=== block 1 ===
**Block 1: routing congestion**

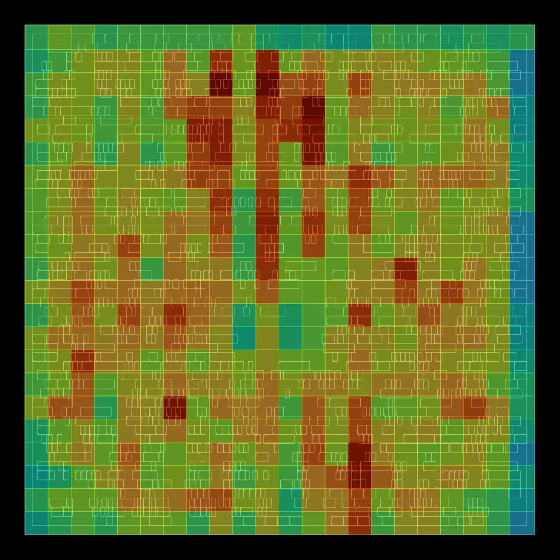
==> config.mk <==
export PLATFORM = sky130hd
export DESIGN_NAME = cdb_arbiter_flat
export DESIGN_NICKNAME = d
export VERILOG_FILES = /design/src/rtl/cdb_arbiter_pkg.sv /design/src/rtl/cdb_arbiter_if.sv /design/src/rtl/cdb_arbiter_rr_picker.sv /design/src/rtl/cdb_arbiter.sv /design/src/flat_wrapper.sv
export SDC_FILE = /design/constraint.sdc
export NUM_CORES = 1
export LEC_CHECK = 0
export ABC_AREA = 1
export CAP_MARGIN = 10
export CELL_PAD_IN_SITES_DETAIL_PLACEMENT = 0
export CELL_PAD_IN_SITES_GLOBAL_PLACEMENT = 1
export CORE_MARGIN = 2
export CORE_UTILIZATION = 32
export DETAILED_ROUTE_END_ITERATION = 16
export PLACE_DENSITY_LB_ADDON = 0.1
export SLEW_MARGIN = 20
export SYNTH_ARGS = -nofsm -noshare
export SYNTH_HDL_FRONTEND = slang
export SYNTH_HIERARCHICAL = 1
export SYNTH_SLANG_ARGS = --single-unit
==> constraint.sdc <==
create_clock -name clk -period 19.2 [get_ports clk]
set_input_delay 3.84 -clock clk [delete_from_list [all_inputs] [get_ports clk]]
set_output_delay 3.84 -clock clk [all_outputs]
set_load 0.01 [all_outputs]
==> src/rtl/cdb_arbiter_pkg.sv <==
// Shared sizing, packet type and small helpers for the CDB arbiter.
package cdb_arbiter_pkg;

   localparam int NUM_REQ   = 4;
   localparam int NUM_CDB   = 2;
   localparam int XLEN      = 32;
   localparam int PTAG_W    = 6;
   localparam int ROB_W     = 5;
   localparam int REQ_IDX_W = (NUM_REQ > 1) ? $clog2(NUM_REQ) : 1;
   localparam int CDB_IDX_W = (NUM_CDB > 1) ? $clog2(NUM_CDB) : 1;
   localparam int CDB_CNT_W = $clog2(NUM_CDB + 1);

   typedef enum logic [1:0] {
      FU_ALU0 = 2'd0,
      FU_ALU1 = 2'd1,
      FU_MDU  = 2'd2,
      FU_LSU  = 2'd3
   } fu_idx_e;

   typedef struct packed {
      logic [PTAG_W-1:0] ptag;
      logic [ROB_W-1:0]  rob_idx;
      logic [XLEN-1:0]   data;
      logic              has_dest;
   } cdb_packet_t;

   localparam int PKT_W = $bits(cdb_packet_t);

   function automatic logic [REQ_IDX_W-1:0] rr_next(input logic [REQ_IDX_W-1:0] idx);
      return (idx == REQ_IDX_W'(NUM_REQ - 1)) ? '0 : idx + REQ_IDX_W'(1);
   endfunction

   function automatic logic [31:0] popcount_cdb(input logic [NUM_CDB-1:0] v);
      logic [31:0] cnt;
      cnt = 32'd0;
      for (int i = 0; i < NUM_CDB; i++) begin
         cnt = cnt + 32'(v[i]);
      end
      return cnt;
   endfunction

endpackage

==> src/rtl/cdb_arbiter_if.sv <==
// FU-result request side and CDB broadcast side of the arbiter.
interface cdb_arbiter_if;
   import cdb_arbiter_pkg::*;

   logic                        flush;
   logic        [NUM_REQ-1:0]   req_valid;
   logic        [NUM_REQ-1:0]   req_ready;
   cdb_packet_t [NUM_REQ-1:0]   req_pkt;
   logic        [NUM_CDB-1:0]   cdb_valid;
   cdb_packet_t [NUM_CDB-1:0]   cdb_pkt;

   modport master (
      output flush, req_valid, req_pkt,
      input  req_ready, cdb_valid, cdb_pkt
   );

   modport slave (
      input  flush, req_valid, req_pkt,
      output req_ready, cdb_valid, cdb_pkt
   );

endinterface

==> src/rtl/cdb_arbiter_rr_picker.sv <==
// Combinational find-first-NUM_CDB requesters scanning upward from a rotating pointer.
module cdb_arbiter_rr_picker
   import cdb_arbiter_pkg::*;
(
   input  logic [NUM_REQ-1:0]               req_i,
   input  logic [REQ_IDX_W-1:0]             ptr_i,
   output logic [NUM_REQ-1:0]               grant_o,
   output logic [NUM_CDB-1:0][NUM_REQ-1:0]  sel_o,
   output logic [REQ_IDX_W-1:0]             last_o,
   output logic                             any_o
);

   localparam int SUM_W = REQ_IDX_W + 1;

   logic [SUM_W-1:0]     sum_s;
   logic [REQ_IDX_W-1:0] idx_s;
   logic [CDB_CNT_W-1:0] cnt_s;
   logic                 hit_s;

   // The k-th hit in scan order lands on CDB port k; cnt_s tracks ports used.
   always_comb begin
      grant_o = '0;
      sel_o   = '0;
      last_o  = ptr_i;
      any_o   = 1'b0;
      sum_s   = '0;
      idx_s   = '0;
      cnt_s   = '0;
      hit_s   = 1'b0;
      for (int k = 0; k < NUM_REQ; k++) begin
         sum_s = {1'b0, ptr_i} + SUM_W'(k);
         idx_s = (sum_s >= SUM_W'(NUM_REQ)) ? REQ_IDX_W'(sum_s - SUM_W'(NUM_REQ))
                                            : sum_s[REQ_IDX_W-1:0];
         hit_s = req_i[idx_s] && (cnt_s < CDB_CNT_W'(NUM_CDB));
         grant_o[idx_s] = grant_o[idx_s] | hit_s;
         for (int p = 0; p < NUM_CDB; p++) begin
            sel_o[p][idx_s] = sel_o[p][idx_s] | (hit_s && (cnt_s == CDB_CNT_W'(p)));
         end
         last_o = hit_s ? idx_s : last_o;
         any_o  = any_o | hit_s;
         cnt_s  = cnt_s + CDB_CNT_W'(hit_s);
      end
   end

endmodule

==> src/rtl/cdb_arbiter.sv <==
// Round-robin arbiter of FU results onto NUM_CDB registered broadcast ports.
// Define CDB_PERF_EN to add saturating stall/broadcast performance counters.
module cdb_arbiter
   import cdb_arbiter_pkg::*;
(
   input  logic                     clk,
   input  logic                     rst,
   cdb_arbiter_if.slave             bus
`ifdef CDB_PERF_EN
   ,
   output logic [NUM_REQ-1:0][31:0] perf_stall_cnt,
   output logic [31:0]              perf_bcast_cnt
`endif
);

   logic        [NUM_REQ-1:0]              req_eff_s;
   logic        [NUM_REQ-1:0]              grant_s;
   logic        [NUM_CDB-1:0][NUM_REQ-1:0] sel_s;
   logic        [REQ_IDX_W-1:0]            last_s;
   logic                                   any_s;
   logic        [REQ_IDX_W-1:0]            rr_ptr_q, rr_ptr_d;
   logic        [NUM_CDB-1:0]              cdb_valid_q, cdb_valid_d;
   cdb_packet_t [NUM_CDB-1:0]              cdb_pkt_q, cdb_pkt_d;
   logic        [NUM_CDB-1:0][PKT_W-1:0]   mux_s;

   // Nothing is grantable while flushing or held in reset.
   always_comb begin
      if (rst || bus.flush) begin
         req_eff_s = '0;
      end else begin
         req_eff_s = bus.req_valid;
      end
   end

   cdb_arbiter_rr_picker u_picker (
      .req_i   (req_eff_s),
      .ptr_i   (rr_ptr_q),
      .grant_o (grant_s),
      .sel_o   (sel_s),
      .last_o  (last_s),
      .any_o   (any_s)
   );

   assign bus.req_ready = grant_s;

   always_comb begin
      mux_s = '0;
      for (int p = 0; p < NUM_CDB; p++) begin
         for (int r = 0; r < NUM_REQ; r++) begin
            mux_s[p] = mux_s[p] | ({PKT_W{sel_s[p][r]}} & bus.req_pkt[r]);
         end
      end
   end

   // Idle ports keep their old payload so only valid bits toggle.
   always_comb begin
      rr_ptr_d    = rr_ptr_q;
      cdb_valid_d = '0;
      cdb_pkt_d   = cdb_pkt_q;
      if (bus.flush) begin
         rr_ptr_d = '0;
      end else if (any_s) begin
         rr_ptr_d = rr_next(last_s);
      end else begin
         rr_ptr_d = rr_ptr_q;
      end
      for (int p = 0; p < NUM_CDB; p++) begin
         cdb_valid_d[p] = |sel_s[p];
         cdb_pkt_d[p]   = cdb_valid_d[p] ? cdb_packet_t'(mux_s[p]) : cdb_pkt_q[p];
      end
   end

   always_ff @(posedge clk or posedge rst) begin
      if (rst) begin
         rr_ptr_q    <= '0;
         cdb_valid_q <= '0;
         cdb_pkt_q   <= '0;
      end else begin
         rr_ptr_q    <= rr_ptr_d;
         cdb_valid_q <= cdb_valid_d;
         cdb_pkt_q   <= cdb_pkt_d;
      end
   end

   assign bus.cdb_valid = cdb_valid_q;
   assign bus.cdb_pkt   = cdb_pkt_q;

`ifdef CDB_PERF_EN
   logic [NUM_REQ-1:0][31:0] stall_q, stall_d;
   logic [31:0]              bcast_q, bcast_d;
   logic [32:0]              bcast_sum_s;

   // Counters saturate rather than wrap; flush leaves them untouched.
   always_comb begin
      stall_d = stall_q;
      for (int i = 0; i < NUM_REQ; i++) begin
         if (bus.req_valid[i] && !grant_s[i] && !bus.flush && (stall_q[i] != 32'hFFFF_FFFF)) begin
            stall_d[i] = stall_q[i] + 32'd1;
         end else begin
            stall_d[i] = stall_q[i];
         end
      end
      bcast_sum_s = {1'b0, bcast_q} + {1'b0, popcount_cdb(cdb_valid_q)};
      if (bcast_sum_s[32]) begin
         bcast_d = 32'hFFFF_FFFF;
      end else begin
         bcast_d = bcast_sum_s[31:0];
      end
   end

   always_ff @(posedge clk or posedge rst) begin
      if (rst) begin
         stall_q <= '0;
         bcast_q <= 32'd0;
      end else begin
         stall_q <= stall_d;
         bcast_q <= bcast_d;
      end
   end

   assign perf_stall_cnt = stall_q;
   assign perf_bcast_cnt = bcast_q;
`endif

endmodule

==> src/flat_wrapper.sv <==
// flat-port wrapper written by rule: the top's interface ports become plain ports
module cdb_arbiter_flat import cdb_arbiter_pkg::*;
  (clk, rst, bus_flush, bus_req_valid, bus_req_pkt, bus_req_ready, bus_cdb_valid, bus_cdb_pkt);
  cdb_arbiter_if bus_i ();
  input  logic clk;
  input  logic rst;
  input wire logic [$bits(bus_i.flush)-1:0] bus_flush;
  input wire logic [$bits(bus_i.req_valid)-1:0] bus_req_valid;
  input wire logic [$bits(bus_i.req_pkt)-1:0] bus_req_pkt;
  output wire logic [$bits(bus_i.req_ready)-1:0] bus_req_ready;
  output wire logic [$bits(bus_i.cdb_valid)-1:0] bus_cdb_valid;
  output wire logic [$bits(bus_i.cdb_pkt)-1:0] bus_cdb_pkt;
  assign bus_i.flush = bus_flush;
  assign bus_i.req_valid = bus_req_valid;
  assign bus_i.req_pkt = bus_req_pkt;
  assign bus_req_ready = bus_i.req_ready;
  assign bus_cdb_valid = bus_i.cdb_valid;
  assign bus_cdb_pkt = bus_i.cdb_pkt;
  cdb_arbiter u_core (.clk(clk), .rst(rst), .bus(bus_i));
endmodule
==> metrics.cfg <==
[synth]
synth_cell_types = 27
netlist_area_mm2 = 0.00704
top_cells_by_area = nand2_1 38%, dfrtp_1 33%, nand3_1 8.5%
ys_seq_share_pct = 32.7
async_flop_share_pct = 100
synthCells = 1169

[final_timing]
fmax_mhz = 89.7
setup_violations = 0
relSlewSlack_pct = 43.7
hold_viol_final = 0

[worst_setup_path]
crit_end = bus_req_ready[1]
rr_endpoint = u_core/bus.cdb_pkt[83]
worstPathMaxFanout = 7
worst_path_largest_cell_delay_ps = 510
path_cells = clkdlybuf4s50_1 > inv_4 > nand2_1 > nor2_1 > nand2_1 > nand3_2 > nand2_1 > inv_2 > ha_1 > inv_1 > o21ai_2 > inv_2 > o21ai_2 > fa_1 > o211ai_1 > nand3_2 > nand2_1 > nand2_1 > clkdlybuf4s50_1
crit_cells = 19
critPathLaunch = rst
crit_top_cell = nand2_1

[flow_run]
warnings = 31

[placed_design]
dp_hpwl_mm = 18.5
dp_slack_ps = 8010

[floorplanning]
die_h_um = 152
coreArea_mm2 = 0.0217
n_tap_cell = 280

[finish]
final_cell_count_no_fill = 1689
buffer_area_share_pct = 28.1
final_cell_mix = 708 x nand2_1, 276 x clkdlybuf4s50_1, 120 x nand3_1
layout.nets = 1594
clock_buffers = 10
antenna_cells = 3

[clock_network]
clock_latency_ps = 350
cts_buffer_depth = 2
cts_resized = 0

[global_routing]
antenna_found_initial = 3
grt_max_degree = 49
grt_pass1_wl_mm = 45.8

[worst_hold_path]
min_to = u_core/bus.cdb_pkt[25]
min-delay-start = u_core/bus.cdb_pkt[25]
hold-path-cell-count = 2

[status]
status = completed

[drt]
dr.pass1.iters = 5

[power_and_ir_drop]
power_density_mw_per_mm2 = 238

Notes on 'routing congestion' of block 1 above:
GR met3 Demand/Resource: 6.29%
Final Util: 46.6%
routed len/inst: 17.4 um

## layer usage
layer / vias to the layer above / wire length (um) / global-route usage [%]
li1: 4088 / - / -
met1: 3730 / 13200 / 33.9
met2: 294 / 13100 / 39.6
met3: 33 / 2440 / 6.29
met4: 0 / 660 / 7.61
met5: - / 0 / 0
## synthesized netlist by cell type (all sizes together), types with 2 or more instances
library cell / n
a21oi: 4
a31oi: 2
buf: 64
dfrtp: 92
ha: 8
inv: 24
nand2: 714
nand3: 132
nor2: 107
o21ai: 16
o22ai: 2
## state kept, by name, indices dropped and copies added, names as in the netlist
| name | count |
|---|---|
| u_core/rr_ptr_q | 2 |
| u_core/bus.cdb_valid | 2 |
| u_core/bus.cdb_pkt | 88 |
## power breakdown
group	internal (uW)	switching, uW	total, uW
Clock	101	83.6	185
Combinational	629	1200	1830
Sequential	322	63.1	385
## cells by family after synthesis
logic type | share of synthesized area [%]
adder cells (fa/ha/maj) | 1.71
AND-OR/OR-AND | 2.31
flip-flops | 32.7
XOR/XNOR | 0.125
buffers and inverters | 7.99
AND/OR/NAND/NOR | 55.1

=== block 2 ===
**Block 2: routed metal per tile**

(4 px per um) The die is cut into 14 by 21 equal tiles; white is low, dark blue is high, scaled to the fullest tile. Values are wire area over tile area, all layers added.
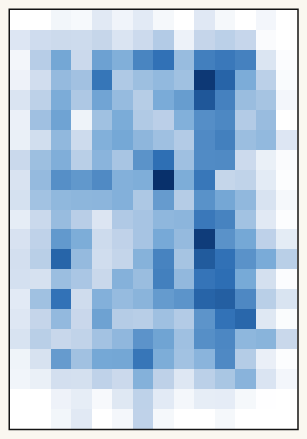
**Block 2: gate-type map**

(4 px per um)
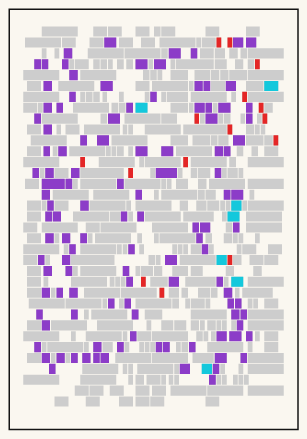
## config.mk

```make
export PLATFORM = sky130hd
export DESIGN_NAME = uart_word_tx
export DESIGN_NICKNAME = d
export VERILOG_FILES = /design/src/rtl/uart_word_tx_pkg.sv /design/src/rtl/uart_baud_tick.sv /design/src/rtl/uart_word_tx.sv
export SDC_FILE = /design/constraint.sdc
export NUM_CORES = 1
export LEC_CHECK = 0
export CORE_ASPECT_RATIO = 1.5
export CORE_MARGIN = 3
export CORE_UTILIZATION = 58
export CTS_BUF_LIST = sky130_fd_sc_hd__clkbuf_16
export CTS_CLUSTER_SIZE = 10
export DETAILED_ROUTE_END_ITERATION = 8
export PLACE_DENSITY_LB_ADDON = 0.05
export SLEW_MARGIN = 20
export SYNTH_ARGS = -nofsm -noshare
export SYNTH_HDL_FRONTEND = slang
export SYNTH_SLANG_ARGS = --single-unit
export TNS_END_PERCENT = 100
```

## constraint.sdc

```tcl
create_clock -name Clk -period 6 [get_ports Clk]
set_input_delay 1.2 -clock Clk [delete_from_list [all_inputs] [get_ports Clk]]
set_output_delay 1.2 -clock Clk [all_outputs]
set_load 0.02 [all_outputs]
```

## src/rtl/uart_word_tx_pkg.sv

```systemverilog
// Shared constants for the word-serialising UART transmitter.
// FSM state encoding and 8N1 frame geometry.
package uart_word_tx_pkg;

  localparam logic [1:0] ST_IDLE  = 2'd0;
  localparam logic [1:0] ST_START = 2'd1;
  localparam logic [1:0] ST_DATA  = 2'd2;
  localparam logic [1:0] ST_STOP  = 2'd3;

  localparam int FRAME_DATA_BITS = 8;
  localparam int FRAME_BITS      = 10;

endpackage

```

## src/rtl/uart_baud_tick.sv

```systemverilog
// Bit-period generator: latches the divider on Load and strobes Tick on
// the last cycle of every bit period (D+1 cycles, D = max(Div,1)).
module uart_baud_tick #(
  parameter int DIV_WIDTH = 16
) (
  input  logic                 Clk,
  input  logic                 ARst,
  input  logic                 Load,
  input  logic [DIV_WIDTH-1:0] Div,
  output logic                 Tick
);

  logic [DIV_WIDTH-1:0] div_q;
  logic [DIV_WIDTH-1:0] cnt_q;
  logic [DIV_WIDTH-1:0] div_eff;

  assign div_eff = (Div == '0) ? DIV_WIDTH'(1) : Div;
  assign Tick    = (cnt_q == '0);

  always_ff @(posedge Clk or posedge ARst) begin
    if (ARst) begin
      div_q <= '0;
      cnt_q <= '0;
    end else if (Load) begin
      div_q <= div_eff;
      cnt_q <= div_eff;
    end else if (Tick) begin
      cnt_q <= div_q;
    end else begin
      cnt_q <= cnt_q - DIV_WIDTH'(1);
    end
  end

endmodule

```

## src/rtl/uart_word_tx.sv

```systemverilog
// Pops words from a show-ahead FIFO and sends each as DATA_WIDTH/8 8N1
// frames, least-significant byte first, on a registered Txd.
//
// state    | meaning
// ---------+-----------------------------------------------
// ST_IDLE  | waiting; pops a word when Enable and not empty
// ST_START | start bit (Txd=0) for one bit period
// ST_DATA  | 8 data bits, LSB first, from shift_q[0]
// ST_STOP  | stop bit (Txd=1); next byte or word done
module uart_word_tx
  import uart_word_tx_pkg::*;
#(
  parameter int DATA_WIDTH = 32,
  parameter int DIV_WIDTH  = 16
) (
  input  logic                  Clk,
  input  logic                  ARst,
  input  logic                  Enable,
  input  logic [DIV_WIDTH-1:0]  ClkDiv,
  input  logic                  FifoEmpty,
  input  logic [DATA_WIDTH-1:0] FifoRData,
  output logic                  FifoRen,
  output logic                  Txd,
  output logic                  Busy,
  output logic                  WordDone
);

  localparam int BYTES = DATA_WIDTH / FRAME_DATA_BITS;
  localparam int BC_W  = (BYTES > 1) ? $clog2(BYTES) : 1;
  localparam logic [BC_W-1:0] LAST_BYTE = BC_W'(BYTES - 1);
  // frame minus start and stop bits, counted from zero
  localparam logic [2:0] LAST_DATA_BIT = 3'(FRAME_BITS - 3);

  logic [1:0]            state_q;
  logic [DATA_WIDTH-1:0] shift_q;
  logic [BC_W-1:0]       byte_cnt_q;
  logic [2:0]            bit_cnt_q;
  logic                  txd_q;
  logic                  tick;
  logic                  pop;

  // Gated by ARst so nothing is popped while held in reset.
  assign pop      = !ARst && (state_q == ST_IDLE) && Enable && !FifoEmpty;
  assign FifoRen  = pop;
  assign Busy     = (state_q != ST_IDLE) || pop;
  assign WordDone = (state_q == ST_STOP) && tick && (byte_cnt_q == '0);
  assign Txd      = txd_q;

  uart_baud_tick #(.DIV_WIDTH(DIV_WIDTH)) u_baud (
    .Clk  (Clk),
    .ARst (ARst),
    .Load (pop),
    .Div  (ClkDiv),
    .Tick (tick)
  );

  always_ff @(posedge Clk or posedge ARst) begin
    if (ARst) begin
      state_q    <= ST_IDLE;
      shift_q    <= '0;
      byte_cnt_q <= '0;
      bit_cnt_q  <= '0;
      txd_q      <= 1'b1;
    end else begin
      case (state_q)
        ST_IDLE: begin
          if (pop) begin
            shift_q    <= FifoRData;
            byte_cnt_q <= LAST_BYTE;
            bit_cnt_q  <= '0;
            txd_q      <= 1'b0;
            state_q    <= ST_START;
          end
        end
        ST_START: begin
          if (tick) begin
            txd_q     <= shift_q[0];
            bit_cnt_q <= '0;
            state_q   <= ST_DATA;
          end
        end
        ST_DATA: begin
          if (tick) begin
            shift_q   <= shift_q >> 1;
            bit_cnt_q <= bit_cnt_q + 3'd1;
            if (bit_cnt_q == LAST_DATA_BIT) begin
              txd_q   <= 1'b1;
              state_q <= ST_STOP;
            end else begin
              txd_q <= shift_q[1];
            end
          end
        end
        ST_STOP: begin
          if (tick) begin
            if (byte_cnt_q != '0) begin
              byte_cnt_q <= byte_cnt_q - BC_W'(1);
              txd_q      <= 1'b0;
              state_q    <= ST_START;
            end else begin
              txd_q   <= 1'b1;
              state_q <= ST_IDLE;
            end
          end
        end
        default: state_q <= ST_IDLE;
      endcase
    end
  end

endmodule

```

==> metrics.cfg <==
[final_timing]
fin_tns_setup_ps = 0
fmax_mhz = 213
fin_hold_ws_ps = 475
tightest_slew_ps = 1020
hold_viol_final = 0
report.final.slew_viol_count = 0
rsz0062_at_grt = false
timing.final.ws_setup_ps = 1310

[drt]
vias = 3373
wl_per_cell_um = 16.6
dr.pass1.iters = 5
top_layer = met4

[worst_setup_path]
worstPathMaxFanout = 28
critPathBufInv = 4
rr_startpoint = state_q[0]
rr_endpoint = shift_q[22]
critPathLaunch = ARst
critPathTopFamily = buffers and inverters
critPathLaunchType = input pin
crit_top_cell = clkdlybuf4s50_1
critPathKind = in -> out

[finish]
post_route_cells_drive_above_1_share_pct = 6.93
sh_comb_area_pct = 38.9
largest-register = shift_q
syn_to_final_growth_pct = 24.3
largest_reg_flops = 32
layout.nets = 534
n_fill_cell = 452
seqCellArea_mm2 = 0.00180

[global_routing]
grtUsageMet2_pct = 40.7
grt_util_met3_pct = 4.91
grtUsageMet1_pct = 31.6

[placed_design]
io_buffer_count = 55
dp_hpwl_mm = 6.19
dp_slack_ps = 1320

[floorplanning]
n_tap_cell = 74
core.rowCount = 35
initCoreUtil_pct = 60.5
io_pins = 56
coreArea_mm2 = 0.00622
chipArea_mm2 = 0.00751

[synth]
xor_share_pct = 1.16
synth_flop_count = 72
ys_sh_aoi_pct = 20.3
syn_area_per_cell_um2 = 8.86
yosysCellCount = 425
top_logic_kind = simple AND/OR/NAND/NOR gates
simple_gate_share_pct = 22.9
yosysMostFrequentCell = nand2_1
mux_area_share_pct = 0.598
ys_top_cells_by_count = 74 x nand2_1, 71 x dfrtp_1, 42 x nor2_1
edf_count = 0
synth_cell_types = 55

[power_and_ir_drop]
peakVddDrop_uv = 304
pwr-share-seq_pct = 39.0

[clock_network]
cts_tree = done
cts_buffers = 9
cts_setup_buffers = 0
cts_buffer_depth = 2
numClockSinks = 72

[worst_hold_path]
hold-path-cell-count = 2
min_to = u_baud.div_q[5]

[flow_run]
drv_cap = 0
warnings = 31

[status]
status = completed

About 'routed metal per tile' of block 2:
densest ninth of the die = middle
nearly empty tiles = 8.2%
mean over tiles = 0.19
fullest tile = 0.58

About 'gate-type map' of block 2:
AND-OR and OR-AND gates -> cyan  # cells 7
inverters -> red  # cells 15
inverting AOI/OAI gates -> purple  # cells 114, where spread over the die

[layout by cell type (no fill, tap or decap), drive strengths merged, types with 2 or more instances in the layout]
cell           synthesis  final
a2bb2oi                2      2
clkdlybuf4s50          0     55
nand4                  6      6
nor3b                  3      3
or4                    2      2
o2bb2ai                2      2
dfrtp                 71     71
nand3                 22     22
xnor2                  4      4
nor4                   8      8
o21ai                 30     30
ha                    10     10
o211ai                 4      4
bufinv                 0      3
a21o                   2      2
nand2                 74     74
o22ai                 24     24
inv                   14     14
and4                   2      2
nor3                   9      9
o221ai                 4      4
a21oi                 33     33
a22o                   2      2
clkbuf                19      9
a31oi                  3      3
mux2                   2      2
clkinv                 1      2
nor2                  43     43
buf                    3      3
clkinvlp               0      2
a32oi                  6      6
or3                    3      3
[power groups by stage]
stage / registers [uW] / logic [uW] / clock network, uW
floorplan: 857 / 622 / 0
global placement: 888 / 771 / 0
detailed placement: 898 / 796 / 0
CTS: 894 / 805 / 609
global route: 923 / 906 / 631
finish: 899 / 805 / 602
[through the flow]
step	util (%)	cells	instance area, um^2
final	75.3	550	4680
after floorplan	-	425	3760
after global routing	75.3	550	4680
after CTS	75.3	550	4680
after global placement	69.9	535	4350
after detailed placement	69.9	535	4350

=== block 3 ===
`src/rtl/axi4_lite_pkg.sv`:
```
// Shared types and defaults for the AXI4-Lite read master and its block-fill sequencer.
package axi4_lite_pkg;

  localparam int unsigned DEF_ADDR_WIDTH = 64;
  localparam int unsigned DEF_DATA_WIDTH = 32;

  typedef enum logic [1:0] {
    IDLE  = 2'd0,
    ISSUE = 2'd1,
    WAIT  = 2'd2,
    DONE  = 2'd3
  } t_fill_state;

  // Byte offset of word cnt inside a block.
  function automatic logic [DEF_ADDR_WIDTH-1:0] word_offset(input int unsigned cnt,
                                                            input int unsigned word_bytes);
    return DEF_ADDR_WIDTH'(cnt) * DEF_ADDR_WIDTH'(word_bytes);
  endfunction

endpackage

```
`src/rtl/axi4_lite_block_fill.sv`:
```
// Cache-block fill sequencer: turns one block request into WORDS single-word reads,
// assembles the returned words and hands the block to the cache.
module axi4_lite_block_fill
  import axi4_lite_pkg::*;
#(
  parameter int unsigned AXI_ADDR_WIDTH = DEF_ADDR_WIDTH,
  parameter int unsigned AXI_DATA_WIDTH = DEF_DATA_WIDTH,
  parameter int unsigned BLOCK_WIDTH    = 512
) (
  input  logic                      clk_i,
  input  logic                      arstn_i,
  input  logic                      req_valid_i,
  input  logic [AXI_ADDR_WIDTH-1:0] req_addr_i,
  output logic                      req_ready_o,
  output logic                      blk_valid_o,
  input  logic                      blk_ready_i,
  output logic [BLOCK_WIDTH-1:0]    blk_data_o,
  output logic                      blk_fault_o,
  output logic                      rd_start_o,
  output logic [AXI_ADDR_WIDTH-1:0] rd_addr_o,
  input  logic [AXI_DATA_WIDTH-1:0] rd_data_i,
  input  logic                      rd_fault_i,
  input  logic                      rd_done_i
);

  localparam int unsigned WORDS      = BLOCK_WIDTH / AXI_DATA_WIDTH;
  localparam int unsigned CNT_W      = (WORDS > 1) ? $clog2(WORDS) : 1;
  localparam int unsigned OFF_W      = $clog2(BLOCK_WIDTH / 8);
  localparam int unsigned WORD_BYTES = AXI_DATA_WIDTH / 8;
  localparam logic [AXI_ADDR_WIDTH-1:0] BLK_MASK =
    ~((AXI_ADDR_WIDTH'(1) << OFF_W) - AXI_ADDR_WIDTH'(1));
  localparam logic [CNT_W-1:0] LAST_CNT = CNT_W'(WORDS - 1);

  t_fill_state               state_q, state_d;
  logic [CNT_W-1:0]          cnt_q, cnt_d;
  logic [AXI_ADDR_WIDTH-1:0] base_q, base_d;
  logic [AXI_ADDR_WIDTH-1:0] rd_addr_q, rd_addr_d;
  logic [BLOCK_WIDTH-1:0]    blk_data_q, blk_data_d;
  logic                      blk_fault_q, blk_fault_d;
  logic                      blk_valid_q, blk_valid_d;
  logic                      rd_start_q, rd_start_d;
  logic                      live_q;

  // Ready only once out of reset so req_ready_o reads 0 while reset is held.
  assign req_ready_o = (state_q == IDLE) && live_q;
  assign blk_valid_o = blk_valid_q;
  assign blk_data_o  = blk_data_q;
  assign blk_fault_o = blk_fault_q;
  assign rd_start_o  = rd_start_q;
  assign rd_addr_o   = rd_addr_q;

  // Next-state, datapath and registered-output decode.
  always_comb begin
    state_d     = state_q;
    cnt_d       = cnt_q;
    base_d      = base_q;
    rd_addr_d   = rd_addr_q;
    blk_data_d  = blk_data_q;
    blk_fault_d = blk_fault_q;

    unique case (state_q)
      IDLE: begin
        if (req_valid_i && live_q) begin
          state_d     = ISSUE;
          base_d      = req_addr_i & BLK_MASK;
          rd_addr_d   = req_addr_i & BLK_MASK;
          cnt_d       = '0;
          blk_fault_d = 1'b0;
          blk_data_d  = '0;
        end
      end
      ISSUE: state_d = WAIT;
      WAIT: begin
        if (rd_done_i) begin
          blk_data_d[32'(cnt_q) * AXI_DATA_WIDTH +: AXI_DATA_WIDTH] = rd_data_i;
          blk_fault_d = blk_fault_q | rd_fault_i;
          if (rd_fault_i || (cnt_q == LAST_CNT)) begin
            state_d = DONE;
          end else begin
            cnt_d     = cnt_q + CNT_W'(1);
            rd_addr_d = base_q + AXI_ADDR_WIDTH'(word_offset(32'(cnt_d), WORD_BYTES));
            state_d   = ISSUE;
          end
        end
      end
      DONE: begin
        if (blk_ready_i) state_d = IDLE;
      end
      default: state_d = IDLE;
    endcase

    rd_start_d  = (state_d == ISSUE);
    blk_valid_d = (state_d == DONE);
  end

  // State and output registers.
  always_ff @(posedge clk_i or negedge arstn_i) begin
    if (!arstn_i) begin
      state_q     <= IDLE;
      cnt_q       <= '0;
      base_q      <= '0;
      rd_addr_q   <= '0;
      blk_data_q  <= '0;
      blk_fault_q <= 1'b0;
      blk_valid_q <= 1'b0;
      rd_start_q  <= 1'b0;
      live_q      <= 1'b0;
    end else begin
      state_q     <= state_d;
      cnt_q       <= cnt_d;
      base_q      <= base_d;
      rd_addr_q   <= rd_addr_d;
      blk_data_q  <= blk_data_d;
      blk_fault_q <= blk_fault_d;
      blk_valid_q <= blk_valid_d;
      rd_start_q  <= rd_start_d;
      live_q      <= 1'b1;
    end
  end

endmodule
```
`config.mk`:
```
export PLATFORM = sky130hd
export DESIGN_NAME = axi4_lite_block_fill
export DESIGN_NICKNAME = d
export VERILOG_FILES = /design/src/rtl/axi4_lite_pkg.sv /design/src/rtl/axi4_lite_block_fill.sv
export SDC_FILE = /design/constraint.sdc
export NUM_CORES = 1
export LEC_CHECK = 0
export CAP_MARGIN = 40
export CORE_AREA = 2 2 262 264
export DETAILED_ROUTE_END_ITERATION = 7
export DIE_AREA = 0 0 264 266
export GPL_TIMING_DRIVEN = 1
export PLACE_DENSITY = 0.73
export SLEW_MARGIN = 10
export SYNTH_ARGS = -nofsm -noshare
export SYNTH_HDL_FRONTEND = slang
export SYNTH_SLANG_ARGS = --single-unit
```
`constraint.sdc`:
```
create_clock -name clk_i -period 4.6 [get_ports clk_i]
set_input_delay 0.46 -clock clk_i [delete_from_list [all_inputs] [get_ports clk_i]]
set_output_delay 0.46 -clock clk_i [all_outputs]
set_load 0.1 [all_outputs]
```
==> metrics.cfg <==
[power_and_ir_drop]
peakVddDrop_uv = 778
power_density_mw_per_mm2 = 454

[global_routing]
grt_pass1_vias = 30200
grtUsageMet2_pct = 64.2

[worst_setup_path]
endpoint_kind = flip-flop
timing.reg2reg.setup_slack_ps = 670
cp_slowest_cell = dfrtp_1
critPathBufInv = 1
rr_startpoint = cnt_q[2]

[clock_network]
numClockSinks = 638
cts-root-buf = clkbuf_16
cts_resized = 0

[finish]
inverters_excl_clock = 5
clock_buffers = 94
seq_cell_count = 638
fin_util_pct = 71.8
antenna_cells = 1
largest_reg_flops = 512

[final_timing]
tightest_slew_ps = 1090

[drt]
wl_per_cell_um = 30.6
via_per_inst = 6.05
drt-initial-drc-count = 3348

[synth]
edf_count = 0
async_flop_share_pct = 100
simple_gate_share_pct = 16.7
ys_seq_share_pct = 63.6
synth_cell_types = 54
synth.cellmix.adderShare_pct = 0.249

[floorplanning]
initCoreUtil_pct = 37.1
die_h_um = 266

[status]
status = completed

[worst_hold_path]
min_to = base_q[42]

==> synth_stat cells, drive strengths merged, types with 2 or more instances <==
master	instances	area, um^2
a211oi	2	20.0
a21oi	3	15.0
a22o	160	1400
a31o	49	429
a31oi	67	419
a32o	31	310
a41o	5	50.1
and2	4	25.0
and3	17	106
and3b	2	17.5
buf	38	190
clkbuf	161	604
conb	2	7.51
dfrtp	638	16000
ha	5	62.6
inv	5	18.8
nand2	654	2450
nand2b	3	18.8
nand3	143	716
nand4	4	25.0
nor2	120	453
nor2b	3	18.8
nor3	30	175
nor3b	2	26.3
nor4	5	62.6
o211ai	2	15.0
o21ai	205	1030
o2bb2ai	7	61.3
o31ai	33	248
or2	3	18.8
xnor2	2	17.5
==> power groups by stage <==
stage	registers, uW	logic, uW	clock network [uW]
floorplan	9370	2170	0
global placement	6710	7060	0
detailed placement	6780	9150	0
CTS	6740	9280	5930
global route	6800	9670	6190
finish	6760	9400	5910
==> repair_timing <==
action | 4_1_cts | 5_1_grt
hold buffers | 1 | 0
endpoints found under the hold margin | 1 | 0
setup endpoints to repair | 0 | 0
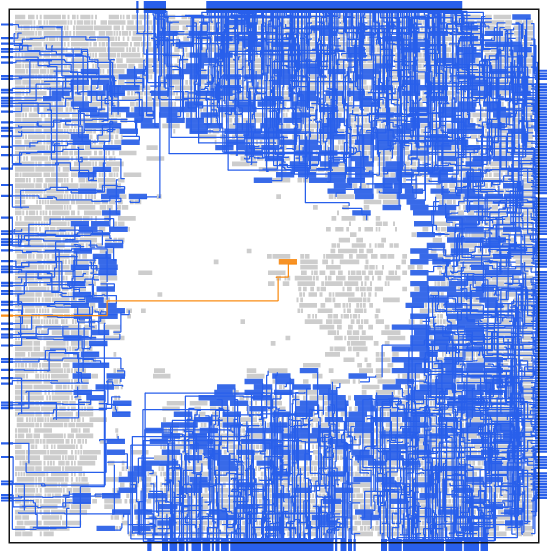
**Above:** block 3 (nets reached from selected ports).
(2 px per um)
`blk_fault_o` -> orange  # direction output, edge left, end cells 1, wire 169 um
`blk_data_o` -> blue  # direction output, edge 152 right, 152 top, 145 bottom, 63 left, end cells 512, wire 44.7 mm
io pins: 682
Port Buf Inserts: 673

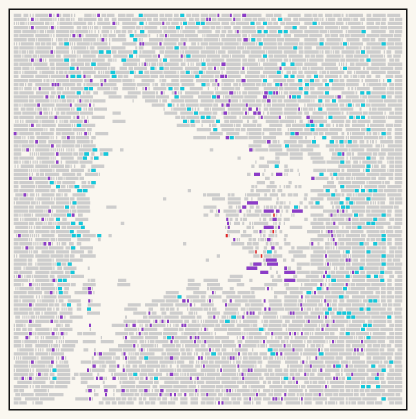
**Above:** block 3 (gate-type map).
(1.5 px per um)
inverters -> red  # cells 5
inverting AOI/OAI gates -> purple  # cells 320, where spread over the die
AND-OR and OR-AND gates -> cyan  # cells 247, where spread over the die


=== block 4 ===
<file path="src/rtl/denoise_pkg.sv">
// Shared types and helpers for the denoise filter path: line-buffer sequencer
// states, default line width and slot rotation.
package denoise_pkg;

  localparam int LINE_WIDTH_DEF = 1920;

  typedef enum logic [2:0] {
    ST_IDLE,
    ST_FILL0,
    ST_FILL1,
    ST_RUN,
    ST_FLUSH
  } lb_state_e;

  // Next physical line slot in the three-slot rotation.
  function automatic logic [1:0] mod3_inc(input logic [1:0] r);
    return (r == 2'd2) ? 2'd0 : r + 2'd1;
  endfunction

endpackage

</file>
<file path="src/rtl/line_seq_counter.sv">
// Write-column counter for the line buffer: tracks the column of the next
// pixel, flags the end of a line and lines that are too short or too long.
module line_seq_counter
  import denoise_pkg::*;
#(
  parameter int LINE_WIDTH = LINE_WIDTH_DEF,
  parameter int X_W        = 11
) (
  input  logic           clk,
  input  logic           rstn,
  input  logic           inc,
  input  logic           restart,
  input  logic           eol,
  output logic [X_W-1:0] x,
  output logic           mid_line,
  output logic           line_end,
  output logic           err_len
);

  localparam logic [X_W-1:0] X_LAST = X_W'(LINE_WIDTH - 1);

  logic [X_W-1:0] cnt;
  logic           at_last;

  // A restarting pixel is column 0 regardless of where the old line stood.
  assign x        = restart ? '0 : cnt;
  assign at_last  = (x == X_LAST);
  assign mid_line = (cnt != '0);
  assign line_end = inc && (eol || at_last);
  // Short: EOL before the last column. Long: last column reached without EOL.
  assign err_len  = inc && (eol != at_last);

  always_ff @(posedge clk or negedge rstn) begin
    if (!rstn) begin
      cnt <= '0;
    end else if (line_end) begin
      cnt <= '0;
    end else if (inc) begin
      cnt <= x + 1'b1;
    end else if (restart) begin
      cnt <= '0;
    end
  end

endmodule

</file>
<file path="src/rtl/line_buffer_ctrl.sv">
// Sequencer for the 3-line window buffer: drives buffer write/read addressing,
// rotates the line slots and emits the window-valid stream with markers.
module line_buffer_ctrl
  import denoise_pkg::*;
#(
  parameter int LINE_WIDTH = LINE_WIDTH_DEF,
  parameter int X_W        = 11
) (
  input  logic           clk,
  input  logic           rstn,
  input  logic           s_valid,
  input  logic           s_sof,
  input  logic           s_eol,
  output logic           s_ready,
  input  logic           m_ready,
  output logic           en_wr,
  output logic [X_W-1:0] write_x,
  output logic [1:0]     write_row,
  output logic           en_rd,
  output logic [X_W-1:0] read_x,
  output logic           win_valid,
  output logic           win_sof,
  output logic           win_eol,
  output logic [1:0]     row_top,
  output logic           err_line
);

  localparam logic [X_W-1:0] X_LAST = X_W'(LINE_WIDTH - 1);
  localparam logic [X_W-1:0] X_ONE  = X_W'(1);

  lb_state_e  state, state_cur, state_nxt;
  logic [1:0] row_q, row_cur, row_nxt;
  logic       drop_q, drop_cur, drop_nxt;
  logic       first_q, first_nxt;
  logic       rdy_q;
  logic       xfer, sof_x, hold_win;
  logic       line_end, err_len, mid_line;

  assign hold_win = win_valid && !m_ready;

  always_comb begin
    s_ready = 1'b0;
    if (rdy_q) begin
      case (state)
        ST_RUN:   s_ready = !hold_win;
        ST_FLUSH: s_ready = 1'b0;
        default:  s_ready = 1'b1;
      endcase
    end
  end

  assign xfer  = s_valid && s_ready;
  assign sof_x = xfer && s_sof;

  // SOF restarts the frame from any state; everything below sees the restarted view.
  assign state_cur = sof_x ? ST_FILL0 : state;
  assign row_cur   = sof_x ? 2'd0 : row_q;
  assign drop_cur  = sof_x ? 1'b0 : drop_q;

  assign en_wr     = xfer && !drop_cur && (state_cur inside {ST_FILL0, ST_FILL1, ST_RUN});
  assign write_row = row_cur;

  line_seq_counter #(
    .LINE_WIDTH (LINE_WIDTH),
    .X_W        (X_W)
  ) u_col (
    .clk      (clk),
    .rstn     (rstn),
    .inc      (en_wr),
    .restart  (sof_x),
    .eol      (s_eol),
    .x        (write_x),
    .mid_line (mid_line),
    .line_end (line_end),
    .err_len  (err_len)
  );

  // Reads trail writes by one column; FLUSH picks up the last column.
  always_comb begin
    en_rd  = 1'b0;
    read_x = (write_x == '0) ? '0 : write_x - 1'b1;
    if (state_cur == ST_FLUSH) begin
      en_rd  = !hold_win;
      read_x = X_LAST;
    end else if (state_cur == ST_RUN) begin
      en_rd = en_wr && (write_x != '0);
    end
  end

  always_comb begin
    state_nxt = state_cur;
    row_nxt   = row_cur;
    drop_nxt  = drop_cur;
    first_nxt = sof_x ? 1'b0 : first_q;
    if (line_end && !s_eol) begin
      drop_nxt = 1'b1;
    end else if (xfer && drop_cur && s_eol) begin
      drop_nxt = 1'b0;
    end
    case (state_cur)
      ST_FILL0: if (line_end) begin
        state_nxt = ST_FILL1;
        row_nxt   = mod3_inc(row_cur);
      end
      ST_FILL1: if (line_end) begin
        state_nxt = ST_RUN;
        row_nxt   = mod3_inc(row_cur);
        first_nxt = 1'b1;
      end
      ST_RUN: if (line_end) begin
        state_nxt = ST_FLUSH;
      end
      ST_FLUSH: if (en_rd) begin
        state_nxt = ST_RUN;
        row_nxt   = mod3_inc(row_cur);
        first_nxt = 1'b0;
      end
      default: ;
    endcase
  end

  always_ff @(posedge clk or negedge rstn) begin
    if (!rstn) begin
      state   <= ST_IDLE;
      row_q   <= 2'd0;
      drop_q  <= 1'b0;
      first_q <= 1'b0;
      rdy_q   <= 1'b0;
    end else begin
      state   <= state_nxt;
      row_q   <= row_nxt;
      drop_q  <= drop_nxt;
      first_q <= first_nxt;
      rdy_q   <= 1'b1;
    end
  end

  // Window stage: one cycle behind en_rd to match the buffer read latency.
  always_ff @(posedge clk or negedge rstn) begin
    if (!rstn) begin
      win_valid <= 1'b0;
      win_sof   <= 1'b0;
      win_eol   <= 1'b0;
      row_top   <= 2'd0;
      err_line  <= 1'b0;
    end else begin
      if (en_rd) begin
        win_valid <= 1'b1;
        win_sof   <= first_q && (state == ST_RUN) && (write_x == X_ONE);
        win_eol   <= (state == ST_FLUSH);
        row_top   <= mod3_inc(row_cur);
      end else begin
        if (m_ready) begin
          win_valid <= 1'b0;
          win_sof   <= 1'b0;
          win_eol   <= 1'b0;
        end
        if (sof_x) begin
          row_top <= 2'd0;
        end
      end
      err_line <= err_len || (sof_x && mid_line);
    end
  end

endmodule

</file>
<file path="config.mk">
export PLATFORM = sky130hd
export DESIGN_NAME = line_buffer_ctrl
export DESIGN_NICKNAME = d
export VERILOG_FILES = /design/src/rtl/denoise_pkg.sv /design/src/rtl/line_seq_counter.sv /design/src/rtl/line_buffer_ctrl.sv
export SDC_FILE = /design/constraint.sdc
export NUM_CORES = 1
export LEC_CHECK = 0
export CORE_MARGIN = 4
export CORE_UTILIZATION = 46
export DETAILED_ROUTE_END_ITERATION = 12
export MAX_ROUTING_LAYER = met4
export PLACE_DENSITY = 0.76
export SLEW_MARGIN = 0
export SYNTH_ARGS = -nofsm -noshare
export SYNTH_HDL_FRONTEND = slang
export SYNTH_SLANG_ARGS = --single-unit
</file>
<file path="constraint.sdc">
create_clock -name clk -period 3.4 [get_ports clk]
set_input_delay 0.85 -clock clk [delete_from_list [all_inputs] [get_ports clk]]
set_output_delay 0.85 -clock clk [all_outputs]
set_load 0.005 [all_outputs]
</file>
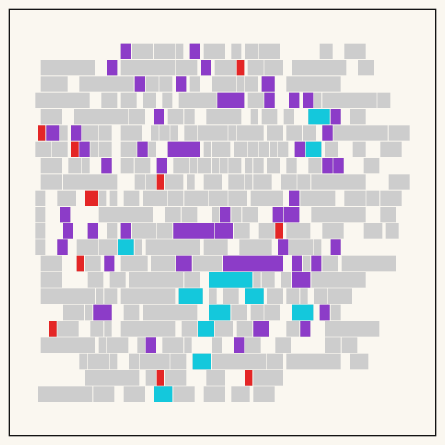
**Above:** block 4 (gate-type map).
(6 px per um)
inverting AOI/OAI gates -> purple  # cells 49
AND-OR and OR-AND gates -> cyan  # cells 11
inverters -> red  # cells 10
Finished Layout Cells: 348
logic share of the area: 45.3%
dominant logic cell type in the layout: buf_4

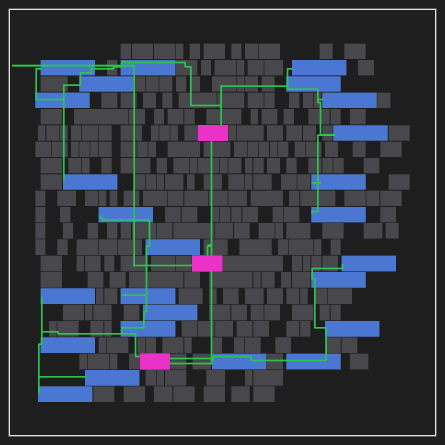
**Above:** block 4 (clock network drawn from the DEF).
(6 px per um)
flip-flops -> blue  # count 25
clock wires -> green  # length 379 um
cells driving clock nets -> magenta  # count 3
flops lie = spread over the die
routed clock nets = 4
Worst-Skew Late Latency: 290 ps
Clock Skews: 4.89 ps
fraction of power consumed by the clock network: 13.8%

==> metrics.cfg <==
[status]
status = completed

[worst_setup_path]
critPathBufInv = 3
path_cells = dlygate4sd2_1 > nand2b_4 > o211ai_1 > buf_4 > nand2_4 > ha_4 > a21boi_4 > a211oi_1 > dlygate4sd2_1
arrival_ps = 2520
critPathRequiredTime_ps = 2550
worstPathMaxFanout = 5
cp_slowest_cell = a211oi_1
rr_endpoint = state[0]
rr_startpoint = state[2]
critPathLaunchType = input pin

[synth]
simple_gate_share_pct = 29.5
async_flop_share_pct = 100
edf_count = 0
synth.cellmix.adderShare_pct = 2.76
synth_area_leader_cell = dfrtp_1
netlist_area_mm2 = 0.00182
top_cell_area_share_pct = 34.5
synth_flop_count = 25
flop_cell = dfrtp_1
top_cells_by_area = dfrtp_1 34%, o21ai_0 5.8%, nand2_1 5.0%
synth_nets = 238

[power_and_ir_drop]
seq-power_uw = 405
peakVddDrop_uv = 396
p_comb_uw = 782
p_switching_uw = 546
clock_power_uw = 189
intPower_uw = 830

[floorplanning]
n_tap_cell = 48
io_pins = 39
core.rowCount = 22
chipWidth_um = 70.8
die_h_um = 70.8

[drt]
route.met3.wl_um = 379
drt-initial-drc-count = 236
vias = 2046
drt_drc_violations_left = 0
dr.pass1.iters = 5
wl_met1_mm = 2.61
drt-total-wl_mm = 6.05

[final_timing]
finalCriticalPeriod_ps = 3370
tightest_slew_ps = 619
relSlewSlack_pct = 58.4
fmax_mhz = 297
setup_violations = 0
hold_viol_final = 0
timing.final.ws_setup_ps = 34.7

[finish]
antenna_cells = 0
buffer_area_share_pct = 26.2
sh_seq_area_pct = 23.1
final_cell_mix = 41 x buf_4, 25 x dfrtp_1, 22 x nand2_1, 22 x clkdlybuf4s50_1
seqCellArea_um2 = 626
n_fill_cell = 301
clock_cell_area_share_pct = 1.71

[global_routing]
antenna_found_initial = 0
grt_pass1_vias = 1952
overflow = 0
grt_pass1_wl_mm = 9.51
grtUsageMet1_pct = 32.0

[clock_network]
cts-root-buf = clkbuf_8
cts_resized = 38
cts_setup_buffers = 2

[placed_design]
routabilityCongestion = 0.980
dp_slack_ps = -698
io_buffer_count = 38

worst max path at each step:
stage / slack [ps] / depth (start not counted) / from / to
floorplan: 20 / 13 / m_ready / state[0]
detailed placement: -700 / 9 / m_ready / en_rd
global route: -30 / 9 / m_ready / read_x[7]
CTS: 20 / 10 / m_ready / read_x[3]
global placement: -640 / 9 / m_ready / en_rd
finish: 30 / 9 / m_ready / read_x[7]
stage by stage:
step	hold slack (ps)	power (uW)	utilization, %	cell area, um^2
after detailed placement	515	1110	67.0	2510
after floorplan	471	745	-	1820
after global placement	499	1100	67.0	2510
after CTS	527	1320	70.4	2640
after global routing	584	1460	72.4	2710
final	536	1380	72.4	2710
flip-flops by register name, indices dropped and copies added (netlist names):
register   count
drop_q         1
err_line       1
first_q        1
rdy_q          1
row_q          2
row_top        2
state          3
u_col.cnt     11
win_eol        1
win_sof        1
win_valid      1
kinds of logic (layout without fill, tap and decap cells):
group                      count (synthesis)  in the layout
xor gates and xnor gates                   5              5
DFF                                       25             25
other                                      1              1
buffers and inverters                     26             98
muxes                                      5              5
adders and majority gates                  4              4
and+or+nand+nor                          102            102
AOI/OAI and AO/OA                         60             60

=== block 5 ===
**Block 5: clock network drawn from the DEF**

(6 px per um)
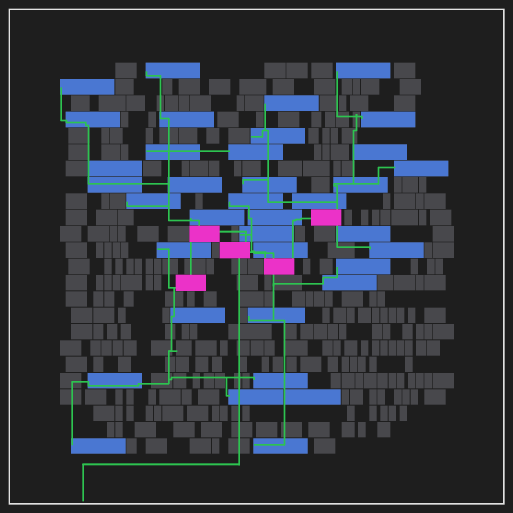
**Block 5: routing congestion**

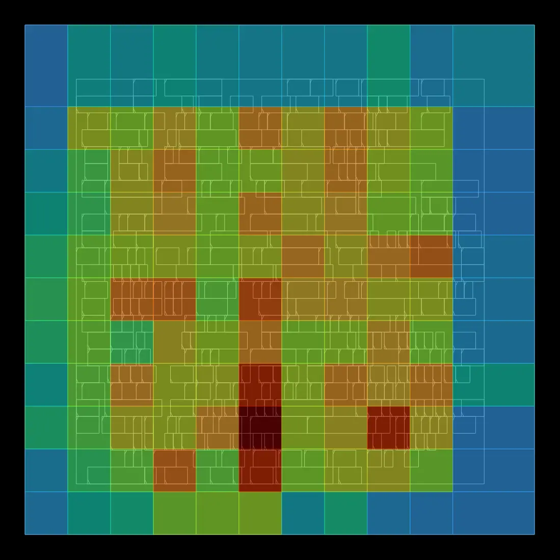
<file path="src/rtl/uart_tx_scheduler_pkg.sv">
// Shared types and helpers for the UART transmit scheduler: FSM state encoding,
// default frame width and the round-robin index helper.
package uart_tx_scheduler_pkg;

    typedef enum logic [1:0] {
        ST_IDLE = 2'd0,
        ST_LOAD = 2'd1,
        ST_HOLD = 2'd2
    } sched_state_t;

    localparam int DEFAULT_DATA_SIZE = 8;

    // Requester index reached after stepping 'step' places past 'last', wrapping at n.
    function automatic int rr_index(input int last, input int step, input int n);
        return (last + step) % n;
    endfunction

endpackage

</file>
<file path="src/rtl/uart_tx_scheduler_rr_arbiter.sv">
// Combinational round-robin pick: first requester after last_grant, wrapping,
// with last_grant itself considered last.
module uart_tx_scheduler_rr_arbiter
    import uart_tx_scheduler_pkg::*;
#(
    parameter int NUM_REQ = 4,
    localparam int ID_W = $clog2(NUM_REQ)
) (
    input  logic [NUM_REQ-1:0] req,
    input  logic [ID_W-1:0]    last_grant,
    output logic [ID_W-1:0]    grant_idx,
    output logic               any_req
);

    logic found;

    always_comb begin
        // NOTE: every variable gets a default before the loop so no path leaves it unassigned (no latch).
        grant_idx = last_grant;
        found     = 1'b0;
        any_req   = |req;
        for (int k = 1; k <= NUM_REQ; k++) begin
            if (!found && req[rr_index(int'(last_grant), k, NUM_REQ)]) begin
                found     = 1'b1;
                grant_idx = ID_W'(rr_index(int'(last_grant), k, NUM_REQ));
            end
        end
    end

endmodule

</file>
<file path="src/rtl/uart_tx_scheduler.sv">
// Shares one UART transmitter among NUM_REQ byte requesters: round-robin grants with a
// burst limit, a capture register for tx_data and tx_on sequencing against data_seen.
module uart_tx_scheduler
    import uart_tx_scheduler_pkg::*;
#(
    parameter int NUM_REQ   = 4,
    parameter int DATA_SIZE = DEFAULT_DATA_SIZE,
    parameter int MAX_BURST = 4,
    parameter int CNT_W     = 16,
    localparam int ID_W     = $clog2(NUM_REQ),
    localparam int BC_W     = $clog2(MAX_BURST + 1)
) (
    input  logic                           clk,
    input  logic                           rst_n,
    input  logic [NUM_REQ-1:0]             req_valid,
    input  logic [NUM_REQ*DATA_SIZE-1:0]   req_data,
    output logic [NUM_REQ-1:0]             req_ready,
    input  logic                           tx_data_seen,
    input  logic                           tx_busy,
    output logic                           tx_on,
    output logic [DATA_SIZE-1:0]           tx_data,
    output logic [ID_W-1:0]                grant_id,
    output logic                           sched_busy,
    output logic [CNT_W-1:0]               frame_cnt
);

    sched_state_t         state_q, state_d;
    logic                 tx_on_q, tx_on_d;
    logic [DATA_SIZE-1:0] tx_data_q, tx_data_d;
    logic [NUM_REQ-1:0]   req_ready_q, req_ready_d;
    logic [ID_W-1:0]      grant_id_q, grant_id_d;
    logic [BC_W-1:0]      burst_cnt_q, burst_cnt_d;
    logic [CNT_W-1:0]     frame_cnt_q, frame_cnt_d;
    logic                 ds_q;

    logic                 ds_rise, ds_fall;
    logic [ID_W-1:0]      arb_grant;
    logic                 arb_any;
    logic                 capture;
    logic [ID_W-1:0]      sel;
    logic [DATA_SIZE-1:0] cap_data;

    uart_tx_scheduler_rr_arbiter #(.NUM_REQ(NUM_REQ)) u_arb (
        .req        (req_valid),
        .last_grant (grant_id_q),
        .grant_idx  (arb_grant),
        .any_req    (arb_any)
    );

    assign ds_rise = tx_data_seen & ~ds_q;
    assign ds_fall = ~tx_data_seen & ds_q;

    always_comb begin
        state_d     = state_q;
        tx_on_d     = 1'b0;
        tx_data_d   = tx_data_q;
        req_ready_d = '0;
        grant_id_d  = grant_id_q;
        burst_cnt_d = burst_cnt_q;
        frame_cnt_d = frame_cnt_q;
        capture     = 1'b0;
        sel         = arb_grant;
        cap_data    = '0;

        unique case (state_q)
            ST_IDLE: begin
                if (arb_any) begin
                    capture     = 1'b1;
                    burst_cnt_d = BC_W'(1);
                    state_d     = ST_LOAD;
                end
            end
            ST_LOAD: begin
                // Request stays up until the transmitter opens its start-bit window.
                tx_on_d = ~ds_rise;
                if (ds_rise) begin
                    frame_cnt_d = frame_cnt_q + 1'b1;
                    state_d     = ST_HOLD;
                end
            end
            ST_HOLD: begin
                // End of the start bit: the transmitter has taken tx_data, so the next byte may load.
                if (ds_fall) begin
                    if (req_valid[grant_id_q] && burst_cnt_q < BC_W'(MAX_BURST)) begin
                        capture     = 1'b1;
                        sel         = grant_id_q;
                        burst_cnt_d = burst_cnt_q + 1'b1;
                        state_d     = ST_LOAD;
                    end else if (arb_any) begin
                        capture     = 1'b1;
                        burst_cnt_d = BC_W'(1);
                        state_d     = ST_LOAD;
                    end else begin
                        state_d = ST_IDLE;
                    end
                end
            end
            default: state_d = ST_IDLE;
        endcase

        for (int i = 0; i < NUM_REQ; i++) begin
            if (sel == ID_W'(i)) cap_data = req_data[i*DATA_SIZE +: DATA_SIZE];
        end

        if (capture) begin
            req_ready_d[sel] = 1'b1;
            grant_id_d       = sel;
            tx_data_d        = cap_data;
        end
    end

    // NOTE: sequential state uses non-blocking assignments so every flop samples pre-edge values.
    always_ff @(posedge clk or negedge rst_n) begin
        if (!rst_n) begin
            state_q     <= ST_IDLE;
            tx_on_q     <= 1'b0;
            tx_data_q   <= '0;
            req_ready_q <= '0;
            grant_id_q  <= ID_W'(NUM_REQ - 1);
            burst_cnt_q <= '0;
            frame_cnt_q <= '0;
            ds_q        <= 1'b0;
        end else begin
            state_q     <= state_d;
            tx_on_q     <= tx_on_d;
            tx_data_q   <= tx_data_d;
            req_ready_q <= req_ready_d;
            grant_id_q  <= grant_id_d;
            burst_cnt_q <= burst_cnt_d;
            frame_cnt_q <= frame_cnt_d;
            ds_q        <= tx_data_seen;
        end
    end

    assign tx_on      = tx_on_q;
    assign tx_data    = tx_data_q;
    assign req_ready  = req_ready_q;
    assign grant_id   = grant_id_q;
    assign frame_cnt  = frame_cnt_q;
    assign sched_busy = (state_q != ST_IDLE) | tx_busy;

endmodule

</file>
<file path="config.mk">
export PLATFORM = sky130hd
export DESIGN_NAME = uart_tx_scheduler
export DESIGN_NICKNAME = d
export VERILOG_FILES = /design/src/rtl/uart_tx_scheduler_pkg.sv /design/src/rtl/uart_tx_scheduler_rr_arbiter.sv /design/src/rtl/uart_tx_scheduler.sv
export SDC_FILE = /design/constraint.sdc
export NUM_CORES = 1
export LEC_CHECK = 0
export ABC_AREA = 1
export ABC_CLOCK_PERIOD_IN_PS = 5050
export CAP_MARGIN = 20
export CORE_MARGIN = 8
export CORE_UTILIZATION = 49
export DETAILED_ROUTE_END_ITERATION = 8
export HOLD_SLACK_MARGIN = 0.03
export PLACE_DENSITY_LB_ADDON = 0.25
export SLEW_MARGIN = 10
export SYNTH_ARGS = -nofsm -noshare
export SYNTH_HDL_FRONTEND = slang
export SYNTH_SLANG_ARGS = --single-unit
</file>
<file path="constraint.sdc">
create_clock -name clk -period 5.05 [get_ports clk]
set_clock_uncertainty 0.1 [all_clocks]
set_input_delay 1.2625 -clock clk [delete_from_list [all_inputs] [get_ports clk]]
set_output_delay 1.2625 -clock clk [all_outputs]
set_load 0.03 [all_outputs]
</file>
==> metrics.cfg <==
[worst_setup_path]
rr_startpoint = grant_id[0]
crit_end = sched_busy
critPathKind = in -> out
r2r_cells = 15
arrival_ps = 2460
endpoint_kind = primary output
rr_endpoint = tx_data[5]

[power_and_ir_drop]
clock_power_uw = 206
power_density_mw_per_mm2 = 639
p_comb_share_pct = 64.7
clkPwrFrac_pct = 10.9
p_switching_uw = 969
largestPowerGroup = combinational logic

[worst_hold_path]
hp-class = reg -> reg
min-delay-start = frame_cnt[15]

[drt]
ant_nets = 0
routed-wl-met2_mm = 2.47
drt-initial-drc-count = 55
dr.pass1.iters = 5
via_per_inst = 5.02
route.met3.wl_um = 336

[final_timing]
hold_viol_final = 0
relSlewSlack_pct = 46.5
fin_tns_setup_ps = 0
fin_crit_sh_pct = 75.7
tightest_slew_ps = 802

[global_routing]
grt_pass1_wl_mm = 8.72
grtUsageMet2_pct = 26.8
antenna_found_initial = 0
grt_util_met3_pct = 4.65
grt_pass1_vias = 2044
grtUsageMet1_pct = 19.7

[clock_network]
cts-root-buf = clkbuf_8
cts_hold_buf = 0
cts_tree = done
cts_setup_buffers = 0
clock_latency_ps = 270

[finish]
lay_top_count = clkdlybuf4s50_1
antenna_cells = 0
clock_buffers = 6
final_cell_mix = 70 x clkdlybuf4s50_1, 64 x nand2_1, 35 x nor2_1, 35 x dfrtp_1, 27 x nand3_1
syn_to_final_growth_pct = 38.3
clock_cell_area_share_pct = 3.04
inverters_excl_clock = 29
buffer_area_share_pct = 24.0
layout.nets = 385

[synth]
yosysMostFrequentCell = nand2_1
synth_area_leader_cell = dfrtp_1
yosysCellCount = 269
ys_seq_share_pct = 43.3
synth_cell_types = 37
netlist_area_mm2 = 0.00215
top_cell_area_share_pct = 40.8
syn_area_per_cell_um2 = 7.98
ys_top_cells_by_count = 64 x nand2_1, 35 x dfrtp_1, 35 x nor2_1
ys_warn_count = 0
yosys_area_mm2 = 0.00215
synth_nets = 311
top_cells_by_area = dfrtp_1 41%, nand2_1 11%, nand3_1 6.3%

[floorplanning]
die_h_um = 82.2
coreArea_mm2 = 0.00429
chipWidth_um = 82.2

[placed_design]
routabilityCongestion = 0.871

[status]
status = completed

[flow_run]
warnings = 26

## Picture notes: 'clock network drawn from the DEF' of block 5
clock wires -> green  # length 454 um
cells driving clock nets -> magenta  # count 5
flip-flops -> blue  # count 37
routed clock nets = 6

## Picture notes: 'routing congestion' of block 5
Final Util: 69.1%
routed len/inst: 12.9 um

## worst max-delay path: stages
cell,delay [ps]
clkdlybuf4s50_1,450
inv_1,30
nand2_1,50
clkdlybuf4s50_1,660
## flip-flops by register name, indices dropped and copies added (netlist names)
register     flops
grant_id         2
state_q          2
req_ready        4
ds_q             1
tx_on            1
burst_cnt_q      3
frame_cnt       16
tx_data          8
## cell families (layout without fill, tap and decap cells)
| kind of cell | count (synthesis) | count (layout) | share of synthesized area (%) |
|---|---|---|---|
| xor+xnor | 15 | 15 | 6.12 |
| compound gates | 18 | 18 | 5.48 |
| buf+inv | 34 | 108 | 7.23 |
| simple gates | 162 | 162 | 36.2 |
| mux | 1 | 1 | 0.525 |
| flops | 37 | 37 | 43.3 |
| fa+ha+maj | 2 | 2 | 1.17 |
## through the flow
stage | setup WS (ps) | total power [uW] | std cells | hold WS, ps | area, um^2
floorplan | 2190 | 1420 | 269 | 367 | 2150
global placement | 1230 | 1670 | 388 | 366 | 2880
detailed placement | 1220 | 1690 | 388 | 386 | 2880
CTS | 1220 | 1910 | 395 | 399 | 2970
global route | 1190 | 2080 | 395 | 428 | 2970
finish | 1230 | 1900 | 395 | 392 | 2970

=== block 6 ===
**Block 6: routed metal per tile**

(1 px per um) The die is cut into 21 by 21 equal tiles; white is low, dark blue is high, scaled to the fullest tile. Values are wire area over tile area, all layers added.
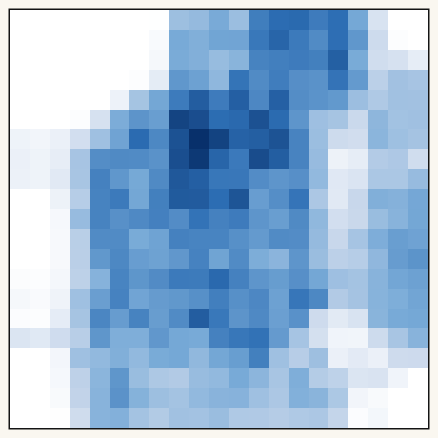
**Block 6: routing congestion**

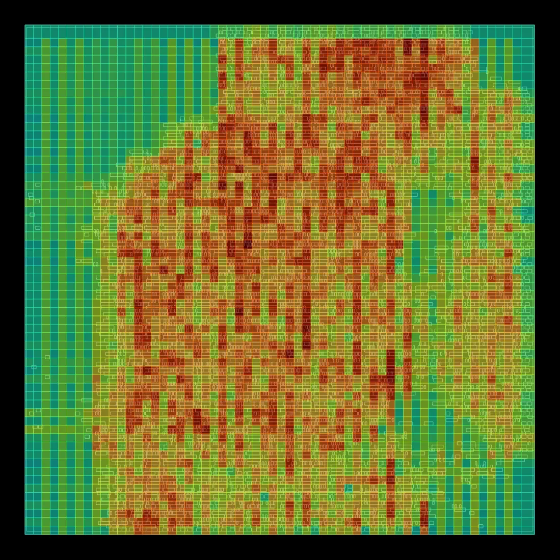
### src/rtl/stage2_conv_window.sv
// Stage-2 convolution window generator: turns the pooled 12x12 raster stream
// into every 5x5 stride-1 window. Each window comes out as one flat bus.
module stage2_conv_window #(
    parameter int unsigned IBW = 19,
    parameter int unsigned X   = 12,
    parameter int unsigned Y   = 12,
    parameter int unsigned KX  = 5,
    parameter int unsigned KY  = 5
) (
    input  logic                             clk,
    input  logic                             reset,
    input  logic                             i_in_valid,
    input  logic [IBW-1:0]                   i_in_fmap,
    output logic                             o_ot_valid,
    output logic [KY*KX*IBW-1:0]             o_ot_window,
    output logic [$clog2(Y-KY+1)-1:0]        o_ot_row,
    output logic [$clog2(X-KX+1)-1:0]        o_ot_col,
    output logic                             o_ot_last
);

    localparam int unsigned CW  = $clog2(X);
    localparam int unsigned RW  = $clog2(Y);
    localparam int unsigned ORW = $clog2(Y-KY+1);
    localparam int unsigned OCW = $clog2(X-KX+1);
    localparam int unsigned WW  = KY*KX*IBW;

    logic [CW-1:0]  col;
    logic [RW-1:0]  row;
    logic           col_end_c;
    logic           row_end_c;
    logic           emit_c;

    logic [IBW-1:0] lb        [KY-1][X];
    logic [IBW-1:0] win       [KY][KX];
    logic [IBW-1:0] newcol_c  [KY];
    logic [IBW-1:0] win_nxt_c [KY][KX];
    logic [WW-1:0]  win_flat_c;

    assign col_end_c = (col == CW'(X-1));
    assign row_end_c = (row == RW'(Y-1));
    // A window closes once the sample sits at least KY-1 rows and KX-1 columns in.
    assign emit_c    = i_in_valid && (row >= RW'(KY-1)) && (col >= CW'(KX-1));

    // Raster position of the next accepted sample; wrapping implies a new frame.
    always_ff @(posedge clk or posedge reset) begin
        if (reset) begin
            col <= '0;
            row <= '0;
        end else if (i_in_valid) begin
            if (col_end_c) begin
                col <= '0;
                row <= row_end_c ? '0 : row + RW'(1);
            end else begin
                col <= col + CW'(1);
            end
        end
    end

    // Newest column: oldest buffered row on top, the live sample at the bottom.
    always_comb begin
        for (int unsigned ky = 0; ky < KY-1; ky++) begin
            newcol_c[ky] = lb[KY-2-ky][col];
        end
        newcol_c[KY-1] = i_in_fmap;
    end

    always_comb begin
        for (int unsigned ky = 0; ky < KY; ky++) begin
            for (int unsigned kx = 0; kx < KX-1; kx++) begin
                win_nxt_c[ky][kx] = win[ky][kx+1];
            end
            win_nxt_c[ky][KX-1] = newcol_c[ky];
        end
    end

    always_comb begin
        win_flat_c = '0;
        for (int unsigned ky = 0; ky < KY; ky++) begin
            for (int unsigned kx = 0; kx < KX; kx++) begin
                win_flat_c[(ky*KX+kx)*IBW +: IBW] = win_nxt_c[ky][kx];
            end
        end
    end

    // Data storage is never exposed before being overwritten, so it needs no reset.
    always_ff @(posedge clk) begin
        if (i_in_valid) begin
            for (int unsigned k = KY-2; k > 0; k--) begin
                lb[k][col] <= lb[k-1][col];
            end
            lb[0][col] <= i_in_fmap;
            win        <= win_nxt_c;
        end
    end

    // The output register captures the post-shift window; it holds while nothing is emitted.
    always_ff @(posedge clk or posedge reset) begin
        if (reset) begin
            o_ot_valid  <= 1'b0;
            o_ot_last   <= 1'b0;
            o_ot_window <= '0;
            o_ot_row    <= '0;
            o_ot_col    <= '0;
        end else begin
            o_ot_valid <= emit_c;
            o_ot_last  <= emit_c && row_end_c && col_end_c;
            if (emit_c) begin
                o_ot_window <= win_flat_c;
                o_ot_row    <= ORW'(row - RW'(KY-1));
                o_ot_col    <= OCW'(col - CW'(KX-1));
            end
        end
    end

endmodule

### config.mk
export PLATFORM = sky130hd
export DESIGN_NAME = stage2_conv_window
export DESIGN_NICKNAME = d
export VERILOG_FILES = /design/src/rtl/stage2_conv_window.sv
export SDC_FILE = /design/constraint.sdc
export NUM_CORES = 2
export LEC_CHECK = 0
export ABC_AREA = 1
export CAP_MARGIN = 20
export CELL_PAD_IN_SITES_DETAIL_PLACEMENT = 1
export CELL_PAD_IN_SITES_GLOBAL_PLACEMENT = 1
export CORE_UTILIZATION = 40
export DETAILED_ROUTE_END_ITERATION = 6
export PLACE_DENSITY = 0.82
export SLEW_MARGIN = 10
export SYNTH_ARGS = -nofsm -noshare
export SYNTH_HDL_FRONTEND = slang
export SYNTH_SLANG_ARGS = --single-unit
### constraint.sdc
create_clock -name clk -period 26.7 [get_ports clk]
set_input_delay 2.67 -clock clk [delete_from_list [all_inputs] [get_ports clk]]
set_output_delay 2.67 -clock clk [all_outputs]
set_load 0.1 [all_outputs]
==> metrics.cfg <==
[status]
status = completed

[clock_network]
cts_hold_buf = 0
cts-root-buf = clkbuf_16
cts_tree = done
cts_buffers = 177
cts_max_level = 4
clock_latency_ps = 840
cts_setup_buffers = 0
numClockSinks = 1783

[final_timing]
report.final.slew_viol_count = 0
fin_skew_ps = 29.1
fin_hold_ws_ps = 441
fin_tns_setup_ps = 0

[finish]
post_route_cells_drive_above_1_share_pct = 4.89
seqCellArea_mm2 = 0.0511
clock_cell_area_share_pct = 6.88
n_fill_cell = 18300
finalInstanceArea_mm2 = 0.0824
clock_buffers = 260
inverters_excl_clock = 926
layout.nets = 6870
buffer_area_share_pct = 6.86
comb_area_mm2 = 0.0136

[worst_setup_path]
rr_startpoint = col[0]
rr_endpoint = o_ot_window[361]
critPathRequiredTime_ps = 27460
worst_path_largest_cell_delay_ps = 680
critPathTopFamily = buffers and inverters
cp_slowest_cell = buf_4
endpoint_kind = flip-flop
crit_cells = 8
r2r_cells = 9
crit_end = o_ot_window[410]

[global_routing]
grt_pass1_wl_mm = 312
overflow = 0
grtUsageMet1_pct = 28.9

[synth]
yosysMostFrequentCell = nand2_1
yosys_area_mm2 = 0.0692
synth_flop_count = 1783
async_flop_share_pct = 27.5

[drt]
wl_met1_mm = 80.5
route.met3.wl_mm = 12.9
drt-total-wl_mm = 206
via_per_inst = 5.06

[worst_hold_path]
hold-path-cell-count = 2

[floorplanning]
initCoreUtil_pct = 40.3
chipArea_mm2 = 0.175

[flow_run]
warnings = 48

[placed_design]
dpl_cell_area_mm2 = 0.0767
io_buffer_count = 504

Notes on 'routed metal per tile' of block 6 above:
fullest tile = 0.48
nearly empty tiles = 16%
mean over tiles = 0.19
densest ninth of the die = middle
emptiest ninth of the die = top left
Vias: 47000
routed len/inst: 22.2 um

Notes on 'routing congestion' of block 6 above:
GR Util met2: 41.1%
GRT Util Overall: 23.6%
Top Usage Layer GRT: met2
GR met3 Demand/Resource: 3.97%

stage by stage:
step | setup WS, ps | util (%)
5_1_grt | 21210 | 48.0
4_1_cts | 21490 | 48.0
3_5_place_dp | 20630 | 44.7
6_report | 21420 | 48.0
3_3_place_gp | 20740 | 44.6
2_1_floorplan | 10330 | -
sequential cells by signal (all words and copies together), names as in the netlist:
signal       cells
lb             912
o_ot_last        1
o_ot_valid       1
col              4
o_ot_row         3
win            380
o_ot_window    475
o_ot_col         3
row              4
cell usage in the layout, fill, tap and decap left out, types with 14 or more instances in the layout:
cell type	n
clkbuf_1	59
clkinv_2	29
nand2_1	2811
clkdlybuf4s50_1	502
nor2_4	14
o21ai_0	14
nand3_1	535
dfrtp_1	489
inv_1	920
edfxtp_1	1292
clkbuf_16	183
clkbuf_8	18
buf_4	54
kinds of logic after synthesis:
family / Yosys count / share of synthesized area, %
buf+inv: 1209 / 6.78
fa+ha+maj: 5 / 0.0903
compound gates: 16 / 0.116
flops: 1783 / 73.8
simple gates: 3367 / 19.2

=== block 7 ===
[src/rtl/axi_llc_pkg.sv]
// Shared types and default RegBus register map for the LLC flush controller.
package axi_llc_pkg;

    typedef enum logic [2:0] {
        IDLE,
        WR_FLUSH,
        WR_COMMIT,
        RD_FLUSHED,
        WAIT,
        RESP
    } flush_state_e;

    localparam logic [31:0] CFG_FLUSH_ADDR = 32'h0000_0008;
    localparam logic [31:0] COMMIT_ADDR    = 32'h0000_0018;
    localparam logic [31:0] FLUSHED_ADDR   = 32'h0000_0028;

endpackage

[src/rtl/axi_llc_flush_ctrl_if.sv]
// Command/response handshake plus RegBus initiator signals of the flush controller.
interface axi_llc_flush_ctrl_if #(
    parameter int unsigned SetAssociativity = 8
);
    logic                        cmd_valid_i;
    logic                        cmd_ready_o;
    logic [SetAssociativity-1:0] cmd_way_mask_i;
    logic                        done_valid_o;
    logic                        done_ready_i;
    logic                        done_error_o;
    logic                        done_timeout_o;
    logic                        busy_o;

    logic [31:0]                 conf_req_addr;
    logic                        conf_req_w;
    logic [31:0]                 conf_req_wdata;
    logic [3:0]                  conf_req_wstrb;
    logic                        conf_req_valid;
    logic [31:0]                 conf_resp_rdata;
    logic                        conf_resp_error;
    logic                        conf_resp_ready;

    // Controller view: drives the RegBus request and the done response.
    modport master (
        input  cmd_valid_i, cmd_way_mask_i, done_ready_i,
        input  conf_resp_rdata, conf_resp_error, conf_resp_ready,
        output cmd_ready_o, done_valid_o, done_error_o, done_timeout_o, busy_o,
        output conf_req_addr, conf_req_w, conf_req_wdata, conf_req_wstrb, conf_req_valid
    );

    modport slave (
        output cmd_valid_i, cmd_way_mask_i, done_ready_i,
        output conf_resp_rdata, conf_resp_error, conf_resp_ready,
        input  cmd_ready_o, done_valid_o, done_error_o, done_timeout_o, busy_o,
        input  conf_req_addr, conf_req_w, conf_req_wdata, conf_req_wstrb, conf_req_valid
    );

endinterface

[src/rtl/axi_llc_flush_ctrl_counter.sv]
// Loadable up/down counter, port-compatible subset of the common_cells counter.
module counter #(
    parameter int unsigned WIDTH = 4
) (
    input  logic             clk_i,
    input  logic             rst_ni,
    input  logic             clear_i,
    input  logic             en_i,
    input  logic             load_i,
    input  logic             down_i,
    input  logic [WIDTH-1:0] d_i,
    output logic [WIDTH-1:0] q_o
);

    logic [WIDTH-1:0] cnt_q, cnt_d;

    always_comb begin
        cnt_d = cnt_q;
        if (clear_i) begin
            cnt_d = '0;
        end else if (load_i) begin
            cnt_d = d_i;
        end else if (en_i) begin
            cnt_d = down_i ? cnt_q - WIDTH'(1) : cnt_q + WIDTH'(1);
        end
    end

    always_ff @(posedge clk_i or negedge rst_ni) begin
        if (!rst_ni) begin
            cnt_q <= '0;
        end else begin
            cnt_q <= cnt_d;
        end
    end

    assign q_o = cnt_q;

endmodule

[src/rtl/axi_llc_flush_ctrl.sv]
// RegBus initiator that writes the LLC flush mask, commits it and polls the
// flushed-status register until the selected ways are clean, a bus error or a timeout.
module axi_llc_flush_ctrl
    import axi_llc_pkg::*;
#(
    parameter int unsigned SetAssociativity = 8,
    parameter logic [31:0] CfgFlushAddr     = CFG_FLUSH_ADDR,
    parameter logic [31:0] CommitAddr       = COMMIT_ADDR,
    parameter logic [31:0] FlushedAddr      = FLUSHED_ADDR,
    parameter int unsigned PollInterval     = 16,
    parameter int unsigned MaxPolls         = 1024
) (
    input  logic                 clk_i,
    input  logic                 rst_i,
    axi_llc_flush_ctrl_if.master bus
);

    localparam int unsigned PollW = $clog2(MaxPolls + 1);
    localparam int unsigned IntW  = (PollInterval > 1) ? $clog2(PollInterval) : 1;

    flush_state_e                state_q, state_d;
    logic [SetAssociativity-1:0] mask_q, mask_d;
    logic [PollW-1:0]            poll_q, poll_d;
    logic                        err_q, err_d;
    logic                        to_q, to_d;
    logic                        int_load, int_en;
    logic [IntW-1:0]             int_q;
    logic                        match;

    assign match = ((bus.conf_resp_rdata[SetAssociativity-1:0] & mask_q) == mask_q);

    counter #(
        .WIDTH (IntW)
    ) i_interval_cnt (
        .clk_i   (clk_i),
        .rst_ni  (1'b1),
        .clear_i (rst_i),
        .en_i    (int_en),
        .load_i  (int_load),
        .down_i  (1'b1),
        .d_i     (IntW'(PollInterval - 1)),
        .q_o     (int_q)
    );

    always_ff @(posedge clk_i) begin
        if (rst_i) begin
            state_q <= IDLE;
            mask_q  <= '0;
            poll_q  <= '0;
            err_q   <= 1'b0;
            to_q    <= 1'b0;
        end else begin
            state_q <= state_d;
            mask_q  <= mask_d;
            poll_q  <= poll_d;
            err_q   <= err_d;
            to_q    <= to_d;
        end
    end

    // In the three request states valid is high by construction, so ready alone is the handshake.
    always_comb begin
        state_d  = state_q;
        mask_d   = mask_q;
        poll_d   = poll_q;
        err_d    = err_q;
        to_d     = to_q;
        int_load = 1'b0;
        int_en   = 1'b0;
        unique case (state_q)
            IDLE: begin
                if (bus.cmd_valid_i) begin
                    mask_d  = bus.cmd_way_mask_i;
                    poll_d  = '0;
                    err_d   = 1'b0;
                    to_d    = 1'b0;
                    state_d = WR_FLUSH;
                end
            end
            WR_FLUSH: begin
                if (bus.conf_resp_ready) begin
                    if (bus.conf_resp_error) begin
                        err_d   = 1'b1;
                        state_d = RESP;
                    end else begin
                        state_d = WR_COMMIT;
                    end
                end
            end
            WR_COMMIT: begin
                if (bus.conf_resp_ready) begin
                    if (bus.conf_resp_error) begin
                        err_d   = 1'b1;
                        state_d = RESP;
                    end else begin
                        state_d = RD_FLUSHED;
                    end
                end
            end
            RD_FLUSHED: begin
                if (bus.conf_resp_ready) begin
                    poll_d = poll_q + PollW'(1);
                    if (bus.conf_resp_error) begin
                        err_d   = 1'b1;
                        state_d = RESP;
                    end else if (match) begin
                        state_d = RESP;
                    end else if (poll_d == PollW'(MaxPolls)) begin
                        err_d   = 1'b1;
                        to_d    = 1'b1;
                        state_d = RESP;
                    end else begin
                        int_load = 1'b1;
                        state_d  = WAIT;
                    end
                end
            end
            WAIT: begin
                if (int_q == '0) begin
                    state_d = RD_FLUSHED;
                end else begin
                    int_en = 1'b1;
                end
            end
            RESP: begin
                if (bus.done_ready_i) begin
                    state_d = IDLE;
                end
            end
            default: state_d = IDLE;
        endcase
    end

    always_comb begin
        bus.cmd_ready_o    = (state_q == IDLE);
        bus.busy_o         = (state_q != IDLE);
        bus.done_valid_o   = (state_q == RESP);
        bus.done_error_o   = (state_q == RESP) && err_q;
        bus.done_timeout_o = (state_q == RESP) && to_q;
        bus.conf_req_valid = 1'b0;
        bus.conf_req_w     = 1'b0;
        bus.conf_req_addr  = '0;
        bus.conf_req_wdata = '0;
        bus.conf_req_wstrb = '0;
        unique case (state_q)
            WR_FLUSH: begin
                bus.conf_req_valid = 1'b1;
                bus.conf_req_w     = 1'b1;
                bus.conf_req_addr  = CfgFlushAddr;
                bus.conf_req_wdata = 32'(mask_q);
                bus.conf_req_wstrb = '1;
            end
            WR_COMMIT: begin
                bus.conf_req_valid = 1'b1;
                bus.conf_req_w     = 1'b1;
                bus.conf_req_addr  = CommitAddr;
                bus.conf_req_wdata = 32'h1;
                bus.conf_req_wstrb = '1;
            end
            RD_FLUSHED: begin
                bus.conf_req_valid = 1'b1;
                bus.conf_req_addr  = FlushedAddr;
            end
            default: ;
        endcase
    end

endmodule

[src/flat_wrapper.sv]
// flat-port wrapper written by rule: the top's interface ports become plain ports
module axi_llc_flush_ctrl_flat import axi_llc_pkg::*;
#(
    parameter int unsigned SetAssociativity = 8,
    parameter logic [31:0] CfgFlushAddr     = CFG_FLUSH_ADDR,
    parameter logic [31:0] CommitAddr       = COMMIT_ADDR,
    parameter logic [31:0] FlushedAddr      = FLUSHED_ADDR,
    parameter int unsigned PollInterval     = 16,
    parameter int unsigned MaxPolls         = 1024
)
  (clk_i, rst_i, bus_cmd_valid_i, bus_cmd_way_mask_i, bus_done_ready_i, bus_conf_resp_rdata, bus_conf_resp_error, bus_conf_resp_ready, bus_cmd_ready_o, bus_done_valid_o, bus_done_error_o, bus_done_timeout_o, bus_busy_o, bus_conf_req_addr, bus_conf_req_w, bus_conf_req_wdata, bus_conf_req_wstrb, bus_conf_req_valid);
  axi_llc_flush_ctrl_if #(.SetAssociativity(SetAssociativity)) bus_i ();
  input  logic clk_i;
  input  logic rst_i;
  input wire logic [$bits(bus_i.cmd_valid_i)-1:0] bus_cmd_valid_i;
  input wire logic [$bits(bus_i.cmd_way_mask_i)-1:0] bus_cmd_way_mask_i;
  input wire logic [$bits(bus_i.done_ready_i)-1:0] bus_done_ready_i;
  input wire logic [$bits(bus_i.conf_resp_rdata)-1:0] bus_conf_resp_rdata;
  input wire logic [$bits(bus_i.conf_resp_error)-1:0] bus_conf_resp_error;
  input wire logic [$bits(bus_i.conf_resp_ready)-1:0] bus_conf_resp_ready;
  output wire logic [$bits(bus_i.cmd_ready_o)-1:0] bus_cmd_ready_o;
  output wire logic [$bits(bus_i.done_valid_o)-1:0] bus_done_valid_o;
  output wire logic [$bits(bus_i.done_error_o)-1:0] bus_done_error_o;
  output wire logic [$bits(bus_i.done_timeout_o)-1:0] bus_done_timeout_o;
  output wire logic [$bits(bus_i.busy_o)-1:0] bus_busy_o;
  output wire logic [$bits(bus_i.conf_req_addr)-1:0] bus_conf_req_addr;
  output wire logic [$bits(bus_i.conf_req_w)-1:0] bus_conf_req_w;
  output wire logic [$bits(bus_i.conf_req_wdata)-1:0] bus_conf_req_wdata;
  output wire logic [$bits(bus_i.conf_req_wstrb)-1:0] bus_conf_req_wstrb;
  output wire logic [$bits(bus_i.conf_req_valid)-1:0] bus_conf_req_valid;
  assign bus_i.cmd_valid_i = bus_cmd_valid_i;
  assign bus_i.cmd_way_mask_i = bus_cmd_way_mask_i;
  assign bus_i.done_ready_i = bus_done_ready_i;
  assign bus_i.conf_resp_rdata = bus_conf_resp_rdata;
  assign bus_i.conf_resp_error = bus_conf_resp_error;
  assign bus_i.conf_resp_ready = bus_conf_resp_ready;
  assign bus_cmd_ready_o = bus_i.cmd_ready_o;
  assign bus_done_valid_o = bus_i.done_valid_o;
  assign bus_done_error_o = bus_i.done_error_o;
  assign bus_done_timeout_o = bus_i.done_timeout_o;
  assign bus_busy_o = bus_i.busy_o;
  assign bus_conf_req_addr = bus_i.conf_req_addr;
  assign bus_conf_req_w = bus_i.conf_req_w;
  assign bus_conf_req_wdata = bus_i.conf_req_wdata;
  assign bus_conf_req_wstrb = bus_i.conf_req_wstrb;
  assign bus_conf_req_valid = bus_i.conf_req_valid;
  axi_llc_flush_ctrl #(.SetAssociativity(SetAssociativity), .CfgFlushAddr(CfgFlushAddr), .CommitAddr(CommitAddr), .FlushedAddr(FlushedAddr), .PollInterval(PollInterval), .MaxPolls(MaxPolls)) u_core (.clk_i(clk_i), .rst_i(rst_i), .bus(bus_i));
endmodule
[config.mk]
export PLATFORM = sky130hd
export DESIGN_NAME = axi_llc_flush_ctrl_flat
export DESIGN_NICKNAME = d
export VERILOG_FILES = /design/src/rtl/axi_llc_pkg.sv /design/src/rtl/axi_llc_flush_ctrl_if.sv /design/src/rtl/axi_llc_flush_ctrl_counter.sv /design/src/rtl/axi_llc_flush_ctrl.sv /design/src/flat_wrapper.sv
export SDC_FILE = /design/constraint.sdc
export NUM_CORES = 1
export LEC_CHECK = 0
export CORE_ASPECT_RATIO = 1.5
export CORE_MARGIN = 3
export CORE_UTILIZATION = 25
export DETAILED_ROUTE_END_ITERATION = 10
export GPL_ROUTABILITY_DRIVEN = 0
export PLACE_DENSITY = 0.6
export SLEW_MARGIN = 40
export SYNTH_ARGS = -nofsm -noshare
export SYNTH_HDL_FRONTEND = slang
export SYNTH_SLANG_ARGS = --single-unit
[constraint.sdc]
create_clock -name clk_i -period 2.3 [get_ports clk_i]
set_input_delay 0.46 -clock clk_i [delete_from_list [all_inputs] [get_ports clk_i]]
set_output_delay 0.46 -clock clk_i [all_outputs]
set_load 0.1 [all_outputs]
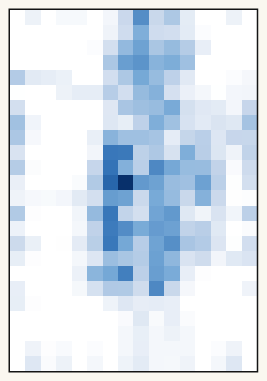
**Above:** block 7 (routed metal per tile).
(3 px per um) The die is cut into 16 by 24 equal tiles; white is low, dark blue is high, scaled to the fullest tile. Values are wire area over tile area, all layers added.
mean over tiles = 0.085
densest ninth of the die = middle
fullest tile = 0.52
emptiest ninth of the die = bottom left
nearly empty tiles = 37%

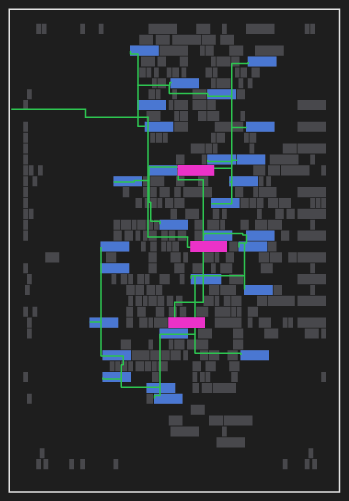
**Above:** block 7 (clock network drawn from the DEF).
(4 px per um)
cells driving clock nets -> magenta  # count 3
clock wires -> green  # length 444 um
flip-flops -> blue  # count 28
routed clock nets = 4
fraction of power consumed by the clock network: 16.4%
Clock group: 401 uW
Clock Skews: 3.13 ps
Worst-Skew Late Latency: 270 ps

==> path summary, 6_finish.rpt <==
path                           startpoint  slack, ps                 to
max          u_core.i_interval_cnt.q_o[0]        120  u_core.state_q[0]
max reg2reg  u_core.i_interval_cnt.q_o[0]        120  u_core.state_q[0]
min reg2reg                   u_core.to_q        470        u_core.to_q
min                           u_core.to_q        470        u_core.to_q
==> report_power, final <==
part	leakage (uW)	switching [uW]	internal (uW)
Sequential	0.000228	28.7	510
Clock	0.0000370	169	231
Combinational	0.000879	1100	410
==> flip-flops by register name, summed over array words and instances, names as in the netlist <==
signal	flops
u_core.poll_q	11
u_core.to_q	1
u_core.mask_q	8
u_core.err_q	1
u_core.i_interval_cnt.q_o	4
u_core.state_q	3
==> through the flow <==
stage	util, %	instances	power (uW)
3_3_place_gp	33.0	440	2050
6_report	33.9	443	2450
5_1_grt	33.9	443	2540
2_1_floorplan	-	347	1810
3_5_place_dp	33.0	440	2060
4_1_cts	33.9	443	2470
==> layer usage <==
| layer | vias to the layer above | global-route usage (%) |
|---|---|---|
| met3 | 9 | 1.79 |
| met5 | - | 0 |
| li1 | 985 | - |
| met1 | 877 | 11.8 |
| met4 | 0 | 4.16 |
| met2 | 67 | 20.2 |
==> metrics.cfg <==
[clock_network]
cts_resized = 0

[synth]
top_logic_kind = simple AND/OR/NAND/NOR gates
ys_seq_share_pct = 25.7
yosysMostFrequentCell = buf_4
synth_area_leader_cell = dfxtp_1
yosysCellCount = 295

[global_routing]
grtUsageTotal_pct = 10.9

[worst_setup_path]
cp_slowest_cell = or4_1
critPathTopFamily = simple AND/OR/NAND/NOR gates
endpoint_kind = flip-flop

[drt]
drt_drc_violations_left = 0
routed-wl-met2_mm = 2.89
drt-initial-drc-count = 125
top_layer = met4

[placed_design]
dp_hpwl_mm = 4.14

[status]
status = completed

[floorplanning]
io_pins = 121
die_h_um = 120
core.rowCount = 41

[final_timing]
fin_tns_setup_ps = 0
fmax_mhz = 458

[finish]
lay_top_count = conb_1
sh_comb_area_pct = 45.3


=== block 8 ===
**Block 8: routed metal per tile**

(4 px per um) The die is cut into 20 by 20 equal tiles; white is low, dark blue is high, scaled to the fullest tile. Values are wire area over tile area, all layers added.
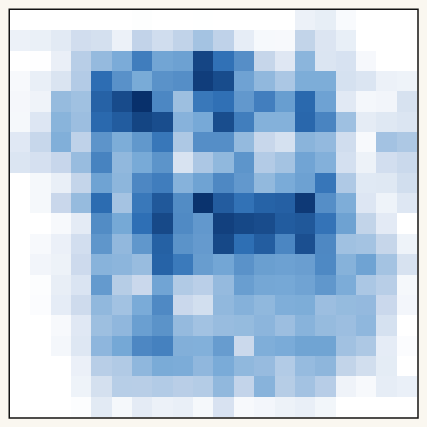
**Block 8: nets reached from selected ports**

(4 px per um)
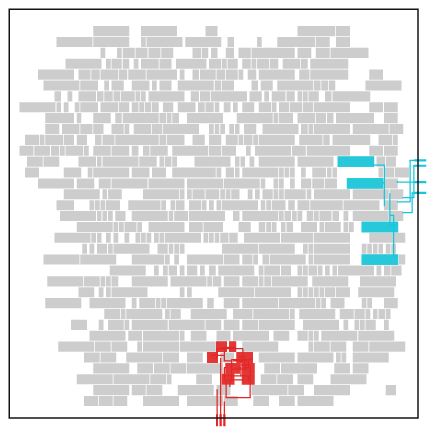
**Block 8: routing congestion**

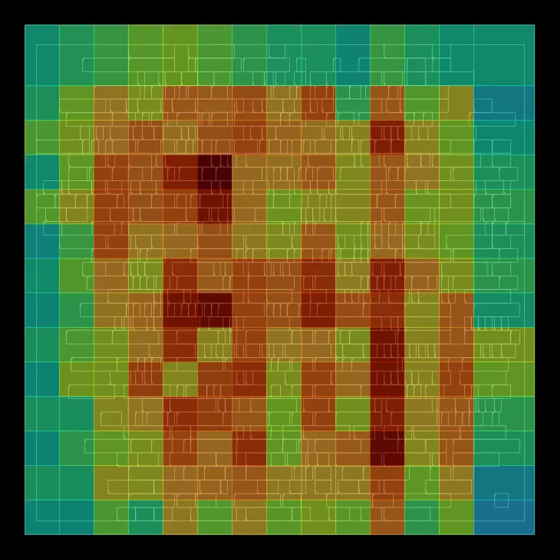
**src/rtl/led_scan_if.sv**
```systemverilog
// Host/display bundle for the LED scan controller: write port, commit and
// display configuration in, scanned digit stream and status out.
interface led_scan_if;
  logic       wr_en;
  logic [2:0] wr_addr;
  logic [3:0] wr_data;
  logic       wr_dp;
  logic       commit;
  logic [2:0] bright;
  logic       lz_en;
  logic [7:0] dig_sel;
  logic [3:0] dig_val;
  logic       dig_dp;
  logic       commit_pend;
  logic       frame_tick;

  modport slave (
    input  wr_en, wr_addr, wr_data, wr_dp, commit, bright, lz_en,
    output dig_sel, dig_val, dig_dp, commit_pend, frame_tick
  );

  modport master (
    output wr_en, wr_addr, wr_data, wr_dp, commit, bright, lz_en,
    input  dig_sel, dig_val, dig_dp, commit_pend, frame_tick
  );
endinterface

```
**src/rtl/led_scan_ctrl.sv**
```systemverilog
// 8-digit seven-segment scan controller: slot/digit timing, double-buffered
// digit memory, dead time, 8-level brightness and leading-zero blanking.
module led_scan_ctrl #(
  parameter int SLOT_CYC  = 6250,
  parameter int BLANK_CYC = 16
) (
  input  logic       clk,
  input  logic       rst_n,
  led_scan_if.slave  io_bus
);

  localparam int            CW       = $clog2(SLOT_CYC + 1);
  localparam logic [CW-1:0] ZERO_L   = {CW{1'b0}};
  localparam logic [CW-1:0] ONE_L    = CW'(1);
  localparam logic [CW-1:0] LAST_L   = CW'(SLOT_CYC - 1);
  localparam logic [CW-1:0] PRELAST_L = CW'(SLOT_CYC - 2);
  localparam logic [CW-1:0] BLANK_L  = CW'(BLANK_CYC);
  localparam logic [CW-1:0] STEP_L   = CW'((SLOT_CYC - BLANK_CYC) >> 3);

  logic [CW-1:0] r_cnt;
  logic [CW-1:0] w_cnt_nxt;
  logic [2:0]    r_idx;
  logic [2:0]    w_idx_nxt;
  logic [2:0]    r_bright;
  logic [2:0]    w_bright;
  logic [CW-1:0] w_on_end;
  logic          w_on;
  logic [4:0]    r_shadow [8];
  logic [4:0]    r_active [8];
  logic [4:0]    w_act_nxt [8];
  logic          w_copy;
  logic [7:0]    w_zero;
  logic [7:0]    w_lz_blank;
  logic [7:0]    w_sel_nxt;
  logic          r_frame_tick;
  logic          r_commit_pend;
  logic [7:0]    r_dig_sel;
  logic [3:0]    r_dig_val;
  logic          r_dig_dp;

  always_comb begin
    if (r_cnt == LAST_L) begin
      w_cnt_nxt = ZERO_L;
      w_idx_nxt = r_idx + 3'd1;
    end else begin
      w_cnt_nxt = r_cnt + ONE_L;
      w_idx_nxt = r_idx;
    end
  end

  // Brightness is taken live during count 0 and held for the rest of the slot.
  always_comb begin
    if (r_cnt == ZERO_L) begin
      w_bright = io_bus.bright;
    end else begin
      w_bright = r_bright;
    end
    w_on_end = BLANK_L + STEP_L * CW'(w_bright) + STEP_L;
  end

  // Contents the active buffer will hold next cycle, so the outputs and the
  // blanking mask already reflect a commit on the first cycle of the frame.
  always_comb begin
    w_copy = r_frame_tick & r_commit_pend;
    for (int i = 0; i < 8; i++) begin
      w_act_nxt[i] = w_copy ? r_shadow[i] : r_active[i];
      w_zero[i]    = (w_act_nxt[i] == 5'd0);
    end
  end

  // Digit i is blanked when it and every digit above it are zero without dp.
  always_comb begin
    w_lz_blank = 8'h00;
    for (int i = 1; i < 8; i++) begin
      w_lz_blank[i] = 1'b1;
      for (int j = i; j < 8; j++) begin
        w_lz_blank[i] = w_lz_blank[i] & w_zero[j];
      end
    end
  end

  always_comb begin
    w_on = (w_cnt_nxt >= BLANK_L) && (w_cnt_nxt < w_on_end) &&
           !(io_bus.lz_en && w_lz_blank[w_idx_nxt]);
    for (int i = 0; i < 8; i++) begin
      w_sel_nxt[i] = !(w_on && (w_idx_nxt == 3'(i)));
    end
  end

  // Scan timing and the per-slot brightness latch.
  always_ff @(posedge clk or negedge rst_n) begin
    if (!rst_n) begin
      r_cnt        <= ZERO_L;
      r_idx        <= 3'd0;
      r_bright     <= 3'd0;
      r_frame_tick <= 1'b0;
    end else begin
      r_cnt        <= w_cnt_nxt;
      r_idx        <= w_idx_nxt;
      r_bright     <= w_bright;
      r_frame_tick <= (r_cnt == PRELAST_L) && (r_idx == 3'd7);
    end
  end

  // Shadow/active buffers; the snapshot uses shadow before this cycle's write.
  always_ff @(posedge clk or negedge rst_n) begin
    if (!rst_n) begin
      for (int i = 0; i < 8; i++) begin
        r_shadow[i] <= 5'd0;
        r_active[i] <= 5'd0;
      end
      r_commit_pend <= 1'b0;
    end else begin
      for (int i = 0; i < 8; i++) begin
        r_active[i] <= w_act_nxt[i];
      end
      if (io_bus.wr_en) begin
        r_shadow[io_bus.wr_addr] <= {io_bus.wr_dp, io_bus.wr_data};
      end
      if (w_copy) begin
        r_commit_pend <= 1'b0;
      end else if (io_bus.commit) begin
        r_commit_pend <= 1'b1;
      end else begin
        r_commit_pend <= r_commit_pend;
      end
    end
  end

  always_ff @(posedge clk or negedge rst_n) begin
    if (!rst_n) begin
      r_dig_sel <= 8'hFF;
      r_dig_val <= 4'd0;
      r_dig_dp  <= 1'b0;
    end else begin
      r_dig_sel <= w_sel_nxt;
      r_dig_val <= w_act_nxt[w_idx_nxt][3:0];
      r_dig_dp  <= w_act_nxt[w_idx_nxt][4];
    end
  end

  assign io_bus.dig_sel     = r_dig_sel;
  assign io_bus.dig_val     = r_dig_val;
  assign io_bus.dig_dp      = r_dig_dp;
  assign io_bus.commit_pend = r_commit_pend;
  assign io_bus.frame_tick  = r_frame_tick;

endmodule

```
**src/flat_wrapper.sv**
```systemverilog
// flat-port wrapper written by rule: the top's interface ports become plain ports
module led_scan_ctrl_flat 
#(
  parameter int SLOT_CYC  = 6250,
  parameter int BLANK_CYC = 16
)
  (clk, rst_n, io_bus_wr_en, io_bus_wr_addr, io_bus_wr_data, io_bus_wr_dp, io_bus_commit, io_bus_bright, io_bus_lz_en, io_bus_dig_sel, io_bus_dig_val, io_bus_dig_dp, io_bus_commit_pend, io_bus_frame_tick);
  led_scan_if io_bus_i ();
  input  logic clk;
  input  logic rst_n;
  input wire logic [$bits(io_bus_i.wr_en)-1:0] io_bus_wr_en;
  input wire logic [$bits(io_bus_i.wr_addr)-1:0] io_bus_wr_addr;
  input wire logic [$bits(io_bus_i.wr_data)-1:0] io_bus_wr_data;
  input wire logic [$bits(io_bus_i.wr_dp)-1:0] io_bus_wr_dp;
  input wire logic [$bits(io_bus_i.commit)-1:0] io_bus_commit;
  input wire logic [$bits(io_bus_i.bright)-1:0] io_bus_bright;
  input wire logic [$bits(io_bus_i.lz_en)-1:0] io_bus_lz_en;
  output wire logic [$bits(io_bus_i.dig_sel)-1:0] io_bus_dig_sel;
  output wire logic [$bits(io_bus_i.dig_val)-1:0] io_bus_dig_val;
  output wire logic [$bits(io_bus_i.dig_dp)-1:0] io_bus_dig_dp;
  output wire logic [$bits(io_bus_i.commit_pend)-1:0] io_bus_commit_pend;
  output wire logic [$bits(io_bus_i.frame_tick)-1:0] io_bus_frame_tick;
  assign io_bus_i.wr_en = io_bus_wr_en;
  assign io_bus_i.wr_addr = io_bus_wr_addr;
  assign io_bus_i.wr_data = io_bus_wr_data;
  assign io_bus_i.wr_dp = io_bus_wr_dp;
  assign io_bus_i.commit = io_bus_commit;
  assign io_bus_i.bright = io_bus_bright;
  assign io_bus_i.lz_en = io_bus_lz_en;
  assign io_bus_dig_sel = io_bus_i.dig_sel;
  assign io_bus_dig_val = io_bus_i.dig_val;
  assign io_bus_dig_dp = io_bus_i.dig_dp;
  assign io_bus_commit_pend = io_bus_i.commit_pend;
  assign io_bus_frame_tick = io_bus_i.frame_tick;
  led_scan_ctrl #(.SLOT_CYC(SLOT_CYC), .BLANK_CYC(BLANK_CYC)) u_core (.clk(clk), .rst_n(rst_n), .io_bus(io_bus_i));
endmodule
```
**config.mk**
```make
export PLATFORM = sky130hd
export DESIGN_NAME = led_scan_ctrl_flat
export DESIGN_NICKNAME = d
export VERILOG_FILES = /design/src/rtl/led_scan_if.sv /design/src/rtl/led_scan_ctrl.sv /design/src/flat_wrapper.sv
export SDC_FILE = /design/constraint.sdc
export NUM_CORES = 1
export LEC_CHECK = 0
export CAP_MARGIN = 10
export CORE_MARGIN = 2
export CORE_UTILIZATION = 60
export CTS_CLUSTER_DIAMETER = 50
export DETAILED_ROUTE_END_ITERATION = 12
export PLACE_DENSITY = 0.85
export SLEW_MARGIN = 15
export SYNTH_ARGS = -nofsm -noshare
export SYNTH_HDL_FRONTEND = slang
export SYNTH_SLANG_ARGS = --single-unit
```
**constraint.sdc**
```tcl
create_clock -name clk -period 6.9 [get_ports clk]
set_input_delay 1.38 -clock clk [delete_from_list [all_inputs] [get_ports clk]]
set_output_delay 1.38 -clock clk [all_outputs]
set_load 0.01 [all_outputs]
```
==> metrics.cfg <==
[status]
status = completed

[worst_hold_path]
hp-class = reg -> reg
hold-path-cell-count = 2

[global_routing]
grtUsageMet1_pct = 37.4
grt_pass1_vias = 4522

[power_and_ir_drop]
switching_share_pct = 23.0
clock_power_uw = 888
p_switching_uw = 414
power_density_mw_per_mm2 = 267

[clock_network]
cts_resized = 0
clock_latency_ps = 520
cts_tree = done
cts_buffer_depth = 2
cts-root-buf = clkbuf_8

[worst_setup_path]
critPathBufInv = 3
cp_slowest_cell = a211oi_1
path_cells = inv_1 > ha_1 > or3b_2 > nor4_4 > mux2_2 > inv_1 > ha_1 > inv_1 > ha_1 > ha_1 > a21o_1 > a21oi_1 > nor2b_1 > o21ai_0 > ha_1 > nand2_1 > o21ai_0 > a211oi_1 > o211ai_1 > a211oi_1 > nand3_1
worst_path_largest_cell_delay_ps = 530
crit_top_cell = ha_1
critPathKind = reg -> reg
timing.reg2reg.setup_slack_ps = 1120

[placed_design]
routabilityCongestion = 0.872
dpl_cell_area_mm2 = 0.00615

[floorplanning]
n_tap_cell = 129
coreArea_mm2 = 0.00928
chipWidth_um = 102
die_h_um = 102

[finish]
layout.nets = 623
final_cell_mix = 146 x nand2_1, 106 x dfrtp_1, 45 x mux2_2
inverters_excl_clock = 14

[final_timing]
finalCriticalPeriod_ps = 5780
rsz0062_at_grt = false
fin_tns_setup_ps = 0

[synth]
mux_area_share_pct = 13.7

Notes on 'routed metal per tile' of block 8 above:
tiles over half the peak = 28%
fullest tile = 0.63
mean over tiles = 0.22

Notes on 'nets reached from selected ports' of block 8 above:
`io_bus_dig_val` -> cyan  # direction output, edge right, end cells 4, wire 75.5 um
`io_bus_wr_addr` -> red  # direction input, edge bottom, end cells 10, wire 115 um
io pins: 31
Port Buf Inserts: 30

Notes on 'routing congestion' of block 8 above:
GR Util met2: 49.1%
Top Usage Layer GRT: met2

==> cells in the mapped netlist (all sizes together) (6+ instances only) <==
master  instances  area [um^2]
nand2         146          548
mux2i          19          190
inv            13         48.8
nor2           20         75.1
buf             9         57.5
ha             26          325
clkbuf          8         30.0
mux2           45          507
nand3          19         95.1
xnor2          10         87.6
o21ai           7         35.0
a21oi           9         45.0
dfstp           8          210
nor4            6         67.6
nor3            9         45.0
or4            11         86.3
xor2           10         87.6
dfrtp         106         2650
==> worst max path at each step <==
stage / cells past startpoint / from / slack (ps) / end
floorplan: 21 / u_core.r_cnt[0] / 2230 / u_core.io_bus.dig_sel[2]
global placement: 18 / io_bus_bright[1] / 1730 / u_core.io_bus.dig_sel[3]
detailed placement: 18 / io_bus_bright[1] / 1500 / u_core.io_bus.dig_sel[2]
CTS: 21 / u_core.r_cnt[0] / 1250 / u_core.io_bus.dig_sel[2]
global route: 21 / u_core.r_cnt[0] / 920 / u_core.io_bus.dig_sel[2]
finish: 21 / u_core.r_cnt[0] / 1120 / u_core.io_bus.dig_sel[2]

=== block 9 ===
## config.mk

```make
export PLATFORM = sky130hd
export DESIGN_NAME = c_drain_flat
export DESIGN_NICKNAME = d
export VERILOG_FILES = /design/src/rtl/c_drain_if.sv /design/src/rtl/c_drain.sv /design/src/flat_wrapper.sv
export SDC_FILE = /design/constraint.sdc
export NUM_CORES = 1
export LEC_CHECK = 0
export CAP_MARGIN = 20
export CORE_MARGIN = 8
export CORE_UTILIZATION = 50
export DETAILED_ROUTE_END_ITERATION = 10
export PLACE_DENSITY = 0.88
export SLEW_MARGIN = 10
export SYNTH_ARGS = -nofsm -noshare
export SYNTH_HDL_FRONTEND = slang
export SYNTH_SLANG_ARGS = --single-unit
export TNS_END_PERCENT = 10
```

## constraint.sdc

```tcl
create_clock -name clk -period 2.1 [get_ports clk]
set_input_delay 0.315 -clock clk [delete_from_list [all_inputs] [get_ports clk]]
set_output_delay 0.315 -clock clk [all_outputs]
set_load 0.01 [all_outputs]
```

## src/rtl/c_drain_if.sv

```systemverilog
// Result stream from the C drain toward the host dataOut path.
interface c_drain_if #(
    parameter int DATAW = 64
);
    logic [DATAW-1:0] out_data;
    logic             out_valid;
    logic             out_ready;
    logic             out_last;

    modport master (
        output out_data,
        output out_valid,
        output out_last,
        input  out_ready
    );

    modport slave (
        input  out_data,
        input  out_valid,
        input  out_last,
        output out_ready
    );
endinterface

```

## src/rtl/c_drain.sv

```systemverilog
// Walks the result rows of C out of the systolic array and serialises each
// row into DATAW-bit words on a valid/ready stream.
//
// state | meaning
// IDLE  | waiting for a start pulse
// LOAD  | capture row Crow of C into the row buffer
// SEND  | present buffered words, one per handshake
// FIN   | one-cycle done pulse, then back to IDLE
module c_drain #(
    parameter int BITS_C = 16,
    parameter int DIM    = 8,
    parameter int DATAW  = 64
) (
    input  logic                    clk,
    input  logic                    rst,
    input  logic                    start,
    output logic [$clog2(DIM)-1:0]  Crow,
    input  logic [DIM*BITS_C-1:0]   Cout,
    c_drain_if.master               dst,
    output logic                    busy,
    output logic                    done
);
    localparam int ROWW = DIM * BITS_C;
    localparam int WPR  = ROWW / DATAW;
    localparam int RW   = $clog2(DIM);
    localparam int IW   = (WPR > 1) ? $clog2(WPR) : 1;
    localparam logic [RW-1:0] ROW_LAST = RW'(DIM - 1);
    localparam logic [IW-1:0] IDX_LAST = IW'(WPR - 1);

    generate
        if (ROWW % DATAW != 0) begin : g_bad_width
            $error("c_drain: DIM*BITS_C must be a multiple of DATAW");
        end
    endgenerate

    typedef enum logic [1:0] {IDLE, LOAD, SEND, FIN} state_t;

    state_t          state;
    logic [RW-1:0]   row;
    logic [IW-1:0]   idx;
    logic [IW-1:0]   idx_nxt;
    logic [ROWW-1:0] rowbuf;

    assign Crow    = row;
    assign idx_nxt = idx + 1'b1;

    // Word i of the buffered row; word 0 holds the lowest elements.
    function automatic logic [DATAW-1:0] word_of(input logic [ROWW-1:0] b,
                                                 input logic [IW-1:0]   i);
        return DATAW'(b >> (int'(i) * DATAW));
    endfunction

    // Drain sequencer; all stream outputs are registered so they hold under backpressure.
    always_ff @(posedge clk) begin
        if (rst) begin
            state         <= IDLE;
            row           <= '0;
            idx           <= '0;
            rowbuf        <= '0;
            dst.out_data  <= '0;
            dst.out_valid <= 1'b0;
            dst.out_last  <= 1'b0;
            busy          <= 1'b0;
            done          <= 1'b0;
        end else begin
            case (state)
                IDLE: begin
                    done <= 1'b0;
                    if (start) begin
                        row   <= '0;
                        busy  <= 1'b1;
                        state <= LOAD;
                    end
                end
                LOAD: begin
                    rowbuf        <= Cout;
                    idx           <= '0;
                    dst.out_data  <= Cout[DATAW-1:0];
                    dst.out_valid <= 1'b1;
                    dst.out_last  <= (row == ROW_LAST) && (IDX_LAST == '0);
                    state         <= SEND;
                end
                SEND: begin
                    if (dst.out_valid && dst.out_ready) begin
                        if (idx != IDX_LAST) begin
                            idx          <= idx_nxt;
                            dst.out_data <= word_of(rowbuf, idx_nxt);
                            dst.out_last <= (row == ROW_LAST) && (idx_nxt == IDX_LAST);
                        end else begin
                            dst.out_valid <= 1'b0;
                            dst.out_last  <= 1'b0;
                            if (row != ROW_LAST) begin
                                row   <= row + 1'b1;
                                state <= LOAD;
                            end else begin
                                done  <= 1'b1;
                                state <= FIN;
                            end
                        end
                    end
                end
                FIN: begin
                    done  <= 1'b0;
                    busy  <= 1'b0;
                    state <= IDLE;
                end
                default: state <= IDLE;
            endcase
        end
    end
endmodule

```

## src/flat_wrapper.sv

```systemverilog
// flat-port wrapper written by rule: the top's interface ports become plain ports
module c_drain_flat 
#(
    parameter int BITS_C = 16,
    parameter int DIM    = 8,
    parameter int DATAW  = 64
)
  (clk, rst, start, Crow, Cout, busy, done, dst_out_data, dst_out_valid, dst_out_last, dst_out_ready);
  c_drain_if #(.DATAW(DATAW)) dst_i ();
  input  logic clk;
  input  logic rst;
  input  logic start;
  output logic [$clog2(DIM)-1:0] Crow;
  input  logic [DIM*BITS_C-1:0] Cout;
  output logic busy;
  output logic done;
  output wire logic [$bits(dst_i.out_data)-1:0] dst_out_data;
  output wire logic [$bits(dst_i.out_valid)-1:0] dst_out_valid;
  output wire logic [$bits(dst_i.out_last)-1:0] dst_out_last;
  input wire logic [$bits(dst_i.out_ready)-1:0] dst_out_ready;
  assign dst_out_data = dst_i.out_data;
  assign dst_out_valid = dst_i.out_valid;
  assign dst_out_last = dst_i.out_last;
  assign dst_i.out_ready = dst_out_ready;
  c_drain #(.BITS_C(BITS_C), .DIM(DIM), .DATAW(DATAW)) u_core (.clk(clk), .rst(rst), .start(start), .Crow(Crow), .Cout(Cout), .dst(dst_i), .busy(busy), .done(done));
endmodule
```

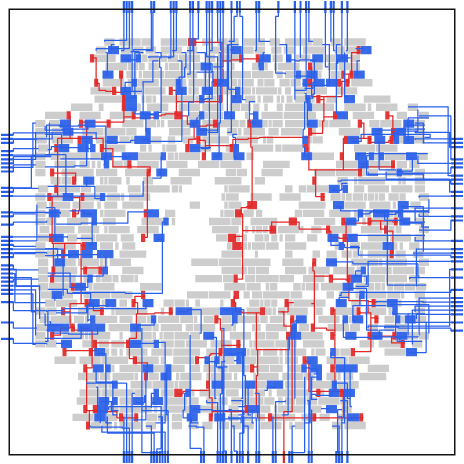
**Above:** block 9 (nets reached from selected ports).
(3 px per um)
`Cout` -> blue  # direction input, edge 34 bottom, 33 top, 32 left, 29 right, end cells 192, wire 4860 um
`rst` -> red  # direction input, edge bottom, end cells 138, wire 1350 um

==> metrics.cfg <==
[flow_run]
drv_cap = 0
warnings = 32

[drt]
drt-initial-drc-count = 324
drt-total-wl_mm = 23.2
wl_per_cell_um = 17.6
drt_drc_violations_left = 0

[finish]
seq_cell_count = 202
sh_comb_area_pct = 36.5
comb_area_mm2 = 0.00421
largest_reg_flops = 128
largest_cell_class = logic gates
buffer_area_share_pct = 19.2
num-nonclk-buffers = 220

[status]
status = completed

[global_routing]
antenna_found_initial = 0
grtUsageTotal_pct = 20.2

[synth]
ys_top_cells_by_count = 202 x dfxtp_1, 195 x mux2i_1, 137 x nand2_1
xor_share_pct = 0
synth_area_leader_cell = dfxtp_1
yosysCellCount = 908
top_cell_area_share_pct = 46.4
synth_flop_count = 202
edf_count = 0
yosysMostFrequentCell = dfxtp_1
yosys_area_mm2 = 0.00871
ys_sh_aoi_pct = 11.7
synth_nets = 1047
simple_gate_share_pct = 13.0
synth_cell_types = 32

[floorplanning]
io_pins = 203

[worst_setup_path]
critPathRequiredTime_ps = 2510
worst_path_largest_cell_delay_ps = 390

[final_timing]
fin_hold_ws_ps = 283
hold_viol_final = 0
fin_crit_sh_pct = 92.4

[clock_network]
numClockSinks = 202
cts_buffer_depth = 3
path_clk_slew_ps = 60
cts_tree = done

-- report_power, final --
group	total (uW)	internal (uW)	leakage, uW	switching, uW
clock	4070	2540	0.000385	1530
combinational	6830	3350	0.00210	3480
sequential	5740	5020	0.00165	718
-- path summary, 6_finish.rpt --
path                        from                 endpoint  slack (ps)  depth (start not counted)
min reg2reg  u_core.dst.out_last      u_core.dst.out_last         470                          2
max              u_core.state[0]   u_core.dst.out_data[5]         160                          7
max reg2reg      u_core.state[0]   u_core.dst.out_data[5]         160                          7
min                          rst  u_core.dst.out_data[33]         280                          4
-- per-layer routing --
layer / up-vias / GRT usage [%] / wire, um
li1: 3452 / - / -
met1: 3370 / 24.1 / 9740
met2: 207 / 35.0 / 11500
met3: 48 / 3.91 / 1310
met4: 0 / 7.90 / 721
met5: - / 0 / 0
-- per-stage QoR --
step | setup WS (ps) | cells | instance area, um^2
after global routing | 51.2 | 1319 | 11600
after detailed placement | 104 | 1279 | 10800
after CTS | 85.5 | 1319 | 11600
after floorplan | 473 | 908 | 8710
after global placement | 177 | 1279 | 10800
final | 159 | 1319 | 11600

=== block 10 ===
**src/rtl/fc_bias_pkg.sv**
```systemverilog
// Shared types and helpers for the parallel FC bias buffer.
// Optional lane shift/saturate is enabled by defining FC_BIAS_SHIFT_EN.
package fc_bias_pkg;

    typedef enum logic [1:0] {
        ST_IDLE  = 2'd0,
        ST_LOAD  = 2'd1,
        ST_READY = 2'd2,
        ST_READ  = 2'd3
    } state_t;

    function automatic int ceil_div(input int a, input int b);
        return (a + b - 1) / b;
    endfunction

    // Signed saturation limits for an ow-bit lane
    function automatic longint sat_max(input int ow);
        return (longint'(1) <<< (ow - 1)) - longint'(1);
    endfunction

    function automatic longint sat_min(input int ow);
        return -(longint'(1) <<< (ow - 1));
    endfunction

endpackage

```
**src/rtl/bias_lane_fmt.sv**
```systemverilog
// One output lane: sign extension, optional shift/saturate (FC_BIAS_SHIFT_EN),
// and zeroing of lanes beyond the last neuron.
module bias_lane_fmt
    import fc_bias_pkg::*;
#(
    parameter int WD = 8,
    parameter int OW = 16
) (
    input  logic [WD-1:0] i_data,
    input  logic          i_vld,
`ifdef FC_BIAS_SHIFT_EN
    input  logic [3:0]    i_shift,
`endif
    output logic [OW-1:0] o_lane
);

    logic signed [WD-1:0] data_s;
    logic signed [OW-1:0] ext;

    assign data_s = i_data;
    assign ext    = OW'(data_s);

`ifdef FC_BIAS_SHIFT_EN
    // 15 guard bits hold any shift of up to 15 without losing the sign
    localparam logic signed [OW+14:0] SAT_HI = (OW+15)'(sat_max(OW));
    localparam logic signed [OW+14:0] SAT_LO = (OW+15)'(sat_min(OW));

    logic signed [OW+14:0] wide;
    logic signed [OW-1:0]  sat;

    assign wide = (OW+15)'(ext) <<< i_shift;

    always_comb begin
        sat = OW'(wide);
        if (wide > SAT_HI)
            sat = OW'(SAT_HI);
        else if (wide < SAT_LO)
            sat = OW'(SAT_LO);
    end

    assign o_lane = i_vld ? sat : '0;
`else
    assign o_lane = i_vld ? ext : '0;
`endif

endmodule

```
**src/rtl/buffer_fc_bias_par.sv**
```systemverilog
// Loads NUM signed biases once and replays them as PAR-lane ready/valid beats.
// Define FC_BIAS_SHIFT_EN to add the i_shift port with saturating left shift.
module buffer_fc_bias_par
    import fc_bias_pkg::*;
#(
    parameter int WD  = 8,
    parameter int OW  = 16,
    parameter int NUM = 10,
    parameter int PAR = 2,
    parameter int IW  = 8
) (
    input  logic              i_sclk,
    input  logic              i_rstn,
    input  logic              i_clr,
    input  logic              i_wr_en,
    input  logic [WD-1:0]     i_wr_data,
    output logic              o_load_done,
    output logic              o_wr_err,
    input  logic              i_rd_start,
    input  logic              i_rd_ready,
`ifdef FC_BIAS_SHIFT_EN
    input  logic [3:0]        i_shift,
`endif
    output logic              o_b_en,
    output logic [IW-1:0]     o_b_num,
    output logic              o_b_last,
    output logic [PAR-1:0]    o_lane_vld,
    output logic [PAR*OW-1:0] o_bias,
    output logic              o_busy
);

    localparam int NBEATS    = ceil_div(NUM, PAR);
    localparam int LAST_BASE = (NBEATS - 1) * PAR;
    localparam int AW        = (NUM > 1) ? $clog2(NUM) : 1;

    state_t               state;
    logic [AW-1:0]        wr_ptr;
    logic [IW-1:0]        base_q;
    logic [WD-1:0]        mem [NUM];

    logic                 start;
    logic                 load_beat;
    logic [IW-1:0]        nxt_base;
    logic [PAR-1:0]       lane_vld;
    logic [PAR*OW-1:0]    lane_bias;

    assign start = (state == ST_READY) && i_rd_start;

    // Selects which beat (if any) gets registered onto the outputs this edge
    always_comb begin
        load_beat = 1'b0;
        nxt_base  = base_q;
        if (start) begin
            load_beat = 1'b1;
            nxt_base  = '0;
        end else if (state == ST_READ && o_b_en && i_rd_ready && !o_b_last) begin
            load_beat = 1'b1;
            nxt_base  = base_q + IW'(PAR);
        end
    end

`ifdef FC_BIAS_SHIFT_EN
    logic [3:0] shift_q;
    logic [3:0] shift_nxt;
    assign shift_nxt = start ? i_shift : shift_q;

    always_ff @(posedge i_sclk or negedge i_rstn) begin
        if (!i_rstn)
            shift_q <= '0;
        else if (start)
            shift_q <= i_shift;
    end
`endif

    for (genvar i = 0; i < PAR; i++) begin : g_lane
        logic [IW:0]   lane_idx;
        logic [WD-1:0] lane_raw;

        assign lane_idx    = {1'b0, nxt_base} + (IW+1)'(i);
        assign lane_vld[i] = lane_idx < (IW+1)'(NUM);
        assign lane_raw    = lane_vld[i] ? mem[lane_idx[AW-1:0]] : '0;

        bias_lane_fmt #(.WD(WD), .OW(OW)) u_fmt (
            .i_data  (lane_raw),
            .i_vld   (lane_vld[i]),
`ifdef FC_BIAS_SHIFT_EN
            .i_shift (shift_nxt),
`endif
            .o_lane  (lane_bias[i*OW +: OW])
        );
    end

    // NOTE: the bias array has no reset; its contents are only read after a full load.
    always_ff @(posedge i_sclk) begin
        if (!i_clr && i_wr_en && (state == ST_IDLE || state == ST_LOAD))
            mem[wr_ptr] <= i_wr_data;
    end

    // NOTE: all state and outputs use non-blocking assignments so every register samples pre-edge values.
    always_ff @(posedge i_sclk or negedge i_rstn) begin
        if (!i_rstn) begin
            state       <= ST_IDLE;
            wr_ptr      <= '0;
            base_q      <= '0;
            o_load_done <= 1'b0;
            o_wr_err    <= 1'b0;
            o_b_en      <= 1'b0;
            o_b_num     <= '0;
            o_b_last    <= 1'b0;
            o_lane_vld  <= '0;
            o_bias      <= '0;
            o_busy      <= 1'b0;
        end else if (i_clr) begin
            state       <= ST_IDLE;
            wr_ptr      <= '0;
            base_q      <= '0;
            o_load_done <= 1'b0;
            o_wr_err    <= 1'b0;
            o_b_en      <= 1'b0;
            o_b_num     <= '0;
            o_b_last    <= 1'b0;
            o_lane_vld  <= '0;
            o_bias      <= '0;
            o_busy      <= 1'b0;
        end else begin
            o_wr_err <= 1'b0;
            case (state)
                ST_IDLE, ST_LOAD: begin
                    if (i_wr_en) begin
                        if (wr_ptr == AW'(NUM - 1)) begin
                            wr_ptr      <= '0;
                            state       <= ST_READY;
                            o_load_done <= 1'b1;
                        end else begin
                            wr_ptr <= wr_ptr + AW'(1);
                            state  <= ST_LOAD;
                        end
                    end
                end
                ST_READY: begin
                    o_wr_err <= i_wr_en;
                    if (i_rd_start) begin
                        state  <= ST_READ;
                        o_busy <= 1'b1;
                    end
                end
                ST_READ: begin
                    o_wr_err <= i_wr_en;
                    if (o_b_en && i_rd_ready && o_b_last) begin
                        state      <= ST_READY;
                        o_busy     <= 1'b0;
                        o_b_en     <= 1'b0;
                        o_b_num    <= '0;
                        o_b_last   <= 1'b0;
                        o_lane_vld <= '0;
                        o_bias     <= '0;
                    end
                end
                default: state <= ST_IDLE;
            endcase

            if (load_beat) begin
                o_b_en     <= 1'b1;
                base_q     <= nxt_base;
                o_b_num    <= nxt_base + IW'(1);
                o_b_last   <= (nxt_base == IW'(LAST_BASE));
                o_lane_vld <= lane_vld;
                o_bias     <= lane_bias;
            end
        end
    end

endmodule

```
**config.mk**
```make
export PLATFORM = sky130hd
export DESIGN_NAME = buffer_fc_bias_par
export DESIGN_NICKNAME = d
export VERILOG_FILES = /design/src/rtl/fc_bias_pkg.sv /design/src/rtl/bias_lane_fmt.sv /design/src/rtl/buffer_fc_bias_par.sv
export SDC_FILE = /design/constraint.sdc
export NUM_CORES = 1
export LEC_CHECK = 0
export ABC_AREA = 0
export CAP_MARGIN = 20
export CORE_MARGIN = 2
export CORE_UTILIZATION = 50
export DETAILED_ROUTE_END_ITERATION = 8
export GPL_TIMING_DRIVEN = 1
export MAX_ROUTING_LAYER = met4
export PLACE_DENSITY_LB_ADDON = 0.15
export SLEW_MARGIN = 20
export SYNTH_ARGS = -nofsm -noshare
export SYNTH_HDL_FRONTEND = slang
export SYNTH_SLANG_ARGS = --single-unit
```
**constraint.sdc**
```tcl
create_clock -name i_sclk -period 10.35 [get_ports i_sclk]
set_input_delay 2.07 -clock i_sclk [delete_from_list [all_inputs] [get_ports i_sclk]]
set_output_delay 2.07 -clock i_sclk [all_outputs]
set_load 0.02 [all_outputs]
```
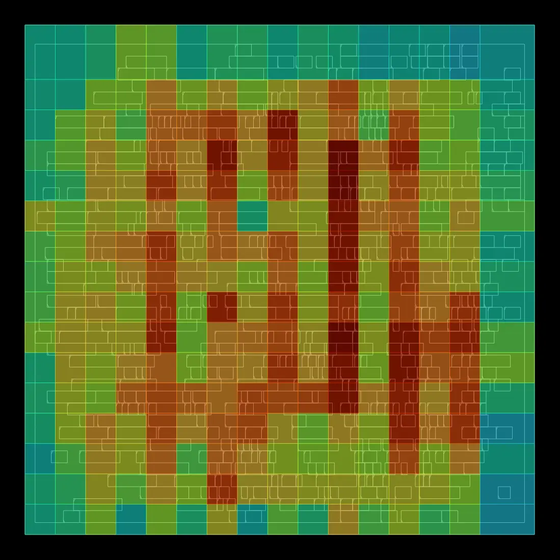
**Above:** block 10 (routing congestion).
Top Usage Layer GRT: met2
met1 GRT Util: 32.6%

==> metrics.cfg <==
[synth]
top_cells_by_area = edfxtp_1 38%, dfrtp_1 18%, mux4_2 5.8%
synth_cell_types = 56
xor_share_pct = 2.96
synth.cellmix.adderShare_pct = 0.600

[clock_network]
cts_setup_buffers = 0
path_clk_slew_ps = 50

[final_timing]
tightest_slew_ps = 1030

[placed_design]
dp_slack_ps = 4150
dp.cells = 729

[worst_setup_path]
crit_end = o_bias[18]
critPathLaunchType = input pin
rr_startpoint = state[1]

[power_and_ir_drop]
largestPowerGroup = clock

[status]
status = completed

[finish]
buffer_area_share_pct = 8.84

sequential cells by signal (all words and copies together) (netlist names):
register     count
mem             80
o_bias          16
base_q           8
o_b_num          8
wr_ptr           4
o_lane_vld       2
state            2
o_b_en           1
o_b_last         1
o_busy           1
o_load_done      1
o_wr_err         1
worst max-delay path, delay by kind of cell:
kind	cells	cell delay [ps]
fa+ha+maj	1	400
buf+inv	3	990
simple gates	4	1490
compound gates	4	1110
cell usage in the layout, fill, tap and decap left out, types with 4 or more instances in the layout:
cell,instances
nand2_1,90
edfxtp_1,80
clkdlybuf4s50_1,59
dfrtp_1,45
nor2_1,31
nor3_1,20
nand3_1,20
o21ai_0,17
a31oi_1,17
clkbuf_16,17
mux4_2,16
a21oi_1,12
xnor2_1,11
a32o_1,11
nor2b_1,10
buf_4,9
a211o_1,8
nand2b_1,7
xor2_1,7
inv_1,6
o31ai_1,6
a22o_1,6
nand4_1,4
a221o_1,4
nor3b_1,4
o221ai_1,4
a31o_2,4
a32oi_1,4
clkinv_2,4
clkinvlp_4,4
layer usage:
layer	vias up	GRT usage (%)	routed length, um
met2	217	40.9	7650
met3	40	6.12	1260
met1	2229	32.6	6490
met4	0	11.5	444
met5	-	-	0
li1	2099	-	-

=== block 11 ===
**config.mk**
```make
export PLATFORM = sky130hd
export DESIGN_NAME = rr_arbiter3
export DESIGN_NICKNAME = d
export VERILOG_FILES = /design/src/rtl/arb_pkg.sv /design/src/rtl/mux3.sv /design/src/rtl/rr_pick3.sv /design/src/rtl/rr_arbiter3.sv
export SDC_FILE = /design/constraint.sdc
export NUM_CORES = 1
export LEC_CHECK = 0
export ABC_AREA = 0
export CAP_MARGIN = 20
export CORE_MARGIN = 4
export CORE_UTILIZATION = 30
export DETAILED_ROUTE_END_ITERATION = 10
export PLACE_DENSITY = 0.81
export SYNTH_ARGS = -nofsm -noshare
export SYNTH_HDL_FRONTEND = slang
export SYNTH_SLANG_ARGS = --single-unit
```
**constraint.sdc**
```tcl
create_clock -name clk -period 1.4 [get_ports clk]
set_input_delay 0.21 -clock clk [delete_from_list [all_inputs] [get_ports clk]]
set_output_delay 0.21 -clock clk [all_outputs]
set_load 0.005 [all_outputs]
```
**src/rtl/arb_pkg.sv**
```systemverilog
`default_nettype none
// ============================================================================
// Package : arb_pkg
// Brief   : Shared types, mux select codes and helpers for the 3-way arbiter.
// Rev     : 1.0  initial release
// ============================================================================
package arb_pkg;

  typedef enum logic {
    IDLE = 1'b0,
    BUSY = 1'b1
  } arb_state_t;

  localparam logic [1:0] SEL_D0 = 2'b00;
  localparam logic [1:0] SEL_D1 = 2'b01;
  localparam logic [1:0] SEL_D2 = 2'b10;

  // Requester index successor in {0,1,2}; 2 wraps to 0.
  function automatic logic [1:0] inc_mod3(input logic [1:0] v);
    return (v == SEL_D2) ? SEL_D0 : (v + 2'd1);
  endfunction

  function automatic logic [2:0] idx_to_onehot(input logic [1:0] idx);
    logic [2:0] oh;
    oh = 3'b000;
    case (idx)
      SEL_D0:  oh = 3'b001;
      SEL_D1:  oh = 3'b010;
      SEL_D2:  oh = 3'b100;
      default: oh = 3'b000;
    endcase
    return oh;
  endfunction

endpackage
`default_nettype wire

```
**src/rtl/mux3.sv**
```systemverilog
`default_nettype none
// ============================================================================
// Module : mux3
// Brief  : WIDTH-parameterised 3-input data mux; select 11 falls back to d0.
// Rev    : 1.0  initial release
// ============================================================================
module mux3
  import arb_pkg::*;
#(
  parameter int WIDTH = 8
) (
  input  logic [1:0]       sel,
  input  logic [WIDTH-1:0] d0,
  input  logic [WIDTH-1:0] d1,
  input  logic [WIDTH-1:0] d2,
  output logic [WIDTH-1:0] y
);

  always_comb begin
    y = d0;
    case (sel)
      SEL_D1:  y = d1;
      SEL_D2:  y = d2;
      default: y = d0;
    endcase
  end

endmodule
`default_nettype wire

```
**src/rtl/rr_pick3.sv**
```systemverilog
`default_nettype none
// ============================================================================
// Module : rr_pick3
// Brief  : Combinational round-robin pick among 3 requests, scanning from ptr+1.
// Rev    : 1.0  initial release
// ============================================================================
module rr_pick3
  import arb_pkg::*;
(
  input  logic [2:0] req,
  input  logic [1:0] ptr,
  output logic       found,
  output logic [1:0] idx
);

  logic [1:0] w_c1;
  logic [1:0] w_c2;

  assign w_c1 = inc_mod3(ptr);
  assign w_c2 = inc_mod3(w_c1);

  // The last served requester (ptr) is considered last.
  always_comb begin
    found = 1'b0;
    idx   = SEL_D0;
    if (req[w_c1]) begin
      found = 1'b1;
      idx   = w_c1;
    end else if (req[w_c2]) begin
      found = 1'b1;
      idx   = w_c2;
    end else if (req[ptr]) begin
      found = 1'b1;
      idx   = ptr;
    end
  end

endmodule
`default_nettype wire

```
**src/rtl/rr_arbiter3.sv**
```systemverilog
`default_nettype none
// ============================================================================
// Module : rr_arbiter3
// Brief  : Burst-locked round-robin arbiter for three requesters with watchdog.
// Rev    : 1.0  initial release
// ============================================================================
module rr_arbiter3
  import arb_pkg::*;
#(
  parameter int WIDTH     = 8,
  parameter int MAX_BEATS = 4
) (
  input  logic             clk,
  input  logic             reset,
  input  logic [2:0]       req_valid,
  input  logic [2:0]       req_last,
  input  logic [WIDTH-1:0] d0,
  input  logic [WIDTH-1:0] d1,
  input  logic [WIDTH-1:0] d2,
  output logic [2:0]       req_ready,
  output logic             out_valid,
  output logic [WIDTH-1:0] out_data,
  input  logic             out_ready,
  output logic [1:0]       sel,
  output logic [2:0]       grant,
  output logic             forced_release
);

  localparam int             CW    = $clog2(MAX_BEATS + 1);
  localparam logic [CW-1:0]  c_MAX = CW'(MAX_BEATS);

  arb_state_t    r_state;
  arb_state_t    w_state_n;
  logic [2:0]    r_grant;
  logic [2:0]    w_grant_n;
  logic [1:0]    r_sel;
  logic [1:0]    w_sel_n;
  logic [1:0]    r_ptr;
  logic [1:0]    w_ptr_n;
  logic [CW-1:0] r_beat_cnt;
  logic [CW-1:0] w_beat_cnt_n;
  logic          r_forced_release;
  logic          w_forced_release_n;

  logic          w_found;
  logic [1:0]    w_idx;
  logic          w_busy;
  logic          w_own_valid;
  logic          w_own_last;
  logic          w_xfer;
  logic [CW-1:0] w_cnt_inc;
  logic          w_limit;

  rr_pick3 u_pick (
    .req   (req_valid),
    .ptr   (r_ptr),
    .found (w_found),
    .idx   (w_idx)
  );

  mux3 #(
    .WIDTH (WIDTH)
  ) u_mux (
    .sel (r_sel),
    .d0  (d0),
    .d1  (d1),
    .d2  (d2),
    .y   (out_data)
  );

  // r_grant is zero while idle, so the owner masks also gate the handshake.
  assign w_busy      = (r_state == BUSY);
  assign w_own_valid = |(req_valid & r_grant);
  assign w_own_last  = |(req_last & r_grant);
  assign out_valid   = w_busy & w_own_valid;
  assign req_ready   = w_busy ? (r_grant & {3{out_ready}}) : 3'b000;
  assign w_xfer      = out_valid & out_ready;
  assign w_cnt_inc   = r_beat_cnt + CW'(1);
  assign w_limit     = (w_cnt_inc == c_MAX);

  assign grant          = r_grant;
  assign sel            = r_sel;
  assign forced_release = r_forced_release;

  always_comb begin
    w_state_n          = r_state;
    w_grant_n          = r_grant;
    w_sel_n            = r_sel;
    w_ptr_n            = r_ptr;
    w_beat_cnt_n       = r_beat_cnt;
    w_forced_release_n = 1'b0;
    case (r_state)
      IDLE: begin
        if (w_found) begin
          w_state_n    = BUSY;
          w_grant_n    = idx_to_onehot(w_idx);
          w_sel_n      = w_idx;
          w_beat_cnt_n = '0;
        end
      end
      BUSY: begin
        if (w_xfer) begin
          if (w_own_last || w_limit) begin
            // A last beat that coincides with the limit is a normal release.
            w_state_n          = IDLE;
            w_ptr_n            = r_sel;
            w_grant_n          = 3'b000;
            w_beat_cnt_n       = '0;
            w_forced_release_n = ~w_own_last;
          end else begin
            w_beat_cnt_n = w_cnt_inc;
          end
        end
      end
      default: begin
        w_state_n = IDLE;
        w_grant_n = 3'b000;
      end
    endcase
  end

  always_ff @(posedge clk) begin
    if (reset) begin
      r_state          <= IDLE;
      r_grant          <= 3'b000;
      r_sel            <= SEL_D0;
      r_ptr            <= SEL_D2;
      r_beat_cnt       <= '0;
      r_forced_release <= 1'b0;
    end else begin
      r_state          <= w_state_n;
      r_grant          <= w_grant_n;
      r_sel            <= w_sel_n;
      r_ptr            <= w_ptr_n;
      r_beat_cnt       <= w_beat_cnt_n;
      r_forced_release <= w_forced_release_n;
    end
  end

endmodule
`default_nettype wire

```
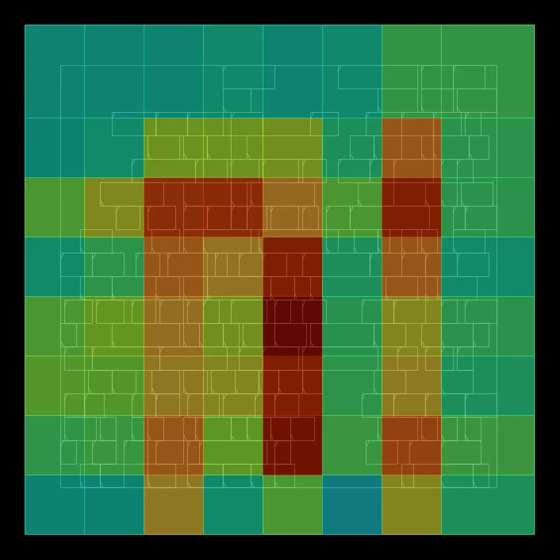
**Above:** block 11 (routing congestion).
GRT Util Overall: 18.0%
Final Util: 68.5%
routed len/inst: 14.7 um
met1 GRT Util: 18.9%
Top Usage Layer GRT: met2

==> metrics.cfg <==
[status]
status = complete, but fails checks
violations = negative setup slack

[finish]
comb_area_um2 = 649
buffer_area_share_pct = 41.5
final_cell_mix = 30 x clkdlybuf4s50_1, 26 x buf_4, 9 x o21ai_1, 9 x buf_2
final_cell_count_no_fill = 212
finalInstanceArea_mm2 = 0.00170

[floorplanning]
die_h_um = 59.1
n_tap_cell = 30
chipArea_mm2 = 0.00349
chipWidth_um = 59.1

[worst_setup_path]
crit_top_cell = buf_6
critPathRequiredTime_ps = 1190
critPathBufInv = 3
arrival_ps = 1350
critPathLaunchType = flip-flop
cp_slowest_cell = dfxtp_4
rr_endpoint = r_beat_cnt[0]
critPathLaunch = sel[1]
rr_startpoint = grant[0]
path_cells = ha_4 > buf_6 > buf_6 > nand2_2 > o21ai_2 > buf_2

[synth]
simple_gate_share_pct = 22.8
mux_area_share_pct = 0
yosysCellCount = 100
xor_share_pct = 1.12
flop_cell = dfxtp_1
ys_warn_count = 0
top_cells_by_area = dfxtp_1 31%, a22oi_1 7.7%, o21ai_0 7.0%
netlist_area_um2 = 783

[final_timing]
timing.final.ws_setup_ps = -157
rsz0062_at_grt = true
report.final.slew_viol_count = 0
fin_crit_sh_pct = 111
setup_violations = 14

[worst_hold_path]
hold-path-cell-count = 4
min_to = grant[0]

[placed_design]
io_buffer_count = 50
dp_hpwl_mm = 2.19
dpl_cell_area_mm2 = 0.00149

[drt]
ant_nets = 0
dr.pass1.iters = 4

[power_and_ir_drop]
peakVddDrop_uv = 533
pwr-share-seq_pct = 36.4
clkPwrFrac_pct = 28.3

[global_routing]
antenna_found_initial = 0
grt_pass1_vias = 1157

[clock_network]
cts_buffer_depth = 2

## sequential cells by signal, summed over array words and instances (netlist names)
register,cells
forced_release,1
grant,3
r_beat_cnt,3
r_ptr,2
r_state,1
sel,2
## how the worst max path moves through the flow
stage / cells after the start / end / slack, ps
2_1_floorplan: 5 / r_ptr[1] / -5
3_3_place_gp: 5 / r_ptr[1] / -430
3_5_place_dp: 5 / r_ptr[1] / -500
4_1_cts: 5 / out_data[7] / -160
5_1_grt: 7 / out_data[7] / -210
6_report: 6 / out_data[7] / -160
## routing by layer
metal / track usage (%) / vias to the layer above / routed length (um)
met5: 0 / - / 0
met4: 5.83 / 0 / 46
met3: 6.10 / 6 / 325
met2: 33.3 / 57 / 1500
met1: 18.9 / 521 / 1240
li1: - / 545 / -
## power by group through the flow
stage,combinational (uW),clock [uW],sequential (uW)
floorplan,88.9,0,369
global placement,299,0,369
detailed placement,305,0,369
CTS,340,284,362
global route,378,306,362
finish,351,280,361
## what timing repair did
action / CTS / global route
buffers inserted: 8 / 1
endpoints found under the setup margin: 29 / 22
pin swaps: 18 / 19
gates cloned: 0 / 0
gates resized: 98 / 13

=== block 12 ===
`src/rtl/shift_seq_ctrl.sv`:
```
// -----------------------------------------------------------------------------
// shift_seq_ctrl
//
// Sequencing controller for the shared 8-bit shift register. Two requesters (A
// and B) issue commands; one command is accepted at a time using round-robin
// arbitration. Each command is executed on the internal register. A shift of
// 0-7 bits is split into steps of at most 3 bits, one step per cycle.
//
// Op codes: 000 NOP, 001 LOAD, 010 LSL, 011 LSR, 100 ASR.
// Optional feature macro: SHIFT_SEQ_ROR_EN
//   defined   : 101 = rotate right by amt (stepped like other shifts),
//               110/111 = NOP
//   undefined : 101-111 = NOP
//
// Ports
//   clk                 clock, all state updates on the rising edge
//   reset               synchronous active-high reset, clears all state
//   a_valid / b_valid   command valid from requester A / B
//   a_ready / b_ready   command accepted this cycle (combinational)
//   a_op / b_op         3-bit op code
//   a_amt / b_amt       total shift amount 0-7
//   a_data / b_data     LOAD value
//   busy                high while a command is executing or completing
//   done                one-cycle completion pulse
//   done_id             0 = A, 1 = B; valid while done
//   result              current register value, final value while done
// -----------------------------------------------------------------------------
module shift_seq_ctrl (
  input  logic       clk,
  input  logic       reset,
  input  logic       a_valid,
  output logic       a_ready,
  input  logic [2:0] a_op,
  input  logic [2:0] a_amt,
  input  logic [7:0] a_data,
  input  logic       b_valid,
  output logic       b_ready,
  input  logic [2:0] b_op,
  input  logic [2:0] b_amt,
  input  logic [7:0] b_data,
  output logic       busy,
  output logic       done,
  output logic       done_id,
  output logic [7:0] result
);

  localparam logic [2:0] OP_NOP  = 3'd0;
  localparam logic [2:0] OP_LOAD = 3'd1;
  localparam logic [2:0] OP_LSL  = 3'd2;
  localparam logic [2:0] OP_LSR  = 3'd3;
  localparam logic [2:0] OP_ASR  = 3'd4;
`ifdef SHIFT_SEQ_ROR_EN
  localparam logic [2:0] OP_ROR  = 3'd5;
`endif

  typedef enum logic [1:0] {
    ST_IDLE = 2'd0,
    ST_EXEC = 2'd1,
    ST_DONE = 2'd2
  } state_t;

  // ---------------------------------------------------------------------------
  // Helpers
  // ---------------------------------------------------------------------------

  // Ops that consume the amount field; everything else runs a single
  // zero-amount step.
  function automatic logic is_shift_op(input logic [2:0] op);
    logic r;
    case (op)
      OP_LSL:  r = 1'b1;
      OP_LSR:  r = 1'b1;
      OP_ASR:  r = 1'b1;
`ifdef SHIFT_SEQ_ROR_EN
      OP_ROR:  r = 1'b1;
`endif
      default: r = 1'b0;
    endcase
    return r;
  endfunction

  // Per-cycle step: the datapath can shift at most 3 bits at once.
  function automatic logic [1:0] step_of(input logic [2:0] rem);
    logic [1:0] r;
    if (rem >= 3'd3) begin
      r = 2'd3;
    end else begin
      r = rem[1:0];
    end
    return r;
  endfunction

  // One datapath step. A zero step leaves the value untouched for all shifts.
  function automatic logic [7:0] apply_step(input logic [2:0] op,
                                            input logic [7:0] val,
                                            input logic [1:0] step,
                                            input logic [7:0] ld);
    logic [7:0]  r;
    logic [15:0] dbl;
    // Rotate is a logical shift of the value concatenated with itself.
    dbl = {val, val} >> step;
    case (op)
      OP_NOP:  r = val;
      OP_LOAD: r = ld;
      OP_LSL:  r = val << step;
      OP_LSR:  r = val >> step;
      OP_ASR:  r = 8'($signed(val) >>> step);
`ifdef SHIFT_SEQ_ROR_EN
      OP_ROR:  r = dbl[7:0];
`endif
      default: r = val;
    endcase
`ifndef SHIFT_SEQ_ROR_EN
    // Without rotate support the doubled word is not needed.
    r = r | (dbl[15:8] & 8'h00);
`endif
    return r;
  endfunction

  // ---------------------------------------------------------------------------
  // State
  // ---------------------------------------------------------------------------
  state_t     state_r;
  state_t     state_nxt_s;
  logic       prio_b_r;      // 1: B wins a tie (A was served last)
  logic [2:0] op_r;
  logic [2:0] rem_r;         // bits still to shift
  logic [7:0] data_r;
  logic       id_r;
  logic [7:0] shreg_r;
  logic       done_r;
  logic       done_id_r;
  logic       busy_r;

  logic       grant_a_s;
  logic       grant_b_s;
  logic       accept_s;
  logic [1:0] step_s;
  logic [2:0] rem_nxt_s;
  logic [7:0] shreg_nxt_s;
  logic       last_step_s;
  logic [2:0] acc_op_s;
  logic [2:0] acc_amt_s;
  logic [7:0] acc_data_s;

  // Round-robin grant; only meaningful while idle (ready gates on state).
  always_comb begin
    grant_a_s = 1'b0;
    grant_b_s = 1'b0;
    if (a_valid && b_valid) begin
      grant_a_s = ~prio_b_r;
      grant_b_s = prio_b_r;
    end else begin
      grant_a_s = a_valid;
      grant_b_s = b_valid;
    end
  end

  assign a_ready  = (state_r == ST_IDLE) & grant_a_s;
  assign b_ready  = (state_r == ST_IDLE) & grant_b_s;
  // Ready is only ever raised together with its valid.
  assign accept_s = a_ready | b_ready;

  // Select the fields of the requester being accepted.
  always_comb begin
    acc_op_s   = 3'd0;
    acc_amt_s  = 3'd0;
    acc_data_s = 8'h00;
    if (b_ready) begin
      acc_op_s   = b_op;
      acc_amt_s  = b_amt;
      acc_data_s = b_data;
    end else begin
      acc_op_s   = a_op;
      acc_amt_s  = a_amt;
      acc_data_s = a_data;
    end
  end

  // Step computation and next-state logic.
  always_comb begin
    state_nxt_s = state_r;
    step_s      = step_of(rem_r);
    rem_nxt_s   = rem_r - {1'b0, step_s};
    last_step_s = (rem_nxt_s == 3'd0);
    shreg_nxt_s = apply_step(op_r, shreg_r, step_s, data_r);
    case (state_r)
      ST_IDLE: begin
        if (accept_s) begin
          state_nxt_s = ST_EXEC;
        end else begin
          state_nxt_s = ST_IDLE;
        end
      end
      ST_EXEC: begin
        if (last_step_s) begin
          state_nxt_s = ST_DONE;
        end else begin
          state_nxt_s = ST_EXEC;
        end
      end
      ST_DONE: state_nxt_s = ST_IDLE;
      default: state_nxt_s = ST_IDLE;
    endcase
  end

  // State register.
  always_ff @(posedge clk) begin
    if (reset) begin
      state_r <= ST_IDLE;
    end else begin
      state_r <= state_nxt_s;
    end
  end

  // Arbitration pointer: moves only when a transfer is accepted.
  always_ff @(posedge clk) begin
    if (reset) begin
      prio_b_r <= 1'b0;
    end else if (accept_s) begin
      prio_b_r <= a_ready;
    end else begin
      prio_b_r <= prio_b_r;
    end
  end

  // Command latch and remaining-amount counter. Non-shift ops start with
  // nothing to shift so they finish after one EXEC cycle.
  always_ff @(posedge clk) begin
    if (reset) begin
      op_r   <= 3'd0;
      rem_r  <= 3'd0;
      data_r <= 8'h00;
      id_r   <= 1'b0;
    end else if (accept_s) begin
      op_r   <= acc_op_s;
      rem_r  <= is_shift_op(acc_op_s) ? acc_amt_s : 3'd0;
      data_r <= acc_data_s;
      id_r   <= b_ready;
    end else if (state_r == ST_EXEC) begin
      rem_r  <= rem_nxt_s;
    end else begin
      rem_r  <= rem_r;
    end
  end

  // Shared shift register; contents persist between commands.
  always_ff @(posedge clk) begin
    if (reset) begin
      shreg_r <= 8'h00;
    end else if (state_r == ST_EXEC) begin
      shreg_r <= shreg_nxt_s;
    end else begin
      shreg_r <= shreg_r;
    end
  end

  // Registered status outputs; done coincides with the DONE state.
  always_ff @(posedge clk) begin
    if (reset) begin
      done_r    <= 1'b0;
      done_id_r <= 1'b0;
      busy_r    <= 1'b0;
    end else begin
      done_r    <= (state_r == ST_EXEC) && last_step_s;
      busy_r    <= (state_nxt_s != ST_IDLE);
      if ((state_r == ST_EXEC) && last_step_s) begin
        done_id_r <= id_r;
      end else begin
        done_id_r <= done_id_r;
      end
    end
  end

  assign busy    = busy_r;
  assign done    = done_r;
  assign done_id = done_id_r;
  assign result  = shreg_r;

endmodule

```
`config.mk`:
```
export PLATFORM = sky130hd
export DESIGN_NAME = shift_seq_ctrl
export DESIGN_NICKNAME = d
export VERILOG_FILES = /design/src/rtl/shift_seq_ctrl.sv
export SDC_FILE = /design/constraint.sdc
export NUM_CORES = 1
export LEC_CHECK = 0
export CAP_MARGIN = 40
export CORE_UTILIZATION = 25
export DETAILED_ROUTE_END_ITERATION = 8
export GPL_ROUTABILITY_DRIVEN = 0
export PLACE_DENSITY = 0.45
export SYNTH_ARGS = -nofsm -noshare
export SYNTH_HDL_FRONTEND = slang
export SYNTH_SLANG_ARGS = --single-unit
```
`constraint.sdc`:
```
create_clock -name clk -period 2.4 [get_ports clk]
set_input_delay 0.48 -clock clk [delete_from_list [all_inputs] [get_ports clk]]
set_output_delay 0.48 -clock clk [all_outputs]
set_load 0.02 [all_outputs]
```
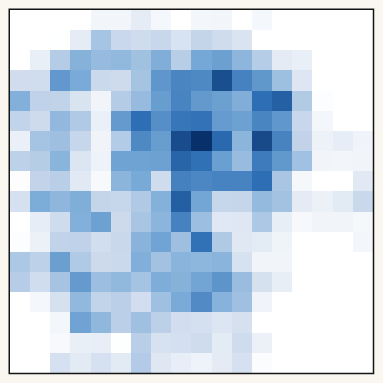
**Above:** block 12 (routed metal per tile).
(4 px per um) The die is cut into 18 by 18 equal tiles; white is low, dark blue is high, scaled to the fullest tile. Values are wire area over tile area, all layers added.
densest ninth of the die = middle
fullest tile = 0.45
mean over tiles = 0.12

==> metrics.cfg <==
[worst_hold_path]
hold-path-cell-count = 2
min_to = prio_b_r
hp-class = reg -> reg

[drt]
wl_met1_mm = 3.08
drt-initial-drc-count = 188
dr.pass1.iters = 4
routed-wl-met2_mm = 2.78
top_layer = met4
drt-total-wl_mm = 6.14
via_per_inst = 5.24
drt_drc_violations_left = 0
route.met3.wl_um = 187
wl_per_cell_um = 15.7

[worst_setup_path]
critPathRequiredTime_ps = 1920
crit_end = result[3]
timing.reg2reg.setup_slack_ps = 530
worstPathMaxFanout = 11
cp_slowest_cell = clkdlybuf4s50_1
worst_path_largest_cell_delay_ps = 680
path_cells = clkdlybuf4s50_1

[global_routing]
grt_max_degree = 25
grt_pass1_vias = 1873
overflow = 0
grt_util_met3_pct = 2.19
antenna_found_initial = 0
grt_pass1_wl_mm = 9.98

[synth]
edf_count = 0
synth_nets = 276
top_cells_by_area = dfxtp_1 30%, mux2i_1 6.1%, nor2_1 5.3%
mux_area_share_pct = 8.40
yosys_area_mm2 = 0.00197
synth_cell_types = 49
ys_warn_count = 0
flop_cell = dfxtp_1
synth_area_leader_cell = dfxtp_1
async_flop_share_pct = 0

[finish]
final_cell_count_no_fill = 392
clock_buffers = 6
buffer_area_share_pct = 21.9
comb_area_mm2 = 0.00126
sh_comb_area_pct = 47.6
comb.multi_input.count = 188
inverters_excl_clock = 6
n_fill_cell = 772
sh_seq_area_pct = 21.9

[power_and_ir_drop]
clkPwrFrac_pct = 22.4
power_density_mw_per_mm2 = 678
seq-power_uw = 637
p_switching_uw = 692
largestPowerGroup = combinational logic
p_leak_uw = 0.000980
report.power.total_uw = 1800

[final_timing]
setup_violations = 0
fin_tns_setup_ps = 0
fin_skew_ps = 8.48
hold_viol_final = 0
relSlewSlack_pct = 66.0
tightest_slew_ps = 508
report.final.slew_viol_count = 0

[floorplanning]
initCoreUtil_pct = 26.5
core.rowCount = 31
die_h_um = 90.7

[clock_network]
numClockSinks = 29
cts_max_level = 2

[flow_run]
drv_cap = 0

[status]
status = completed

[placed_design]
io_buffer_count = 44
dp.cells = 384

sequential cells by signal, indices dropped and copies added, names as in the netlist:
name,flops
data_r,8
done_id,1
result,8
busy,1
done,1
state_r,2
op_r,3
id_r,1
prio_b_r,1
rem_r,3
cell usage after synthesis (all sizes together) (8+ instances only):
| cell type | count |
|---|---|
| clkbuf | 8 |
| mux2i | 12 |
| nand2 | 10 |
| a21oi | 14 |
| a211oi | 9 |
| nor2 | 29 |
| buf | 12 |
| a222oi | 8 |
| nor2b | 10 |
| o21ai | 14 |
| nand2b | 14 |
| dfxtp | 29 |
through the flow:
step / hold slack (ps) / setup slack [ps]
after floorplan: 457 / 532
after global placement: 473 / 19.3
after detailed placement: 477 / 24.4
after CTS: 488 / 11.1
after global routing: 524 / 330
final: 491 / 393
cell usage in the layout (no fill, tap or decap), types with 4 or more instances in the layout:
cell type / instances
clkdlybuf4s50_1: 42
dfxtp_1: 29
nor2_1: 27
buf_4: 18
nand2b_1: 14
a21oi_1: 14
o21ai_0: 12
mux2i_1: 12
nand2_1: 10
nor2b_1: 10
a211oi_1: 9
a222oi_1: 8
inv_1: 6
a221oi_1: 5
o211ai_1: 5
clkbuf_8: 5
nand3_1: 4
a311oi_1: 4
a32oi_1: 4

=== block 13 ===
**Block 13: routing congestion**

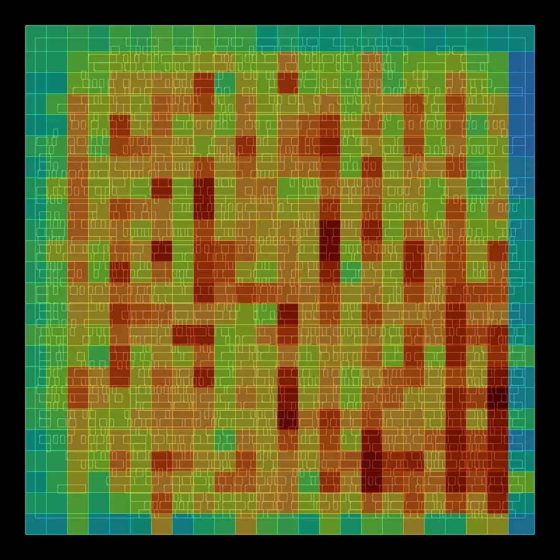
**Block 13: clock network drawn from the DEF**

(3 px per um)
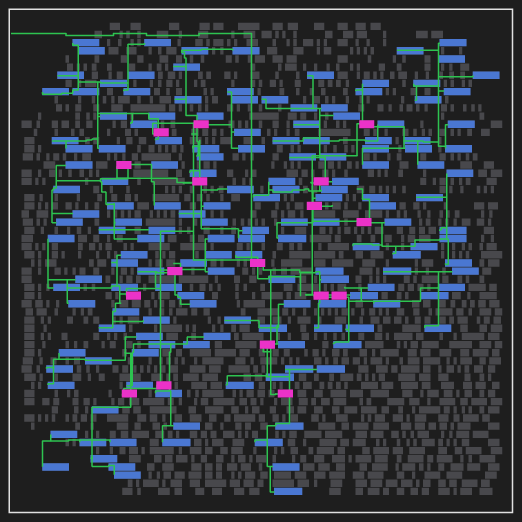
<file path="config.mk">
export PLATFORM = sky130hd
export DESIGN_NAME = wb_arbiter
export DESIGN_NICKNAME = d
export VERILOG_FILES = /design/src/rtl/wb_arbiter.sv
export SDC_FILE = /design/constraint.sdc
export NUM_CORES = 1
export LEC_CHECK = 0
export ABC_AREA = 1
export CELL_PAD_IN_SITES_DETAIL_PLACEMENT = 1
export CELL_PAD_IN_SITES_GLOBAL_PLACEMENT = 1
export CORE_MARGIN = 3
export CORE_UTILIZATION = 37
export CTS_BUF_LIST = sky130_fd_sc_hd__clkbuf_4 sky130_fd_sc_hd__clkbuf_8
export CTS_CLUSTER_SIZE = 8
export DETAILED_ROUTE_END_ITERATION = 10
export PLACE_DENSITY_LB_ADDON = 0.1
export SYNTH_ARGS = -nofsm -noshare
export SYNTH_HDL_FRONTEND = slang
export SYNTH_SLANG_ARGS = --single-unit
</file>
<file path="constraint.sdc">
create_clock -name clk -period 2.4 [get_ports clk]
set_input_delay 0.6 -clock clk [delete_from_list [all_inputs] [get_ports clk]]
set_output_delay 0.6 -clock clk [all_outputs]
set_load 0.03 [all_outputs]
</file>
<file path="src/rtl/wb_arbiter.sv">
// Writeback arbiter: grants ALU/MDU results into a small in-order write queue
// that drains into a single register-file write port.
module wb_arbiter #(
    parameter int DEPTH        = 4,
    parameter int STARVE_LIMIT = 3
) (
    input  logic        clk,
    input  logic        rst_n,
    input  logic        alu_valid,
    input  logic [4:0]  alu_dst,
    input  logic [31:0] alu_data,
    output logic        alu_ready,
    input  logic        mdu_valid,
    input  logic [4:0]  mdu_dst,
    input  logic [31:0] mdu_data,
    output logic        mdu_ready,
    input  logic        wr_stall,
    output logic        wr_en,
    output logic [4:0]  wr_dst,
    output logic [31:0] wr_data,
    output logic [31:0] pending_mask
);

    localparam int PW = (DEPTH > 1) ? $clog2(DEPTH) : 1;
    localparam int CW = PW + 1;
    localparam int SW = (STARVE_LIMIT > 0) ? $clog2(STARVE_LIMIT + 1) : 1;
    localparam logic [CW-1:0] DEPTH_C = CW'(DEPTH);
    localparam logic [SW-1:0] LIMIT_C = SW'(STARVE_LIMIT);

    logic [4:0]    dst_q  [DEPTH];
    logic [31:0]   data_q [DEPTH];
    logic [DEPTH-1:0] vld_q;
    logic [PW-1:0] rd_ptr_q, rd_ptr_d;
    logic [PW-1:0] wr_ptr_q, wr_ptr_d;
    logic [CW-1:0] count_q, count_d;
    logic [SW-1:0] starve_q, starve_d;

    logic        space;
    logic        alu_acc, mdu_acc;
    logic        push, pop;
    logic [4:0]  push_dst;
    logic [31:0] push_data;

    // Readies are forced low during reset so nothing is granted while rst_n is low.
    always_comb begin
        space     = rst_n && (count_q < DEPTH_C);
        mdu_ready = space && mdu_valid && (!alu_valid || (starve_q == LIMIT_C));
        alu_ready = space && !mdu_ready;
    end

    always_comb begin
        alu_acc   = alu_valid && alu_ready;
        mdu_acc   = mdu_valid && mdu_ready;
        push_dst  = mdu_acc ? mdu_dst  : alu_dst;
        push_data = mdu_acc ? mdu_data : alu_data;
        push      = (alu_acc || mdu_acc) && (push_dst != 5'd0);
        pop       = (count_q != '0) && !wr_stall;
    end

    always_comb begin
        wr_en   = pop;
        wr_dst  = '0;
        wr_data = '0;
        if (count_q != '0) begin
            wr_dst  = dst_q[rd_ptr_q];
            wr_data = data_q[rd_ptr_q];
        end
    end

    always_comb begin
        pending_mask = '0;
        for (int i = 0; i < DEPTH; i++) begin
            if (vld_q[i]) pending_mask[dst_q[i]] = 1'b1;
        end
    end

    always_comb begin
        rd_ptr_d = pop  ? rd_ptr_q + PW'(1) : rd_ptr_q;
        wr_ptr_d = push ? wr_ptr_q + PW'(1) : wr_ptr_q;
        count_d  = count_q;
        case ({push, pop})
            2'b10:   count_d = count_q + CW'(1);
            2'b01:   count_d = count_q - CW'(1);
            default: count_d = count_q;
        endcase
    end

    // Starvation counter: counts cycles the MDU waits behind an ALU grant.
    always_comb begin
        starve_d = starve_q;
        if (mdu_acc || !mdu_valid) begin
            starve_d = '0;
        end else if (alu_acc && (starve_q != LIMIT_C)) begin
            starve_d = starve_q + SW'(1);
        end
    end

    always_ff @(posedge clk or negedge rst_n) begin
        if (!rst_n) begin
            rd_ptr_q <= '0;
            wr_ptr_q <= '0;
            count_q  <= '0;
            starve_q <= '0;
            vld_q    <= '0;
            for (int i = 0; i < DEPTH; i++) begin
                dst_q[i]  <= '0;
                data_q[i] <= '0;
            end
        end else begin
            rd_ptr_q <= rd_ptr_d;
            wr_ptr_q <= wr_ptr_d;
            count_q  <= count_d;
            starve_q <= starve_d;
            if (pop) vld_q[rd_ptr_q] <= 1'b0;
            if (push) begin
                vld_q[wr_ptr_q]  <= 1'b1;
                dst_q[wr_ptr_q]  <= push_dst;
                data_q[wr_ptr_q] <= push_data;
            end
        end
    end

endmodule
</file>
==> metrics.cfg <==
[status]
status = complete, but fails checks
violations = negative setup slack

[synth]
yosysMostFrequentCell = nand2_1
flop_cell = dfrtp_1
ys_top_cells_by_count = 443 x nand2_1, 161 x dfrtp_1, 150 x nand4_1
synthCells = 1336
yosysCellCount = 1336
syn_area_per_cell_um2 = 7.20
synth_nets = 1426
synth_flop_count = 161
edf_count = 0
top_logic_kind = simple AND/OR/NAND/NOR gates
top_cell_area_share_pct = 41.9
xor_share_pct = 0.273
ys_sh_aoi_pct = 11.5

[placed_design]
dp_hpwl_mm = 22.5
dp_slack_ps = -459

[clock_network]
cts-root-buf = clkbuf_8
cts_setup_buffers = 28
cts_tree = done
cts_resized = 147
numClockSinks = 161

[drt]
dr.pass1.iters = 5
via_per_inst = 5.69
drt-initial-drc-count = 659
drt_drc_violations_left = 0
routed-wl-met2_mm = 20.6

[final_timing]
setup_violations = 56
fin_hold_ws_ps = 198
timing.final.ws_setup_ps = -165
fmax_mhz = 390

[worst_setup_path]
critPathRequiredTime_ps = 1800
endpoint_kind = primary output
worstPathMaxFanout = 6
rr_startpoint = starve_q[1]
r2r_cells = 17
arrival_ps = 1970
critPathTopFamily = flip-flops
cp_slowest_cell = dfrtp_2
rr_endpoint = count_q[2]
critPathBufInv = 2
worst_path_largest_cell_delay_ps = 500
crit_cells = 5
critPathKind = reg -> out

[floorplanning]
chipArea_mm2 = 0.0280
die_h_um = 167
chipWidth_um = 167

[power_and_ir_drop]
report.power.total_uw = 19800
p_leak_uw = 0.00654

[finish]
largest_reg_flops = 128
post_route_cells_drive_above_1_share_pct = 31.0
lay_top_count = nand2_1
fin_util_pct = 55.4
reg_top3 = data_q (128), dst_q (20), vld_q (4)

[global_routing]
overflow = 0
grtUsageMet1_pct = 34.8

## Picture notes: 'routing congestion' of block 13
GR met3 Demand/Resource: 3.82%
Top Usage Layer GRT: met2
GRT Util Overall: 26.1%

## Picture notes: 'clock network drawn from the DEF' of block 13
flip-flops -> blue  # count 161
cells driving clock nets -> magenta  # count 17
clock wires -> green  # length 2230 um
routed clock nets = 18
Worst-Skew Late Latency: 490 ps
fraction of power consumed by the clock network: 10.8%
Clock Skews: 21.6 ps
Clock group: 2140 uW

## cell type report
type,instances,area [um^2]
well taps,330,413
repair buffers,285,3140
fillers,3047,11300
multi-input cells,1001,5760
inverters,67,303
clock buffers,17,234
clock inverters,14,174
flip-flops and latches,161,4050
## where the power goes
group | total, uW | switching, uW | internal, uW
Sequential | 4970 | 1060 | 3910
Combinational | 12700 | 7670 | 5020
Clock | 2140 | 1180 | 959
## worst reg2reg max path, cell delays in order, from the launching register on
cell and delay (ps):
dfrtp_1 410, ha_2 190, inv_2 60, nand2_4 60
nand3_4 150, buf_6 120, nand2_2 40, nand2_2 70
nand2_2 80, nor2_4 140, nand2_4 70, nand2_4 70
ha_4 130, inv_4 40, fa_2 370, a21oi_2 170
o21ai_2 80, xnor2_1 120
## worst min path at each step
stage / endpoint / startpoint / cells past startpoint / slack, ps
after global placement: data_q[84] / data_q[84] / 2 / 450
after floorplan: count_q[0] / rst_n / 0 / 300
after global routing: count_q[0] / rst_n / 2 / 230
after detailed placement: data_q[73] / data_q[73] / 2 / 450
final: count_q[0] / rst_n / 2 / 200
after CTS: count_q[0] / rst_n / 2 / 210

=== block 14 ===
### config.mk
export PLATFORM = sky130hd
export DESIGN_NAME = brg_frac_flat
export DESIGN_NICKNAME = d
export VERILOG_FILES = /design/src/rtl/brg_frac_if.sv /design/src/rtl/brg_frac.sv /design/src/flat_wrapper.sv
export SDC_FILE = /design/constraint.sdc
export NUM_CORES = 1
export LEC_CHECK = 0
export CAP_MARGIN = 20
export CORE_MARGIN = 2
export CORE_UTILIZATION = 40
export DETAILED_ROUTE_END_ITERATION = 7
export SYNTH_ARGS = -nofsm -noshare
export SYNTH_HDL_FRONTEND = slang
export SYNTH_SLANG_ARGS = --single-unit
### constraint.sdc
create_clock -name clk -period 3.71 [get_ports clk]
set_clock_uncertainty 0.15 [all_clocks]
set_input_delay 0.5565 -clock clk [delete_from_list [all_inputs] [get_ports clk]]
set_output_delay 0.5565 -clock clk [all_outputs]
set_load 0.05 [all_outputs]
### src/rtl/brg_frac_if.sv
// brg_frac_if: host bus, control and tick signals between brg_frac and its host
interface brg_frac_if #(
  parameter int DIV_W = 16,
  parameter int OS_LOG2 = 4
);
  logic [7:0] databus;
  logic [1:0] ioaddr;
  logic iocs;
  logic run;
  logic resync;
  logic brg_en;
  logic brg_full;
  logic [OS_LOG2-1:0] os_phase;
  logic [DIV_W-1:0] div_active;
  modport master (
    output databus, ioaddr, iocs, run, resync,
    input brg_en, brg_full, os_phase, div_active
  );
  modport slave (
    input databus, ioaddr, iocs, run, resync,
    output brg_en, brg_full, os_phase, div_active
  );
endinterface

### src/rtl/brg_frac.sv
// brg_frac: fractional baud-rate generator with shadowed divisor, run gating and resync
module brg_frac #(
  parameter int DIV_W = 16,
  parameter int FRAC_W = 4,
  parameter int OS_LOG2 = 4,
  parameter int RST_DIV = 10401
) (
  input logic clk,
  input logic rst,
  brg_frac_if.slave b
);
  localparam int IW = DIV_W - FRAC_W;
  localparam int AW = (FRAC_W == 0) ? 1 : FRAC_W;
  localparam logic [DIV_W-1:0] RV = DIV_W'(RST_DIV);
  logic [IW:0] cnt_q, cnt_d;
  logic [AW-1:0] acc_q, acc_d, frac_sel;
  logic [OS_LOG2-1:0] os_q, os_d;
  logic [DIV_W-1:0] act_q, act_d, shd_q, shd_d, div_sel;
  logic [7:0] lo_q, lo_d;
  logic pend_q, pend_d;
  logic wr_lo, wr_hi, tick, commit;
  logic [IW-1:0] int_sel;
  logic [AW:0] sum;
  always_comb begin
    wr_lo = b.iocs & (b.ioaddr == 2'b10);
    wr_hi = b.iocs & (b.ioaddr == 2'b11);
    div_sel = pend_q ? shd_q : act_q;
    int_sel = div_sel[DIV_W-1:FRAC_W];
    frac_sel = (FRAC_W == 0) ? '0 : div_sel[AW-1:0];
    sum = {1'b0, acc_q} + {1'b0, frac_sel};
    tick = b.run & ~b.resync & (cnt_q == '0);
    commit = pend_q & (b.resync | ~b.run | tick);
    cnt_d = b.resync ? {1'b0, int_sel >> 1}
          : ~b.run ? (pend_q ? {1'b0, int_sel} : cnt_q)
          : tick ? {1'b0, int_sel} + (IW+1)'(sum[AW])
          : cnt_q - (IW+1)'(1);
    acc_d = (b.resync | commit) ? '0 : tick ? sum[AW-1:0] : acc_q;
    os_d = b.resync ? '1 : tick ? os_q - OS_LOG2'(1) : os_q;
    act_d = commit ? shd_q : act_q;
    shd_d = wr_hi ? {b.databus[DIV_W-9:0], lo_q} : shd_q;
    pend_d = wr_hi | (pend_q & ~commit);
    lo_d = wr_lo ? b.databus : lo_q;
  end
  always_ff @(posedge clk or posedge rst)
    if (rst) begin
      cnt_q <= {1'b0, RV[DIV_W-1:FRAC_W]};
      acc_q <= '0;
      os_q <= '1;
      act_q <= RV;
      shd_q <= RV;
      lo_q <= '0;
      pend_q <= 1'b0;
    end else begin
      cnt_q <= cnt_d;
      acc_q <= acc_d;
      os_q <= os_d;
      act_q <= act_d;
      shd_q <= shd_d;
      lo_q <= lo_d;
      pend_q <= pend_d;
    end
  assign b.brg_en = tick;
  assign b.brg_full = tick & (os_q == '0);
  assign b.os_phase = os_q;
  assign b.div_active = act_q;
endmodule
### src/flat_wrapper.sv
// flat-port wrapper written by rule: the top's interface ports become plain ports
module brg_frac_flat 
#(
  parameter int DIV_W = 16,
  parameter int FRAC_W = 4,
  parameter int OS_LOG2 = 4,
  parameter int RST_DIV = 10401
)
  (clk, rst, b_databus, b_ioaddr, b_iocs, b_run, b_resync, b_brg_en, b_brg_full, b_os_phase, b_div_active);
  brg_frac_if #(.DIV_W(DIV_W), .OS_LOG2(OS_LOG2)) b_i ();
  input logic clk;
  input logic rst;
  input wire logic [$bits(b_i.databus)-1:0] b_databus;
  input wire logic [$bits(b_i.ioaddr)-1:0] b_ioaddr;
  input wire logic [$bits(b_i.iocs)-1:0] b_iocs;
  input wire logic [$bits(b_i.run)-1:0] b_run;
  input wire logic [$bits(b_i.resync)-1:0] b_resync;
  output wire logic [$bits(b_i.brg_en)-1:0] b_brg_en;
  output wire logic [$bits(b_i.brg_full)-1:0] b_brg_full;
  output wire logic [$bits(b_i.os_phase)-1:0] b_os_phase;
  output wire logic [$bits(b_i.div_active)-1:0] b_div_active;
  assign b_i.databus = b_databus;
  assign b_i.ioaddr = b_ioaddr;
  assign b_i.iocs = b_iocs;
  assign b_i.run = b_run;
  assign b_i.resync = b_resync;
  assign b_brg_en = b_i.brg_en;
  assign b_brg_full = b_i.brg_full;
  assign b_os_phase = b_i.os_phase;
  assign b_div_active = b_i.div_active;
  brg_frac #(.DIV_W(DIV_W), .FRAC_W(FRAC_W), .OS_LOG2(OS_LOG2), .RST_DIV(RST_DIV)) u_core (.clk(clk), .rst(rst), .b(b_i));
endmodule
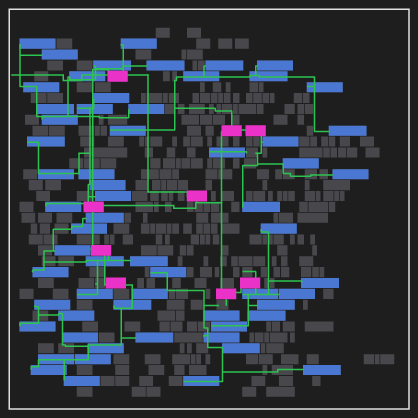
**Above:** block 14 (clock network drawn from the DEF).
(4 px per um)
clock wires -> green  # length 881 um
cells driving clock nets -> magenta  # count 9
flip-flops -> blue  # count 62
routed clock nets = 10
flops lie = spread over the die

==> metrics.cfg <==
[status]
status = completed

[synth]
synth_flop_count = 62
ys_top_cells_by_count = 44 x dfrtp_1, 43 x mux2_2, 28 x nor2_1
simple_gate_share_pct = 16.4
top_cells_by_area = dfrtp_1 30%, mux2_2 13%, dfstp_2 13%
edf_count = 0

[clock_network]
cts_tree = done
path_clk_slew_ps = 80
cts_buffer_depth = 2
clock_latency_ps = 340

[placed_design]
dp_hpwl_mm = 5.93
dpl_cell_area_mm2 = 0.00410

[worst_hold_path]
hp-class = reg -> reg
min-delay-start = u_core.lo_q[5]

[flow_run]
drv_cap = 0
warnings = 27

[floorplanning]
chipArea_mm2 = 0.00991
coreArea_mm2 = 0.00881
initCoreUtil_pct = 41.5

[finish]
comb.multi_input.count = 259
seqCellArea_mm2 = 0.00157
final_cell_mix = 44 x dfrtp_1, 43 x mux2_2, 34 x clkdlybuf4s50_1
antenna_cells = 0
lay_top_count = dfrtp_1
post_route_cells_drive_above_1_share_pct = 25.6
layout.nets = 415
num-nonclk-buffers = 40
inverters_excl_clock = 18
sh_comb_area_pct = 44.4
buffer_area_share_pct = 9.53
largest_cell_class = logic gates
syn_to_final_growth_pct = 17.9

[worst_setup_path]
critPathKind = reg -> reg
critPathRequiredTime_ps = 3820

[final_timing]
hold_viol_final = 0
rsz0062_at_grt = false

[power_and_ir_drop]
p_comb_uw = 995
power_density_mw_per_mm2 = 624

[global_routing]
grt_pass1_wl_mm = 13.8
grt_pass1_vias = 2674

[drt]
drt-initial-drc-count = 218
drt-total-wl_mm = 8.14
via_per_inst = 5.40

-- worst reg2reg max path: stages (launching register included) --
cell       delay [ps]
dfrtp_1           490
mux2_2            380
ha_1              200
inv_1              70
fa_1              190
nor2b_1            60
o21ai_0           150
nand2b_1          120
ha_1              260
ha_1              230
nand4b_1          100
nand2_1           180
xnor2_1           180
o21ai_0           200
o21ai_0           130
a2bb2oi_1         170
-- metal layers --
metal	routed length (um)	GRT usage, %	share of wire (%)	vias up
li1	-	-	-	1329
met1	3930	25.7	48	1311
met2	3610	25.5	44	65
met3	416	3.72	5.1	12
met4	187	7.48	2.3	0
met5	0	0	0	-
-- logic make-up after synthesis --
| group | count (synthesis) |
|---|---|
| compound gates | 78 |
| xor+xnor | 15 |
| fa+ha+maj | 10 |
| buf+inv | 32 |
| flops | 62 |
| mux | 47 |
| simple gates | 109 |
-- metrics by stage --
step | hold WS, ps | instances | power (uW) | setup slack [ps] | utilization (%)
CTS | 356 | 503 | 2710 | 366 | 48.9
global placement | 334 | 487 | 2070 | 571 | 46.5
floorplan | 325 | 353 | 1760 | 219 | -
detailed placement | 340 | 487 | 2080 | 376 | 46.5
finish | 353 | 503 | 2690 | 366 | 48.9
global route | 368 | 503 | 2850 | 155 | 48.9

=== block 15 ===
**Block 15: gate-type map**

(4 px per um)
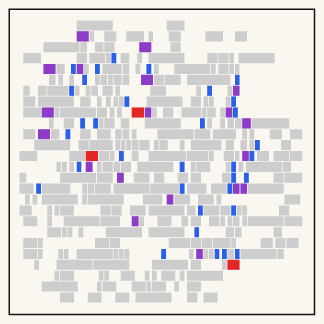
$ cat src/rtl/vga_sync_controller.sv
// ---------------------------------------------------------------------------
// vga_sync_controller
//
// Timing master for the VGA output path. A clock divider produces a one-clk
// pixel enable. Two counters walk the raster (columns, then lines). The
// returned RGB332 pixel is registered together with the decoded sync and
// visibility flags, so colour and sync leave the block aligned with each
// other. All registered outputs lag the counters that produced them by one
// pixel.
//
// Ports
//   clk          in   system clock
//   rst          in   asynchronous, active-high reset
//   PixData      in   [7:0] RGB332 from the pattern generator, a function of
//                     Hcounter/Vcounter
//   Hcounter     out  [9:0] current pixel column, 0..H_TOTAL-1
//   Vcounter     out  [9:0] current line, 0..V_TOTAL-1
//   pix_tick     out  one-clk pixel-rate enable, gated by rst
//   frame_start  out  one-clk pulse on the tick that wraps the raster to (0,0)
//   Hsync        out  horizontal sync, active low, registered
//   Vsync        out  vertical sync, active low, registered
//   video_on     out  registered pixel lies in the visible area
//   Red          out  [2:0] PixData[7:5] when visible, else 0
//   Green        out  [2:0] PixData[4:2] when visible, else 0
//   Blue         out  [1:0] PixData[1:0] when visible, else 0
// ---------------------------------------------------------------------------
module vga_sync_controller #(
  parameter int CLK_DIV  = 2,
  parameter int H_ACTIVE = 640,
  parameter int H_FP     = 16,
  parameter int H_SYNC   = 96,
  parameter int H_BP     = 48,
  parameter int V_ACTIVE = 480,
  parameter int V_FP     = 10,
  parameter int V_SYNC   = 2,
  parameter int V_BP     = 33
) (
  input  logic       clk,
  input  logic       rst,
  input  logic [7:0] PixData,
  output logic [9:0] Hcounter,
  output logic [9:0] Vcounter,
  output logic       pix_tick,
  output logic       frame_start,
  output logic       Hsync,
  output logic       Vsync,
  output logic       video_on,
  output logic [2:0] Red,
  output logic [2:0] Green,
  output logic [1:0] Blue
);

  // -------------------------------------------------------------------------
  // Derived timing constants
  // -------------------------------------------------------------------------
  localparam int H_TOTAL = H_ACTIVE + H_FP + H_SYNC + H_BP;
  localparam int V_TOTAL = V_ACTIVE + V_FP + V_SYNC + V_BP;

  // A divide-by-one divider still needs a one-bit register; it simply stays 0.
  localparam int DIV_W = (CLK_DIV > 1) ? $clog2(CLK_DIV) : 1;

  localparam logic [DIV_W-1:0] DIV_LAST = DIV_W'(CLK_DIV - 1);
  localparam logic [DIV_W-1:0] DIV_ONE  = DIV_W'(1);

  localparam logic [9:0] H_LAST       = 10'(H_TOTAL - 1);
  localparam logic [9:0] V_LAST       = 10'(V_TOTAL - 1);
  localparam logic [9:0] H_VIS_END    = 10'(H_ACTIVE);
  localparam logic [9:0] V_VIS_END    = 10'(V_ACTIVE);
  localparam logic [9:0] H_SYNC_BEGIN = 10'(H_ACTIVE + H_FP);
  localparam logic [9:0] H_SYNC_END   = 10'(H_ACTIVE + H_FP + H_SYNC);
  localparam logic [9:0] V_SYNC_BEGIN = 10'(V_ACTIVE + V_FP);
  localparam logic [9:0] V_SYNC_END   = 10'(V_ACTIVE + V_FP + V_SYNC);

  // -------------------------------------------------------------------------
  // Pixel-rate divider
  // -------------------------------------------------------------------------
  logic [DIV_W-1:0] div_q, div_d;
  logic             tick_raw;

  always_comb begin
    div_d = div_q;
    if (div_q == DIV_LAST) begin
      div_d = '0;
    end else begin
      div_d = div_q + DIV_ONE;
    end
  end

  always_ff @(posedge clk or posedge rst) begin
    if (rst) begin
      div_q <= '0;
    end else begin
      div_q <= div_d;
    end
  end

  // Registers below are held by reset directly, so the ungated tick is safe
  // to use internally; only the exported copy needs the rst gate (with
  // CLK_DIV=1 the raw tick is constantly high).
  assign tick_raw = (div_q == DIV_LAST);
  assign pix_tick = tick_raw & ~rst;

  // -------------------------------------------------------------------------
  // Raster counters
  // -------------------------------------------------------------------------
  logic [9:0] h_q, h_d;
  logic [9:0] v_q, v_d;
  logic       h_wrap;
  logic       v_wrap;

  assign h_wrap = (h_q == H_LAST);
  assign v_wrap = (v_q == V_LAST);

  always_comb begin
    h_d = h_q;
    v_d = v_q;
    if (tick_raw) begin
      if (h_wrap) begin
        h_d = '0;
        // Both counters move on the same edge at the end of a line, so the
        // (H_LAST, V_LAST) -> (0, 0) wrap shows no intermediate value.
        if (v_wrap) begin
          v_d = '0;
        end else begin
          v_d = v_q + 10'd1;
        end
      end else begin
        h_d = h_q + 10'd1;
      end
    end
  end

  always_ff @(posedge clk or posedge rst) begin
    if (rst) begin
      h_q <= '0;
      v_q <= '0;
    end else begin
      h_q <= h_d;
      v_q <= v_d;
    end
  end

  assign Hcounter    = h_q;
  assign Vcounter    = v_q;
  assign frame_start = pix_tick & h_wrap & v_wrap;

  // -------------------------------------------------------------------------
  // Raster decode for the current counter position
  // -------------------------------------------------------------------------
  logic visible;
  logic hs_n;
  logic vs_n;

  assign visible = (h_q < H_VIS_END) && (v_q < V_VIS_END);
  assign hs_n    = ~((h_q >= H_SYNC_BEGIN) && (h_q < H_SYNC_END));
  assign vs_n    = ~((v_q >= V_SYNC_BEGIN) && (v_q < V_SYNC_END));

  // -------------------------------------------------------------------------
  // Output stage
  //
  // PixData is the pattern generator's answer for the current counters. It
  // is captured on the same tick edge as the sync/visibility decode of those
  // counters, which keeps colour and sync aligned one pixel behind the
  // counters. Between ticks every output holds.
  // -------------------------------------------------------------------------
  logic       hsync_q, hsync_d;
  logic       vsync_q, vsync_d;
  logic       von_q,   von_d;
  logic [7:0] rgb_q,   rgb_d;

  always_comb begin
    hsync_d = hsync_q;
    vsync_d = vsync_q;
    von_d   = von_q;
    rgb_d   = rgb_q;
    if (tick_raw) begin
      hsync_d = hs_n;
      vsync_d = vs_n;
      von_d   = visible;
      rgb_d   = visible ? PixData : 8'h00;
    end
  end

  // Sync idles high under reset so a pulse in progress is cut off at once
  // rather than stretched across the reset.
  always_ff @(posedge clk or posedge rst) begin
    if (rst) begin
      hsync_q <= 1'b1;
      vsync_q <= 1'b1;
      von_q   <= 1'b0;
      rgb_q   <= 8'h00;
    end else begin
      hsync_q <= hsync_d;
      vsync_q <= vsync_d;
      von_q   <= von_d;
      rgb_q   <= rgb_d;
    end
  end

  assign Hsync    = hsync_q;
  assign Vsync    = vsync_q;
  assign video_on = von_q;
  assign Red      = rgb_q[7:5];
  assign Green    = rgb_q[4:2];
  assign Blue     = rgb_q[1:0];

endmodule

$ cat config.mk
export PLATFORM = sky130hd
export DESIGN_NAME = vga_sync_controller
export DESIGN_NICKNAME = d
export VERILOG_FILES = /design/src/rtl/vga_sync_controller.sv
export SDC_FILE = /design/constraint.sdc
export NUM_CORES = 1
export LEC_CHECK = 0
export ABC_AREA = 1
export ABC_CLOCK_PERIOD_IN_PS = 1700
export CAP_MARGIN = 15
export CORE_MARGIN = 2
export CORE_UTILIZATION = 35
export CTS_CLUSTER_SIZE = 25
export DETAILED_ROUTE_END_ITERATION = 8
export HOLD_SLACK_MARGIN = 0.12
export PLACE_DENSITY = 0.57
export SYNTH_ARGS = -nofsm -noshare
export SYNTH_HDL_FRONTEND = slang
export SYNTH_SLANG_ARGS = --single-unit
$ cat constraint.sdc
create_clock -name clk -period 1.7 [get_ports clk]
set_input_delay 0.425 -clock clk [delete_from_list [all_inputs] [get_ports clk]]
set_output_delay 0.425 -clock clk [all_outputs]
set_load 0.005 [all_outputs]
==> metrics.cfg <==
[global_routing]
grt_pass1_vias = 1716
overflow = 0
antenna_found_initial = 0
top_usage_layer = met2
grt_pass1_wl_mm = 8.04
grtUsageTotal_pct = 17.3

[worst_hold_path]
min_to = rgb_q[6]

[worst_setup_path]
timing.reg2reg.setup_slack_ps = 90
r2r_cells = 9
endpoint_kind = primary output
worstPathMaxFanout = 2
critPathLaunchType = flip-flop
crit_end = frame_start
critPathKind = reg -> out
critPathRequiredTime_ps = 1270

[synth]
synth_cell_types = 30
synth_flop_count = 32
syn_area_per_cell_um2 = 7.71
synth_area_leader_cell = dfrtp_1
netlist_area_mm2 = 0.00181
synthCells = 235
flop_cell = dfrtp_1
ys_seq_share_pct = 44.3
yosys_area_mm2 = 0.00181
ys_warn_count = 0
top_cell_area_share_pct = 41.4

[floorplanning]
io_pins = 43
die_h_um = 75.9
initCoreUtil_pct = 35.9

[drt]
vias = 1786
routed-wl-met2_mm = 2.25
top_layer = met4
drt-total-wl_mm = 4.61
route.met3.wl_um = 269

[final_timing]
rsz0062_at_grt = true
tightest_slew_ps = 313
setup_violations = 1
fin_crit_sh_pct = 108
timing.final.ws_setup_ps = -142
fmax_mhz = 543

[power_and_ir_drop]
power_density_mw_per_mm2 = 554
peakVddDrop_uv = 313

[clock_network]
cts_tree = done
path_clk_slew_ps = 70
cts_buffers = 5
clock_latency_ps = 290
cts-root-buf = clkbuf_8

[placed_design]
io_buffer_count = 42
routabilityCongestion = 0.834
dp_hpwl_mm = 3.19
dp_slack_ps = -303

[finish]
comb_area_um2 = 911
seqCellArea_um2 = 803
antenna_cells = 0
syn_to_final_growth_pct = 58.1
final_cell_mix = 65 x nand2_1, 36 x buf_4, 30 x dfrtp_1, 30 x nor2_1, 24 x inv_1

[status]
status = complete, but fails checks
violations = negative setup slack

Notes on 'gate-type map' of block 15 above:
inverters -> blue  # cells 33
inverting AOI/OAI gates -> purple  # cells 19
XOR/XNOR gates -> red  # cells 3
dominant logic cell type in the layout: nand2_1
logic share of the area: 31.8%
Finished Layout Cells: 399

-- worst max-delay path, stage by stage, from the launching register on --
cell and delay, ps:
dfrtp_1 350, ha_2 190, nand2_2 60, nor2_4 110, inv_2 60, nor2_8 100, nand2_4 60, nor2_1 80
buf_2 110
-- flip-flops by register name (all words and copies together) (netlist names) --
signal	flops
Hcounter	10
rgb_q	8
Vcounter	10
Vsync	1
Hsync	1
div_q	1
video_on	1
-- kinds of logic (layout without fill, tap and decap cells) --
logic type      count (synthesis)  after routing  synth area share, %
fa+ha+maj                       4              4                 2.76
compound gates                 20             20                 6.98
flops                          32             32                 44.3
simple gates                  139            139                 36.1
buf+inv                        37            131                 8.36
xor+xnor                        3              3                 1.45
-- layout make-up --
cell class	count	area share, %
clock buffers	5	2.40
clock inverters	3	1.48
inverters	33	4.32
multi-input cells	166	31.8
flip-flops and latches	32	28.0
well taps	70	3.06
repair buffers	90	28.9
-- repair_timing --
action	CTS	global route
gates cloned	0	0
setup endpoints to repair	20	11
resized	37	21
setup buffers	12	9
pin swaps	4	7
-- power breakdown --
| part | switching [uW] | internal (uW) |
|---|---|---|
| clock | 307 | 434 |
| sequential | 5.20 | 771 |
| combinational | 28.1 | 43.6 |
| total | 340 | 1250 |

=== block 16 ===
===== src/rtl/vm_pkg.sv =====
// Shared types for the vending-machine dispense path.
// Contents: change-code constants, the queued dispense event, the dispense FSM
// state type, and a helper that maps a change code to a coin count.
package vm_pkg;

    localparam logic [1:0] CHG_NONE = 2'b00;
    localparam logic [1:0] CHG_5    = 2'b01;
    localparam logic [1:0] CHG_10   = 2'b10;
    localparam logic [1:0] CHG_RSVD = 2'b11;

    // One queued dispense job: optional product drop followed by 0..2 coins.
    typedef struct packed {
        logic       vend;
        logic [1:0] coins;
    } disp_evt_t;

    localparam int unsigned EVT_W = $bits(disp_evt_t);

    typedef enum logic [1:0] {
        StIdle,
        StMotor,
        StHopper,
        StFault
    } disp_state_e;

    function automatic logic [1:0] chg_to_coins(input logic [1:0] chg);
        logic [1:0] coins;
        case (chg)
            CHG_NONE: coins = 2'd0;
            CHG_5:    coins = 2'd1;
            CHG_10:   coins = 2'd2;
            CHG_RSVD: coins = 2'd0;  // reserved code carries no coins
            default:  coins = 2'd0;
        endcase
        return coins;
    endfunction

endpackage


===== src/rtl/dispense_fifo.sv =====
// Synchronous FIFO of dispense events, show-ahead read (rdata is the head).
// Ports:
//   clk, rst        clock, synchronous active-high reset (flushes contents)
//   push, wdata     write request and data; accepted when not full, or when
//                   full and a pop happens in the same cycle
//   pop             read request; ignored when empty
//   rdata           head entry, valid while !empty
//   full, empty     occupancy flags
module dispense_fifo #(
    parameter int unsigned DEPTH = 4,
    parameter int unsigned WIDTH = 3
) (
    input  logic             clk,
    input  logic             rst,
    input  logic             push,
    input  logic [WIDTH-1:0] wdata,
    input  logic             pop,
    output logic [WIDTH-1:0] rdata,
    output logic             full,
    output logic             empty
);

    localparam int unsigned AW = (DEPTH > 1) ? $clog2(DEPTH) : 1;

    logic [WIDTH-1:0] mem_q [DEPTH];
    logic [WIDTH-1:0] mem_d [DEPTH];
    logic [AW-1:0]    wr_ptr_q, wr_ptr_d;
    logic [AW-1:0]    rd_ptr_q, rd_ptr_d;
    logic [AW:0]      count_q, count_d;
    logic             do_push, do_pop;

    assign full    = (count_q == (AW+1)'(DEPTH));
    assign empty   = (count_q == '0);
    assign rdata   = mem_q[rd_ptr_q];
    assign do_pop  = pop & ~empty;
    // A pop frees the head slot this edge, so a full FIFO can still take a push.
    assign do_push = push & (~full | do_pop);

    always_comb begin
        mem_d    = mem_q;
        wr_ptr_d = wr_ptr_q;
        rd_ptr_d = rd_ptr_q;
        count_d  = count_q;
        if (do_push) begin
            mem_d[wr_ptr_q] = wdata;
            wr_ptr_d        = wr_ptr_q + AW'(1);  // DEPTH is a power of 2: natural wrap
        end
        if (do_pop) begin
            rd_ptr_d = rd_ptr_q + AW'(1);
        end
        case ({do_push, do_pop})
            2'b10:   count_d = count_q + (AW+1)'(1);
            2'b01:   count_d = count_q - (AW+1)'(1);
            default: count_d = count_q;
        endcase
    end

    always_ff @(posedge clk) begin
        if (rst) begin
            wr_ptr_q <= '0;
            rd_ptr_q <= '0;
            count_q  <= '0;
            for (int i = 0; i < int'(DEPTH); i++) begin
                mem_q[i] <= '0;
            end
        end else begin
            wr_ptr_q <= wr_ptr_d;
            rd_ptr_q <= rd_ptr_d;
            count_q  <= count_d;
            mem_q    <= mem_d;
        end
    end

endmodule


===== src/rtl/dispense_controller.sv =====
// Dispense controller: queues vend/change events from the coin FSM and drives
// the product motor and coin hopper through request/done handshakes with a
// timeout fault.
// Ports:
//   clk, rst      clock, synchronous active-high reset
//   b, change     vend pulse and change code from vending_machine
//   motor_done    product drop completed (pulse)
//   hopper_done   one coin ejected (pulse)
//   fault_clr     leave the fault state (pulse)
//   motor_on      product motor request (level)
//   hopper_req    coin eject request (level, held across multiple coins)
//   busy          FSM not idle or events pending
//   fault         timeout fault active
//   overflow      sticky: an event was dropped on a full queue
//   vend_count    completed product drops, saturating
module dispense_controller
    import vm_pkg::*;
#(
    parameter int unsigned DEPTH       = 4,
    parameter int unsigned TIMEOUT_CYC = 1000,
    parameter int unsigned CNT_W       = 16
) (
    input  logic             clk,
    input  logic             rst,
    input  logic             b,
    input  logic [1:0]       change,
    input  logic             motor_done,
    input  logic             hopper_done,
    input  logic             fault_clr,
    output logic             motor_on,
    output logic             hopper_req,
    output logic             busy,
    output logic             fault,
    output logic             overflow,
    output logic [CNT_W-1:0] vend_count
);

    localparam int unsigned TW = $clog2(TIMEOUT_CYC) + 1;
    localparam logic [TW-1:0] TMO_LAST = TW'(TIMEOUT_CYC - 1);

    disp_state_e      state_q, state_d;
    logic             motor_on_q, motor_on_d;
    logic             hopper_req_q, hopper_req_d;
    logic             fault_q, fault_d;
    logic             overflow_q, overflow_d;
    logic [CNT_W-1:0] cnt_q, cnt_d;
    logic [1:0]       coins_q, coins_d;
    logic [TW-1:0]    tmo_q, tmo_d;

    disp_evt_t        push_evt;
    disp_evt_t        pop_evt;
    logic [EVT_W-1:0] pop_raw;
    logic             evt_push;
    logic             fifo_pop;
    logic             fifo_full;
    logic             fifo_empty;

    assign push_evt.vend  = b;
    assign push_evt.coins = chg_to_coins(change);
    assign evt_push       = b | (push_evt.coins != 2'd0);
    assign pop_evt        = disp_evt_t'(pop_raw);

    dispense_fifo #(
        .DEPTH (DEPTH),
        .WIDTH (EVT_W)
    ) u_fifo (
        .clk   (clk),
        .rst   (rst),
        .push  (evt_push),
        .wdata (push_evt),
        .pop   (fifo_pop),
        .rdata (pop_raw),
        .full  (fifo_full),
        .empty (fifo_empty)
    );

    always_comb begin
        state_d      = state_q;
        motor_on_d   = motor_on_q;
        hopper_req_d = hopper_req_q;
        fault_d      = fault_q;
        cnt_d        = cnt_q;
        coins_d      = coins_q;
        tmo_d        = tmo_q;
        fifo_pop     = 1'b0;

        case (state_q)
            StIdle: begin
                if (!fifo_empty) begin
                    fifo_pop = 1'b1;
                    coins_d  = pop_evt.coins;
                    tmo_d    = '0;
                    if (pop_evt.vend) begin
                        state_d    = StMotor;
                        motor_on_d = 1'b1;
                    end else if (pop_evt.coins != 2'd0) begin
                        state_d      = StHopper;
                        hopper_req_d = 1'b1;
                    end
                end
            end
            StMotor: begin
                // done takes priority over a coincident timeout
                if (motor_done) begin
                    tmo_d      = '0;
                    motor_on_d = 1'b0;
                    if (cnt_q != '1) begin
                        cnt_d = cnt_q + CNT_W'(1);
                    end
                    if (coins_q != 2'd0) begin
                        state_d      = StHopper;
                        hopper_req_d = 1'b1;
                    end else begin
                        state_d = StIdle;
                    end
                end else if (tmo_q == TMO_LAST) begin
                    state_d    = StFault;
                    motor_on_d = 1'b0;
                    fault_d    = 1'b1;
                end else begin
                    tmo_d = tmo_q + TW'(1);
                end
            end
            StHopper: begin
                if (hopper_done) begin
                    tmo_d   = '0;
                    coins_d = coins_q - 2'd1;
                    if (coins_q <= 2'd1) begin
                        state_d      = StIdle;
                        hopper_req_d = 1'b0;
                    end
                end else if (tmo_q == TMO_LAST) begin
                    state_d      = StFault;
                    hopper_req_d = 1'b0;
                    fault_d      = 1'b1;
                end else begin
                    tmo_d = tmo_q + TW'(1);
                end
            end
            StFault: begin
                // the interrupted event is abandoned; queued events resume
                if (fault_clr) begin
                    state_d = StIdle;
                    fault_d = 1'b0;
                    coins_d = 2'd0;
                    tmo_d   = '0;
                end
            end
            default: begin
                state_d      = StIdle;
                motor_on_d   = 1'b0;
                hopper_req_d = 1'b0;
            end
        endcase

        overflow_d = overflow_q | (evt_push & fifo_full & ~fifo_pop);
    end

    always_ff @(posedge clk) begin
        if (rst) begin
            state_q      <= StIdle;
            motor_on_q   <= 1'b0;
            hopper_req_q <= 1'b0;
            fault_q      <= 1'b0;
            overflow_q   <= 1'b0;
            cnt_q        <= '0;
            coins_q      <= 2'd0;
            tmo_q        <= '0;
        end else begin
            state_q      <= state_d;
            motor_on_q   <= motor_on_d;
            hopper_req_q <= hopper_req_d;
            fault_q      <= fault_d;
            overflow_q   <= overflow_d;
            cnt_q        <= cnt_d;
            coins_q      <= coins_d;
            tmo_q        <= tmo_d;
        end
    end

    assign motor_on   = motor_on_q;
    assign hopper_req = hopper_req_q;
    assign fault      = fault_q;
    assign overflow   = overflow_q;
    assign vend_count = cnt_q;
    assign busy       = (state_q != StIdle) | ~fifo_empty;

endmodule

===== config.mk =====
export PLATFORM = sky130hd
export DESIGN_NAME = dispense_controller
export DESIGN_NICKNAME = d
export VERILOG_FILES = /design/src/rtl/vm_pkg.sv /design/src/rtl/dispense_fifo.sv /design/src/rtl/dispense_controller.sv
export SDC_FILE = /design/constraint.sdc
export NUM_CORES = 1
export LEC_CHECK = 0
export CAP_MARGIN = 10
export CORE_MARGIN = 2
export CORE_UTILIZATION = 61
export CTS_CLUSTER_SIZE = 12
export DETAILED_ROUTE_END_ITERATION = 16
export PLACE_DENSITY_LB_ADDON = 0.05
export SLEW_MARGIN = 40
export SYNTH_ARGS = -nofsm -noshare
export SYNTH_HDL_FRONTEND = slang
export SYNTH_SLANG_ARGS = --single-unit

===== constraint.sdc =====
create_clock -name clk -period 3.64 [get_ports clk]
set_input_delay 0.546 -clock clk [delete_from_list [all_inputs] [get_ports clk]]
set_output_delay 0.546 -clock clk [all_outputs]
set_load 0.01 [all_outputs]

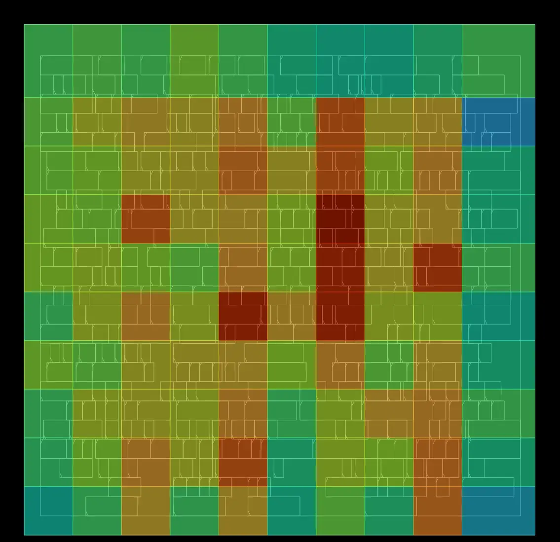
**Above:** block 16 (routing congestion).
routed len/inst: 14.0 um
GR Util met2: 37.2%
Final Util: 73.4%
Top Usage Layer GRT: met2

logic make-up after synthesis:
family,Yosys count
compound gates,66
simple gates,144
mux,6
buf+inv,23
fa+ha+maj,17
xor+xnor,23
flops,54
layout make-up:
cell class,count,area share (%)
Clock inverter,1,0.920
Timing Repair Buffer,28,8.51
Tap cell,52,1.99
Inverter,13,1.50
Multi-Input combinational cell,256,51.4
Clock buffer,6,2.53
Sequential cell,54,33.1
critical path, stage by stage, from the launching register on:
cell and delay (ps):
dfxtp_1 370, inv_1 140, ha_1 310, or4b_4 540, clkdlybuf4s50_1 500
layer usage:
| layer | GRT usage (%) | vias to the layer above | share of wire (%) |
|---|---|---|---|
| li1 | - | 1230 | - |
| met1 | 32.4 | 1155 | 47 |
| met2 | 37.2 | 54 | 46 |
| met3 | 4.44 | 7 | 4.7 |
| met4 | 8.02 | 0 | 1.5 |
| met5 | 0 | - | 0 |
power groups by stage:
stage	registers, uW	logic [uW]	clock network [uW]
2_1_floorplan	703	421	0
3_3_place_gp	711	516	0
3_5_place_dp	714	528	0
4_1_cts	701	530	415
5_1_grt	709	604	440
6_report	701	531	408
==> metrics.cfg <==
[worst_hold_path]
min-delay-start = u_fifo.mem_q[0]
hp-class = reg -> reg
min_to = u_fifo.mem_q[0]
hold-path-cell-count = 2

[synth]
async_flop_share_pct = 0
synth.cellmix.adderShare_pct = 7.71
synth_flop_count = 54
yosysMostFrequentCell = dfxtp_1
edf_count = 0
xor_share_pct = 7.05
flop_cell = dfxtp_1

[finish]
syn_to_final_growth_pct = 14.2
final_cell_mix = 54 x dfxtp_1, 37 x nor2_1, 32 x nand2_1
largest_reg_flops = 16
n_fill_cell = 362

[power_and_ir_drop]
p_leak_uw = 0.00119
intPower_uw = 1100
power_density_mw_per_mm2 = 503
p_switching_uw = 542
report.power.total_uw = 1640

[flow_run]
warnings = 36
drv_cap = 0

[clock_network]
cts_hold_buf = 0
cts_buffer_depth = 2
cts_tree = done

[final_timing]
fin_skew_ps = 6.49
relSlewSlack_pct = 53.4
report.final.slew_viol_count = 0
hold_viol_final = 0
fmax_mhz = 368

[worst_setup_path]
arrival_ps = 2170
critPathKind = reg -> out
r2r_cells = 8

[floorplanning]
chipArea_mm2 = 0.00525
core.rowCount = 24
initCoreUtil_pct = 64.3

[global_routing]
overflow = 0

[status]
status = completed

[placed_design]
routabilityCongestion = 0.909

[drt]
drt-total-wl_mm = 5.75


=== block 17 ===
**Block 17: nets reached from selected ports**

(4 px per um)
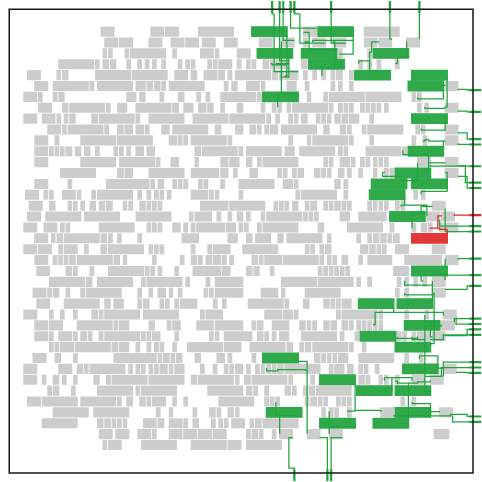
**Block 17: routing congestion**

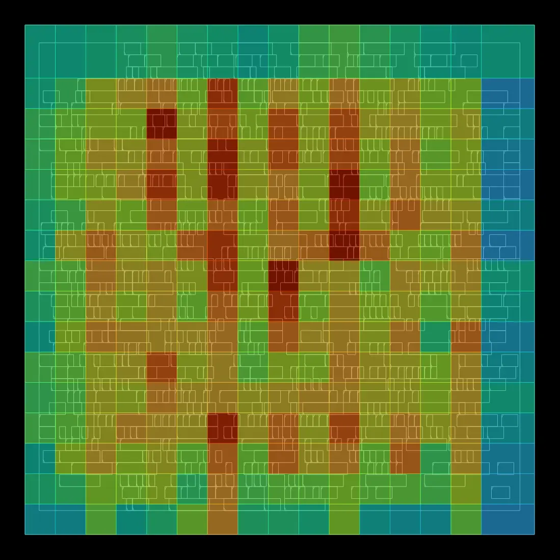
**Block 17: routed metal per tile**

(3 px per um) The die is cut into 23 by 23 equal tiles; white is low, dark blue is high, scaled to the fullest tile. Values are wire area over tile area, all layers added.
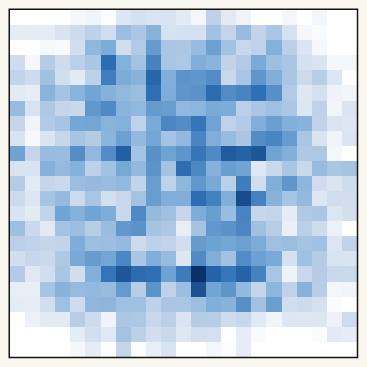
**config.mk**
```make
export PLATFORM = sky130hd
export DESIGN_NAME = csa_word_sequencer
export DESIGN_NICKNAME = d
export VERILOG_FILES = /design/src/rtl/csa_seq_pkg.sv /design/src/rtl/csa8_core.sv /design/src/rtl/csa_word_sequencer.sv
export SDC_FILE = /design/constraint.sdc
export NUM_CORES = 1
export LEC_CHECK = 0
export ABC_AREA = 1
export CAP_MARGIN = 15
export CORE_MARGIN = 3
export CORE_UTILIZATION = 50
export CTS_BUF_LIST = sky130_fd_sc_hd__clkbuf_4
export CTS_CLUSTER_SIZE = 40
export DETAILED_ROUTE_END_ITERATION = 12
export PLACE_DENSITY_LB_ADDON = 0.08
export SETUP_SLACK_MARGIN = 0.5
export SLEW_MARGIN = 20
export SYNTH_ARGS = -nofsm -noshare
export SYNTH_HDL_FRONTEND = slang
export SYNTH_SLANG_ARGS = --single-unit
```
**constraint.sdc**
```tcl
create_clock -name clk -period 9.1 [get_ports clk]
set_input_delay 2.73 -clock clk [delete_from_list [all_inputs] [get_ports clk]]
set_output_delay 2.73 -clock clk [all_outputs]
set_load 0.05 [all_outputs]
```
**src/rtl/csa_seq_pkg.sv**
```systemverilog
// Shared types and constants for the multi-precision carry-skip add sequencer.
package csa_seq_pkg;

   typedef enum logic [1:0] {
      IDLE = 2'd0,
      RUN  = 2'd1,
      DONE = 2'd2
   } state_t;

   localparam int SLICE_W = 8;

   // Slice index width; a single-slice build still needs a one-bit index.
   function automatic int idx_width(input int nslice);
      return (nslice > 1) ? $clog2(nslice) : 1;
   endfunction

endpackage

```
**src/rtl/csa8_core.sv**
```systemverilog
// Combinational 8-bit carry-skip adder: two 4-bit ripple blocks with skip muxes.
module csa8_core
   import csa_seq_pkg::*;
(
   input  logic [SLICE_W-1:0] a,
   input  logic [SLICE_W-1:0] b,
   input  logic               cin,
   output logic [SLICE_W-1:0] sum,
   output logic               cout
);

   localparam int BLK_W = 4;
   localparam int NBLK  = SLICE_W / BLK_W;

   // Ripple within each block; a fully-propagating block forwards its carry-in directly.
   always_comb begin
      logic [SLICE_W-1:0] sum_v;
      logic               blk_cin_v;
      logic               rip_v;
      logic               prop_v;
      sum_v     = '0;
      blk_cin_v = cin;
      for (int k = 0; k < NBLK; k++) begin
         rip_v  = blk_cin_v;
         prop_v = 1'b1;
         for (int j = 0; j < BLK_W; j++) begin
            sum_v[k*BLK_W+j] = a[k*BLK_W+j] ^ b[k*BLK_W+j] ^ rip_v;
            prop_v           = prop_v & (a[k*BLK_W+j] ^ b[k*BLK_W+j]);
            rip_v            = (a[k*BLK_W+j] & b[k*BLK_W+j]) |
                               (rip_v & (a[k*BLK_W+j] ^ b[k*BLK_W+j]));
         end
         blk_cin_v = prop_v ? blk_cin_v : rip_v;
      end
      sum  = sum_v;
      cout = blk_cin_v;
   end

endmodule

```
**src/rtl/csa_word_sequencer.sv**
```systemverilog
// Wide add built from one shared 8-bit carry-skip adder, one slice per cycle, LSB first.
// Optional signed-overflow output enabled by defining CSA_SEQ_OVF_EN.
module csa_word_sequencer
   import csa_seq_pkg::*;
#(
   parameter int NSLICE = 4
) (
   input  logic                    clk,
   input  logic                    rst_n,
   input  logic                    in_valid,
   output logic                    in_ready,
   input  logic [8*NSLICE-1:0]     in_a,
   input  logic [8*NSLICE-1:0]     in_b,
   input  logic                    in_cin,
   output logic                    out_valid,
   input  logic                    out_ready,
   output logic [8*NSLICE-1:0]     out_sum,
   output logic                    out_cout,
   output logic                    busy
`ifdef CSA_SEQ_OVF_EN
   ,
   output logic                    out_ovf
`endif
);

   localparam int WIDTH = SLICE_W * NSLICE;
   localparam int IW    = idx_width(NSLICE);
   localparam logic [IW-1:0] LAST_IDX = IW'(NSLICE - 1);

   state_t             state_r;
   logic [WIDTH-1:0]   opa_r;
   logic [WIDTH-1:0]   opb_r;
   logic [WIDTH-1:0]   acc_r;
   logic               carry_r;
   logic [IW-1:0]      idx_r;

   logic [SLICE_W-1:0] a_slice_s;
   logic [SLICE_W-1:0] b_slice_s;
   logic [SLICE_W-1:0] sum_s;
   logic               cout_s;
   logic [WIDTH-1:0]   next_acc_s;

   // Select the current operand slice and merge the adder result into the accumulator image.
   always_comb begin
      a_slice_s  = '0;
      b_slice_s  = '0;
      next_acc_s = acc_r;
      for (int i = 0; i < NSLICE; i++) begin
         a_slice_s = a_slice_s | ((idx_r == IW'(i)) ? opa_r[SLICE_W*i +: SLICE_W] : 8'h00);
         b_slice_s = b_slice_s | ((idx_r == IW'(i)) ? opb_r[SLICE_W*i +: SLICE_W] : 8'h00);
         next_acc_s[SLICE_W*i +: SLICE_W] = (idx_r == IW'(i)) ? sum_s
                                           : acc_r[SLICE_W*i +: SLICE_W];
      end
   end

   csa8_core u_core (
      .a    (a_slice_s),
      .b    (b_slice_s),
      .cin  (carry_r),
      .sum  (sum_s),
      .cout (cout_s)
   );

`ifdef CSA_SEQ_OVF_EN
   logic ovf_s;
   // Carry into the MSB is recovered from the MSB sum bit, then XORed with the carry out.
   always_comb begin
      ovf_s = a_slice_s[SLICE_W-1] ^ b_slice_s[SLICE_W-1] ^ sum_s[SLICE_W-1] ^ cout_s;
   end
`endif

   // Sequencer FSM with registered handshake and result outputs.
   always_ff @(posedge clk or negedge rst_n) begin
      if (!rst_n) begin
         state_r   <= IDLE;
         opa_r     <= '0;
         opb_r     <= '0;
         acc_r     <= '0;
         carry_r   <= 1'b0;
         idx_r     <= '0;
         in_ready  <= 1'b1;
         out_valid <= 1'b0;
         out_sum   <= '0;
         out_cout  <= 1'b0;
         busy      <= 1'b0;
`ifdef CSA_SEQ_OVF_EN
         out_ovf   <= 1'b0;
`endif
      end else begin
         case (state_r)
            IDLE: begin
               if (in_valid && in_ready) begin
                  opa_r    <= in_a;
                  opb_r    <= in_b;
                  carry_r  <= in_cin;
                  idx_r    <= '0;
                  in_ready <= 1'b0;
                  busy     <= 1'b1;
                  state_r  <= RUN;
               end
            end
            RUN: begin
               acc_r   <= next_acc_s;
               carry_r <= cout_s;
               idx_r   <= idx_r + IW'(1);
               // Publish only the complete word so consumers never see partial slices.
               if (idx_r == LAST_IDX) begin
                  idx_r     <= '0;
                  out_sum   <= next_acc_s;
                  out_cout  <= cout_s;
                  out_valid <= 1'b1;
`ifdef CSA_SEQ_OVF_EN
                  out_ovf   <= ovf_s;
`endif
                  state_r   <= DONE;
               end
            end
            DONE: begin
               if (out_valid && out_ready) begin
                  out_valid <= 1'b0;
                  in_ready  <= 1'b1;
                  busy      <= 1'b0;
                  state_r   <= IDLE;
               end
            end
            default: begin
               state_r   <= IDLE;
               idx_r     <= '0;
               in_ready  <= 1'b1;
               out_valid <= 1'b0;
               busy      <= 1'b0;
            end
         endcase
      end
   end

endmodule

```
==> metrics.cfg <==
[clock_network]
cts_buffer_depth = 2
cts_setup_buffers = 0

[power_and_ir_drop]
clock_power_uw = 361

[worst_setup_path]
arrival_ps = 6030
critPathLaunch = idx_r[0]

[worst_hold_path]
min-delay-start = out_sum[17]

[flow_run]
warnings = 39

[floorplanning]
n_tap_cell = 143

[placed_design]
io_buffer_count = 104

[final_timing]
hold_viol_final = 0
finalCriticalPeriod_ps = 5640

[finish]
clock_buffers = 20
buffer_area_share_pct = 14.5

[synth]
mux_area_share_pct = 0

[status]
status = completed

[drt]
route.met3.wl_um = 716

## Picture notes: 'nets reached from selected ports' of block 17
`out_sum` -> green  # direction output, edge 21 right, 8 top, 3 bottom, end cells 32, wire 753 um
`out_valid` -> red  # direction output, edge right, end cells 1, wire 14.2 um

## Picture notes: 'routing congestion' of block 17
GR Util met2: 32.3%
GRT Util Overall: 21.1%
Top Usage Layer GRT: met2
met1 GRT Util: 30.6%

## Picture notes: 'routed metal per tile' of block 17
fullest tile = 0.48
tiles over half the peak = 20%
densest ninth of the die = middle
nearly empty tiles = 8.7%
routed len/inst: 13.6 um
Vias: 4796
final WL: 13.2 mm

critical path, stage by stage, from the launching register on:
cell     delay [ps]
dfrtp_1         410
inv_1           130
ha_1            610
inv_1           390
o22ai_1         260
nor2_1           90
fa_1            410
fa_1            400
fa_1            380
inv_1            80
fa_1            150
o21ai_0          90
and2_1          160
fa_1            380
fa_1            390
inv_1            90
fa_1            190
fa_1            490
nand2_1         100
o21ai_0         120
nand2_1          90
o21ai_0          80
cell usage after synthesis (all sizes together), types with 6 or more instances:
| master | n |
|---|---|
| buf | 19 |
| inv | 104 |
| ha | 12 |
| clkbuf | 17 |
| nand2 | 256 |
| nand4 | 6 |
| o22ai | 14 |
| nand3 | 7 |
| fa | 8 |
| dfrtp | 128 |
| a21oi | 33 |
| o21ai | 75 |
| nor2 | 48 |
final timing paths:
path | endpoint | slack [ps] | cells past startpoint
min reg2reg | out_sum[17] | 480 | 2
max | acc_r[23] | 3460 | 21
max in group asynchronous | opb_r[5] | 5760 | 2
max reg2reg | acc_r[23] | 3460 | 21
min in group asynchronous | out_sum[14] | 2250 | 1
min | out_sum[17] | 480 | 2

=== block 18 ===
**Block 18: routing congestion**

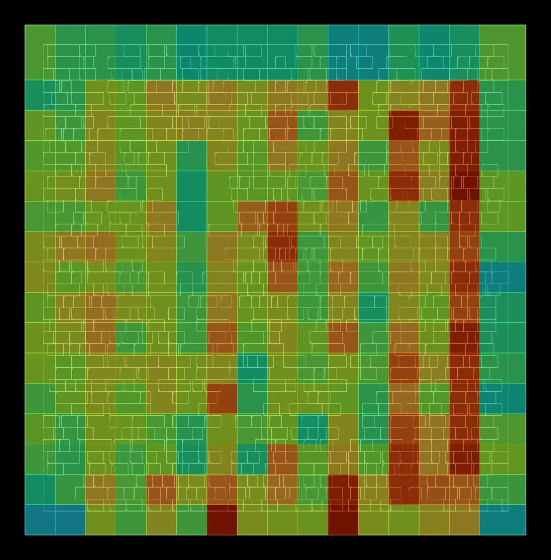
**Block 18: clock network drawn from the DEF**

(4 px per um)
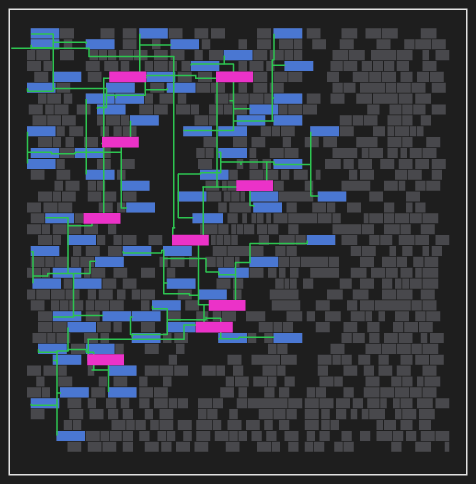
**Block 18: gate-type map**

(3 px per um)
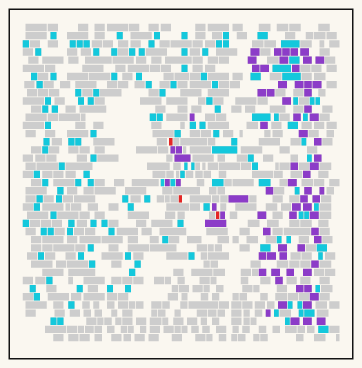
--- src/rtl/rom_arbiter_pkg.sv ---
// rom_arbiter_pkg: shared arbiter types and widths
// Provides the arbiter state encoding, master index constants, the starvation
// counter width and the memory bus widths used by rom_arbiter and its counter.
package rom_arbiter_pkg;
   localparam int MemAddrBus = 32;
   localparam int MemBus     = 32;
   localparam int STARVE_W   = 4;
   localparam int ARB_M0     = 0;
   localparam int ARB_M1     = 1;
   typedef enum logic {ARB_FREE = 1'b0, ARB_LOCK = 1'b1} arb_state_e;
endpackage

--- src/rtl/rom_arb_starve_cnt.sv ---
// rom_arb_starve_cnt: saturating count of consecutive denied loader request cycles
// Ports: clk, rst (sync, active-high), req (loader requesting), gnt (loader granted),
//        starve_hit (count has reached STARVE_MAX).
module rom_arb_starve_cnt
   import rom_arbiter_pkg::*;
#(
   parameter int STARVE_MAX = 8
) (
   input  logic clk,
   input  logic rst,
   input  logic req,
   input  logic gnt,
   output logic starve_hit
);
   logic [STARVE_W-1:0] cnt;
   always_ff @(posedge clk)
      cnt <= (rst || !req || gnt) ? '0 : (&cnt ? cnt : cnt + 1'b1);
   assign starve_hit = cnt == STARVE_W'(STARVE_MAX);
endmodule

--- src/rtl/rom_arbiter.sv ---
// rom_arbiter: shares the single-port instruction ROM between fetch (m0) and loader (m1)
// Ports: clk, rst (sync, active-high);
//        m0_req_i/m0_addr_i -> m0_gnt_o, m0_rvalid_o, m0_rdata_o (fetch, read-only);
//        m1_req_i/m1_we_i/m1_lock_i/m1_addr_i/m1_wdata_i -> m1_gnt_o, m1_rvalid_o,
//        m1_rdata_o, m1_err_o (loader, read/write, lockable);
//        rom_we_o/rom_addr_o/rom_wdata_o to the ROM, rom_rdata_i from it (combinational).
// Macro ROM_ARB_WPROT_EN: blocks loader writes at or above PROT_BASE and flags m1_err_o.
module rom_arbiter
   import rom_arbiter_pkg::*;
#(
   parameter int                    STARVE_MAX = 8,
   parameter logic [MemAddrBus-1:0] PROT_BASE  = 32'h0000_1000
) (
   input  logic                  clk,
   input  logic                  rst,
   input  logic                  m0_req_i,
   input  logic [MemAddrBus-1:0] m0_addr_i,
   output logic                  m0_gnt_o,
   output logic                  m0_rvalid_o,
   output logic [MemBus-1:0]     m0_rdata_o,
   input  logic                  m1_req_i,
   input  logic                  m1_we_i,
   input  logic                  m1_lock_i,
   input  logic [MemAddrBus-1:0] m1_addr_i,
   input  logic [MemBus-1:0]     m1_wdata_i,
   output logic                  m1_gnt_o,
   output logic                  m1_rvalid_o,
   output logic [MemBus-1:0]     m1_rdata_o,
   output logic                  m1_err_o,
   output logic                  rom_we_o,
   output logic [MemAddrBus-1:0] rom_addr_o,
   output logic [MemBus-1:0]     rom_wdata_o,
   input  logic [MemBus-1:0]     rom_rdata_i
);
`ifdef ROM_ARB_WPROT_EN
   localparam bit WPROT_EN = 1'b1;
`else
   localparam bit WPROT_EN = 1'b0;
`endif
   arb_state_e state, state_nxt;
   logic [1:0] gnt;
   logic       starve_hit, prot, rv0, rv1, err;
   rom_arb_starve_cnt #(.STARVE_MAX(STARVE_MAX)) u_starve (
      .clk        (clk),
      .rst        (rst),
      .req        (m1_req_i),
      .gnt        (gnt[ARB_M1]),
      .starve_hit (starve_hit)
   );
   // Grants are gated by rst so nothing reaches the ROM while in reset.
   always_comb begin
      gnt       = 2'b00;
      state_nxt = ARB_FREE;
      if (!rst && state == ARB_LOCK) begin
         gnt[ARB_M1] = m1_req_i;
         state_nxt   = (m1_req_i && m1_lock_i) ? ARB_LOCK : ARB_FREE;
      end else if (!rst) begin
         gnt[ARB_M1] = m1_req_i && (starve_hit || !m0_req_i);
         gnt[ARB_M0] = m0_req_i && !gnt[ARB_M1];
         state_nxt   = (gnt[ARB_M1] && m1_lock_i) ? ARB_LOCK : ARB_FREE;
      end
   end
   assign prot        = WPROT_EN && m1_we_i && (m1_addr_i >= PROT_BASE);
   assign m0_gnt_o    = gnt[ARB_M0];
   assign m1_gnt_o    = gnt[ARB_M1];
   assign rom_we_o    = gnt[ARB_M1] && m1_we_i && !prot;
   assign rom_addr_o  = gnt[ARB_M0] ? m0_addr_i : gnt[ARB_M1] ? m1_addr_i : '0;
   assign rom_wdata_o = gnt[ARB_M1] ? m1_wdata_i : '0;
   // Registered strobes are masked during rst so a pending response is dropped at once.
   assign m0_rvalid_o = rv0 && !rst;
   assign m1_rvalid_o = rv1 && !rst;
   assign m1_err_o    = err && !rst;
   always_ff @(posedge clk) begin
      if (rst) begin
         state      <= ARB_FREE;
         rv0        <= 1'b0;
         rv1        <= 1'b0;
         err        <= 1'b0;
         m0_rdata_o <= '0;
         m1_rdata_o <= '0;
      end else begin
         state <= state_nxt;
         rv0   <= gnt[ARB_M0];
         rv1   <= gnt[ARB_M1] && !m1_we_i;
         err   <= gnt[ARB_M1] && prot;
         if (gnt[ARB_M0]) m0_rdata_o <= rom_rdata_i;
         if (gnt[ARB_M1] && !m1_we_i) m1_rdata_o <= rom_rdata_i;
      end
   end
endmodule

--- config.mk ---
export PLATFORM = sky130hd
export DESIGN_NAME = rom_arbiter
export DESIGN_NICKNAME = d
export VERILOG_FILES = /design/src/rtl/rom_arbiter_pkg.sv /design/src/rtl/rom_arb_starve_cnt.sv /design/src/rtl/rom_arbiter.sv
export SDC_FILE = /design/constraint.sdc
export NUM_CORES = 1
export LEC_CHECK = 0
export ABC_CLOCK_PERIOD_IN_PS = 2200
export CORE_AREA = 4 4 110 112
export CTS_BUF_LIST = sky130_fd_sc_hd__clkbuf_4 sky130_fd_sc_hd__clkbuf_8 sky130_fd_sc_hd__clkbuf_16
export DETAILED_ROUTE_END_ITERATION = 6
export DIE_AREA = 0 0 114 116
export GPL_ROUTABILITY_DRIVEN = 1
export HOLD_SLACK_MARGIN = 0.12
export MAX_ROUTING_LAYER = met4
export PLACE_DENSITY_LB_ADDON = 0.1
export SETUP_SLACK_MARGIN = 0.3
export SYNTH_ARGS = -nofsm -noshare
export SYNTH_HDL_FRONTEND = slang
export SYNTH_SLANG_ARGS = --single-unit
--- constraint.sdc ---
create_clock -name clk -period 2.2 [get_ports clk]
set_input_delay 0.33 -clock clk [delete_from_list [all_inputs] [get_ports clk]]
set_output_delay 0.33 -clock clk [all_outputs]
set_load 0.02 [all_outputs]
==> metrics.cfg <==
[clock_network]
cts-root-buf = clkbuf_16
numClockSinks = 71

[finish]
n_fill_cell = 954
comb_area_mm2 = 0.00253
layout.nets = 854

[final_timing]
relSlewSlack_pct = 58.2
rsz0062_at_grt = true

[worst_setup_path]
rr_startpoint = u_starve.cnt[0]
crit_end = rom_addr_o[15]

[drt]
drt-total-wl_mm = 15.1
vias = 4248
top_layer = met4

[synth]
top_cells_by_area = dfxtp_1 36%, mux2i_1 16%, nand2b_1 15%
ys_seq_share_pct = 35.8
async_flop_share_pct = 0
synthCells = 449
syn_area_per_cell_um2 = 8.83

[flow_run]
warnings = 29

[power_and_ir_drop]
seq-power_uw = 1380

[floorplanning]
core.rowCount = 39

[status]
status = completed

About 'routing congestion' of block 18:
GRT Util Overall: 22.6%
routed len/inst: 17.5 um
Top Usage Layer GRT: met2

About 'clock network drawn from the DEF' of block 18:
flip-flops -> blue  # count 71
cells driving clock nets -> magenta  # count 9
clock wires -> green  # length 916 um
routed clock nets = 10

About 'gate-type map' of block 18:
inverting AOI/OAI gates -> purple  # cells 74
inverters -> red  # cells 3
NAND gates -> cyan  # cells 137, where spread over the die
dominant logic cell type in the layout: clkdlybuf4s50_1
logic share of the area: 34.0%
Finished Layout Cells: 867

per-stage QoR:
stage | TNS (ps) | std cells | setup WS (ps) | hold WS, ps
2_1_floorplan | 0 | 449 | 330 | 402
3_3_place_gp | -23520 | 838 | -360 | 459
3_5_place_dp | -24190 | 838 | -386 | 467
4_1_cts | -5.43 | 863 | -5.43 | 475
5_1_grt | -318 | 867 | -73.1 | 496
6_report | 0 | 867 | 15.0 | 471
routing by layer:
metal | track usage (%) | vias to the layer above
met3 | 7.26 | 25
li1 | - | 2075
met1 | 25.7 | 1970
met4 | 7.84 | 0
met5 | - | -
met2 | 37.4 | 178
registers in the layout, indices dropped and copies added, names as in the netlist:
name	count
m0_rdata_o	32
rv1	1
u_starve.cnt	4
state	1
rv0	1
m1_rdata_o	32
critical path: cells and delay by family, from the launching register on:
family,cells,cell delay (ps)
fa+ha+maj,1,160
buf+inv,3,390
simple gates,1,250
compound gates,2,390
flops,1,330
final cells by class:
type | count | area share [%]
clock inverters | 6 | 0.487
diodes | 1 | 0.0336
multi-input cells | 329 | 34.0
clock buffers | 10 | 3.21
flip-flops and latches | 71 | 19.1
repair buffers | 304 | 40.6
well taps | 143 | 2.40
inverters | 3 | 0.151

=== block 19 ===
### config.mk
export PLATFORM = sky130hd
export DESIGN_NAME = prio_scan_encoder
export DESIGN_NICKNAME = d
export VERILOG_FILES = /design/src/rtl/prio_scan_encoder.sv
export SDC_FILE = /design/constraint.sdc
export NUM_CORES = 1
export LEC_CHECK = 0
export ABC_CLOCK_PERIOD_IN_PS = 4110
export CORE_MARGIN = 1.5
export CORE_UTILIZATION = 50
export DETAILED_ROUTE_END_ITERATION = 10
export PLACE_DENSITY_LB_ADDON = 0.08
export SLEW_MARGIN = 15
export SYNTH_ARGS = -nofsm -noshare
export SYNTH_HDL_FRONTEND = slang
export SYNTH_SLANG_ARGS = --single-unit
### constraint.sdc
create_clock -name clk -period 4.11 [get_ports clk]
set_input_delay 0.822 -clock clk [delete_from_list [all_inputs] [get_ports clk]]
set_output_delay 0.822 -clock clk [all_outputs]
set_load 0.05 [all_outputs]
### src/rtl/prio_scan_encoder.sv
// -----------------------------------------------------------------------------
// prio_scan_encoder
//
// Registered, parametrised successor to the combinational 8:3 priority encoder.
// A non-zero request vector is captured while the block is idle, and then
// drained one encoded index per accepted beat, highest priority first. An
// all-zero vector is accepted but produces only a one-cycle zero_err pulse.
//
// Parameters:
//   N  width of the request vector (legal range 2..64)
//   W  width of the encoded index, derived as $clog2(N); not overridable
//
// Ports:
//   clk        rising-edge clock
//   rst        synchronous, active-high reset
//   req        request vector (bit N-1 highest priority by default)
//   req_valid  req is valid this cycle
//   req_ready  block can capture a new vector (high only while idle)
//   idx        encoded index of the current highest-priority pending bit
//   idx_valid  idx is valid
//   idx_ready  downstream accepts idx
//   idx_last   idx is the final pending bit of the captured vector
//   zero_err   one-cycle pulse: a captured vector had no bits set
//
// Build option:
//   PSE_LSB_FIRST_EN  when defined, bit 0 is highest priority and idx is the
//                     lowest set bit of pending. Handshake and FSM unchanged.
//
// Every output is a flop or a decode of the state flop, so there is no
// combinational path from req or idx_ready to any output.
// -----------------------------------------------------------------------------
module prio_scan_encoder #(
  parameter  int N = 8,
  localparam int W = $clog2(N)
) (
  input  logic         clk,
  input  logic         rst,
  input  logic [N-1:0] req,
  input  logic         req_valid,
  output logic         req_ready,
  output logic [W-1:0] idx,
  output logic         idx_valid,
  input  logic         idx_ready,
  output logic         idx_last,
  output logic         zero_err
);

  typedef enum logic {
    IDLE  = 1'b0,
    DRAIN = 1'b1
  } state_e;

  localparam logic [N-1:0] ONE = {{(N-1){1'b0}}, 1'b1};

  state_e         state_q, state_d;
  logic [N-1:0]   pending_q, pending_d;
  logic [W-1:0]   idx_q;
  logic           idx_last_q;
  logic           zero_err_q, zero_err_d;

  // Priority search over an arbitrary-width vector. The loop runs in the
  // direction opposite to priority so the last hit (the winner) overwrites
  // earlier ones. An empty vector yields 0, which keeps idx at 0 while idle.
  function automatic logic [W-1:0] find_top(input logic [N-1:0] p);
    logic [W-1:0] r;
    r = '0;
`ifdef PSE_LSB_FIRST_EN
    for (int i = N - 1; i >= 0; i--) begin
      if (p[i]) r = W'(i);
    end
`else
    for (int i = 0; i < N; i++) begin
      if (p[i]) r = W'(i);
    end
`endif
    return r;
  endfunction

  // Exactly one bit set: non-zero, and clearing the lowest set bit empties it.
  function automatic logic is_single(input logic [N-1:0] p);
    return (p != '0) && ((p & (p - ONE)) == '0);
  endfunction

  // Next-state logic. idx_q always names the winning bit of pending_q while
  // draining, so clearing that bit on a handshake advances to the next one.
  always_comb begin
    state_d    = state_q;
    pending_d  = pending_q;
    zero_err_d = 1'b0;
    case (state_q)
      IDLE: begin
        if (req_valid) begin
          if (req != '0) begin
            pending_d = req;
            state_d   = DRAIN;
          end else begin
            zero_err_d = 1'b1;
          end
        end
      end
      DRAIN: begin
        // New requests are ignored here; req_ready is low.
        if (idx_ready) begin
          pending_d = pending_q & ~(ONE << idx_q);
          if (idx_last_q) state_d = IDLE;
        end
      end
      default: begin
        state_d   = IDLE;
        pending_d = '0;
      end
    endcase
  end

  // idx and idx_last are precomputed from the next pending value so the
  // outputs come straight from flops and the search stays off the output path.
  always_ff @(posedge clk) begin
    if (rst) begin
      state_q    <= IDLE;
      pending_q  <= '0;
      idx_q      <= '0;
      idx_last_q <= 1'b0;
      zero_err_q <= 1'b0;
    end else begin
      state_q    <= state_d;
      pending_q  <= pending_d;
      idx_q      <= find_top(pending_d);
      idx_last_q <= is_single(pending_d);
      zero_err_q <= zero_err_d;
    end
  end

  assign req_ready = (state_q == IDLE);
  assign idx_valid = (state_q == DRAIN);
  assign idx       = idx_q;
  assign idx_last  = idx_last_q;
  assign zero_err  = zero_err_q;

endmodule

==> metrics.cfg <==
[final_timing]
fin_crit_sh_pct = 72.5
rsz0062_at_grt = false
tightest_slew_ps = 517
fin_tns_setup_ps = 0

[power_and_ir_drop]
power_density_mw_per_mm2 = 372
report.power.total_uw = 356
largestPowerGroup = sequential cells
p_switching_uw = 124
clkPwrFrac_pct = 21.3
p_leak_uw = 0.000349
p_comb_uw = 124
intPower_uw = 232
peakVddDrop_uv = 210

[clock_network]
cts_tree = done
cts_setup_buffers = 0
cts_max_level = 1
cts_buffers = 3
cts_resized = 0
cts_buffer_depth = 2

[placed_design]
dp_hpwl_mm = 1.32
dpl_cell_area_um2 = 936
dp_slack_ps = 869

[synth]
synthCells = 94
syn_area_per_cell_um2 = 7.96
synth_area_leader_cell = dfxtp_1
flop_cell = dfxtp_1
ys_warn_count = 0
top_cells_by_area = dfxtp_1 37%, nand2_1 7.0%, a21oi_1 6.7%
yosys_area_um2 = 748
yosysCellCount = 94

[drt]
wl_per_cell_um = 13.8
via_per_inst = 5.97
drt_drc_violations_left = 0

[finish]
syn_to_final_growth_pct = 28.1
finalInstanceArea_um2 = 958
final_cell_count_no_fill = 128

[global_routing]
antenna_found_initial = 0
grt_pass1_wl_mm = 2.79

[flow_run]
warnings = 26

[worst_setup_path]
critPathLaunchType = input pin
endpoint_kind = flip-flop

[status]
status = completed

## layer usage
metal	vias up	GRT usage, %	share of wire (%)
met5	-	0	0
met4	0	11.0	3.4
met3	9	4.35	7.6
met2	38	33.4	44
met1	342	26.6	45
li1	375	-	-
## worst paths after layout
| kind | from | to | cells after the start |
|---|---|---|---|
| max | req[7] | idx_last | 8 |
| min | idx_valid | idx_valid | 2 |
| max reg2reg | idx_valid | idx_last | 8 |
| min reg2reg | idx_valid | idx_valid | 2 |
## logic make-up after synthesis
logic type                share of synthesized area, %
AOI/OAI and AO/OA                                 26.8
xor gates and xnor gates                          1.17
buffers and inverters                             3.01
DFF                                               37.5
and+or+nand+nor                                   31.6
## state kept, by name, summed over array words and instances, names as in the netlist
register   flops
idx_valid      1
idx_last       1
zero_err       1
pending_q      8
idx            3
## cell type report
class / count / area (um^2) / share of cell area [%]
multi-input cells: 76 / 445 / 46.5
flip-flops and latches: 14 / 280 / 29.2
repair buffers: 19 / 188 / 19.6
clock buffers: 3 / 22.5 / 2.35
well taps: 15 / 18.8 / 1.96
inverters: 1 / 3.75 / 0.392
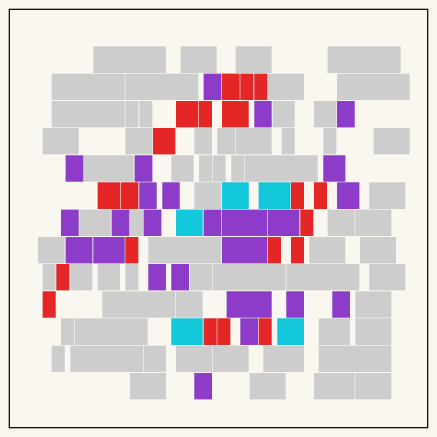
**Above:** block 19 (gate-type map).
(10 px per um)
inverting AOI/OAI gates -> purple  # cells 25
NAND gates -> red  # cells 20
AND-OR and OR-AND gates -> cyan  # cells 5, where middle

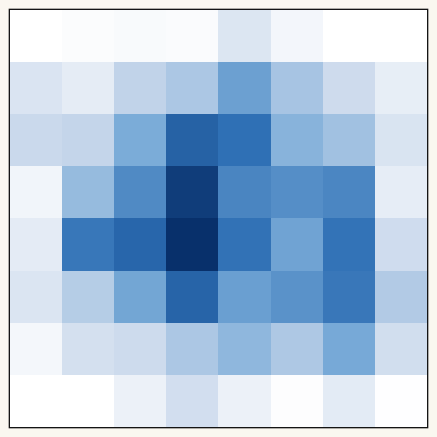
**Above:** block 19 (routed metal per tile).
(10 px per um) The die is cut into 8 by 8 equal tiles; white is low, dark blue is high, scaled to the fullest tile. Values are wire area over tile area, all layers added.
tiles over half the peak = 31%
nearly empty tiles = 11%
mean over tiles = 0.17
densest ninth of the die = middle

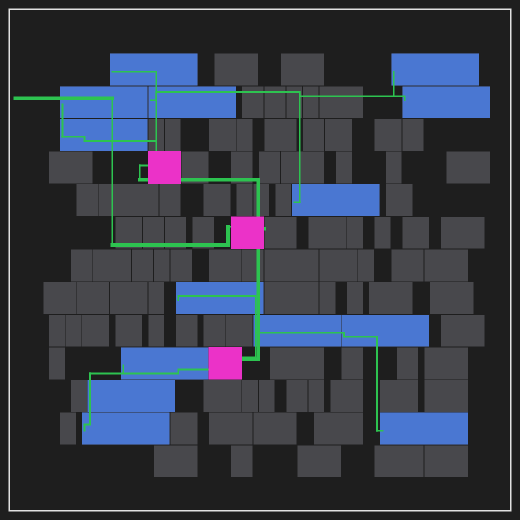
**Above:** block 19 (clock network drawn from the DEF).
(12 px per um)
cells driving clock nets -> magenta  # count 3
flip-flops -> blue  # count 14
clock wires -> green  # length 170 um
routed clock nets = 4
flops lie = spread over the die


=== block 20 ===
File: config.mk
export PLATFORM = sky130hd
export DESIGN_NAME = vga_frame_mux
export DESIGN_NICKNAME = d
export VERILOG_FILES = /design/src/rtl/vga_frame_mux.sv
export SDC_FILE = /design/constraint.sdc
export NUM_CORES = 1
export LEC_CHECK = 0
export CAP_MARGIN = 20
export CORE_UTILIZATION = 35
export DETAILED_ROUTE_END_ITERATION = 16
export GPL_ROUTABILITY_DRIVEN = 0
export PLACE_DENSITY_LB_ADDON = 0.05
export SETUP_SLACK_MARGIN = 0.05
export SLEW_MARGIN = 20
export SYNTH_ARGS = -nofsm -noshare
export SYNTH_HDL_FRONTEND = slang
export SYNTH_SLANG_ARGS = --single-unit
File: constraint.sdc
create_clock -name clk -period 2.15 [get_ports clk]
set_input_delay 0.215 -clock clk [delete_from_list [all_inputs] [get_ports clk]]
set_output_delay 0.215 -clock clk [all_outputs]
set_load 0.01 [all_outputs]
File: src/rtl/vga_frame_mux.sv
// vga_frame_mux: frame-synchronous selector that routes one of NUM_SRC VGA sync/colour
// streams to the output pins. Source changes requested on sel/sel_valid are deferred to
// the leading vsync edge of the currently routed stream, or forced after TIMEOUT_CYC
// cycles without such an edge, so the monitor never sees a torn frame.
//
// Ports:
//   clk, rst                  pixel clock, synchronous active-high reset
//   sel, sel_valid            requested source index and its one-cycle strobe
//   src_hsync, src_vsync      per-source syncs, bit i = source i
//   src_red/green/blue        packed colours, source i at [i*COLOR_W +: COLOR_W]
//   hsync_out, vsync_out      registered syncs of the routed source
//   red_out/green_out/blue_out registered colours of the routed source
//   cur_sel                   source currently routed
//   switch_busy               a request is pending
//   frame_done                one-cycle pulse per leading vsync edge of the routed source
//
// Optional feature: define VGA_FRAME_MUX_SWITCH_BLANK_EN to blank the colour outputs for
// the first frame after every switch (until the new source's first leading vsync edge).
module vga_frame_mux #(
    parameter int unsigned NUM_SRC          = 3,
    parameter int unsigned COLOR_W          = 1,
    parameter int unsigned VSYNC_ACTIVE_LOW = 1,
    parameter int unsigned TIMEOUT_CYC      = 2097152,
    localparam int unsigned SEL_W           = $clog2(NUM_SRC)
) (
    input  logic                       clk,
    input  logic                       rst,
    input  logic [SEL_W-1:0]           sel,
    input  logic                       sel_valid,
    input  logic [NUM_SRC-1:0]         src_hsync,
    input  logic [NUM_SRC-1:0]         src_vsync,
    input  logic [NUM_SRC*COLOR_W-1:0] src_red,
    input  logic [NUM_SRC*COLOR_W-1:0] src_green,
    input  logic [NUM_SRC*COLOR_W-1:0] src_blue,
    output logic                       hsync_out,
    output logic                       vsync_out,
    output logic [COLOR_W-1:0]         red_out,
    output logic [COLOR_W-1:0]         green_out,
    output logic [COLOR_W-1:0]         blue_out,
    output logic [SEL_W-1:0]           cur_sel,
    output logic                       switch_busy,
    output logic                       frame_done
);

    localparam int unsigned CNT_W = 22;
    localparam logic        ACT_LVL  = (VSYNC_ACTIVE_LOW != 0) ? 1'b0 : 1'b1;
    localparam logic        IDLE_LVL = ~ACT_LVL;
    localparam logic [CNT_W-1:0] CNT_LAST = CNT_W'(TIMEOUT_CYC - 1);
    localparam logic [CNT_W-1:0] CNT_MAX  = {CNT_W{1'b1}};
    localparam logic [SEL_W:0]   NUM_SRC_W = (SEL_W + 1)'(NUM_SRC);

    typedef enum logic {StIdle, StPending} state_e;

    state_e             state_q, state_d;
    logic [SEL_W-1:0]   cur_sel_q, cur_sel_d;
    logic [SEL_W-1:0]   pend_sel_q, pend_sel_d;
    logic               vs_prev_q, vs_prev_d;
    logic [CNT_W-1:0]   cnt_q, cnt_d;
    logic               hsync_q, vsync_q, frame_done_q;
    logic [COLOR_W-1:0] red_q, green_q, blue_q;
    logic [COLOR_W-1:0] red_d, green_d, blue_d;

    // Routed-source and pending-source taps.
    logic               hs_cur, vs_cur, vs_new;
    logic [COLOR_W-1:0] red_cur, green_cur, blue_cur;

    logic lead_edge, timeout_hit, req_ok, do_switch;

    always_comb begin
        hs_cur    = src_hsync[0];
        vs_cur    = src_vsync[0];
        vs_new    = src_vsync[0];
        red_cur   = src_red[0 +: COLOR_W];
        green_cur = src_green[0 +: COLOR_W];
        blue_cur  = src_blue[0 +: COLOR_W];
        for (int unsigned i = 0; i < NUM_SRC; i++) begin
            if (cur_sel_q == SEL_W'(i)) begin
                hs_cur    = src_hsync[i];
                vs_cur    = src_vsync[i];
                red_cur   = src_red[i*COLOR_W +: COLOR_W];
                green_cur = src_green[i*COLOR_W +: COLOR_W];
                blue_cur  = src_blue[i*COLOR_W +: COLOR_W];
            end
            if (pend_sel_q == SEL_W'(i)) begin
                vs_new = src_vsync[i];
            end
        end
    end

    assign lead_edge   = (vs_cur == ACT_LVL) && (vs_prev_q != ACT_LVL);
    assign timeout_hit = (state_q == StPending) && (cnt_q == CNT_LAST);
    assign req_ok      = sel_valid && ({1'b0, sel} < NUM_SRC_W);

    always_comb begin
        state_d    = state_q;
        cur_sel_d  = cur_sel_q;
        pend_sel_d = pend_sel_q;
        vs_prev_d  = vs_cur;
        do_switch  = 1'b0;
        if (lead_edge) begin
            cnt_d = '0;
        end else if (cnt_q == CNT_MAX) begin
            cnt_d = cnt_q;
        end else begin
            cnt_d = cnt_q + 1'b1;
        end

        case (state_q)
            StIdle: begin
                if (req_ok && (sel != cur_sel_q)) begin
                    pend_sel_d = sel;
                    state_d    = StPending;
                    // Timeout window is measured from the moment a request is latched.
                    cnt_d      = '0;
                end
            end
            StPending: begin
                if (lead_edge || timeout_hit) begin
                    do_switch = 1'b1;
                    cur_sel_d = pend_sel_q;
                    // Start edge detection from the new source's present level.
                    vs_prev_d = vs_new;
                    cnt_d     = '0;
                    // A coincident request is judged against the source just switched to.
                    if (req_ok && (sel != pend_sel_q)) begin
                        pend_sel_d = sel;
                    end else begin
                        state_d = StIdle;
                    end
                end else if (req_ok) begin
                    if (sel == cur_sel_q) begin
                        state_d = StIdle;
                    end else begin
                        pend_sel_d = sel;
                    end
                end
            end
            default: state_d = StIdle;
        endcase
    end

`ifdef VGA_FRAME_MUX_SWITCH_BLANK_EN
    logic blank_q, blank_d;

    always_comb begin
        blank_d = blank_q;
        if (do_switch) begin
            blank_d = 1'b1;
        end else if (lead_edge) begin
            blank_d = 1'b0;
        end
        red_d   = blank_d ? '0 : red_cur;
        green_d = blank_d ? '0 : green_cur;
        blue_d  = blank_d ? '0 : blue_cur;
    end

    always_ff @(posedge clk) begin
        if (rst) begin
            blank_q <= 1'b0;
        end else begin
            blank_q <= blank_d;
        end
    end
`else
    always_comb begin
        red_d   = red_cur;
        green_d = green_cur;
        blue_d  = blue_cur;
    end
`endif

    always_ff @(posedge clk) begin
        if (rst) begin
            state_q      <= StIdle;
            cur_sel_q    <= '0;
            pend_sel_q   <= '0;
            vs_prev_q    <= src_vsync[0];
            cnt_q        <= '0;
            hsync_q      <= IDLE_LVL;
            vsync_q      <= IDLE_LVL;
            red_q        <= '0;
            green_q      <= '0;
            blue_q       <= '0;
            frame_done_q <= 1'b0;
        end else begin
            state_q      <= state_d;
            cur_sel_q    <= cur_sel_d;
            pend_sel_q   <= pend_sel_d;
            vs_prev_q    <= vs_prev_d;
            cnt_q        <= cnt_d;
            hsync_q      <= hs_cur;
            vsync_q      <= vs_cur;
            red_q        <= red_d;
            green_q      <= green_d;
            blue_q       <= blue_d;
            frame_done_q <= lead_edge;
        end
    end

    assign hsync_out   = hsync_q;
    assign vsync_out   = vsync_q;
    assign red_out     = red_q;
    assign green_out   = green_q;
    assign blue_out    = blue_q;
    assign cur_sel     = cur_sel_q;
    assign switch_busy = (state_q == StPending);
    assign frame_done  = frame_done_q;

endmodule

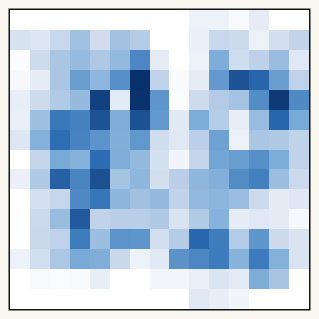
**Above:** block 20 (routed metal per tile).
(4 px per um) The die is cut into 15 by 15 equal tiles; white is low, dark blue is high, scaled to the fullest tile. Values are wire area over tile area, all layers added.
tiles over half the peak = 22%
densest ninth of the die = left middle
nearly empty tiles = 16%
fullest tile = 0.39
GRT Util Overall: 16.8%
final WL: 4.30 mm

==> metrics.cfg <==
[worst_setup_path]
worstPathMaxFanout = 10
rr_startpoint = cnt_q[7]
critPathKind = reg -> reg
critPathRequiredTime_ps = 2380
arrival_ps = 2230
critPathLaunchType = flip-flop

[finish]
post_route_cells_drive_above_1_share_pct = 17.4
seqCellArea_um2 = 686
comb_area_mm2 = 0.00114
clock_cell_area_share_pct = 3.80
sh_seq_area_pct = 27.4
comb.multi_input.count = 171

[placed_design]
io_buffer_count = 28
dp.cells = 332
dp_slack_ps = 19.5

[synth]
synth_nets = 241
yosysMostFrequentCell = dfxtp_1
xor_share_pct = 7.09
synth_flop_count = 34
synthCells = 220
mux_area_share_pct = 5.47
yosysCellCount = 220
edf_count = 0
top_logic_kind = simple AND/OR/NAND/NOR gates
yosys_area_mm2 = 0.00185
top_cell_area_share_pct = 36.7

[drt]
vias = 1726

[worst_hold_path]
min-delay-start = switch_busy
hold-path-cell-count = 2

[global_routing]
grt_pass1_vias = 1593
grt_max_degree = 23
overflow = 0

[clock_network]
cts_tree = done
path_clk_slew_ps = 80
cts-root-buf = clkbuf_8
clock_latency_ps = 290
cts_setup_buffers = 0

[final_timing]
relSlewSlack_pct = 65.0
rsz0062_at_grt = false
finalCriticalPeriod_ps = 2000
setup_violations = 0
tightest_slew_ps = 520
fmax_mhz = 501
fin_tns_setup_ps = 0

[floorplanning]
chipWidth_um = 74.8
initCoreUtil_pct = 36.3
core.rowCount = 26
coreArea_mm2 = 0.00511

[flow_run]
warnings = 27

[power_and_ir_drop]
pwr-share-seq_pct = 49.2
peakVddDrop_uv = 335
intPower_uw = 1000
switching_share_pct = 25.1

[status]
status = completed

routing by layer:
layer / GRT usage [%] / up-vias / share of wire (%)
met4: 6.29 / 0 / 1.1
met3: 4.15 / 5 / 4.8
met1: 20.7 / 792 / 48
met2: 28.5 / 34 / 46
met5: 0 / - / 0
li1: - / 895 / -
worst max-delay path, stage by stage, from the launching register on:
cell and delay (ps):
dfxtp_1 370, nand3_1 170, or4_4 580, o22a_4 240
or4b_1 500, nand4_1 80
power groups by stage:
stage	Combinational (uW)	Clock (uW)	Sequential, uW
global route	183	552	660
detailed placement	164	0	672
CTS	165	533	657
floorplan	72.2	0	673
finish	165	513	657
global placement	164	0	671
cell usage in the layout, fill, tap and decap left out, types with 2 or more instances in the layout:
master            n
a211oi_1         10
a21boi_0          2
a21oi_1          10
and3_1            4
and4_1            2
buf_4            25
clkbuf_8          6
clkdlybuf4s50_1  28
dfxtp_1          30
dfxtp_2           4
inv_1             3
mux2i_1           9
nand2_1          13
nand3_1           9
nand3b_1          3
nand4_1           7
nor2_1           25
nor2b_1          12
nor3_1            9
nor4_1            5
nor4b_1           2
o21ai_0           6
o21bai_1          4
or2_2             2
or3_1             2
or4b_1            2
or4bb_1           2
xnor2_1          14

=== block 21 ===
**Block 21: gate-type map**

(3 px per um)
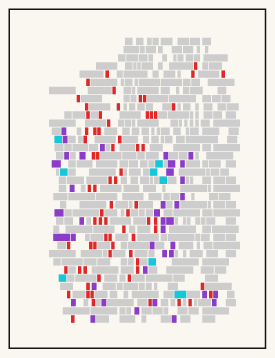
[config.mk]
export PLATFORM = sky130hd
export DESIGN_NAME = decrypt
export DESIGN_NICKNAME = d
export VERILOG_FILES = /design/src/rtl/lwe_pkg.sv /design/src/rtl/lwe_round.sv /design/src/rtl/decrypt.sv
export SDC_FILE = /design/constraint.sdc
export NUM_CORES = 1
export LEC_CHECK = 0
export ABC_CLOCK_PERIOD_IN_PS = 3400
export CAP_MARGIN = 20
export CORE_ASPECT_RATIO = 1.4
export CORE_MARGIN = 8
export CORE_UTILIZATION = 52
export CTS_CLUSTER_SIZE = 24
export DETAILED_ROUTE_END_ITERATION = 10
export PLACE_DENSITY = 0.78
export SYNTH_ARGS = -nofsm -noshare
export SYNTH_HDL_FRONTEND = slang
export SYNTH_HIERARCHICAL = 1
export SYNTH_SLANG_ARGS = --single-unit
[constraint.sdc]
create_clock -name clk -period 3.4 [get_ports clk]
set_input_delay 0.34 -clock clk [delete_from_list [all_inputs] [get_ports clk]]
set_output_delay 0.34 -clock clk [all_outputs]
set_load 0.005 [all_outputs]
[src/rtl/lwe_pkg.sv]
// ==== lwe_pkg : shared LWE widths, FSM states and modular MAC helper (rev 1.0) ====
`default_nettype none

package lwe_pkg;

   localparam int LWE_PW           = 8;
   localparam int LWE_CW           = 10;
   localparam int LWE_Q            = 1024;
   localparam int LWE_N            = 2;
   localparam int LWE_ROUND_OFFSET = 2 ** (LWE_CW - LWE_PW - 1);

   typedef enum logic [1:0] {
      ST_IDLE  = 2'd0,
      ST_ACCUM = 2'd1,
      ST_ROUND = 2'd2,
      ST_DONE  = 2'd3
   } state_t;

   // q is a power of two, so every mod q below is plain truncation.
   function automatic logic [LWE_CW-1:0] mod_q_mac(input logic [LWE_CW-1:0] acc,
                                                   input logic [LWE_CW-1:0] a,
                                                   input logic [LWE_CW-1:0] s);
      return acc + LWE_CW'({{LWE_CW{1'b0}}, a} * {{LWE_CW{1'b0}}, s});
   endfunction

endpackage

`default_nettype wire

[src/rtl/lwe_round.sv]
// ==== lwe_round : diff -> nearest plaintext symbol, round-half-up (rev 1.0) ====
`default_nettype none

module lwe_round
   import lwe_pkg::*;
#(
   parameter int PLAINTEXT_WIDTH  = LWE_PW,
   parameter int CIPHERTEXT_WIDTH = LWE_CW
) (
   input  logic [CIPHERTEXT_WIDTH-1:0] diff,
   output logic [PLAINTEXT_WIDTH-1:0]  plaintext
);

   localparam logic [CIPHERTEXT_WIDTH:0] OFFSET =
      (CIPHERTEXT_WIDTH+1)'(1) << (CIPHERTEXT_WIDTH - PLAINTEXT_WIDTH - 1);

   // The carry out of the CW+1-bit sum falls off in the final truncation, so diff near q wraps to 0.
   always_comb begin
      plaintext = PLAINTEXT_WIDTH'(({1'b0, diff} + OFFSET) >> (CIPHERTEXT_WIDTH - PLAINTEXT_WIDTH));
   end

endmodule

`default_nettype wire

[src/rtl/decrypt.sv]
// ==== decrypt : LWE decryption, d = b - sum(a_i*s_i) mod q, m = round(p*d/q) (rev 1.0) ====
`default_nettype none

module decrypt
   import lwe_pkg::*;
#(
   parameter int PLAINTEXT_WIDTH    = LWE_PW,
   parameter int CIPHERTEXT_WIDTH   = LWE_CW,
   parameter int CIPHERTEXT_MODULUS = LWE_Q,
   parameter int LITTLE_N           = LWE_N,
   localparam int IDX_W             = $clog2(LITTLE_N + 1)
) (
   input  logic                        clk,
   input  logic                        rst_n,
   input  logic                        go,
   input  logic                        in_valid,
   output logic                        in_ready,
   input  logic [CIPHERTEXT_WIDTH-1:0] ciphertext_elem,
   input  logic [CIPHERTEXT_WIDTH-1:0] secretkey_elem,
   output logic [IDX_W-1:0]            elem_idx,
   output logic [PLAINTEXT_WIDTH-1:0]  plaintext,
   output logic                        out_valid,
   input  logic                        out_ready,
   output logic                        busy
);

   localparam logic [IDX_W-1:0] LAST_IDX = IDX_W'(LITTLE_N);

   generate
      if (CIPHERTEXT_WIDTH < PLAINTEXT_WIDTH + 1) begin : g_bad_width
         $fatal(1, "decrypt: CIPHERTEXT_WIDTH must be at least PLAINTEXT_WIDTH+1");
      end
      if (CIPHERTEXT_MODULUS != 2 ** CIPHERTEXT_WIDTH) begin : g_bad_modulus
         $fatal(1, "decrypt: CIPHERTEXT_MODULUS must equal 2**CIPHERTEXT_WIDTH");
      end
   endgenerate

   state_t                      state;
   state_t                      state_nxt;
   logic [CIPHERTEXT_WIDTH-1:0] acc;
   logic [CIPHERTEXT_WIDTH-1:0] diff;
   logic [CIPHERTEXT_WIDTH-1:0] mac;
   logic [PLAINTEXT_WIDTH-1:0]  rounded;
   logic                        beat;

   generate
      if (CIPHERTEXT_WIDTH == LWE_CW) begin : g_pkg_mac
         always_comb mac = mod_q_mac(acc, ciphertext_elem, secretkey_elem);
      end else begin : g_local_mac
         always_comb mac = acc + CIPHERTEXT_WIDTH'({{CIPHERTEXT_WIDTH{1'b0}}, ciphertext_elem} *
                                                   {{CIPHERTEXT_WIDTH{1'b0}}, secretkey_elem});
      end
   endgenerate

   lwe_round #(
      .PLAINTEXT_WIDTH  (PLAINTEXT_WIDTH),
      .CIPHERTEXT_WIDTH (CIPHERTEXT_WIDTH)
   ) u_round (
      .diff      (diff),
      .plaintext (rounded)
   );

   always_comb beat = in_valid && in_ready;

   always_ff @(posedge clk or negedge rst_n) begin
      if (!rst_n) begin
         state <= ST_IDLE;
      end else begin
         state <= state_nxt;
      end
   end

   always_comb begin
      state_nxt = state;
      case (state)
         ST_IDLE:  if (go) state_nxt = ST_ACCUM;
         ST_ACCUM: if (beat && elem_idx == LAST_IDX) state_nxt = ST_ROUND;
         ST_ROUND: state_nxt = ST_DONE;
         ST_DONE:  if (out_ready) state_nxt = ST_IDLE;
         default:  state_nxt = ST_IDLE;
      endcase
   end

   always_comb begin
      in_ready  = (state == ST_ACCUM);
      out_valid = (state == ST_DONE);
      busy      = (state != ST_IDLE);
   end

   // elem_idx parks at n after the body beat and only clears on the next go.
   always_ff @(posedge clk or negedge rst_n) begin
      if (!rst_n) begin
         acc       <= '0;
         diff      <= '0;
         elem_idx  <= '0;
         plaintext <= '0;
      end else begin
         if (state == ST_IDLE && go) begin
            acc      <= '0;
            elem_idx <= '0;
         end
         if (beat) begin
            if (elem_idx < LAST_IDX) begin
               acc      <= mac;
               elem_idx <= elem_idx + IDX_W'(1);
            end else begin
               diff <= ciphertext_elem - acc;
            end
         end
         if (state == ST_ROUND) begin
            plaintext <= rounded;
         end
      end
   end

endmodule

`default_nettype wire

==> metrics.cfg <==
[status]
status = complete, but fails checks
violations = negative setup slack

[drt]
wl_per_cell_um = 14.1
routed-wl-met2_mm = 4.14
drt-total-wl_mm = 7.53
ant_nets = 0
vias = 2756
drt_drc_violations_left = 0
via_per_inst = 5.15
top_layer = met4
drt-initial-drc-count = 98
dr.pass1.iters = 4

[worst_setup_path]
critPathRequiredTime_ps = 3550
arrival_ps = 4190
rr_startpoint = acc[6]
timing.reg2reg.setup_slack_ps = 10

[clock_network]
cts_max_level = 2
cts-root-buf = clkbuf_8
numClockSinks = 31
cts_buffer_depth = 2
path_clk_slew_ps = 70

[finish]
largest_reg_flops = 10
antenna_cells = 0
n_fill_cell = 523
post_route_cells_drive_above_1_share_pct = 24.5
syn_to_final_growth_pct = 28.3
reg_top3 = acc (10), diff (9), plaintext (8)
final_cell_count_no_fill = 535

[final_timing]
hold_viol_final = 0
setup_violations = 5
report.final.slew_viol_count = 0
fmax_mhz = 247
timing.final.ws_setup_ps = -641
finalCriticalPeriod_ps = 4040
fin_skew_ps = 4.06
tightest_slew_ps = 773
fin_crit_sh_pct = 119

[power_and_ir_drop]
p_switching_uw = 1370
p_comb_share_pct = 69.6
power_density_mw_per_mm2 = 754
clkPwrFrac_pct = 11.1
p_leak_uw = 0.00217

[global_routing]
overflow = 0
grt_max_degree = 32
grt_pass1_wl_mm = 13.1
grtUsageTotal_pct = 17.0
top_usage_layer = met2
grt_util_met3_pct = 3.14
grtUsageMet2_pct = 32.5

[floorplanning]
coreArea_mm2 = 0.00653
chipArea_mm2 = 0.00956
io_pins = 38

[worst_hold_path]
hp-class = in -> async

[synth]
syn_area_per_cell_um2 = 8.96
netlist_area_mm2 = 0.00346
ys_warn_count = 6
synthCells = 386

[flow_run]
drv_cap = 0

[placed_design]
dp.cells = 524

About 'gate-type map' of block 21:
AND-OR and OR-AND gates -> cyan  # cells 8
inverters -> red  # cells 71
inverting AOI/OAI gates -> purple  # cells 39

[cell type report]
| cell class | instances | area (um^2) | area share [%] |
|---|---|---|---|
| timing repair buffer | 77 | 656 | 14.8 |
| multi-input combinational | 274 | 2530 | 57.1 |
| tap | 74 | 92.6 | 2.09 |
| clock inverter | 3 | 43.8 | 0.987 |
| inverter | 71 | 267 | 6.01 |
| clock buffer | 5 | 68.8 | 1.55 |
| sequential | 31 | 776 | 17.5 |
[power groups by stage]
| stage | combinational [uW] | sequential [uW] | clock (uW) |
|---|---|---|---|
| final | 2330 | 646 | 371 |
| after detailed placement | 2220 | 653 | 0 |
| after floorplan | 1510 | 630 | 0 |
| after global routing | 2660 | 672 | 392 |
| after CTS | 2310 | 647 | 380 |
| after global placement | 2150 | 645 | 0 |
[worst max-delay path, cell delays in order]
cell and delay, ps:
clkdlybuf4s15_2 240, buf_4 180, and2_1 140, ha_2 190
fa_2 390, fa_1 480, fa_1 530, inv_2 40
fa_1 500, inv_1 50, ha_2 170, or4_1 520
a31oi_1 210, xnor2_1 140, o21ai_1 80
[timing repair]
action                                  in CTS  in global routing
hold buffers                                 0                  0
resized                                     76                 16
pin swaps                                   20                 24
endpoints found under the setup margin       7                  6
buffers inserted                             3                  1

=== block 22 ===
**Block 22: clock network drawn from the DEF**

(10 px per um)
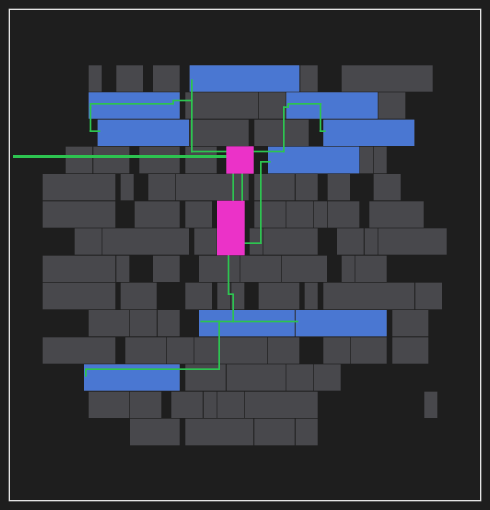
**Block 22: nets reached from selected ports**

(10 px per um)
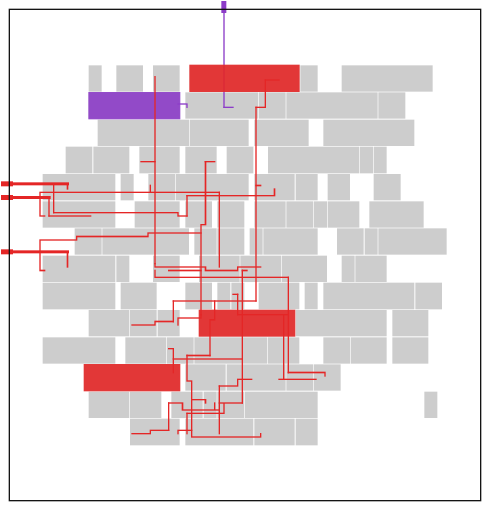
**Block 22: routing congestion**

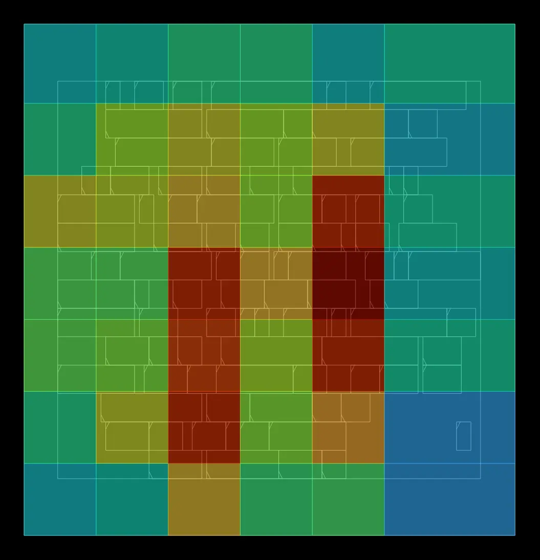
`src/rtl/traffic_phase_controller.sv`:
```
// Timed phase sequencer for a two-road junction with an on-request walk phase.
// Each phase dwells for a programmable number of enabled clock ticks; lamp
// outputs are a pure decode of the registered phase, and the phase code is
// exposed on the phase port so the sequence can be observed directly.
`timescale 1ns/1ps
module traffic_phase_controller #(
    parameter int CNT_W            = 4,
    parameter int MAIN_GREEN_TICKS = 8,
    parameter int SIDE_GREEN_TICKS = 6,
    parameter int YELLOW_TICKS     = 2,
    parameter int ALLRED_TICKS     = 1,
    parameter int PED_TICKS        = 4
) (
    input  logic       clk,
    input  logic       rst_n,
    input  logic       enable,
    input  logic       ped_req,
    output logic       ped_ack,
    output logic [2:0] main_light,
    output logic [2:0] side_light,
    output logic       walk,
    output logic [2:0] phase
);

    typedef enum logic [2:0] {
        MAIN_G = 3'd0,
        MAIN_Y = 3'd1,
        AR1    = 3'd2,
        SIDE_G = 3'd3,
        SIDE_Y = 3'd4,
        AR2    = 3'd5,
        WALK   = 3'd6,
        UNUSED = 3'd7
    } phase_t;

    localparam logic [2:0] RED    = 3'b000;
    localparam logic [2:0] GREEN  = 3'b001;
    localparam logic [2:0] YELLOW = 3'b010;

    phase_t             state_q, state_d, nxt;
    logic [CNT_W-1:0]   cnt_q, cnt_d;
    logic               ped_pending_q, ped_pending_d;
    logic               enter_walk;

    // Reload value for the dwell counter: duration of the phase minus one.
    function automatic logic [CNT_W-1:0] dwell(input phase_t p);
        logic [CNT_W-1:0] d;
        d = CNT_W'(ALLRED_TICKS - 1);
        case (p)
            MAIN_G:  d = CNT_W'(MAIN_GREEN_TICKS - 1);
            MAIN_Y:  d = CNT_W'(YELLOW_TICKS - 1);
            SIDE_G:  d = CNT_W'(SIDE_GREEN_TICKS - 1);
            SIDE_Y:  d = CNT_W'(YELLOW_TICKS - 1);
            WALK:    d = CNT_W'(PED_TICKS - 1);
            default: d = CNT_W'(ALLRED_TICKS - 1);
        endcase
        return d;
    endfunction

    // State, dwell counter, pending request and walk acknowledge registers.
    always_ff @(posedge clk or negedge rst_n) begin
        if (!rst_n) begin
            state_q       <= AR2;
            cnt_q         <= CNT_W'(ALLRED_TICKS - 1);
            ped_pending_q <= 1'b0;
            ped_ack       <= 1'b0;
        end else begin
            state_q       <= state_d;
            cnt_q         <= cnt_d;
            ped_pending_q <= ped_pending_d;
            ped_ack       <= enter_walk;
        end
    end

    // Next phase and dwell count; the unused code recovers to AR2 unconditionally
    // so a corrupted state can never stall with enable low.
    always_comb begin
        state_d    = state_q;
        cnt_d      = cnt_q;
        nxt        = state_q;
        enter_walk = 1'b0;
        if (state_q == UNUSED) begin
            state_d = AR2;
            cnt_d   = dwell(AR2);
        end else if (enable) begin
            if (cnt_q == '0) begin
                case (state_q)
                    MAIN_G:  nxt = MAIN_Y;
                    MAIN_Y:  nxt = AR1;
                    AR1:     nxt = SIDE_G;
                    SIDE_G:  nxt = SIDE_Y;
                    SIDE_Y:  nxt = AR2;
                    AR2:     nxt = (ped_pending_q | ped_req) ? WALK : MAIN_G;
                    WALK:    nxt = MAIN_G;
                    default: nxt = AR2;
                endcase
                state_d    = nxt;
                cnt_d      = dwell(nxt);
                enter_walk = (nxt == WALK);
            end else begin
                cnt_d = cnt_q - CNT_W'(1);
            end
        end
    end

    // A request arriving on the walk-entry edge wins over the clear.
    always_comb begin
        ped_pending_d = ped_req | (ped_pending_q & ~enter_walk);
    end

    // Lamp, walk and phase decode of the registered state.
    always_comb begin
        main_light = RED;
        side_light = RED;
        walk       = 1'b0;
        phase      = state_q;
        case (state_q)
            MAIN_G:  main_light = GREEN;
            MAIN_Y:  main_light = YELLOW;
            SIDE_G:  side_light = GREEN;
            SIDE_Y:  side_light = YELLOW;
            WALK:    walk       = 1'b1;
            default: ;
        endcase
    end

endmodule

```
`config.mk`:
```
export PLATFORM = sky130hd
export DESIGN_NAME = traffic_phase_controller
export DESIGN_NICKNAME = d
export VERILOG_FILES = /design/src/rtl/traffic_phase_controller.sv
export SDC_FILE = /design/constraint.sdc
export NUM_CORES = 1
export LEC_CHECK = 0
export CORE_AREA = 3 3 44 46
export DETAILED_ROUTE_END_ITERATION = 16
export DIE_AREA = 0 0 47 49
export PLACE_DENSITY = 0.7
export SKIP_LAST_GASP = 1
export SLEW_MARGIN = 30
export SYNTH_ARGS = -nofsm -noshare
export SYNTH_HDL_FRONTEND = slang
export SYNTH_SLANG_ARGS = --single-unit
```
`constraint.sdc`:
```
create_clock -name clk -period 1.4 [get_ports clk]
set_input_delay 0.28 -clock clk [delete_from_list [all_inputs] [get_ports clk]]
set_output_delay 0.28 -clock clk [all_outputs]
set_load 0.05 [all_outputs]
```
==> metrics.cfg <==
[status]
status = complete, but fails checks
violations = negative setup slack

[synth]
xor_share_pct = 4.26
yosysCellCount = 62
synth_cell_types = 35
edf_count = 0
ys_seq_share_pct = 36.9
yosys_area_um2 = 617
flop_cell = dfrtp_1
syn_area_per_cell_um2 = 9.95
mux_area_share_pct = 3.45
netlist_area_um2 = 617

[power_and_ir_drop]
p_leak_uw = 0.000493

[finish]
syn_to_final_growth_pct = 85.8
sh_seq_area_pct = 20.3
comb_area_um2 = 454
clock_buffers = 4
sh_comb_area_pct = 39.6
largest_cell_class = logic gates
seqCellArea_um2 = 233
num-nonclk-buffers = 35
seq_cell_count = 9
lay_top_count = buf_4
clock_cell_area_share_pct = 2.29
final_cell_count_no_fill = 112

[clock_network]
clock_latency_ps = 250
cts_hold_buf = 0
cts_buffers = 3
path_clk_slew_ps = 70
cts_buffer_depth = 2
cts_resized = 7

[worst_setup_path]
worst_path_largest_cell_delay_ps = 680
cp_slowest_cell = dfstp_4
arrival_ps = 1300
critPathBufInv = 1
endpoint_kind = primary output
critPathTopFamily = flip-flops
critPathKind = reg -> out

[drt]
route.met3.wl_um = 89
vias = 583
drt-initial-drc-count = 4

[placed_design]
dp.cells = 99
dpl_cell_area_um2 = 971

[final_timing]
hold_viol_final = 0
setup_violations = 11
timing.final.ws_setup_ps = -184
fin_skew_ps = 4.77
report.final.slew_viol_count = 0
fin_hold_ws_ps = 333

[global_routing]
grt_pass1_vias = 615
grt_pass1_wl_mm = 2.64
grt_max_degree = 10

[floorplanning]
chipWidth_um = 47

[worst_hold_path]
hp-class = in -> async

[flow_run]
warnings = 29

Notes on 'clock network drawn from the DEF' of block 22 above:
flip-flops -> blue  # count 9
cells driving clock nets -> magenta  # count 3
clock wires -> green  # length 128 um
routed clock nets = 4

Notes on 'nets reached from selected ports' of block 22 above:
`phase` -> red  # direction output, edge left, end cells 3, wire 321 um
`ped_ack` -> purple  # direction output, edge top, end cells 1, wire 11.5 um
io pins: 15
Port Buf Inserts: 12

Notes on 'routing congestion' of block 22 above:
Top Usage Layer GRT: met2
routed len/inst: 16.4 um
GR met3 Demand/Resource: 4.06%
met1 GRT Util: 20.0%
GRT Util Overall: 15.7%

[report_power, final]
group | internal (uW) | switching (uW)
clock network | 110 | 89.3
registers | 397 | 192
logic | 1190 | 1060
[worst register-to-register path, stage by stage (launching register included)]
cell,delay [ps]
dfstp_4,680
buf_4,160
o21ai_0,100
mux2_4,280
a211oi_2,190
[cells in the mapped netlist, types with 2 or more instances]
library cell | n | area (um^2)
nor3b_1 | 2 | 15.0
nor2_1 | 9 | 33.8
nand2b_1 | 2 | 12.5
inv_1 | 3 | 11.3
nand2_1 | 4 | 15.0
a31oi_1 | 2 | 12.5
or3b_1 | 2 | 17.5
dfstp_2 | 2 | 52.6
xnor2_1 | 2 | 17.5
buf_4 | 3 | 22.5
dfrtp_1 | 7 | 175
[worst paths after layout]
path                       depth (start not counted)  slack, ps       endpoint           from
setup reg to reg                                   4        -80       cnt_q[1]       phase[0]
hold reg to reg                                    1        560  ped_pending_q  ped_pending_q
max in group asynchronous                          1        730       phase[0]          rst_n
setup / recovery                                   3       -180  side_light[0]       phase[0]
hold / removal                                     1        330       cnt_q[3]          rst_n
min in group clk                                   1        560  ped_pending_q  ped_pending_q

=== block 23 ===
===== config.mk =====
export PLATFORM = sky130hd
export DESIGN_NAME = ext_int_ctrl
export DESIGN_NICKNAME = d
export VERILOG_FILES = /design/src/rtl/ext_int_ctrl.sv
export SDC_FILE = /design/constraint.sdc
export NUM_CORES = 1
export LEC_CHECK = 0
export CORE_ASPECT_RATIO = 2
export CORE_MARGIN = 2
export CORE_UTILIZATION = 36
export CTS_BUF_LIST = sky130_fd_sc_hd__clkbuf_2
export DETAILED_ROUTE_END_ITERATION = 8
export HOLD_SLACK_MARGIN = 0.1
export PLACE_DENSITY = 0.83
export RECOVER_POWER = 50
export SLEW_MARGIN = 20
export SYNTH_ARGS = -nofsm -noshare
export SYNTH_HDL_FRONTEND = slang
export SYNTH_SLANG_ARGS = --single-unit

===== constraint.sdc =====
create_clock -name clk -period 2 [get_ports clk]
set_clock_uncertainty 0.15 [all_clocks]
set_input_delay 0.5 -clock clk [delete_from_list [all_inputs] [get_ports clk]]
set_output_delay 0.5 -clock clk [all_outputs]
set_load 0.02 [all_outputs]

===== src/rtl/ext_int_ctrl.sv =====
// ext_int_ctrl: external-interrupt and rfi sequencer owning SRR0/SRR1.
// Takes interrupts only at commit; strobes decode from state alone.
module ext_int_ctrl #(
   parameter int          MSR_WIDTH   = 32,
   parameter logic [31:0] VEC_EXT     = 32'h00000500,
   parameter int          SYNC_STAGES = 2
) (
   input  logic                 clk,
   input  logic                 rst_n,
   input  logic                 ext_irq,
   input  logic                 msr_ee,
   input  logic [MSR_WIDTH-1:0] msr_rd,
   input  logic                 commit,
   input  logic [31:0]          commit_npc,
   input  logic                 rfi,
   input  logic                 srr_wr,
   input  logic                 srr_sel,
   input  logic [31:0]          srr_wd,
   output logic [31:0]          srr0,
   output logic [MSR_WIDTH-1:0] srr1,
   output logic                 msr_wr,
   output logic [MSR_WIDTH-1:0] msr_wd,
   output logic                 flush,
   output logic                 redirect,
   output logic [31:0]          redirect_pc,
   output logic                 irq_ack
);
   localparam logic [1:0] IDLE = 2'd0;
   localparam logic [1:0] TAKE = 2'd1;
   localparam logic [1:0] RFI  = 2'd2;
   logic [1:0]             r_state;
   logic [SYNC_STAGES-1:0] r_sync;
   logic [31:0]            r_srr0;
   logic [MSR_WIDTH-1:0]   r_srr1;
   logic                   w_irq_s;
   logic                   w_take;
   logic                   w_rfi;
   logic [MSR_WIDTH-1:0]   w_clr_ee;
   assign w_irq_s = r_sync[SYNC_STAGES-1];
   assign w_take  = r_state == TAKE;
   assign w_rfi   = r_state == RFI;
   always_ff @(posedge clk) begin
      if (!rst_n) begin
         r_state <= IDLE;
         r_sync  <= '0;
         r_srr0  <= '0;
         r_srr1  <= '0;
      end else begin
         r_sync <= {r_sync[SYNC_STAGES-2:0], ext_irq};
         if (r_state != IDLE)
            r_state <= IDLE;
         else if (commit && rfi)
            r_state <= RFI;
         else if (commit && w_irq_s && msr_ee) begin
            r_srr0  <= commit_npc;
            r_srr1  <= msr_rd;
            r_state <= TAKE;
         end else if (srr_wr) begin
            if (srr_sel)
               r_srr1 <= srr_wd;
            else
               r_srr0 <= srr_wd;
         end
      end
   end
   // EE is bit 16 in big-endian numbering
   always_comb begin
      w_clr_ee                = r_srr1;
      w_clr_ee[MSR_WIDTH-17]  = 1'b0;
   end
   assign srr0        = r_srr0;
   assign srr1        = r_srr1;
   assign flush       = w_take | w_rfi;
   assign redirect    = w_take | w_rfi;
   assign msr_wr      = w_take | w_rfi;
   assign irq_ack     = w_take;
   assign redirect_pc = w_take ? VEC_EXT : w_rfi ? r_srr0 : 32'h0;
   assign msr_wd      = w_take ? w_clr_ee : w_rfi ? r_srr1 : '0;
endmodule

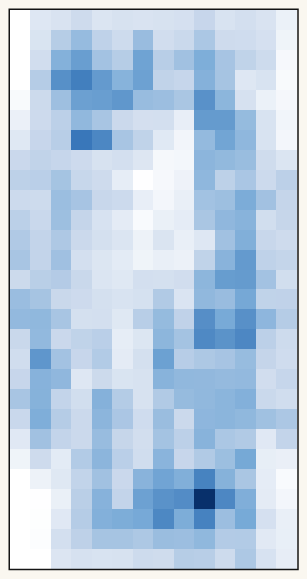
**Above:** block 23 (routed metal per tile).
(4 px per um) The die is cut into 14 by 28 equal tiles; white is low, dark blue is high, scaled to the fullest tile. Values are wire area over tile area, all layers added.
nearly empty tiles = 3.6%
mean over tiles = 0.26
tiles over half the peak = 9.7%

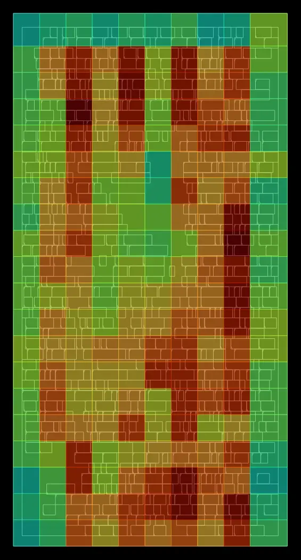
**Above:** block 23 (routing congestion).
met1 GRT Util: 29.4%
routed len/inst: 20.3 um
Top Usage Layer GRT: met2
GRT Util Overall: 28.1%
GR met3 Demand/Resource: 5.87%

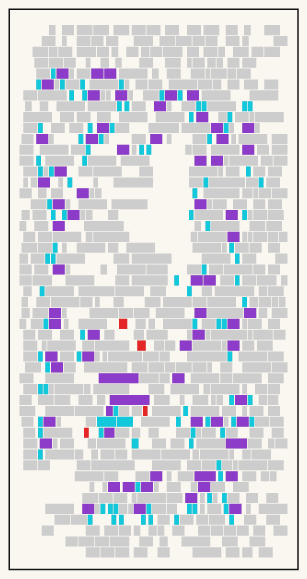
**Above:** block 23 (gate-type map).
(4 px per um)
NAND gates -> cyan  # cells 101, where spread over the die
inverting AOI/OAI gates -> purple  # cells 68, where spread over the die
inverters -> red  # cells 4
Finished Layout Cells: 780
logic share of the area: 29.8%
dominant logic cell type in the layout: clkdlybuf4s50_1

==> metrics.cfg <==
[global_routing]
grt_pass1_vias = 4118
antenna_found_initial = 0
overflow = 0
grt_pass1_wl_mm = 21.6

[clock_network]
cts_tree = done

[final_timing]
rsz0062_at_grt = true
setup_violations = 80
fmax_mhz = 400
report.final.slew_viol_count = 0
timing.final.ws_setup_ps = -500
tightest_slew_ps = 328

[flow_run]
warnings = 31

[power_and_ir_drop]
clock_power_uw = 884
clkPwrFrac_pct = 24.5
largestPowerGroup = sequential cells

[finish]
seq_cell_count = 68
layout.nets = 781

[status]
violations = negative setup slack
status = complete, but fails checks

[floorplanning]
coreArea_mm2 = 0.00895
chipArea_mm2 = 0.0100

[worst_setup_path]
critPathLaunch = r_state[0]
worstPathMaxFanout = 5
endpoint_kind = primary output

[drt]
ant_nets = 0

[synth]
flop_cell = dfxtp_1
synth_flop_count = 68
synth_nets = 522
yosysMostFrequentCell = nand2_1

[placed_design]
dp.cells = 740

[through the flow]
step	utilization (%)	hold slack [ps]
after floorplan	-	262
after global placement	65.7	265
after detailed placement	65.7	285
after CTS	68.3	331
after global routing	73.2	338
final	73.2	339
[cells by family (layout without fill, tap and decap cells)]
| family | Yosys count | after routing | share of synthesized area [%] |
|---|---|---|---|
| DFF | 68 | 68 | 41.1 |
| buffers and inverters | 40 | 303 | 6.38 |
| adders and majority gates | 3 | 3 | 1.13 |
| AOI/OAI and AO/OA | 70 | 70 | 19.4 |
| and+or+nand+nor | 234 | 234 | 32.0 |
[placed cells by master (no fill, tap or decap), types with 5 or more instances in the layout]
cell type | synthesis | final
clkbuf_2 | 0 | 11
and2_4 | 1 | 31
buf_16 | 0 | 5
nor2_1 | 65 | 64
buf_6 | 6 | 53
clkbuf_1 | 21 | 6
buf_4 | 2 | 19
buf_2 | 7 | 19
nor2b_4 | 0 | 9
nand2_1 | 99 | 98
clkdlybuf4s50_1 | 0 | 102
a311oi_1 | 64 | 62
dlygate4sd2_1 | 0 | 39
clkdlybuf4s15_1 | 0 | 19
clkbuf_16 | 0 | 6
dfxtp_1 | 68 | 65
buf_12 | 0 | 10
nor2b_1 | 32 | 22


==> layout pictures side by side <==
Nets reached from selected ports.
image #1
(4 px per um)
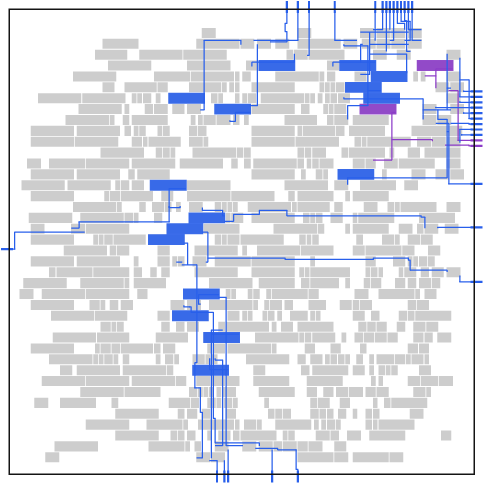
image #2
(6 px per um)
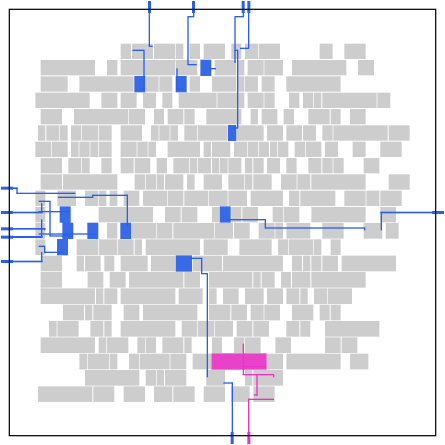
image #3
(1 px per um)
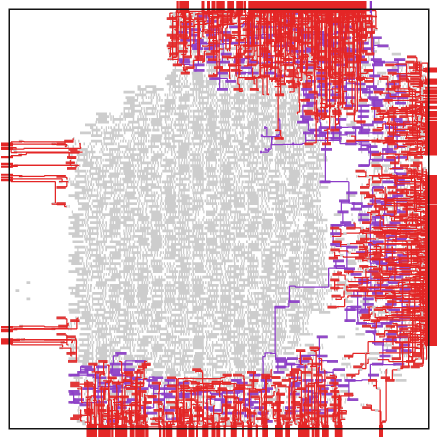
image #4
(6 px per um)
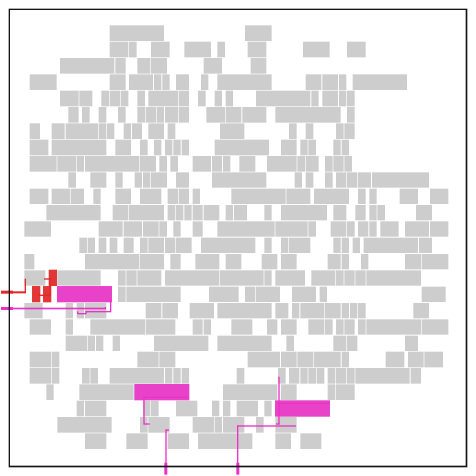
image #5
(4 px per um)
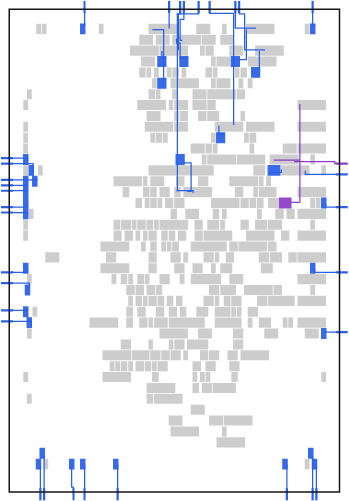
image #6
(8 px per um)
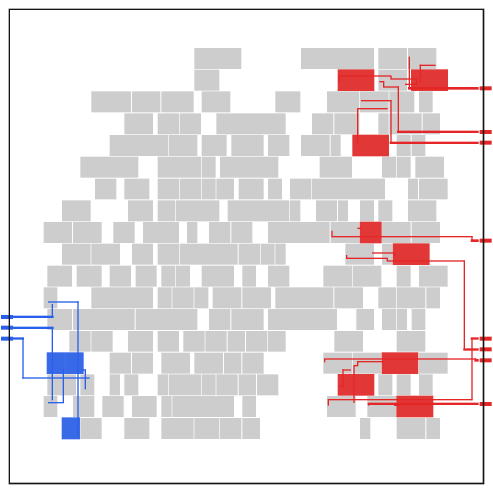
block 10: image #1
block 4: image #2
block 11: image #6
block 7: image #5
block 15: image #4
block 6: image #3
Of these, most cells: image #3

Key to image #5:
`bus_conf_req_w` -> purple  # direction output, edge right, end cells 1, wire 44.1 um
`bus_conf_req_wdata` -> blue  # direction output, edge 11 left, 9 top, 8 bottom, 4 right, end cells 32, wire 334 um


==> gallery <==
Clock network drawn from the DEF.
shot_01.png
(8 px per um)
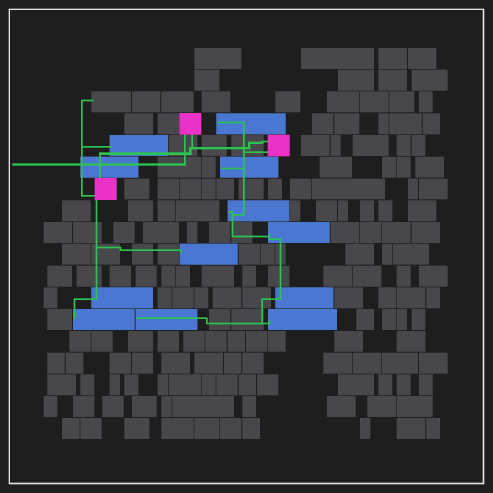
shot_02.png
(3 px per um)
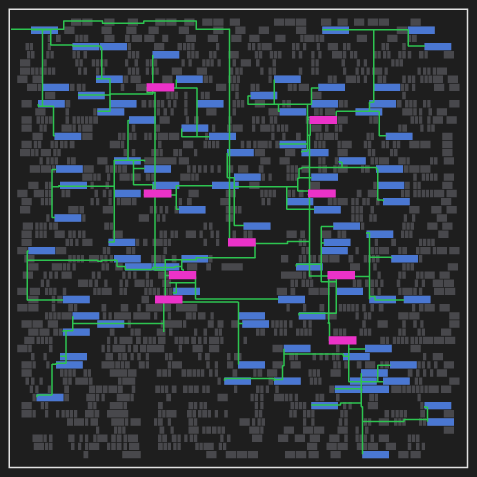
shot_03.png
(6 px per um)
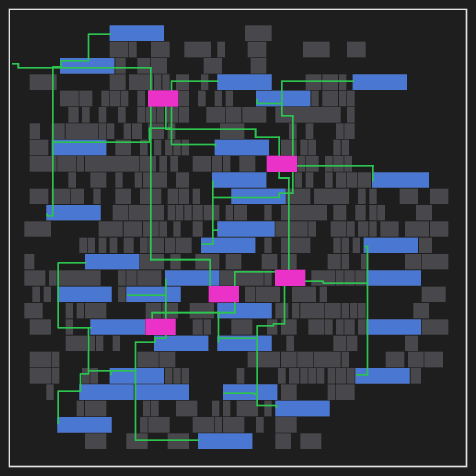
shot_04.png
(6 px per um)
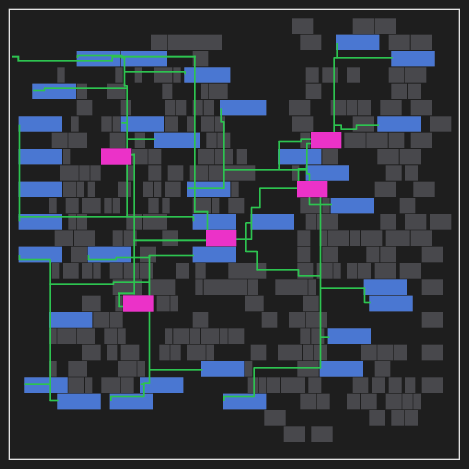
shot_05.png
(2 px per um)
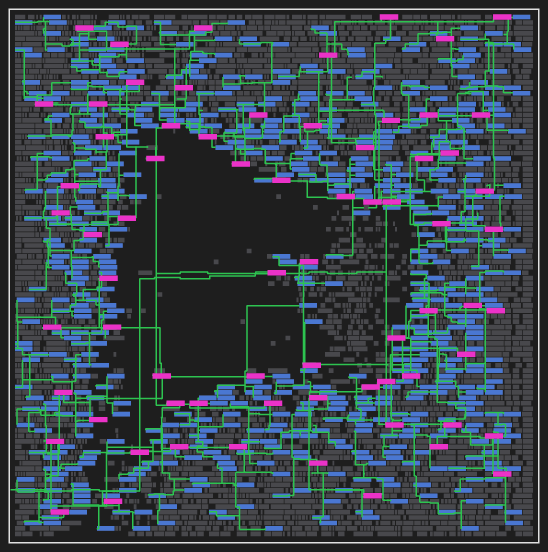
shot_06.png
(4 px per um)
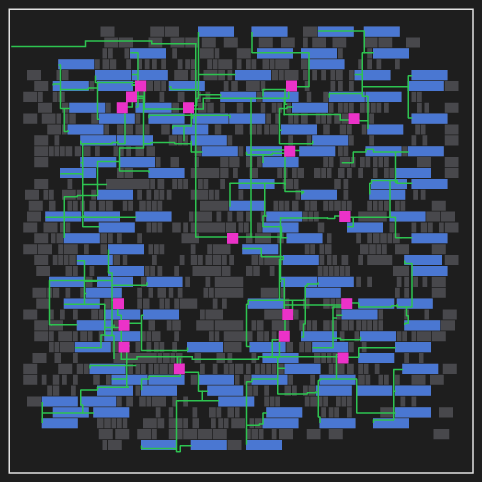
shot_04.png: block 20
shot_02.png: block 1
shot_01.png: block 11
shot_06.png: block 17
shot_05.png: block 3
shot_03.png: block 15

Power is estimated from default activity; no workload was simulated.
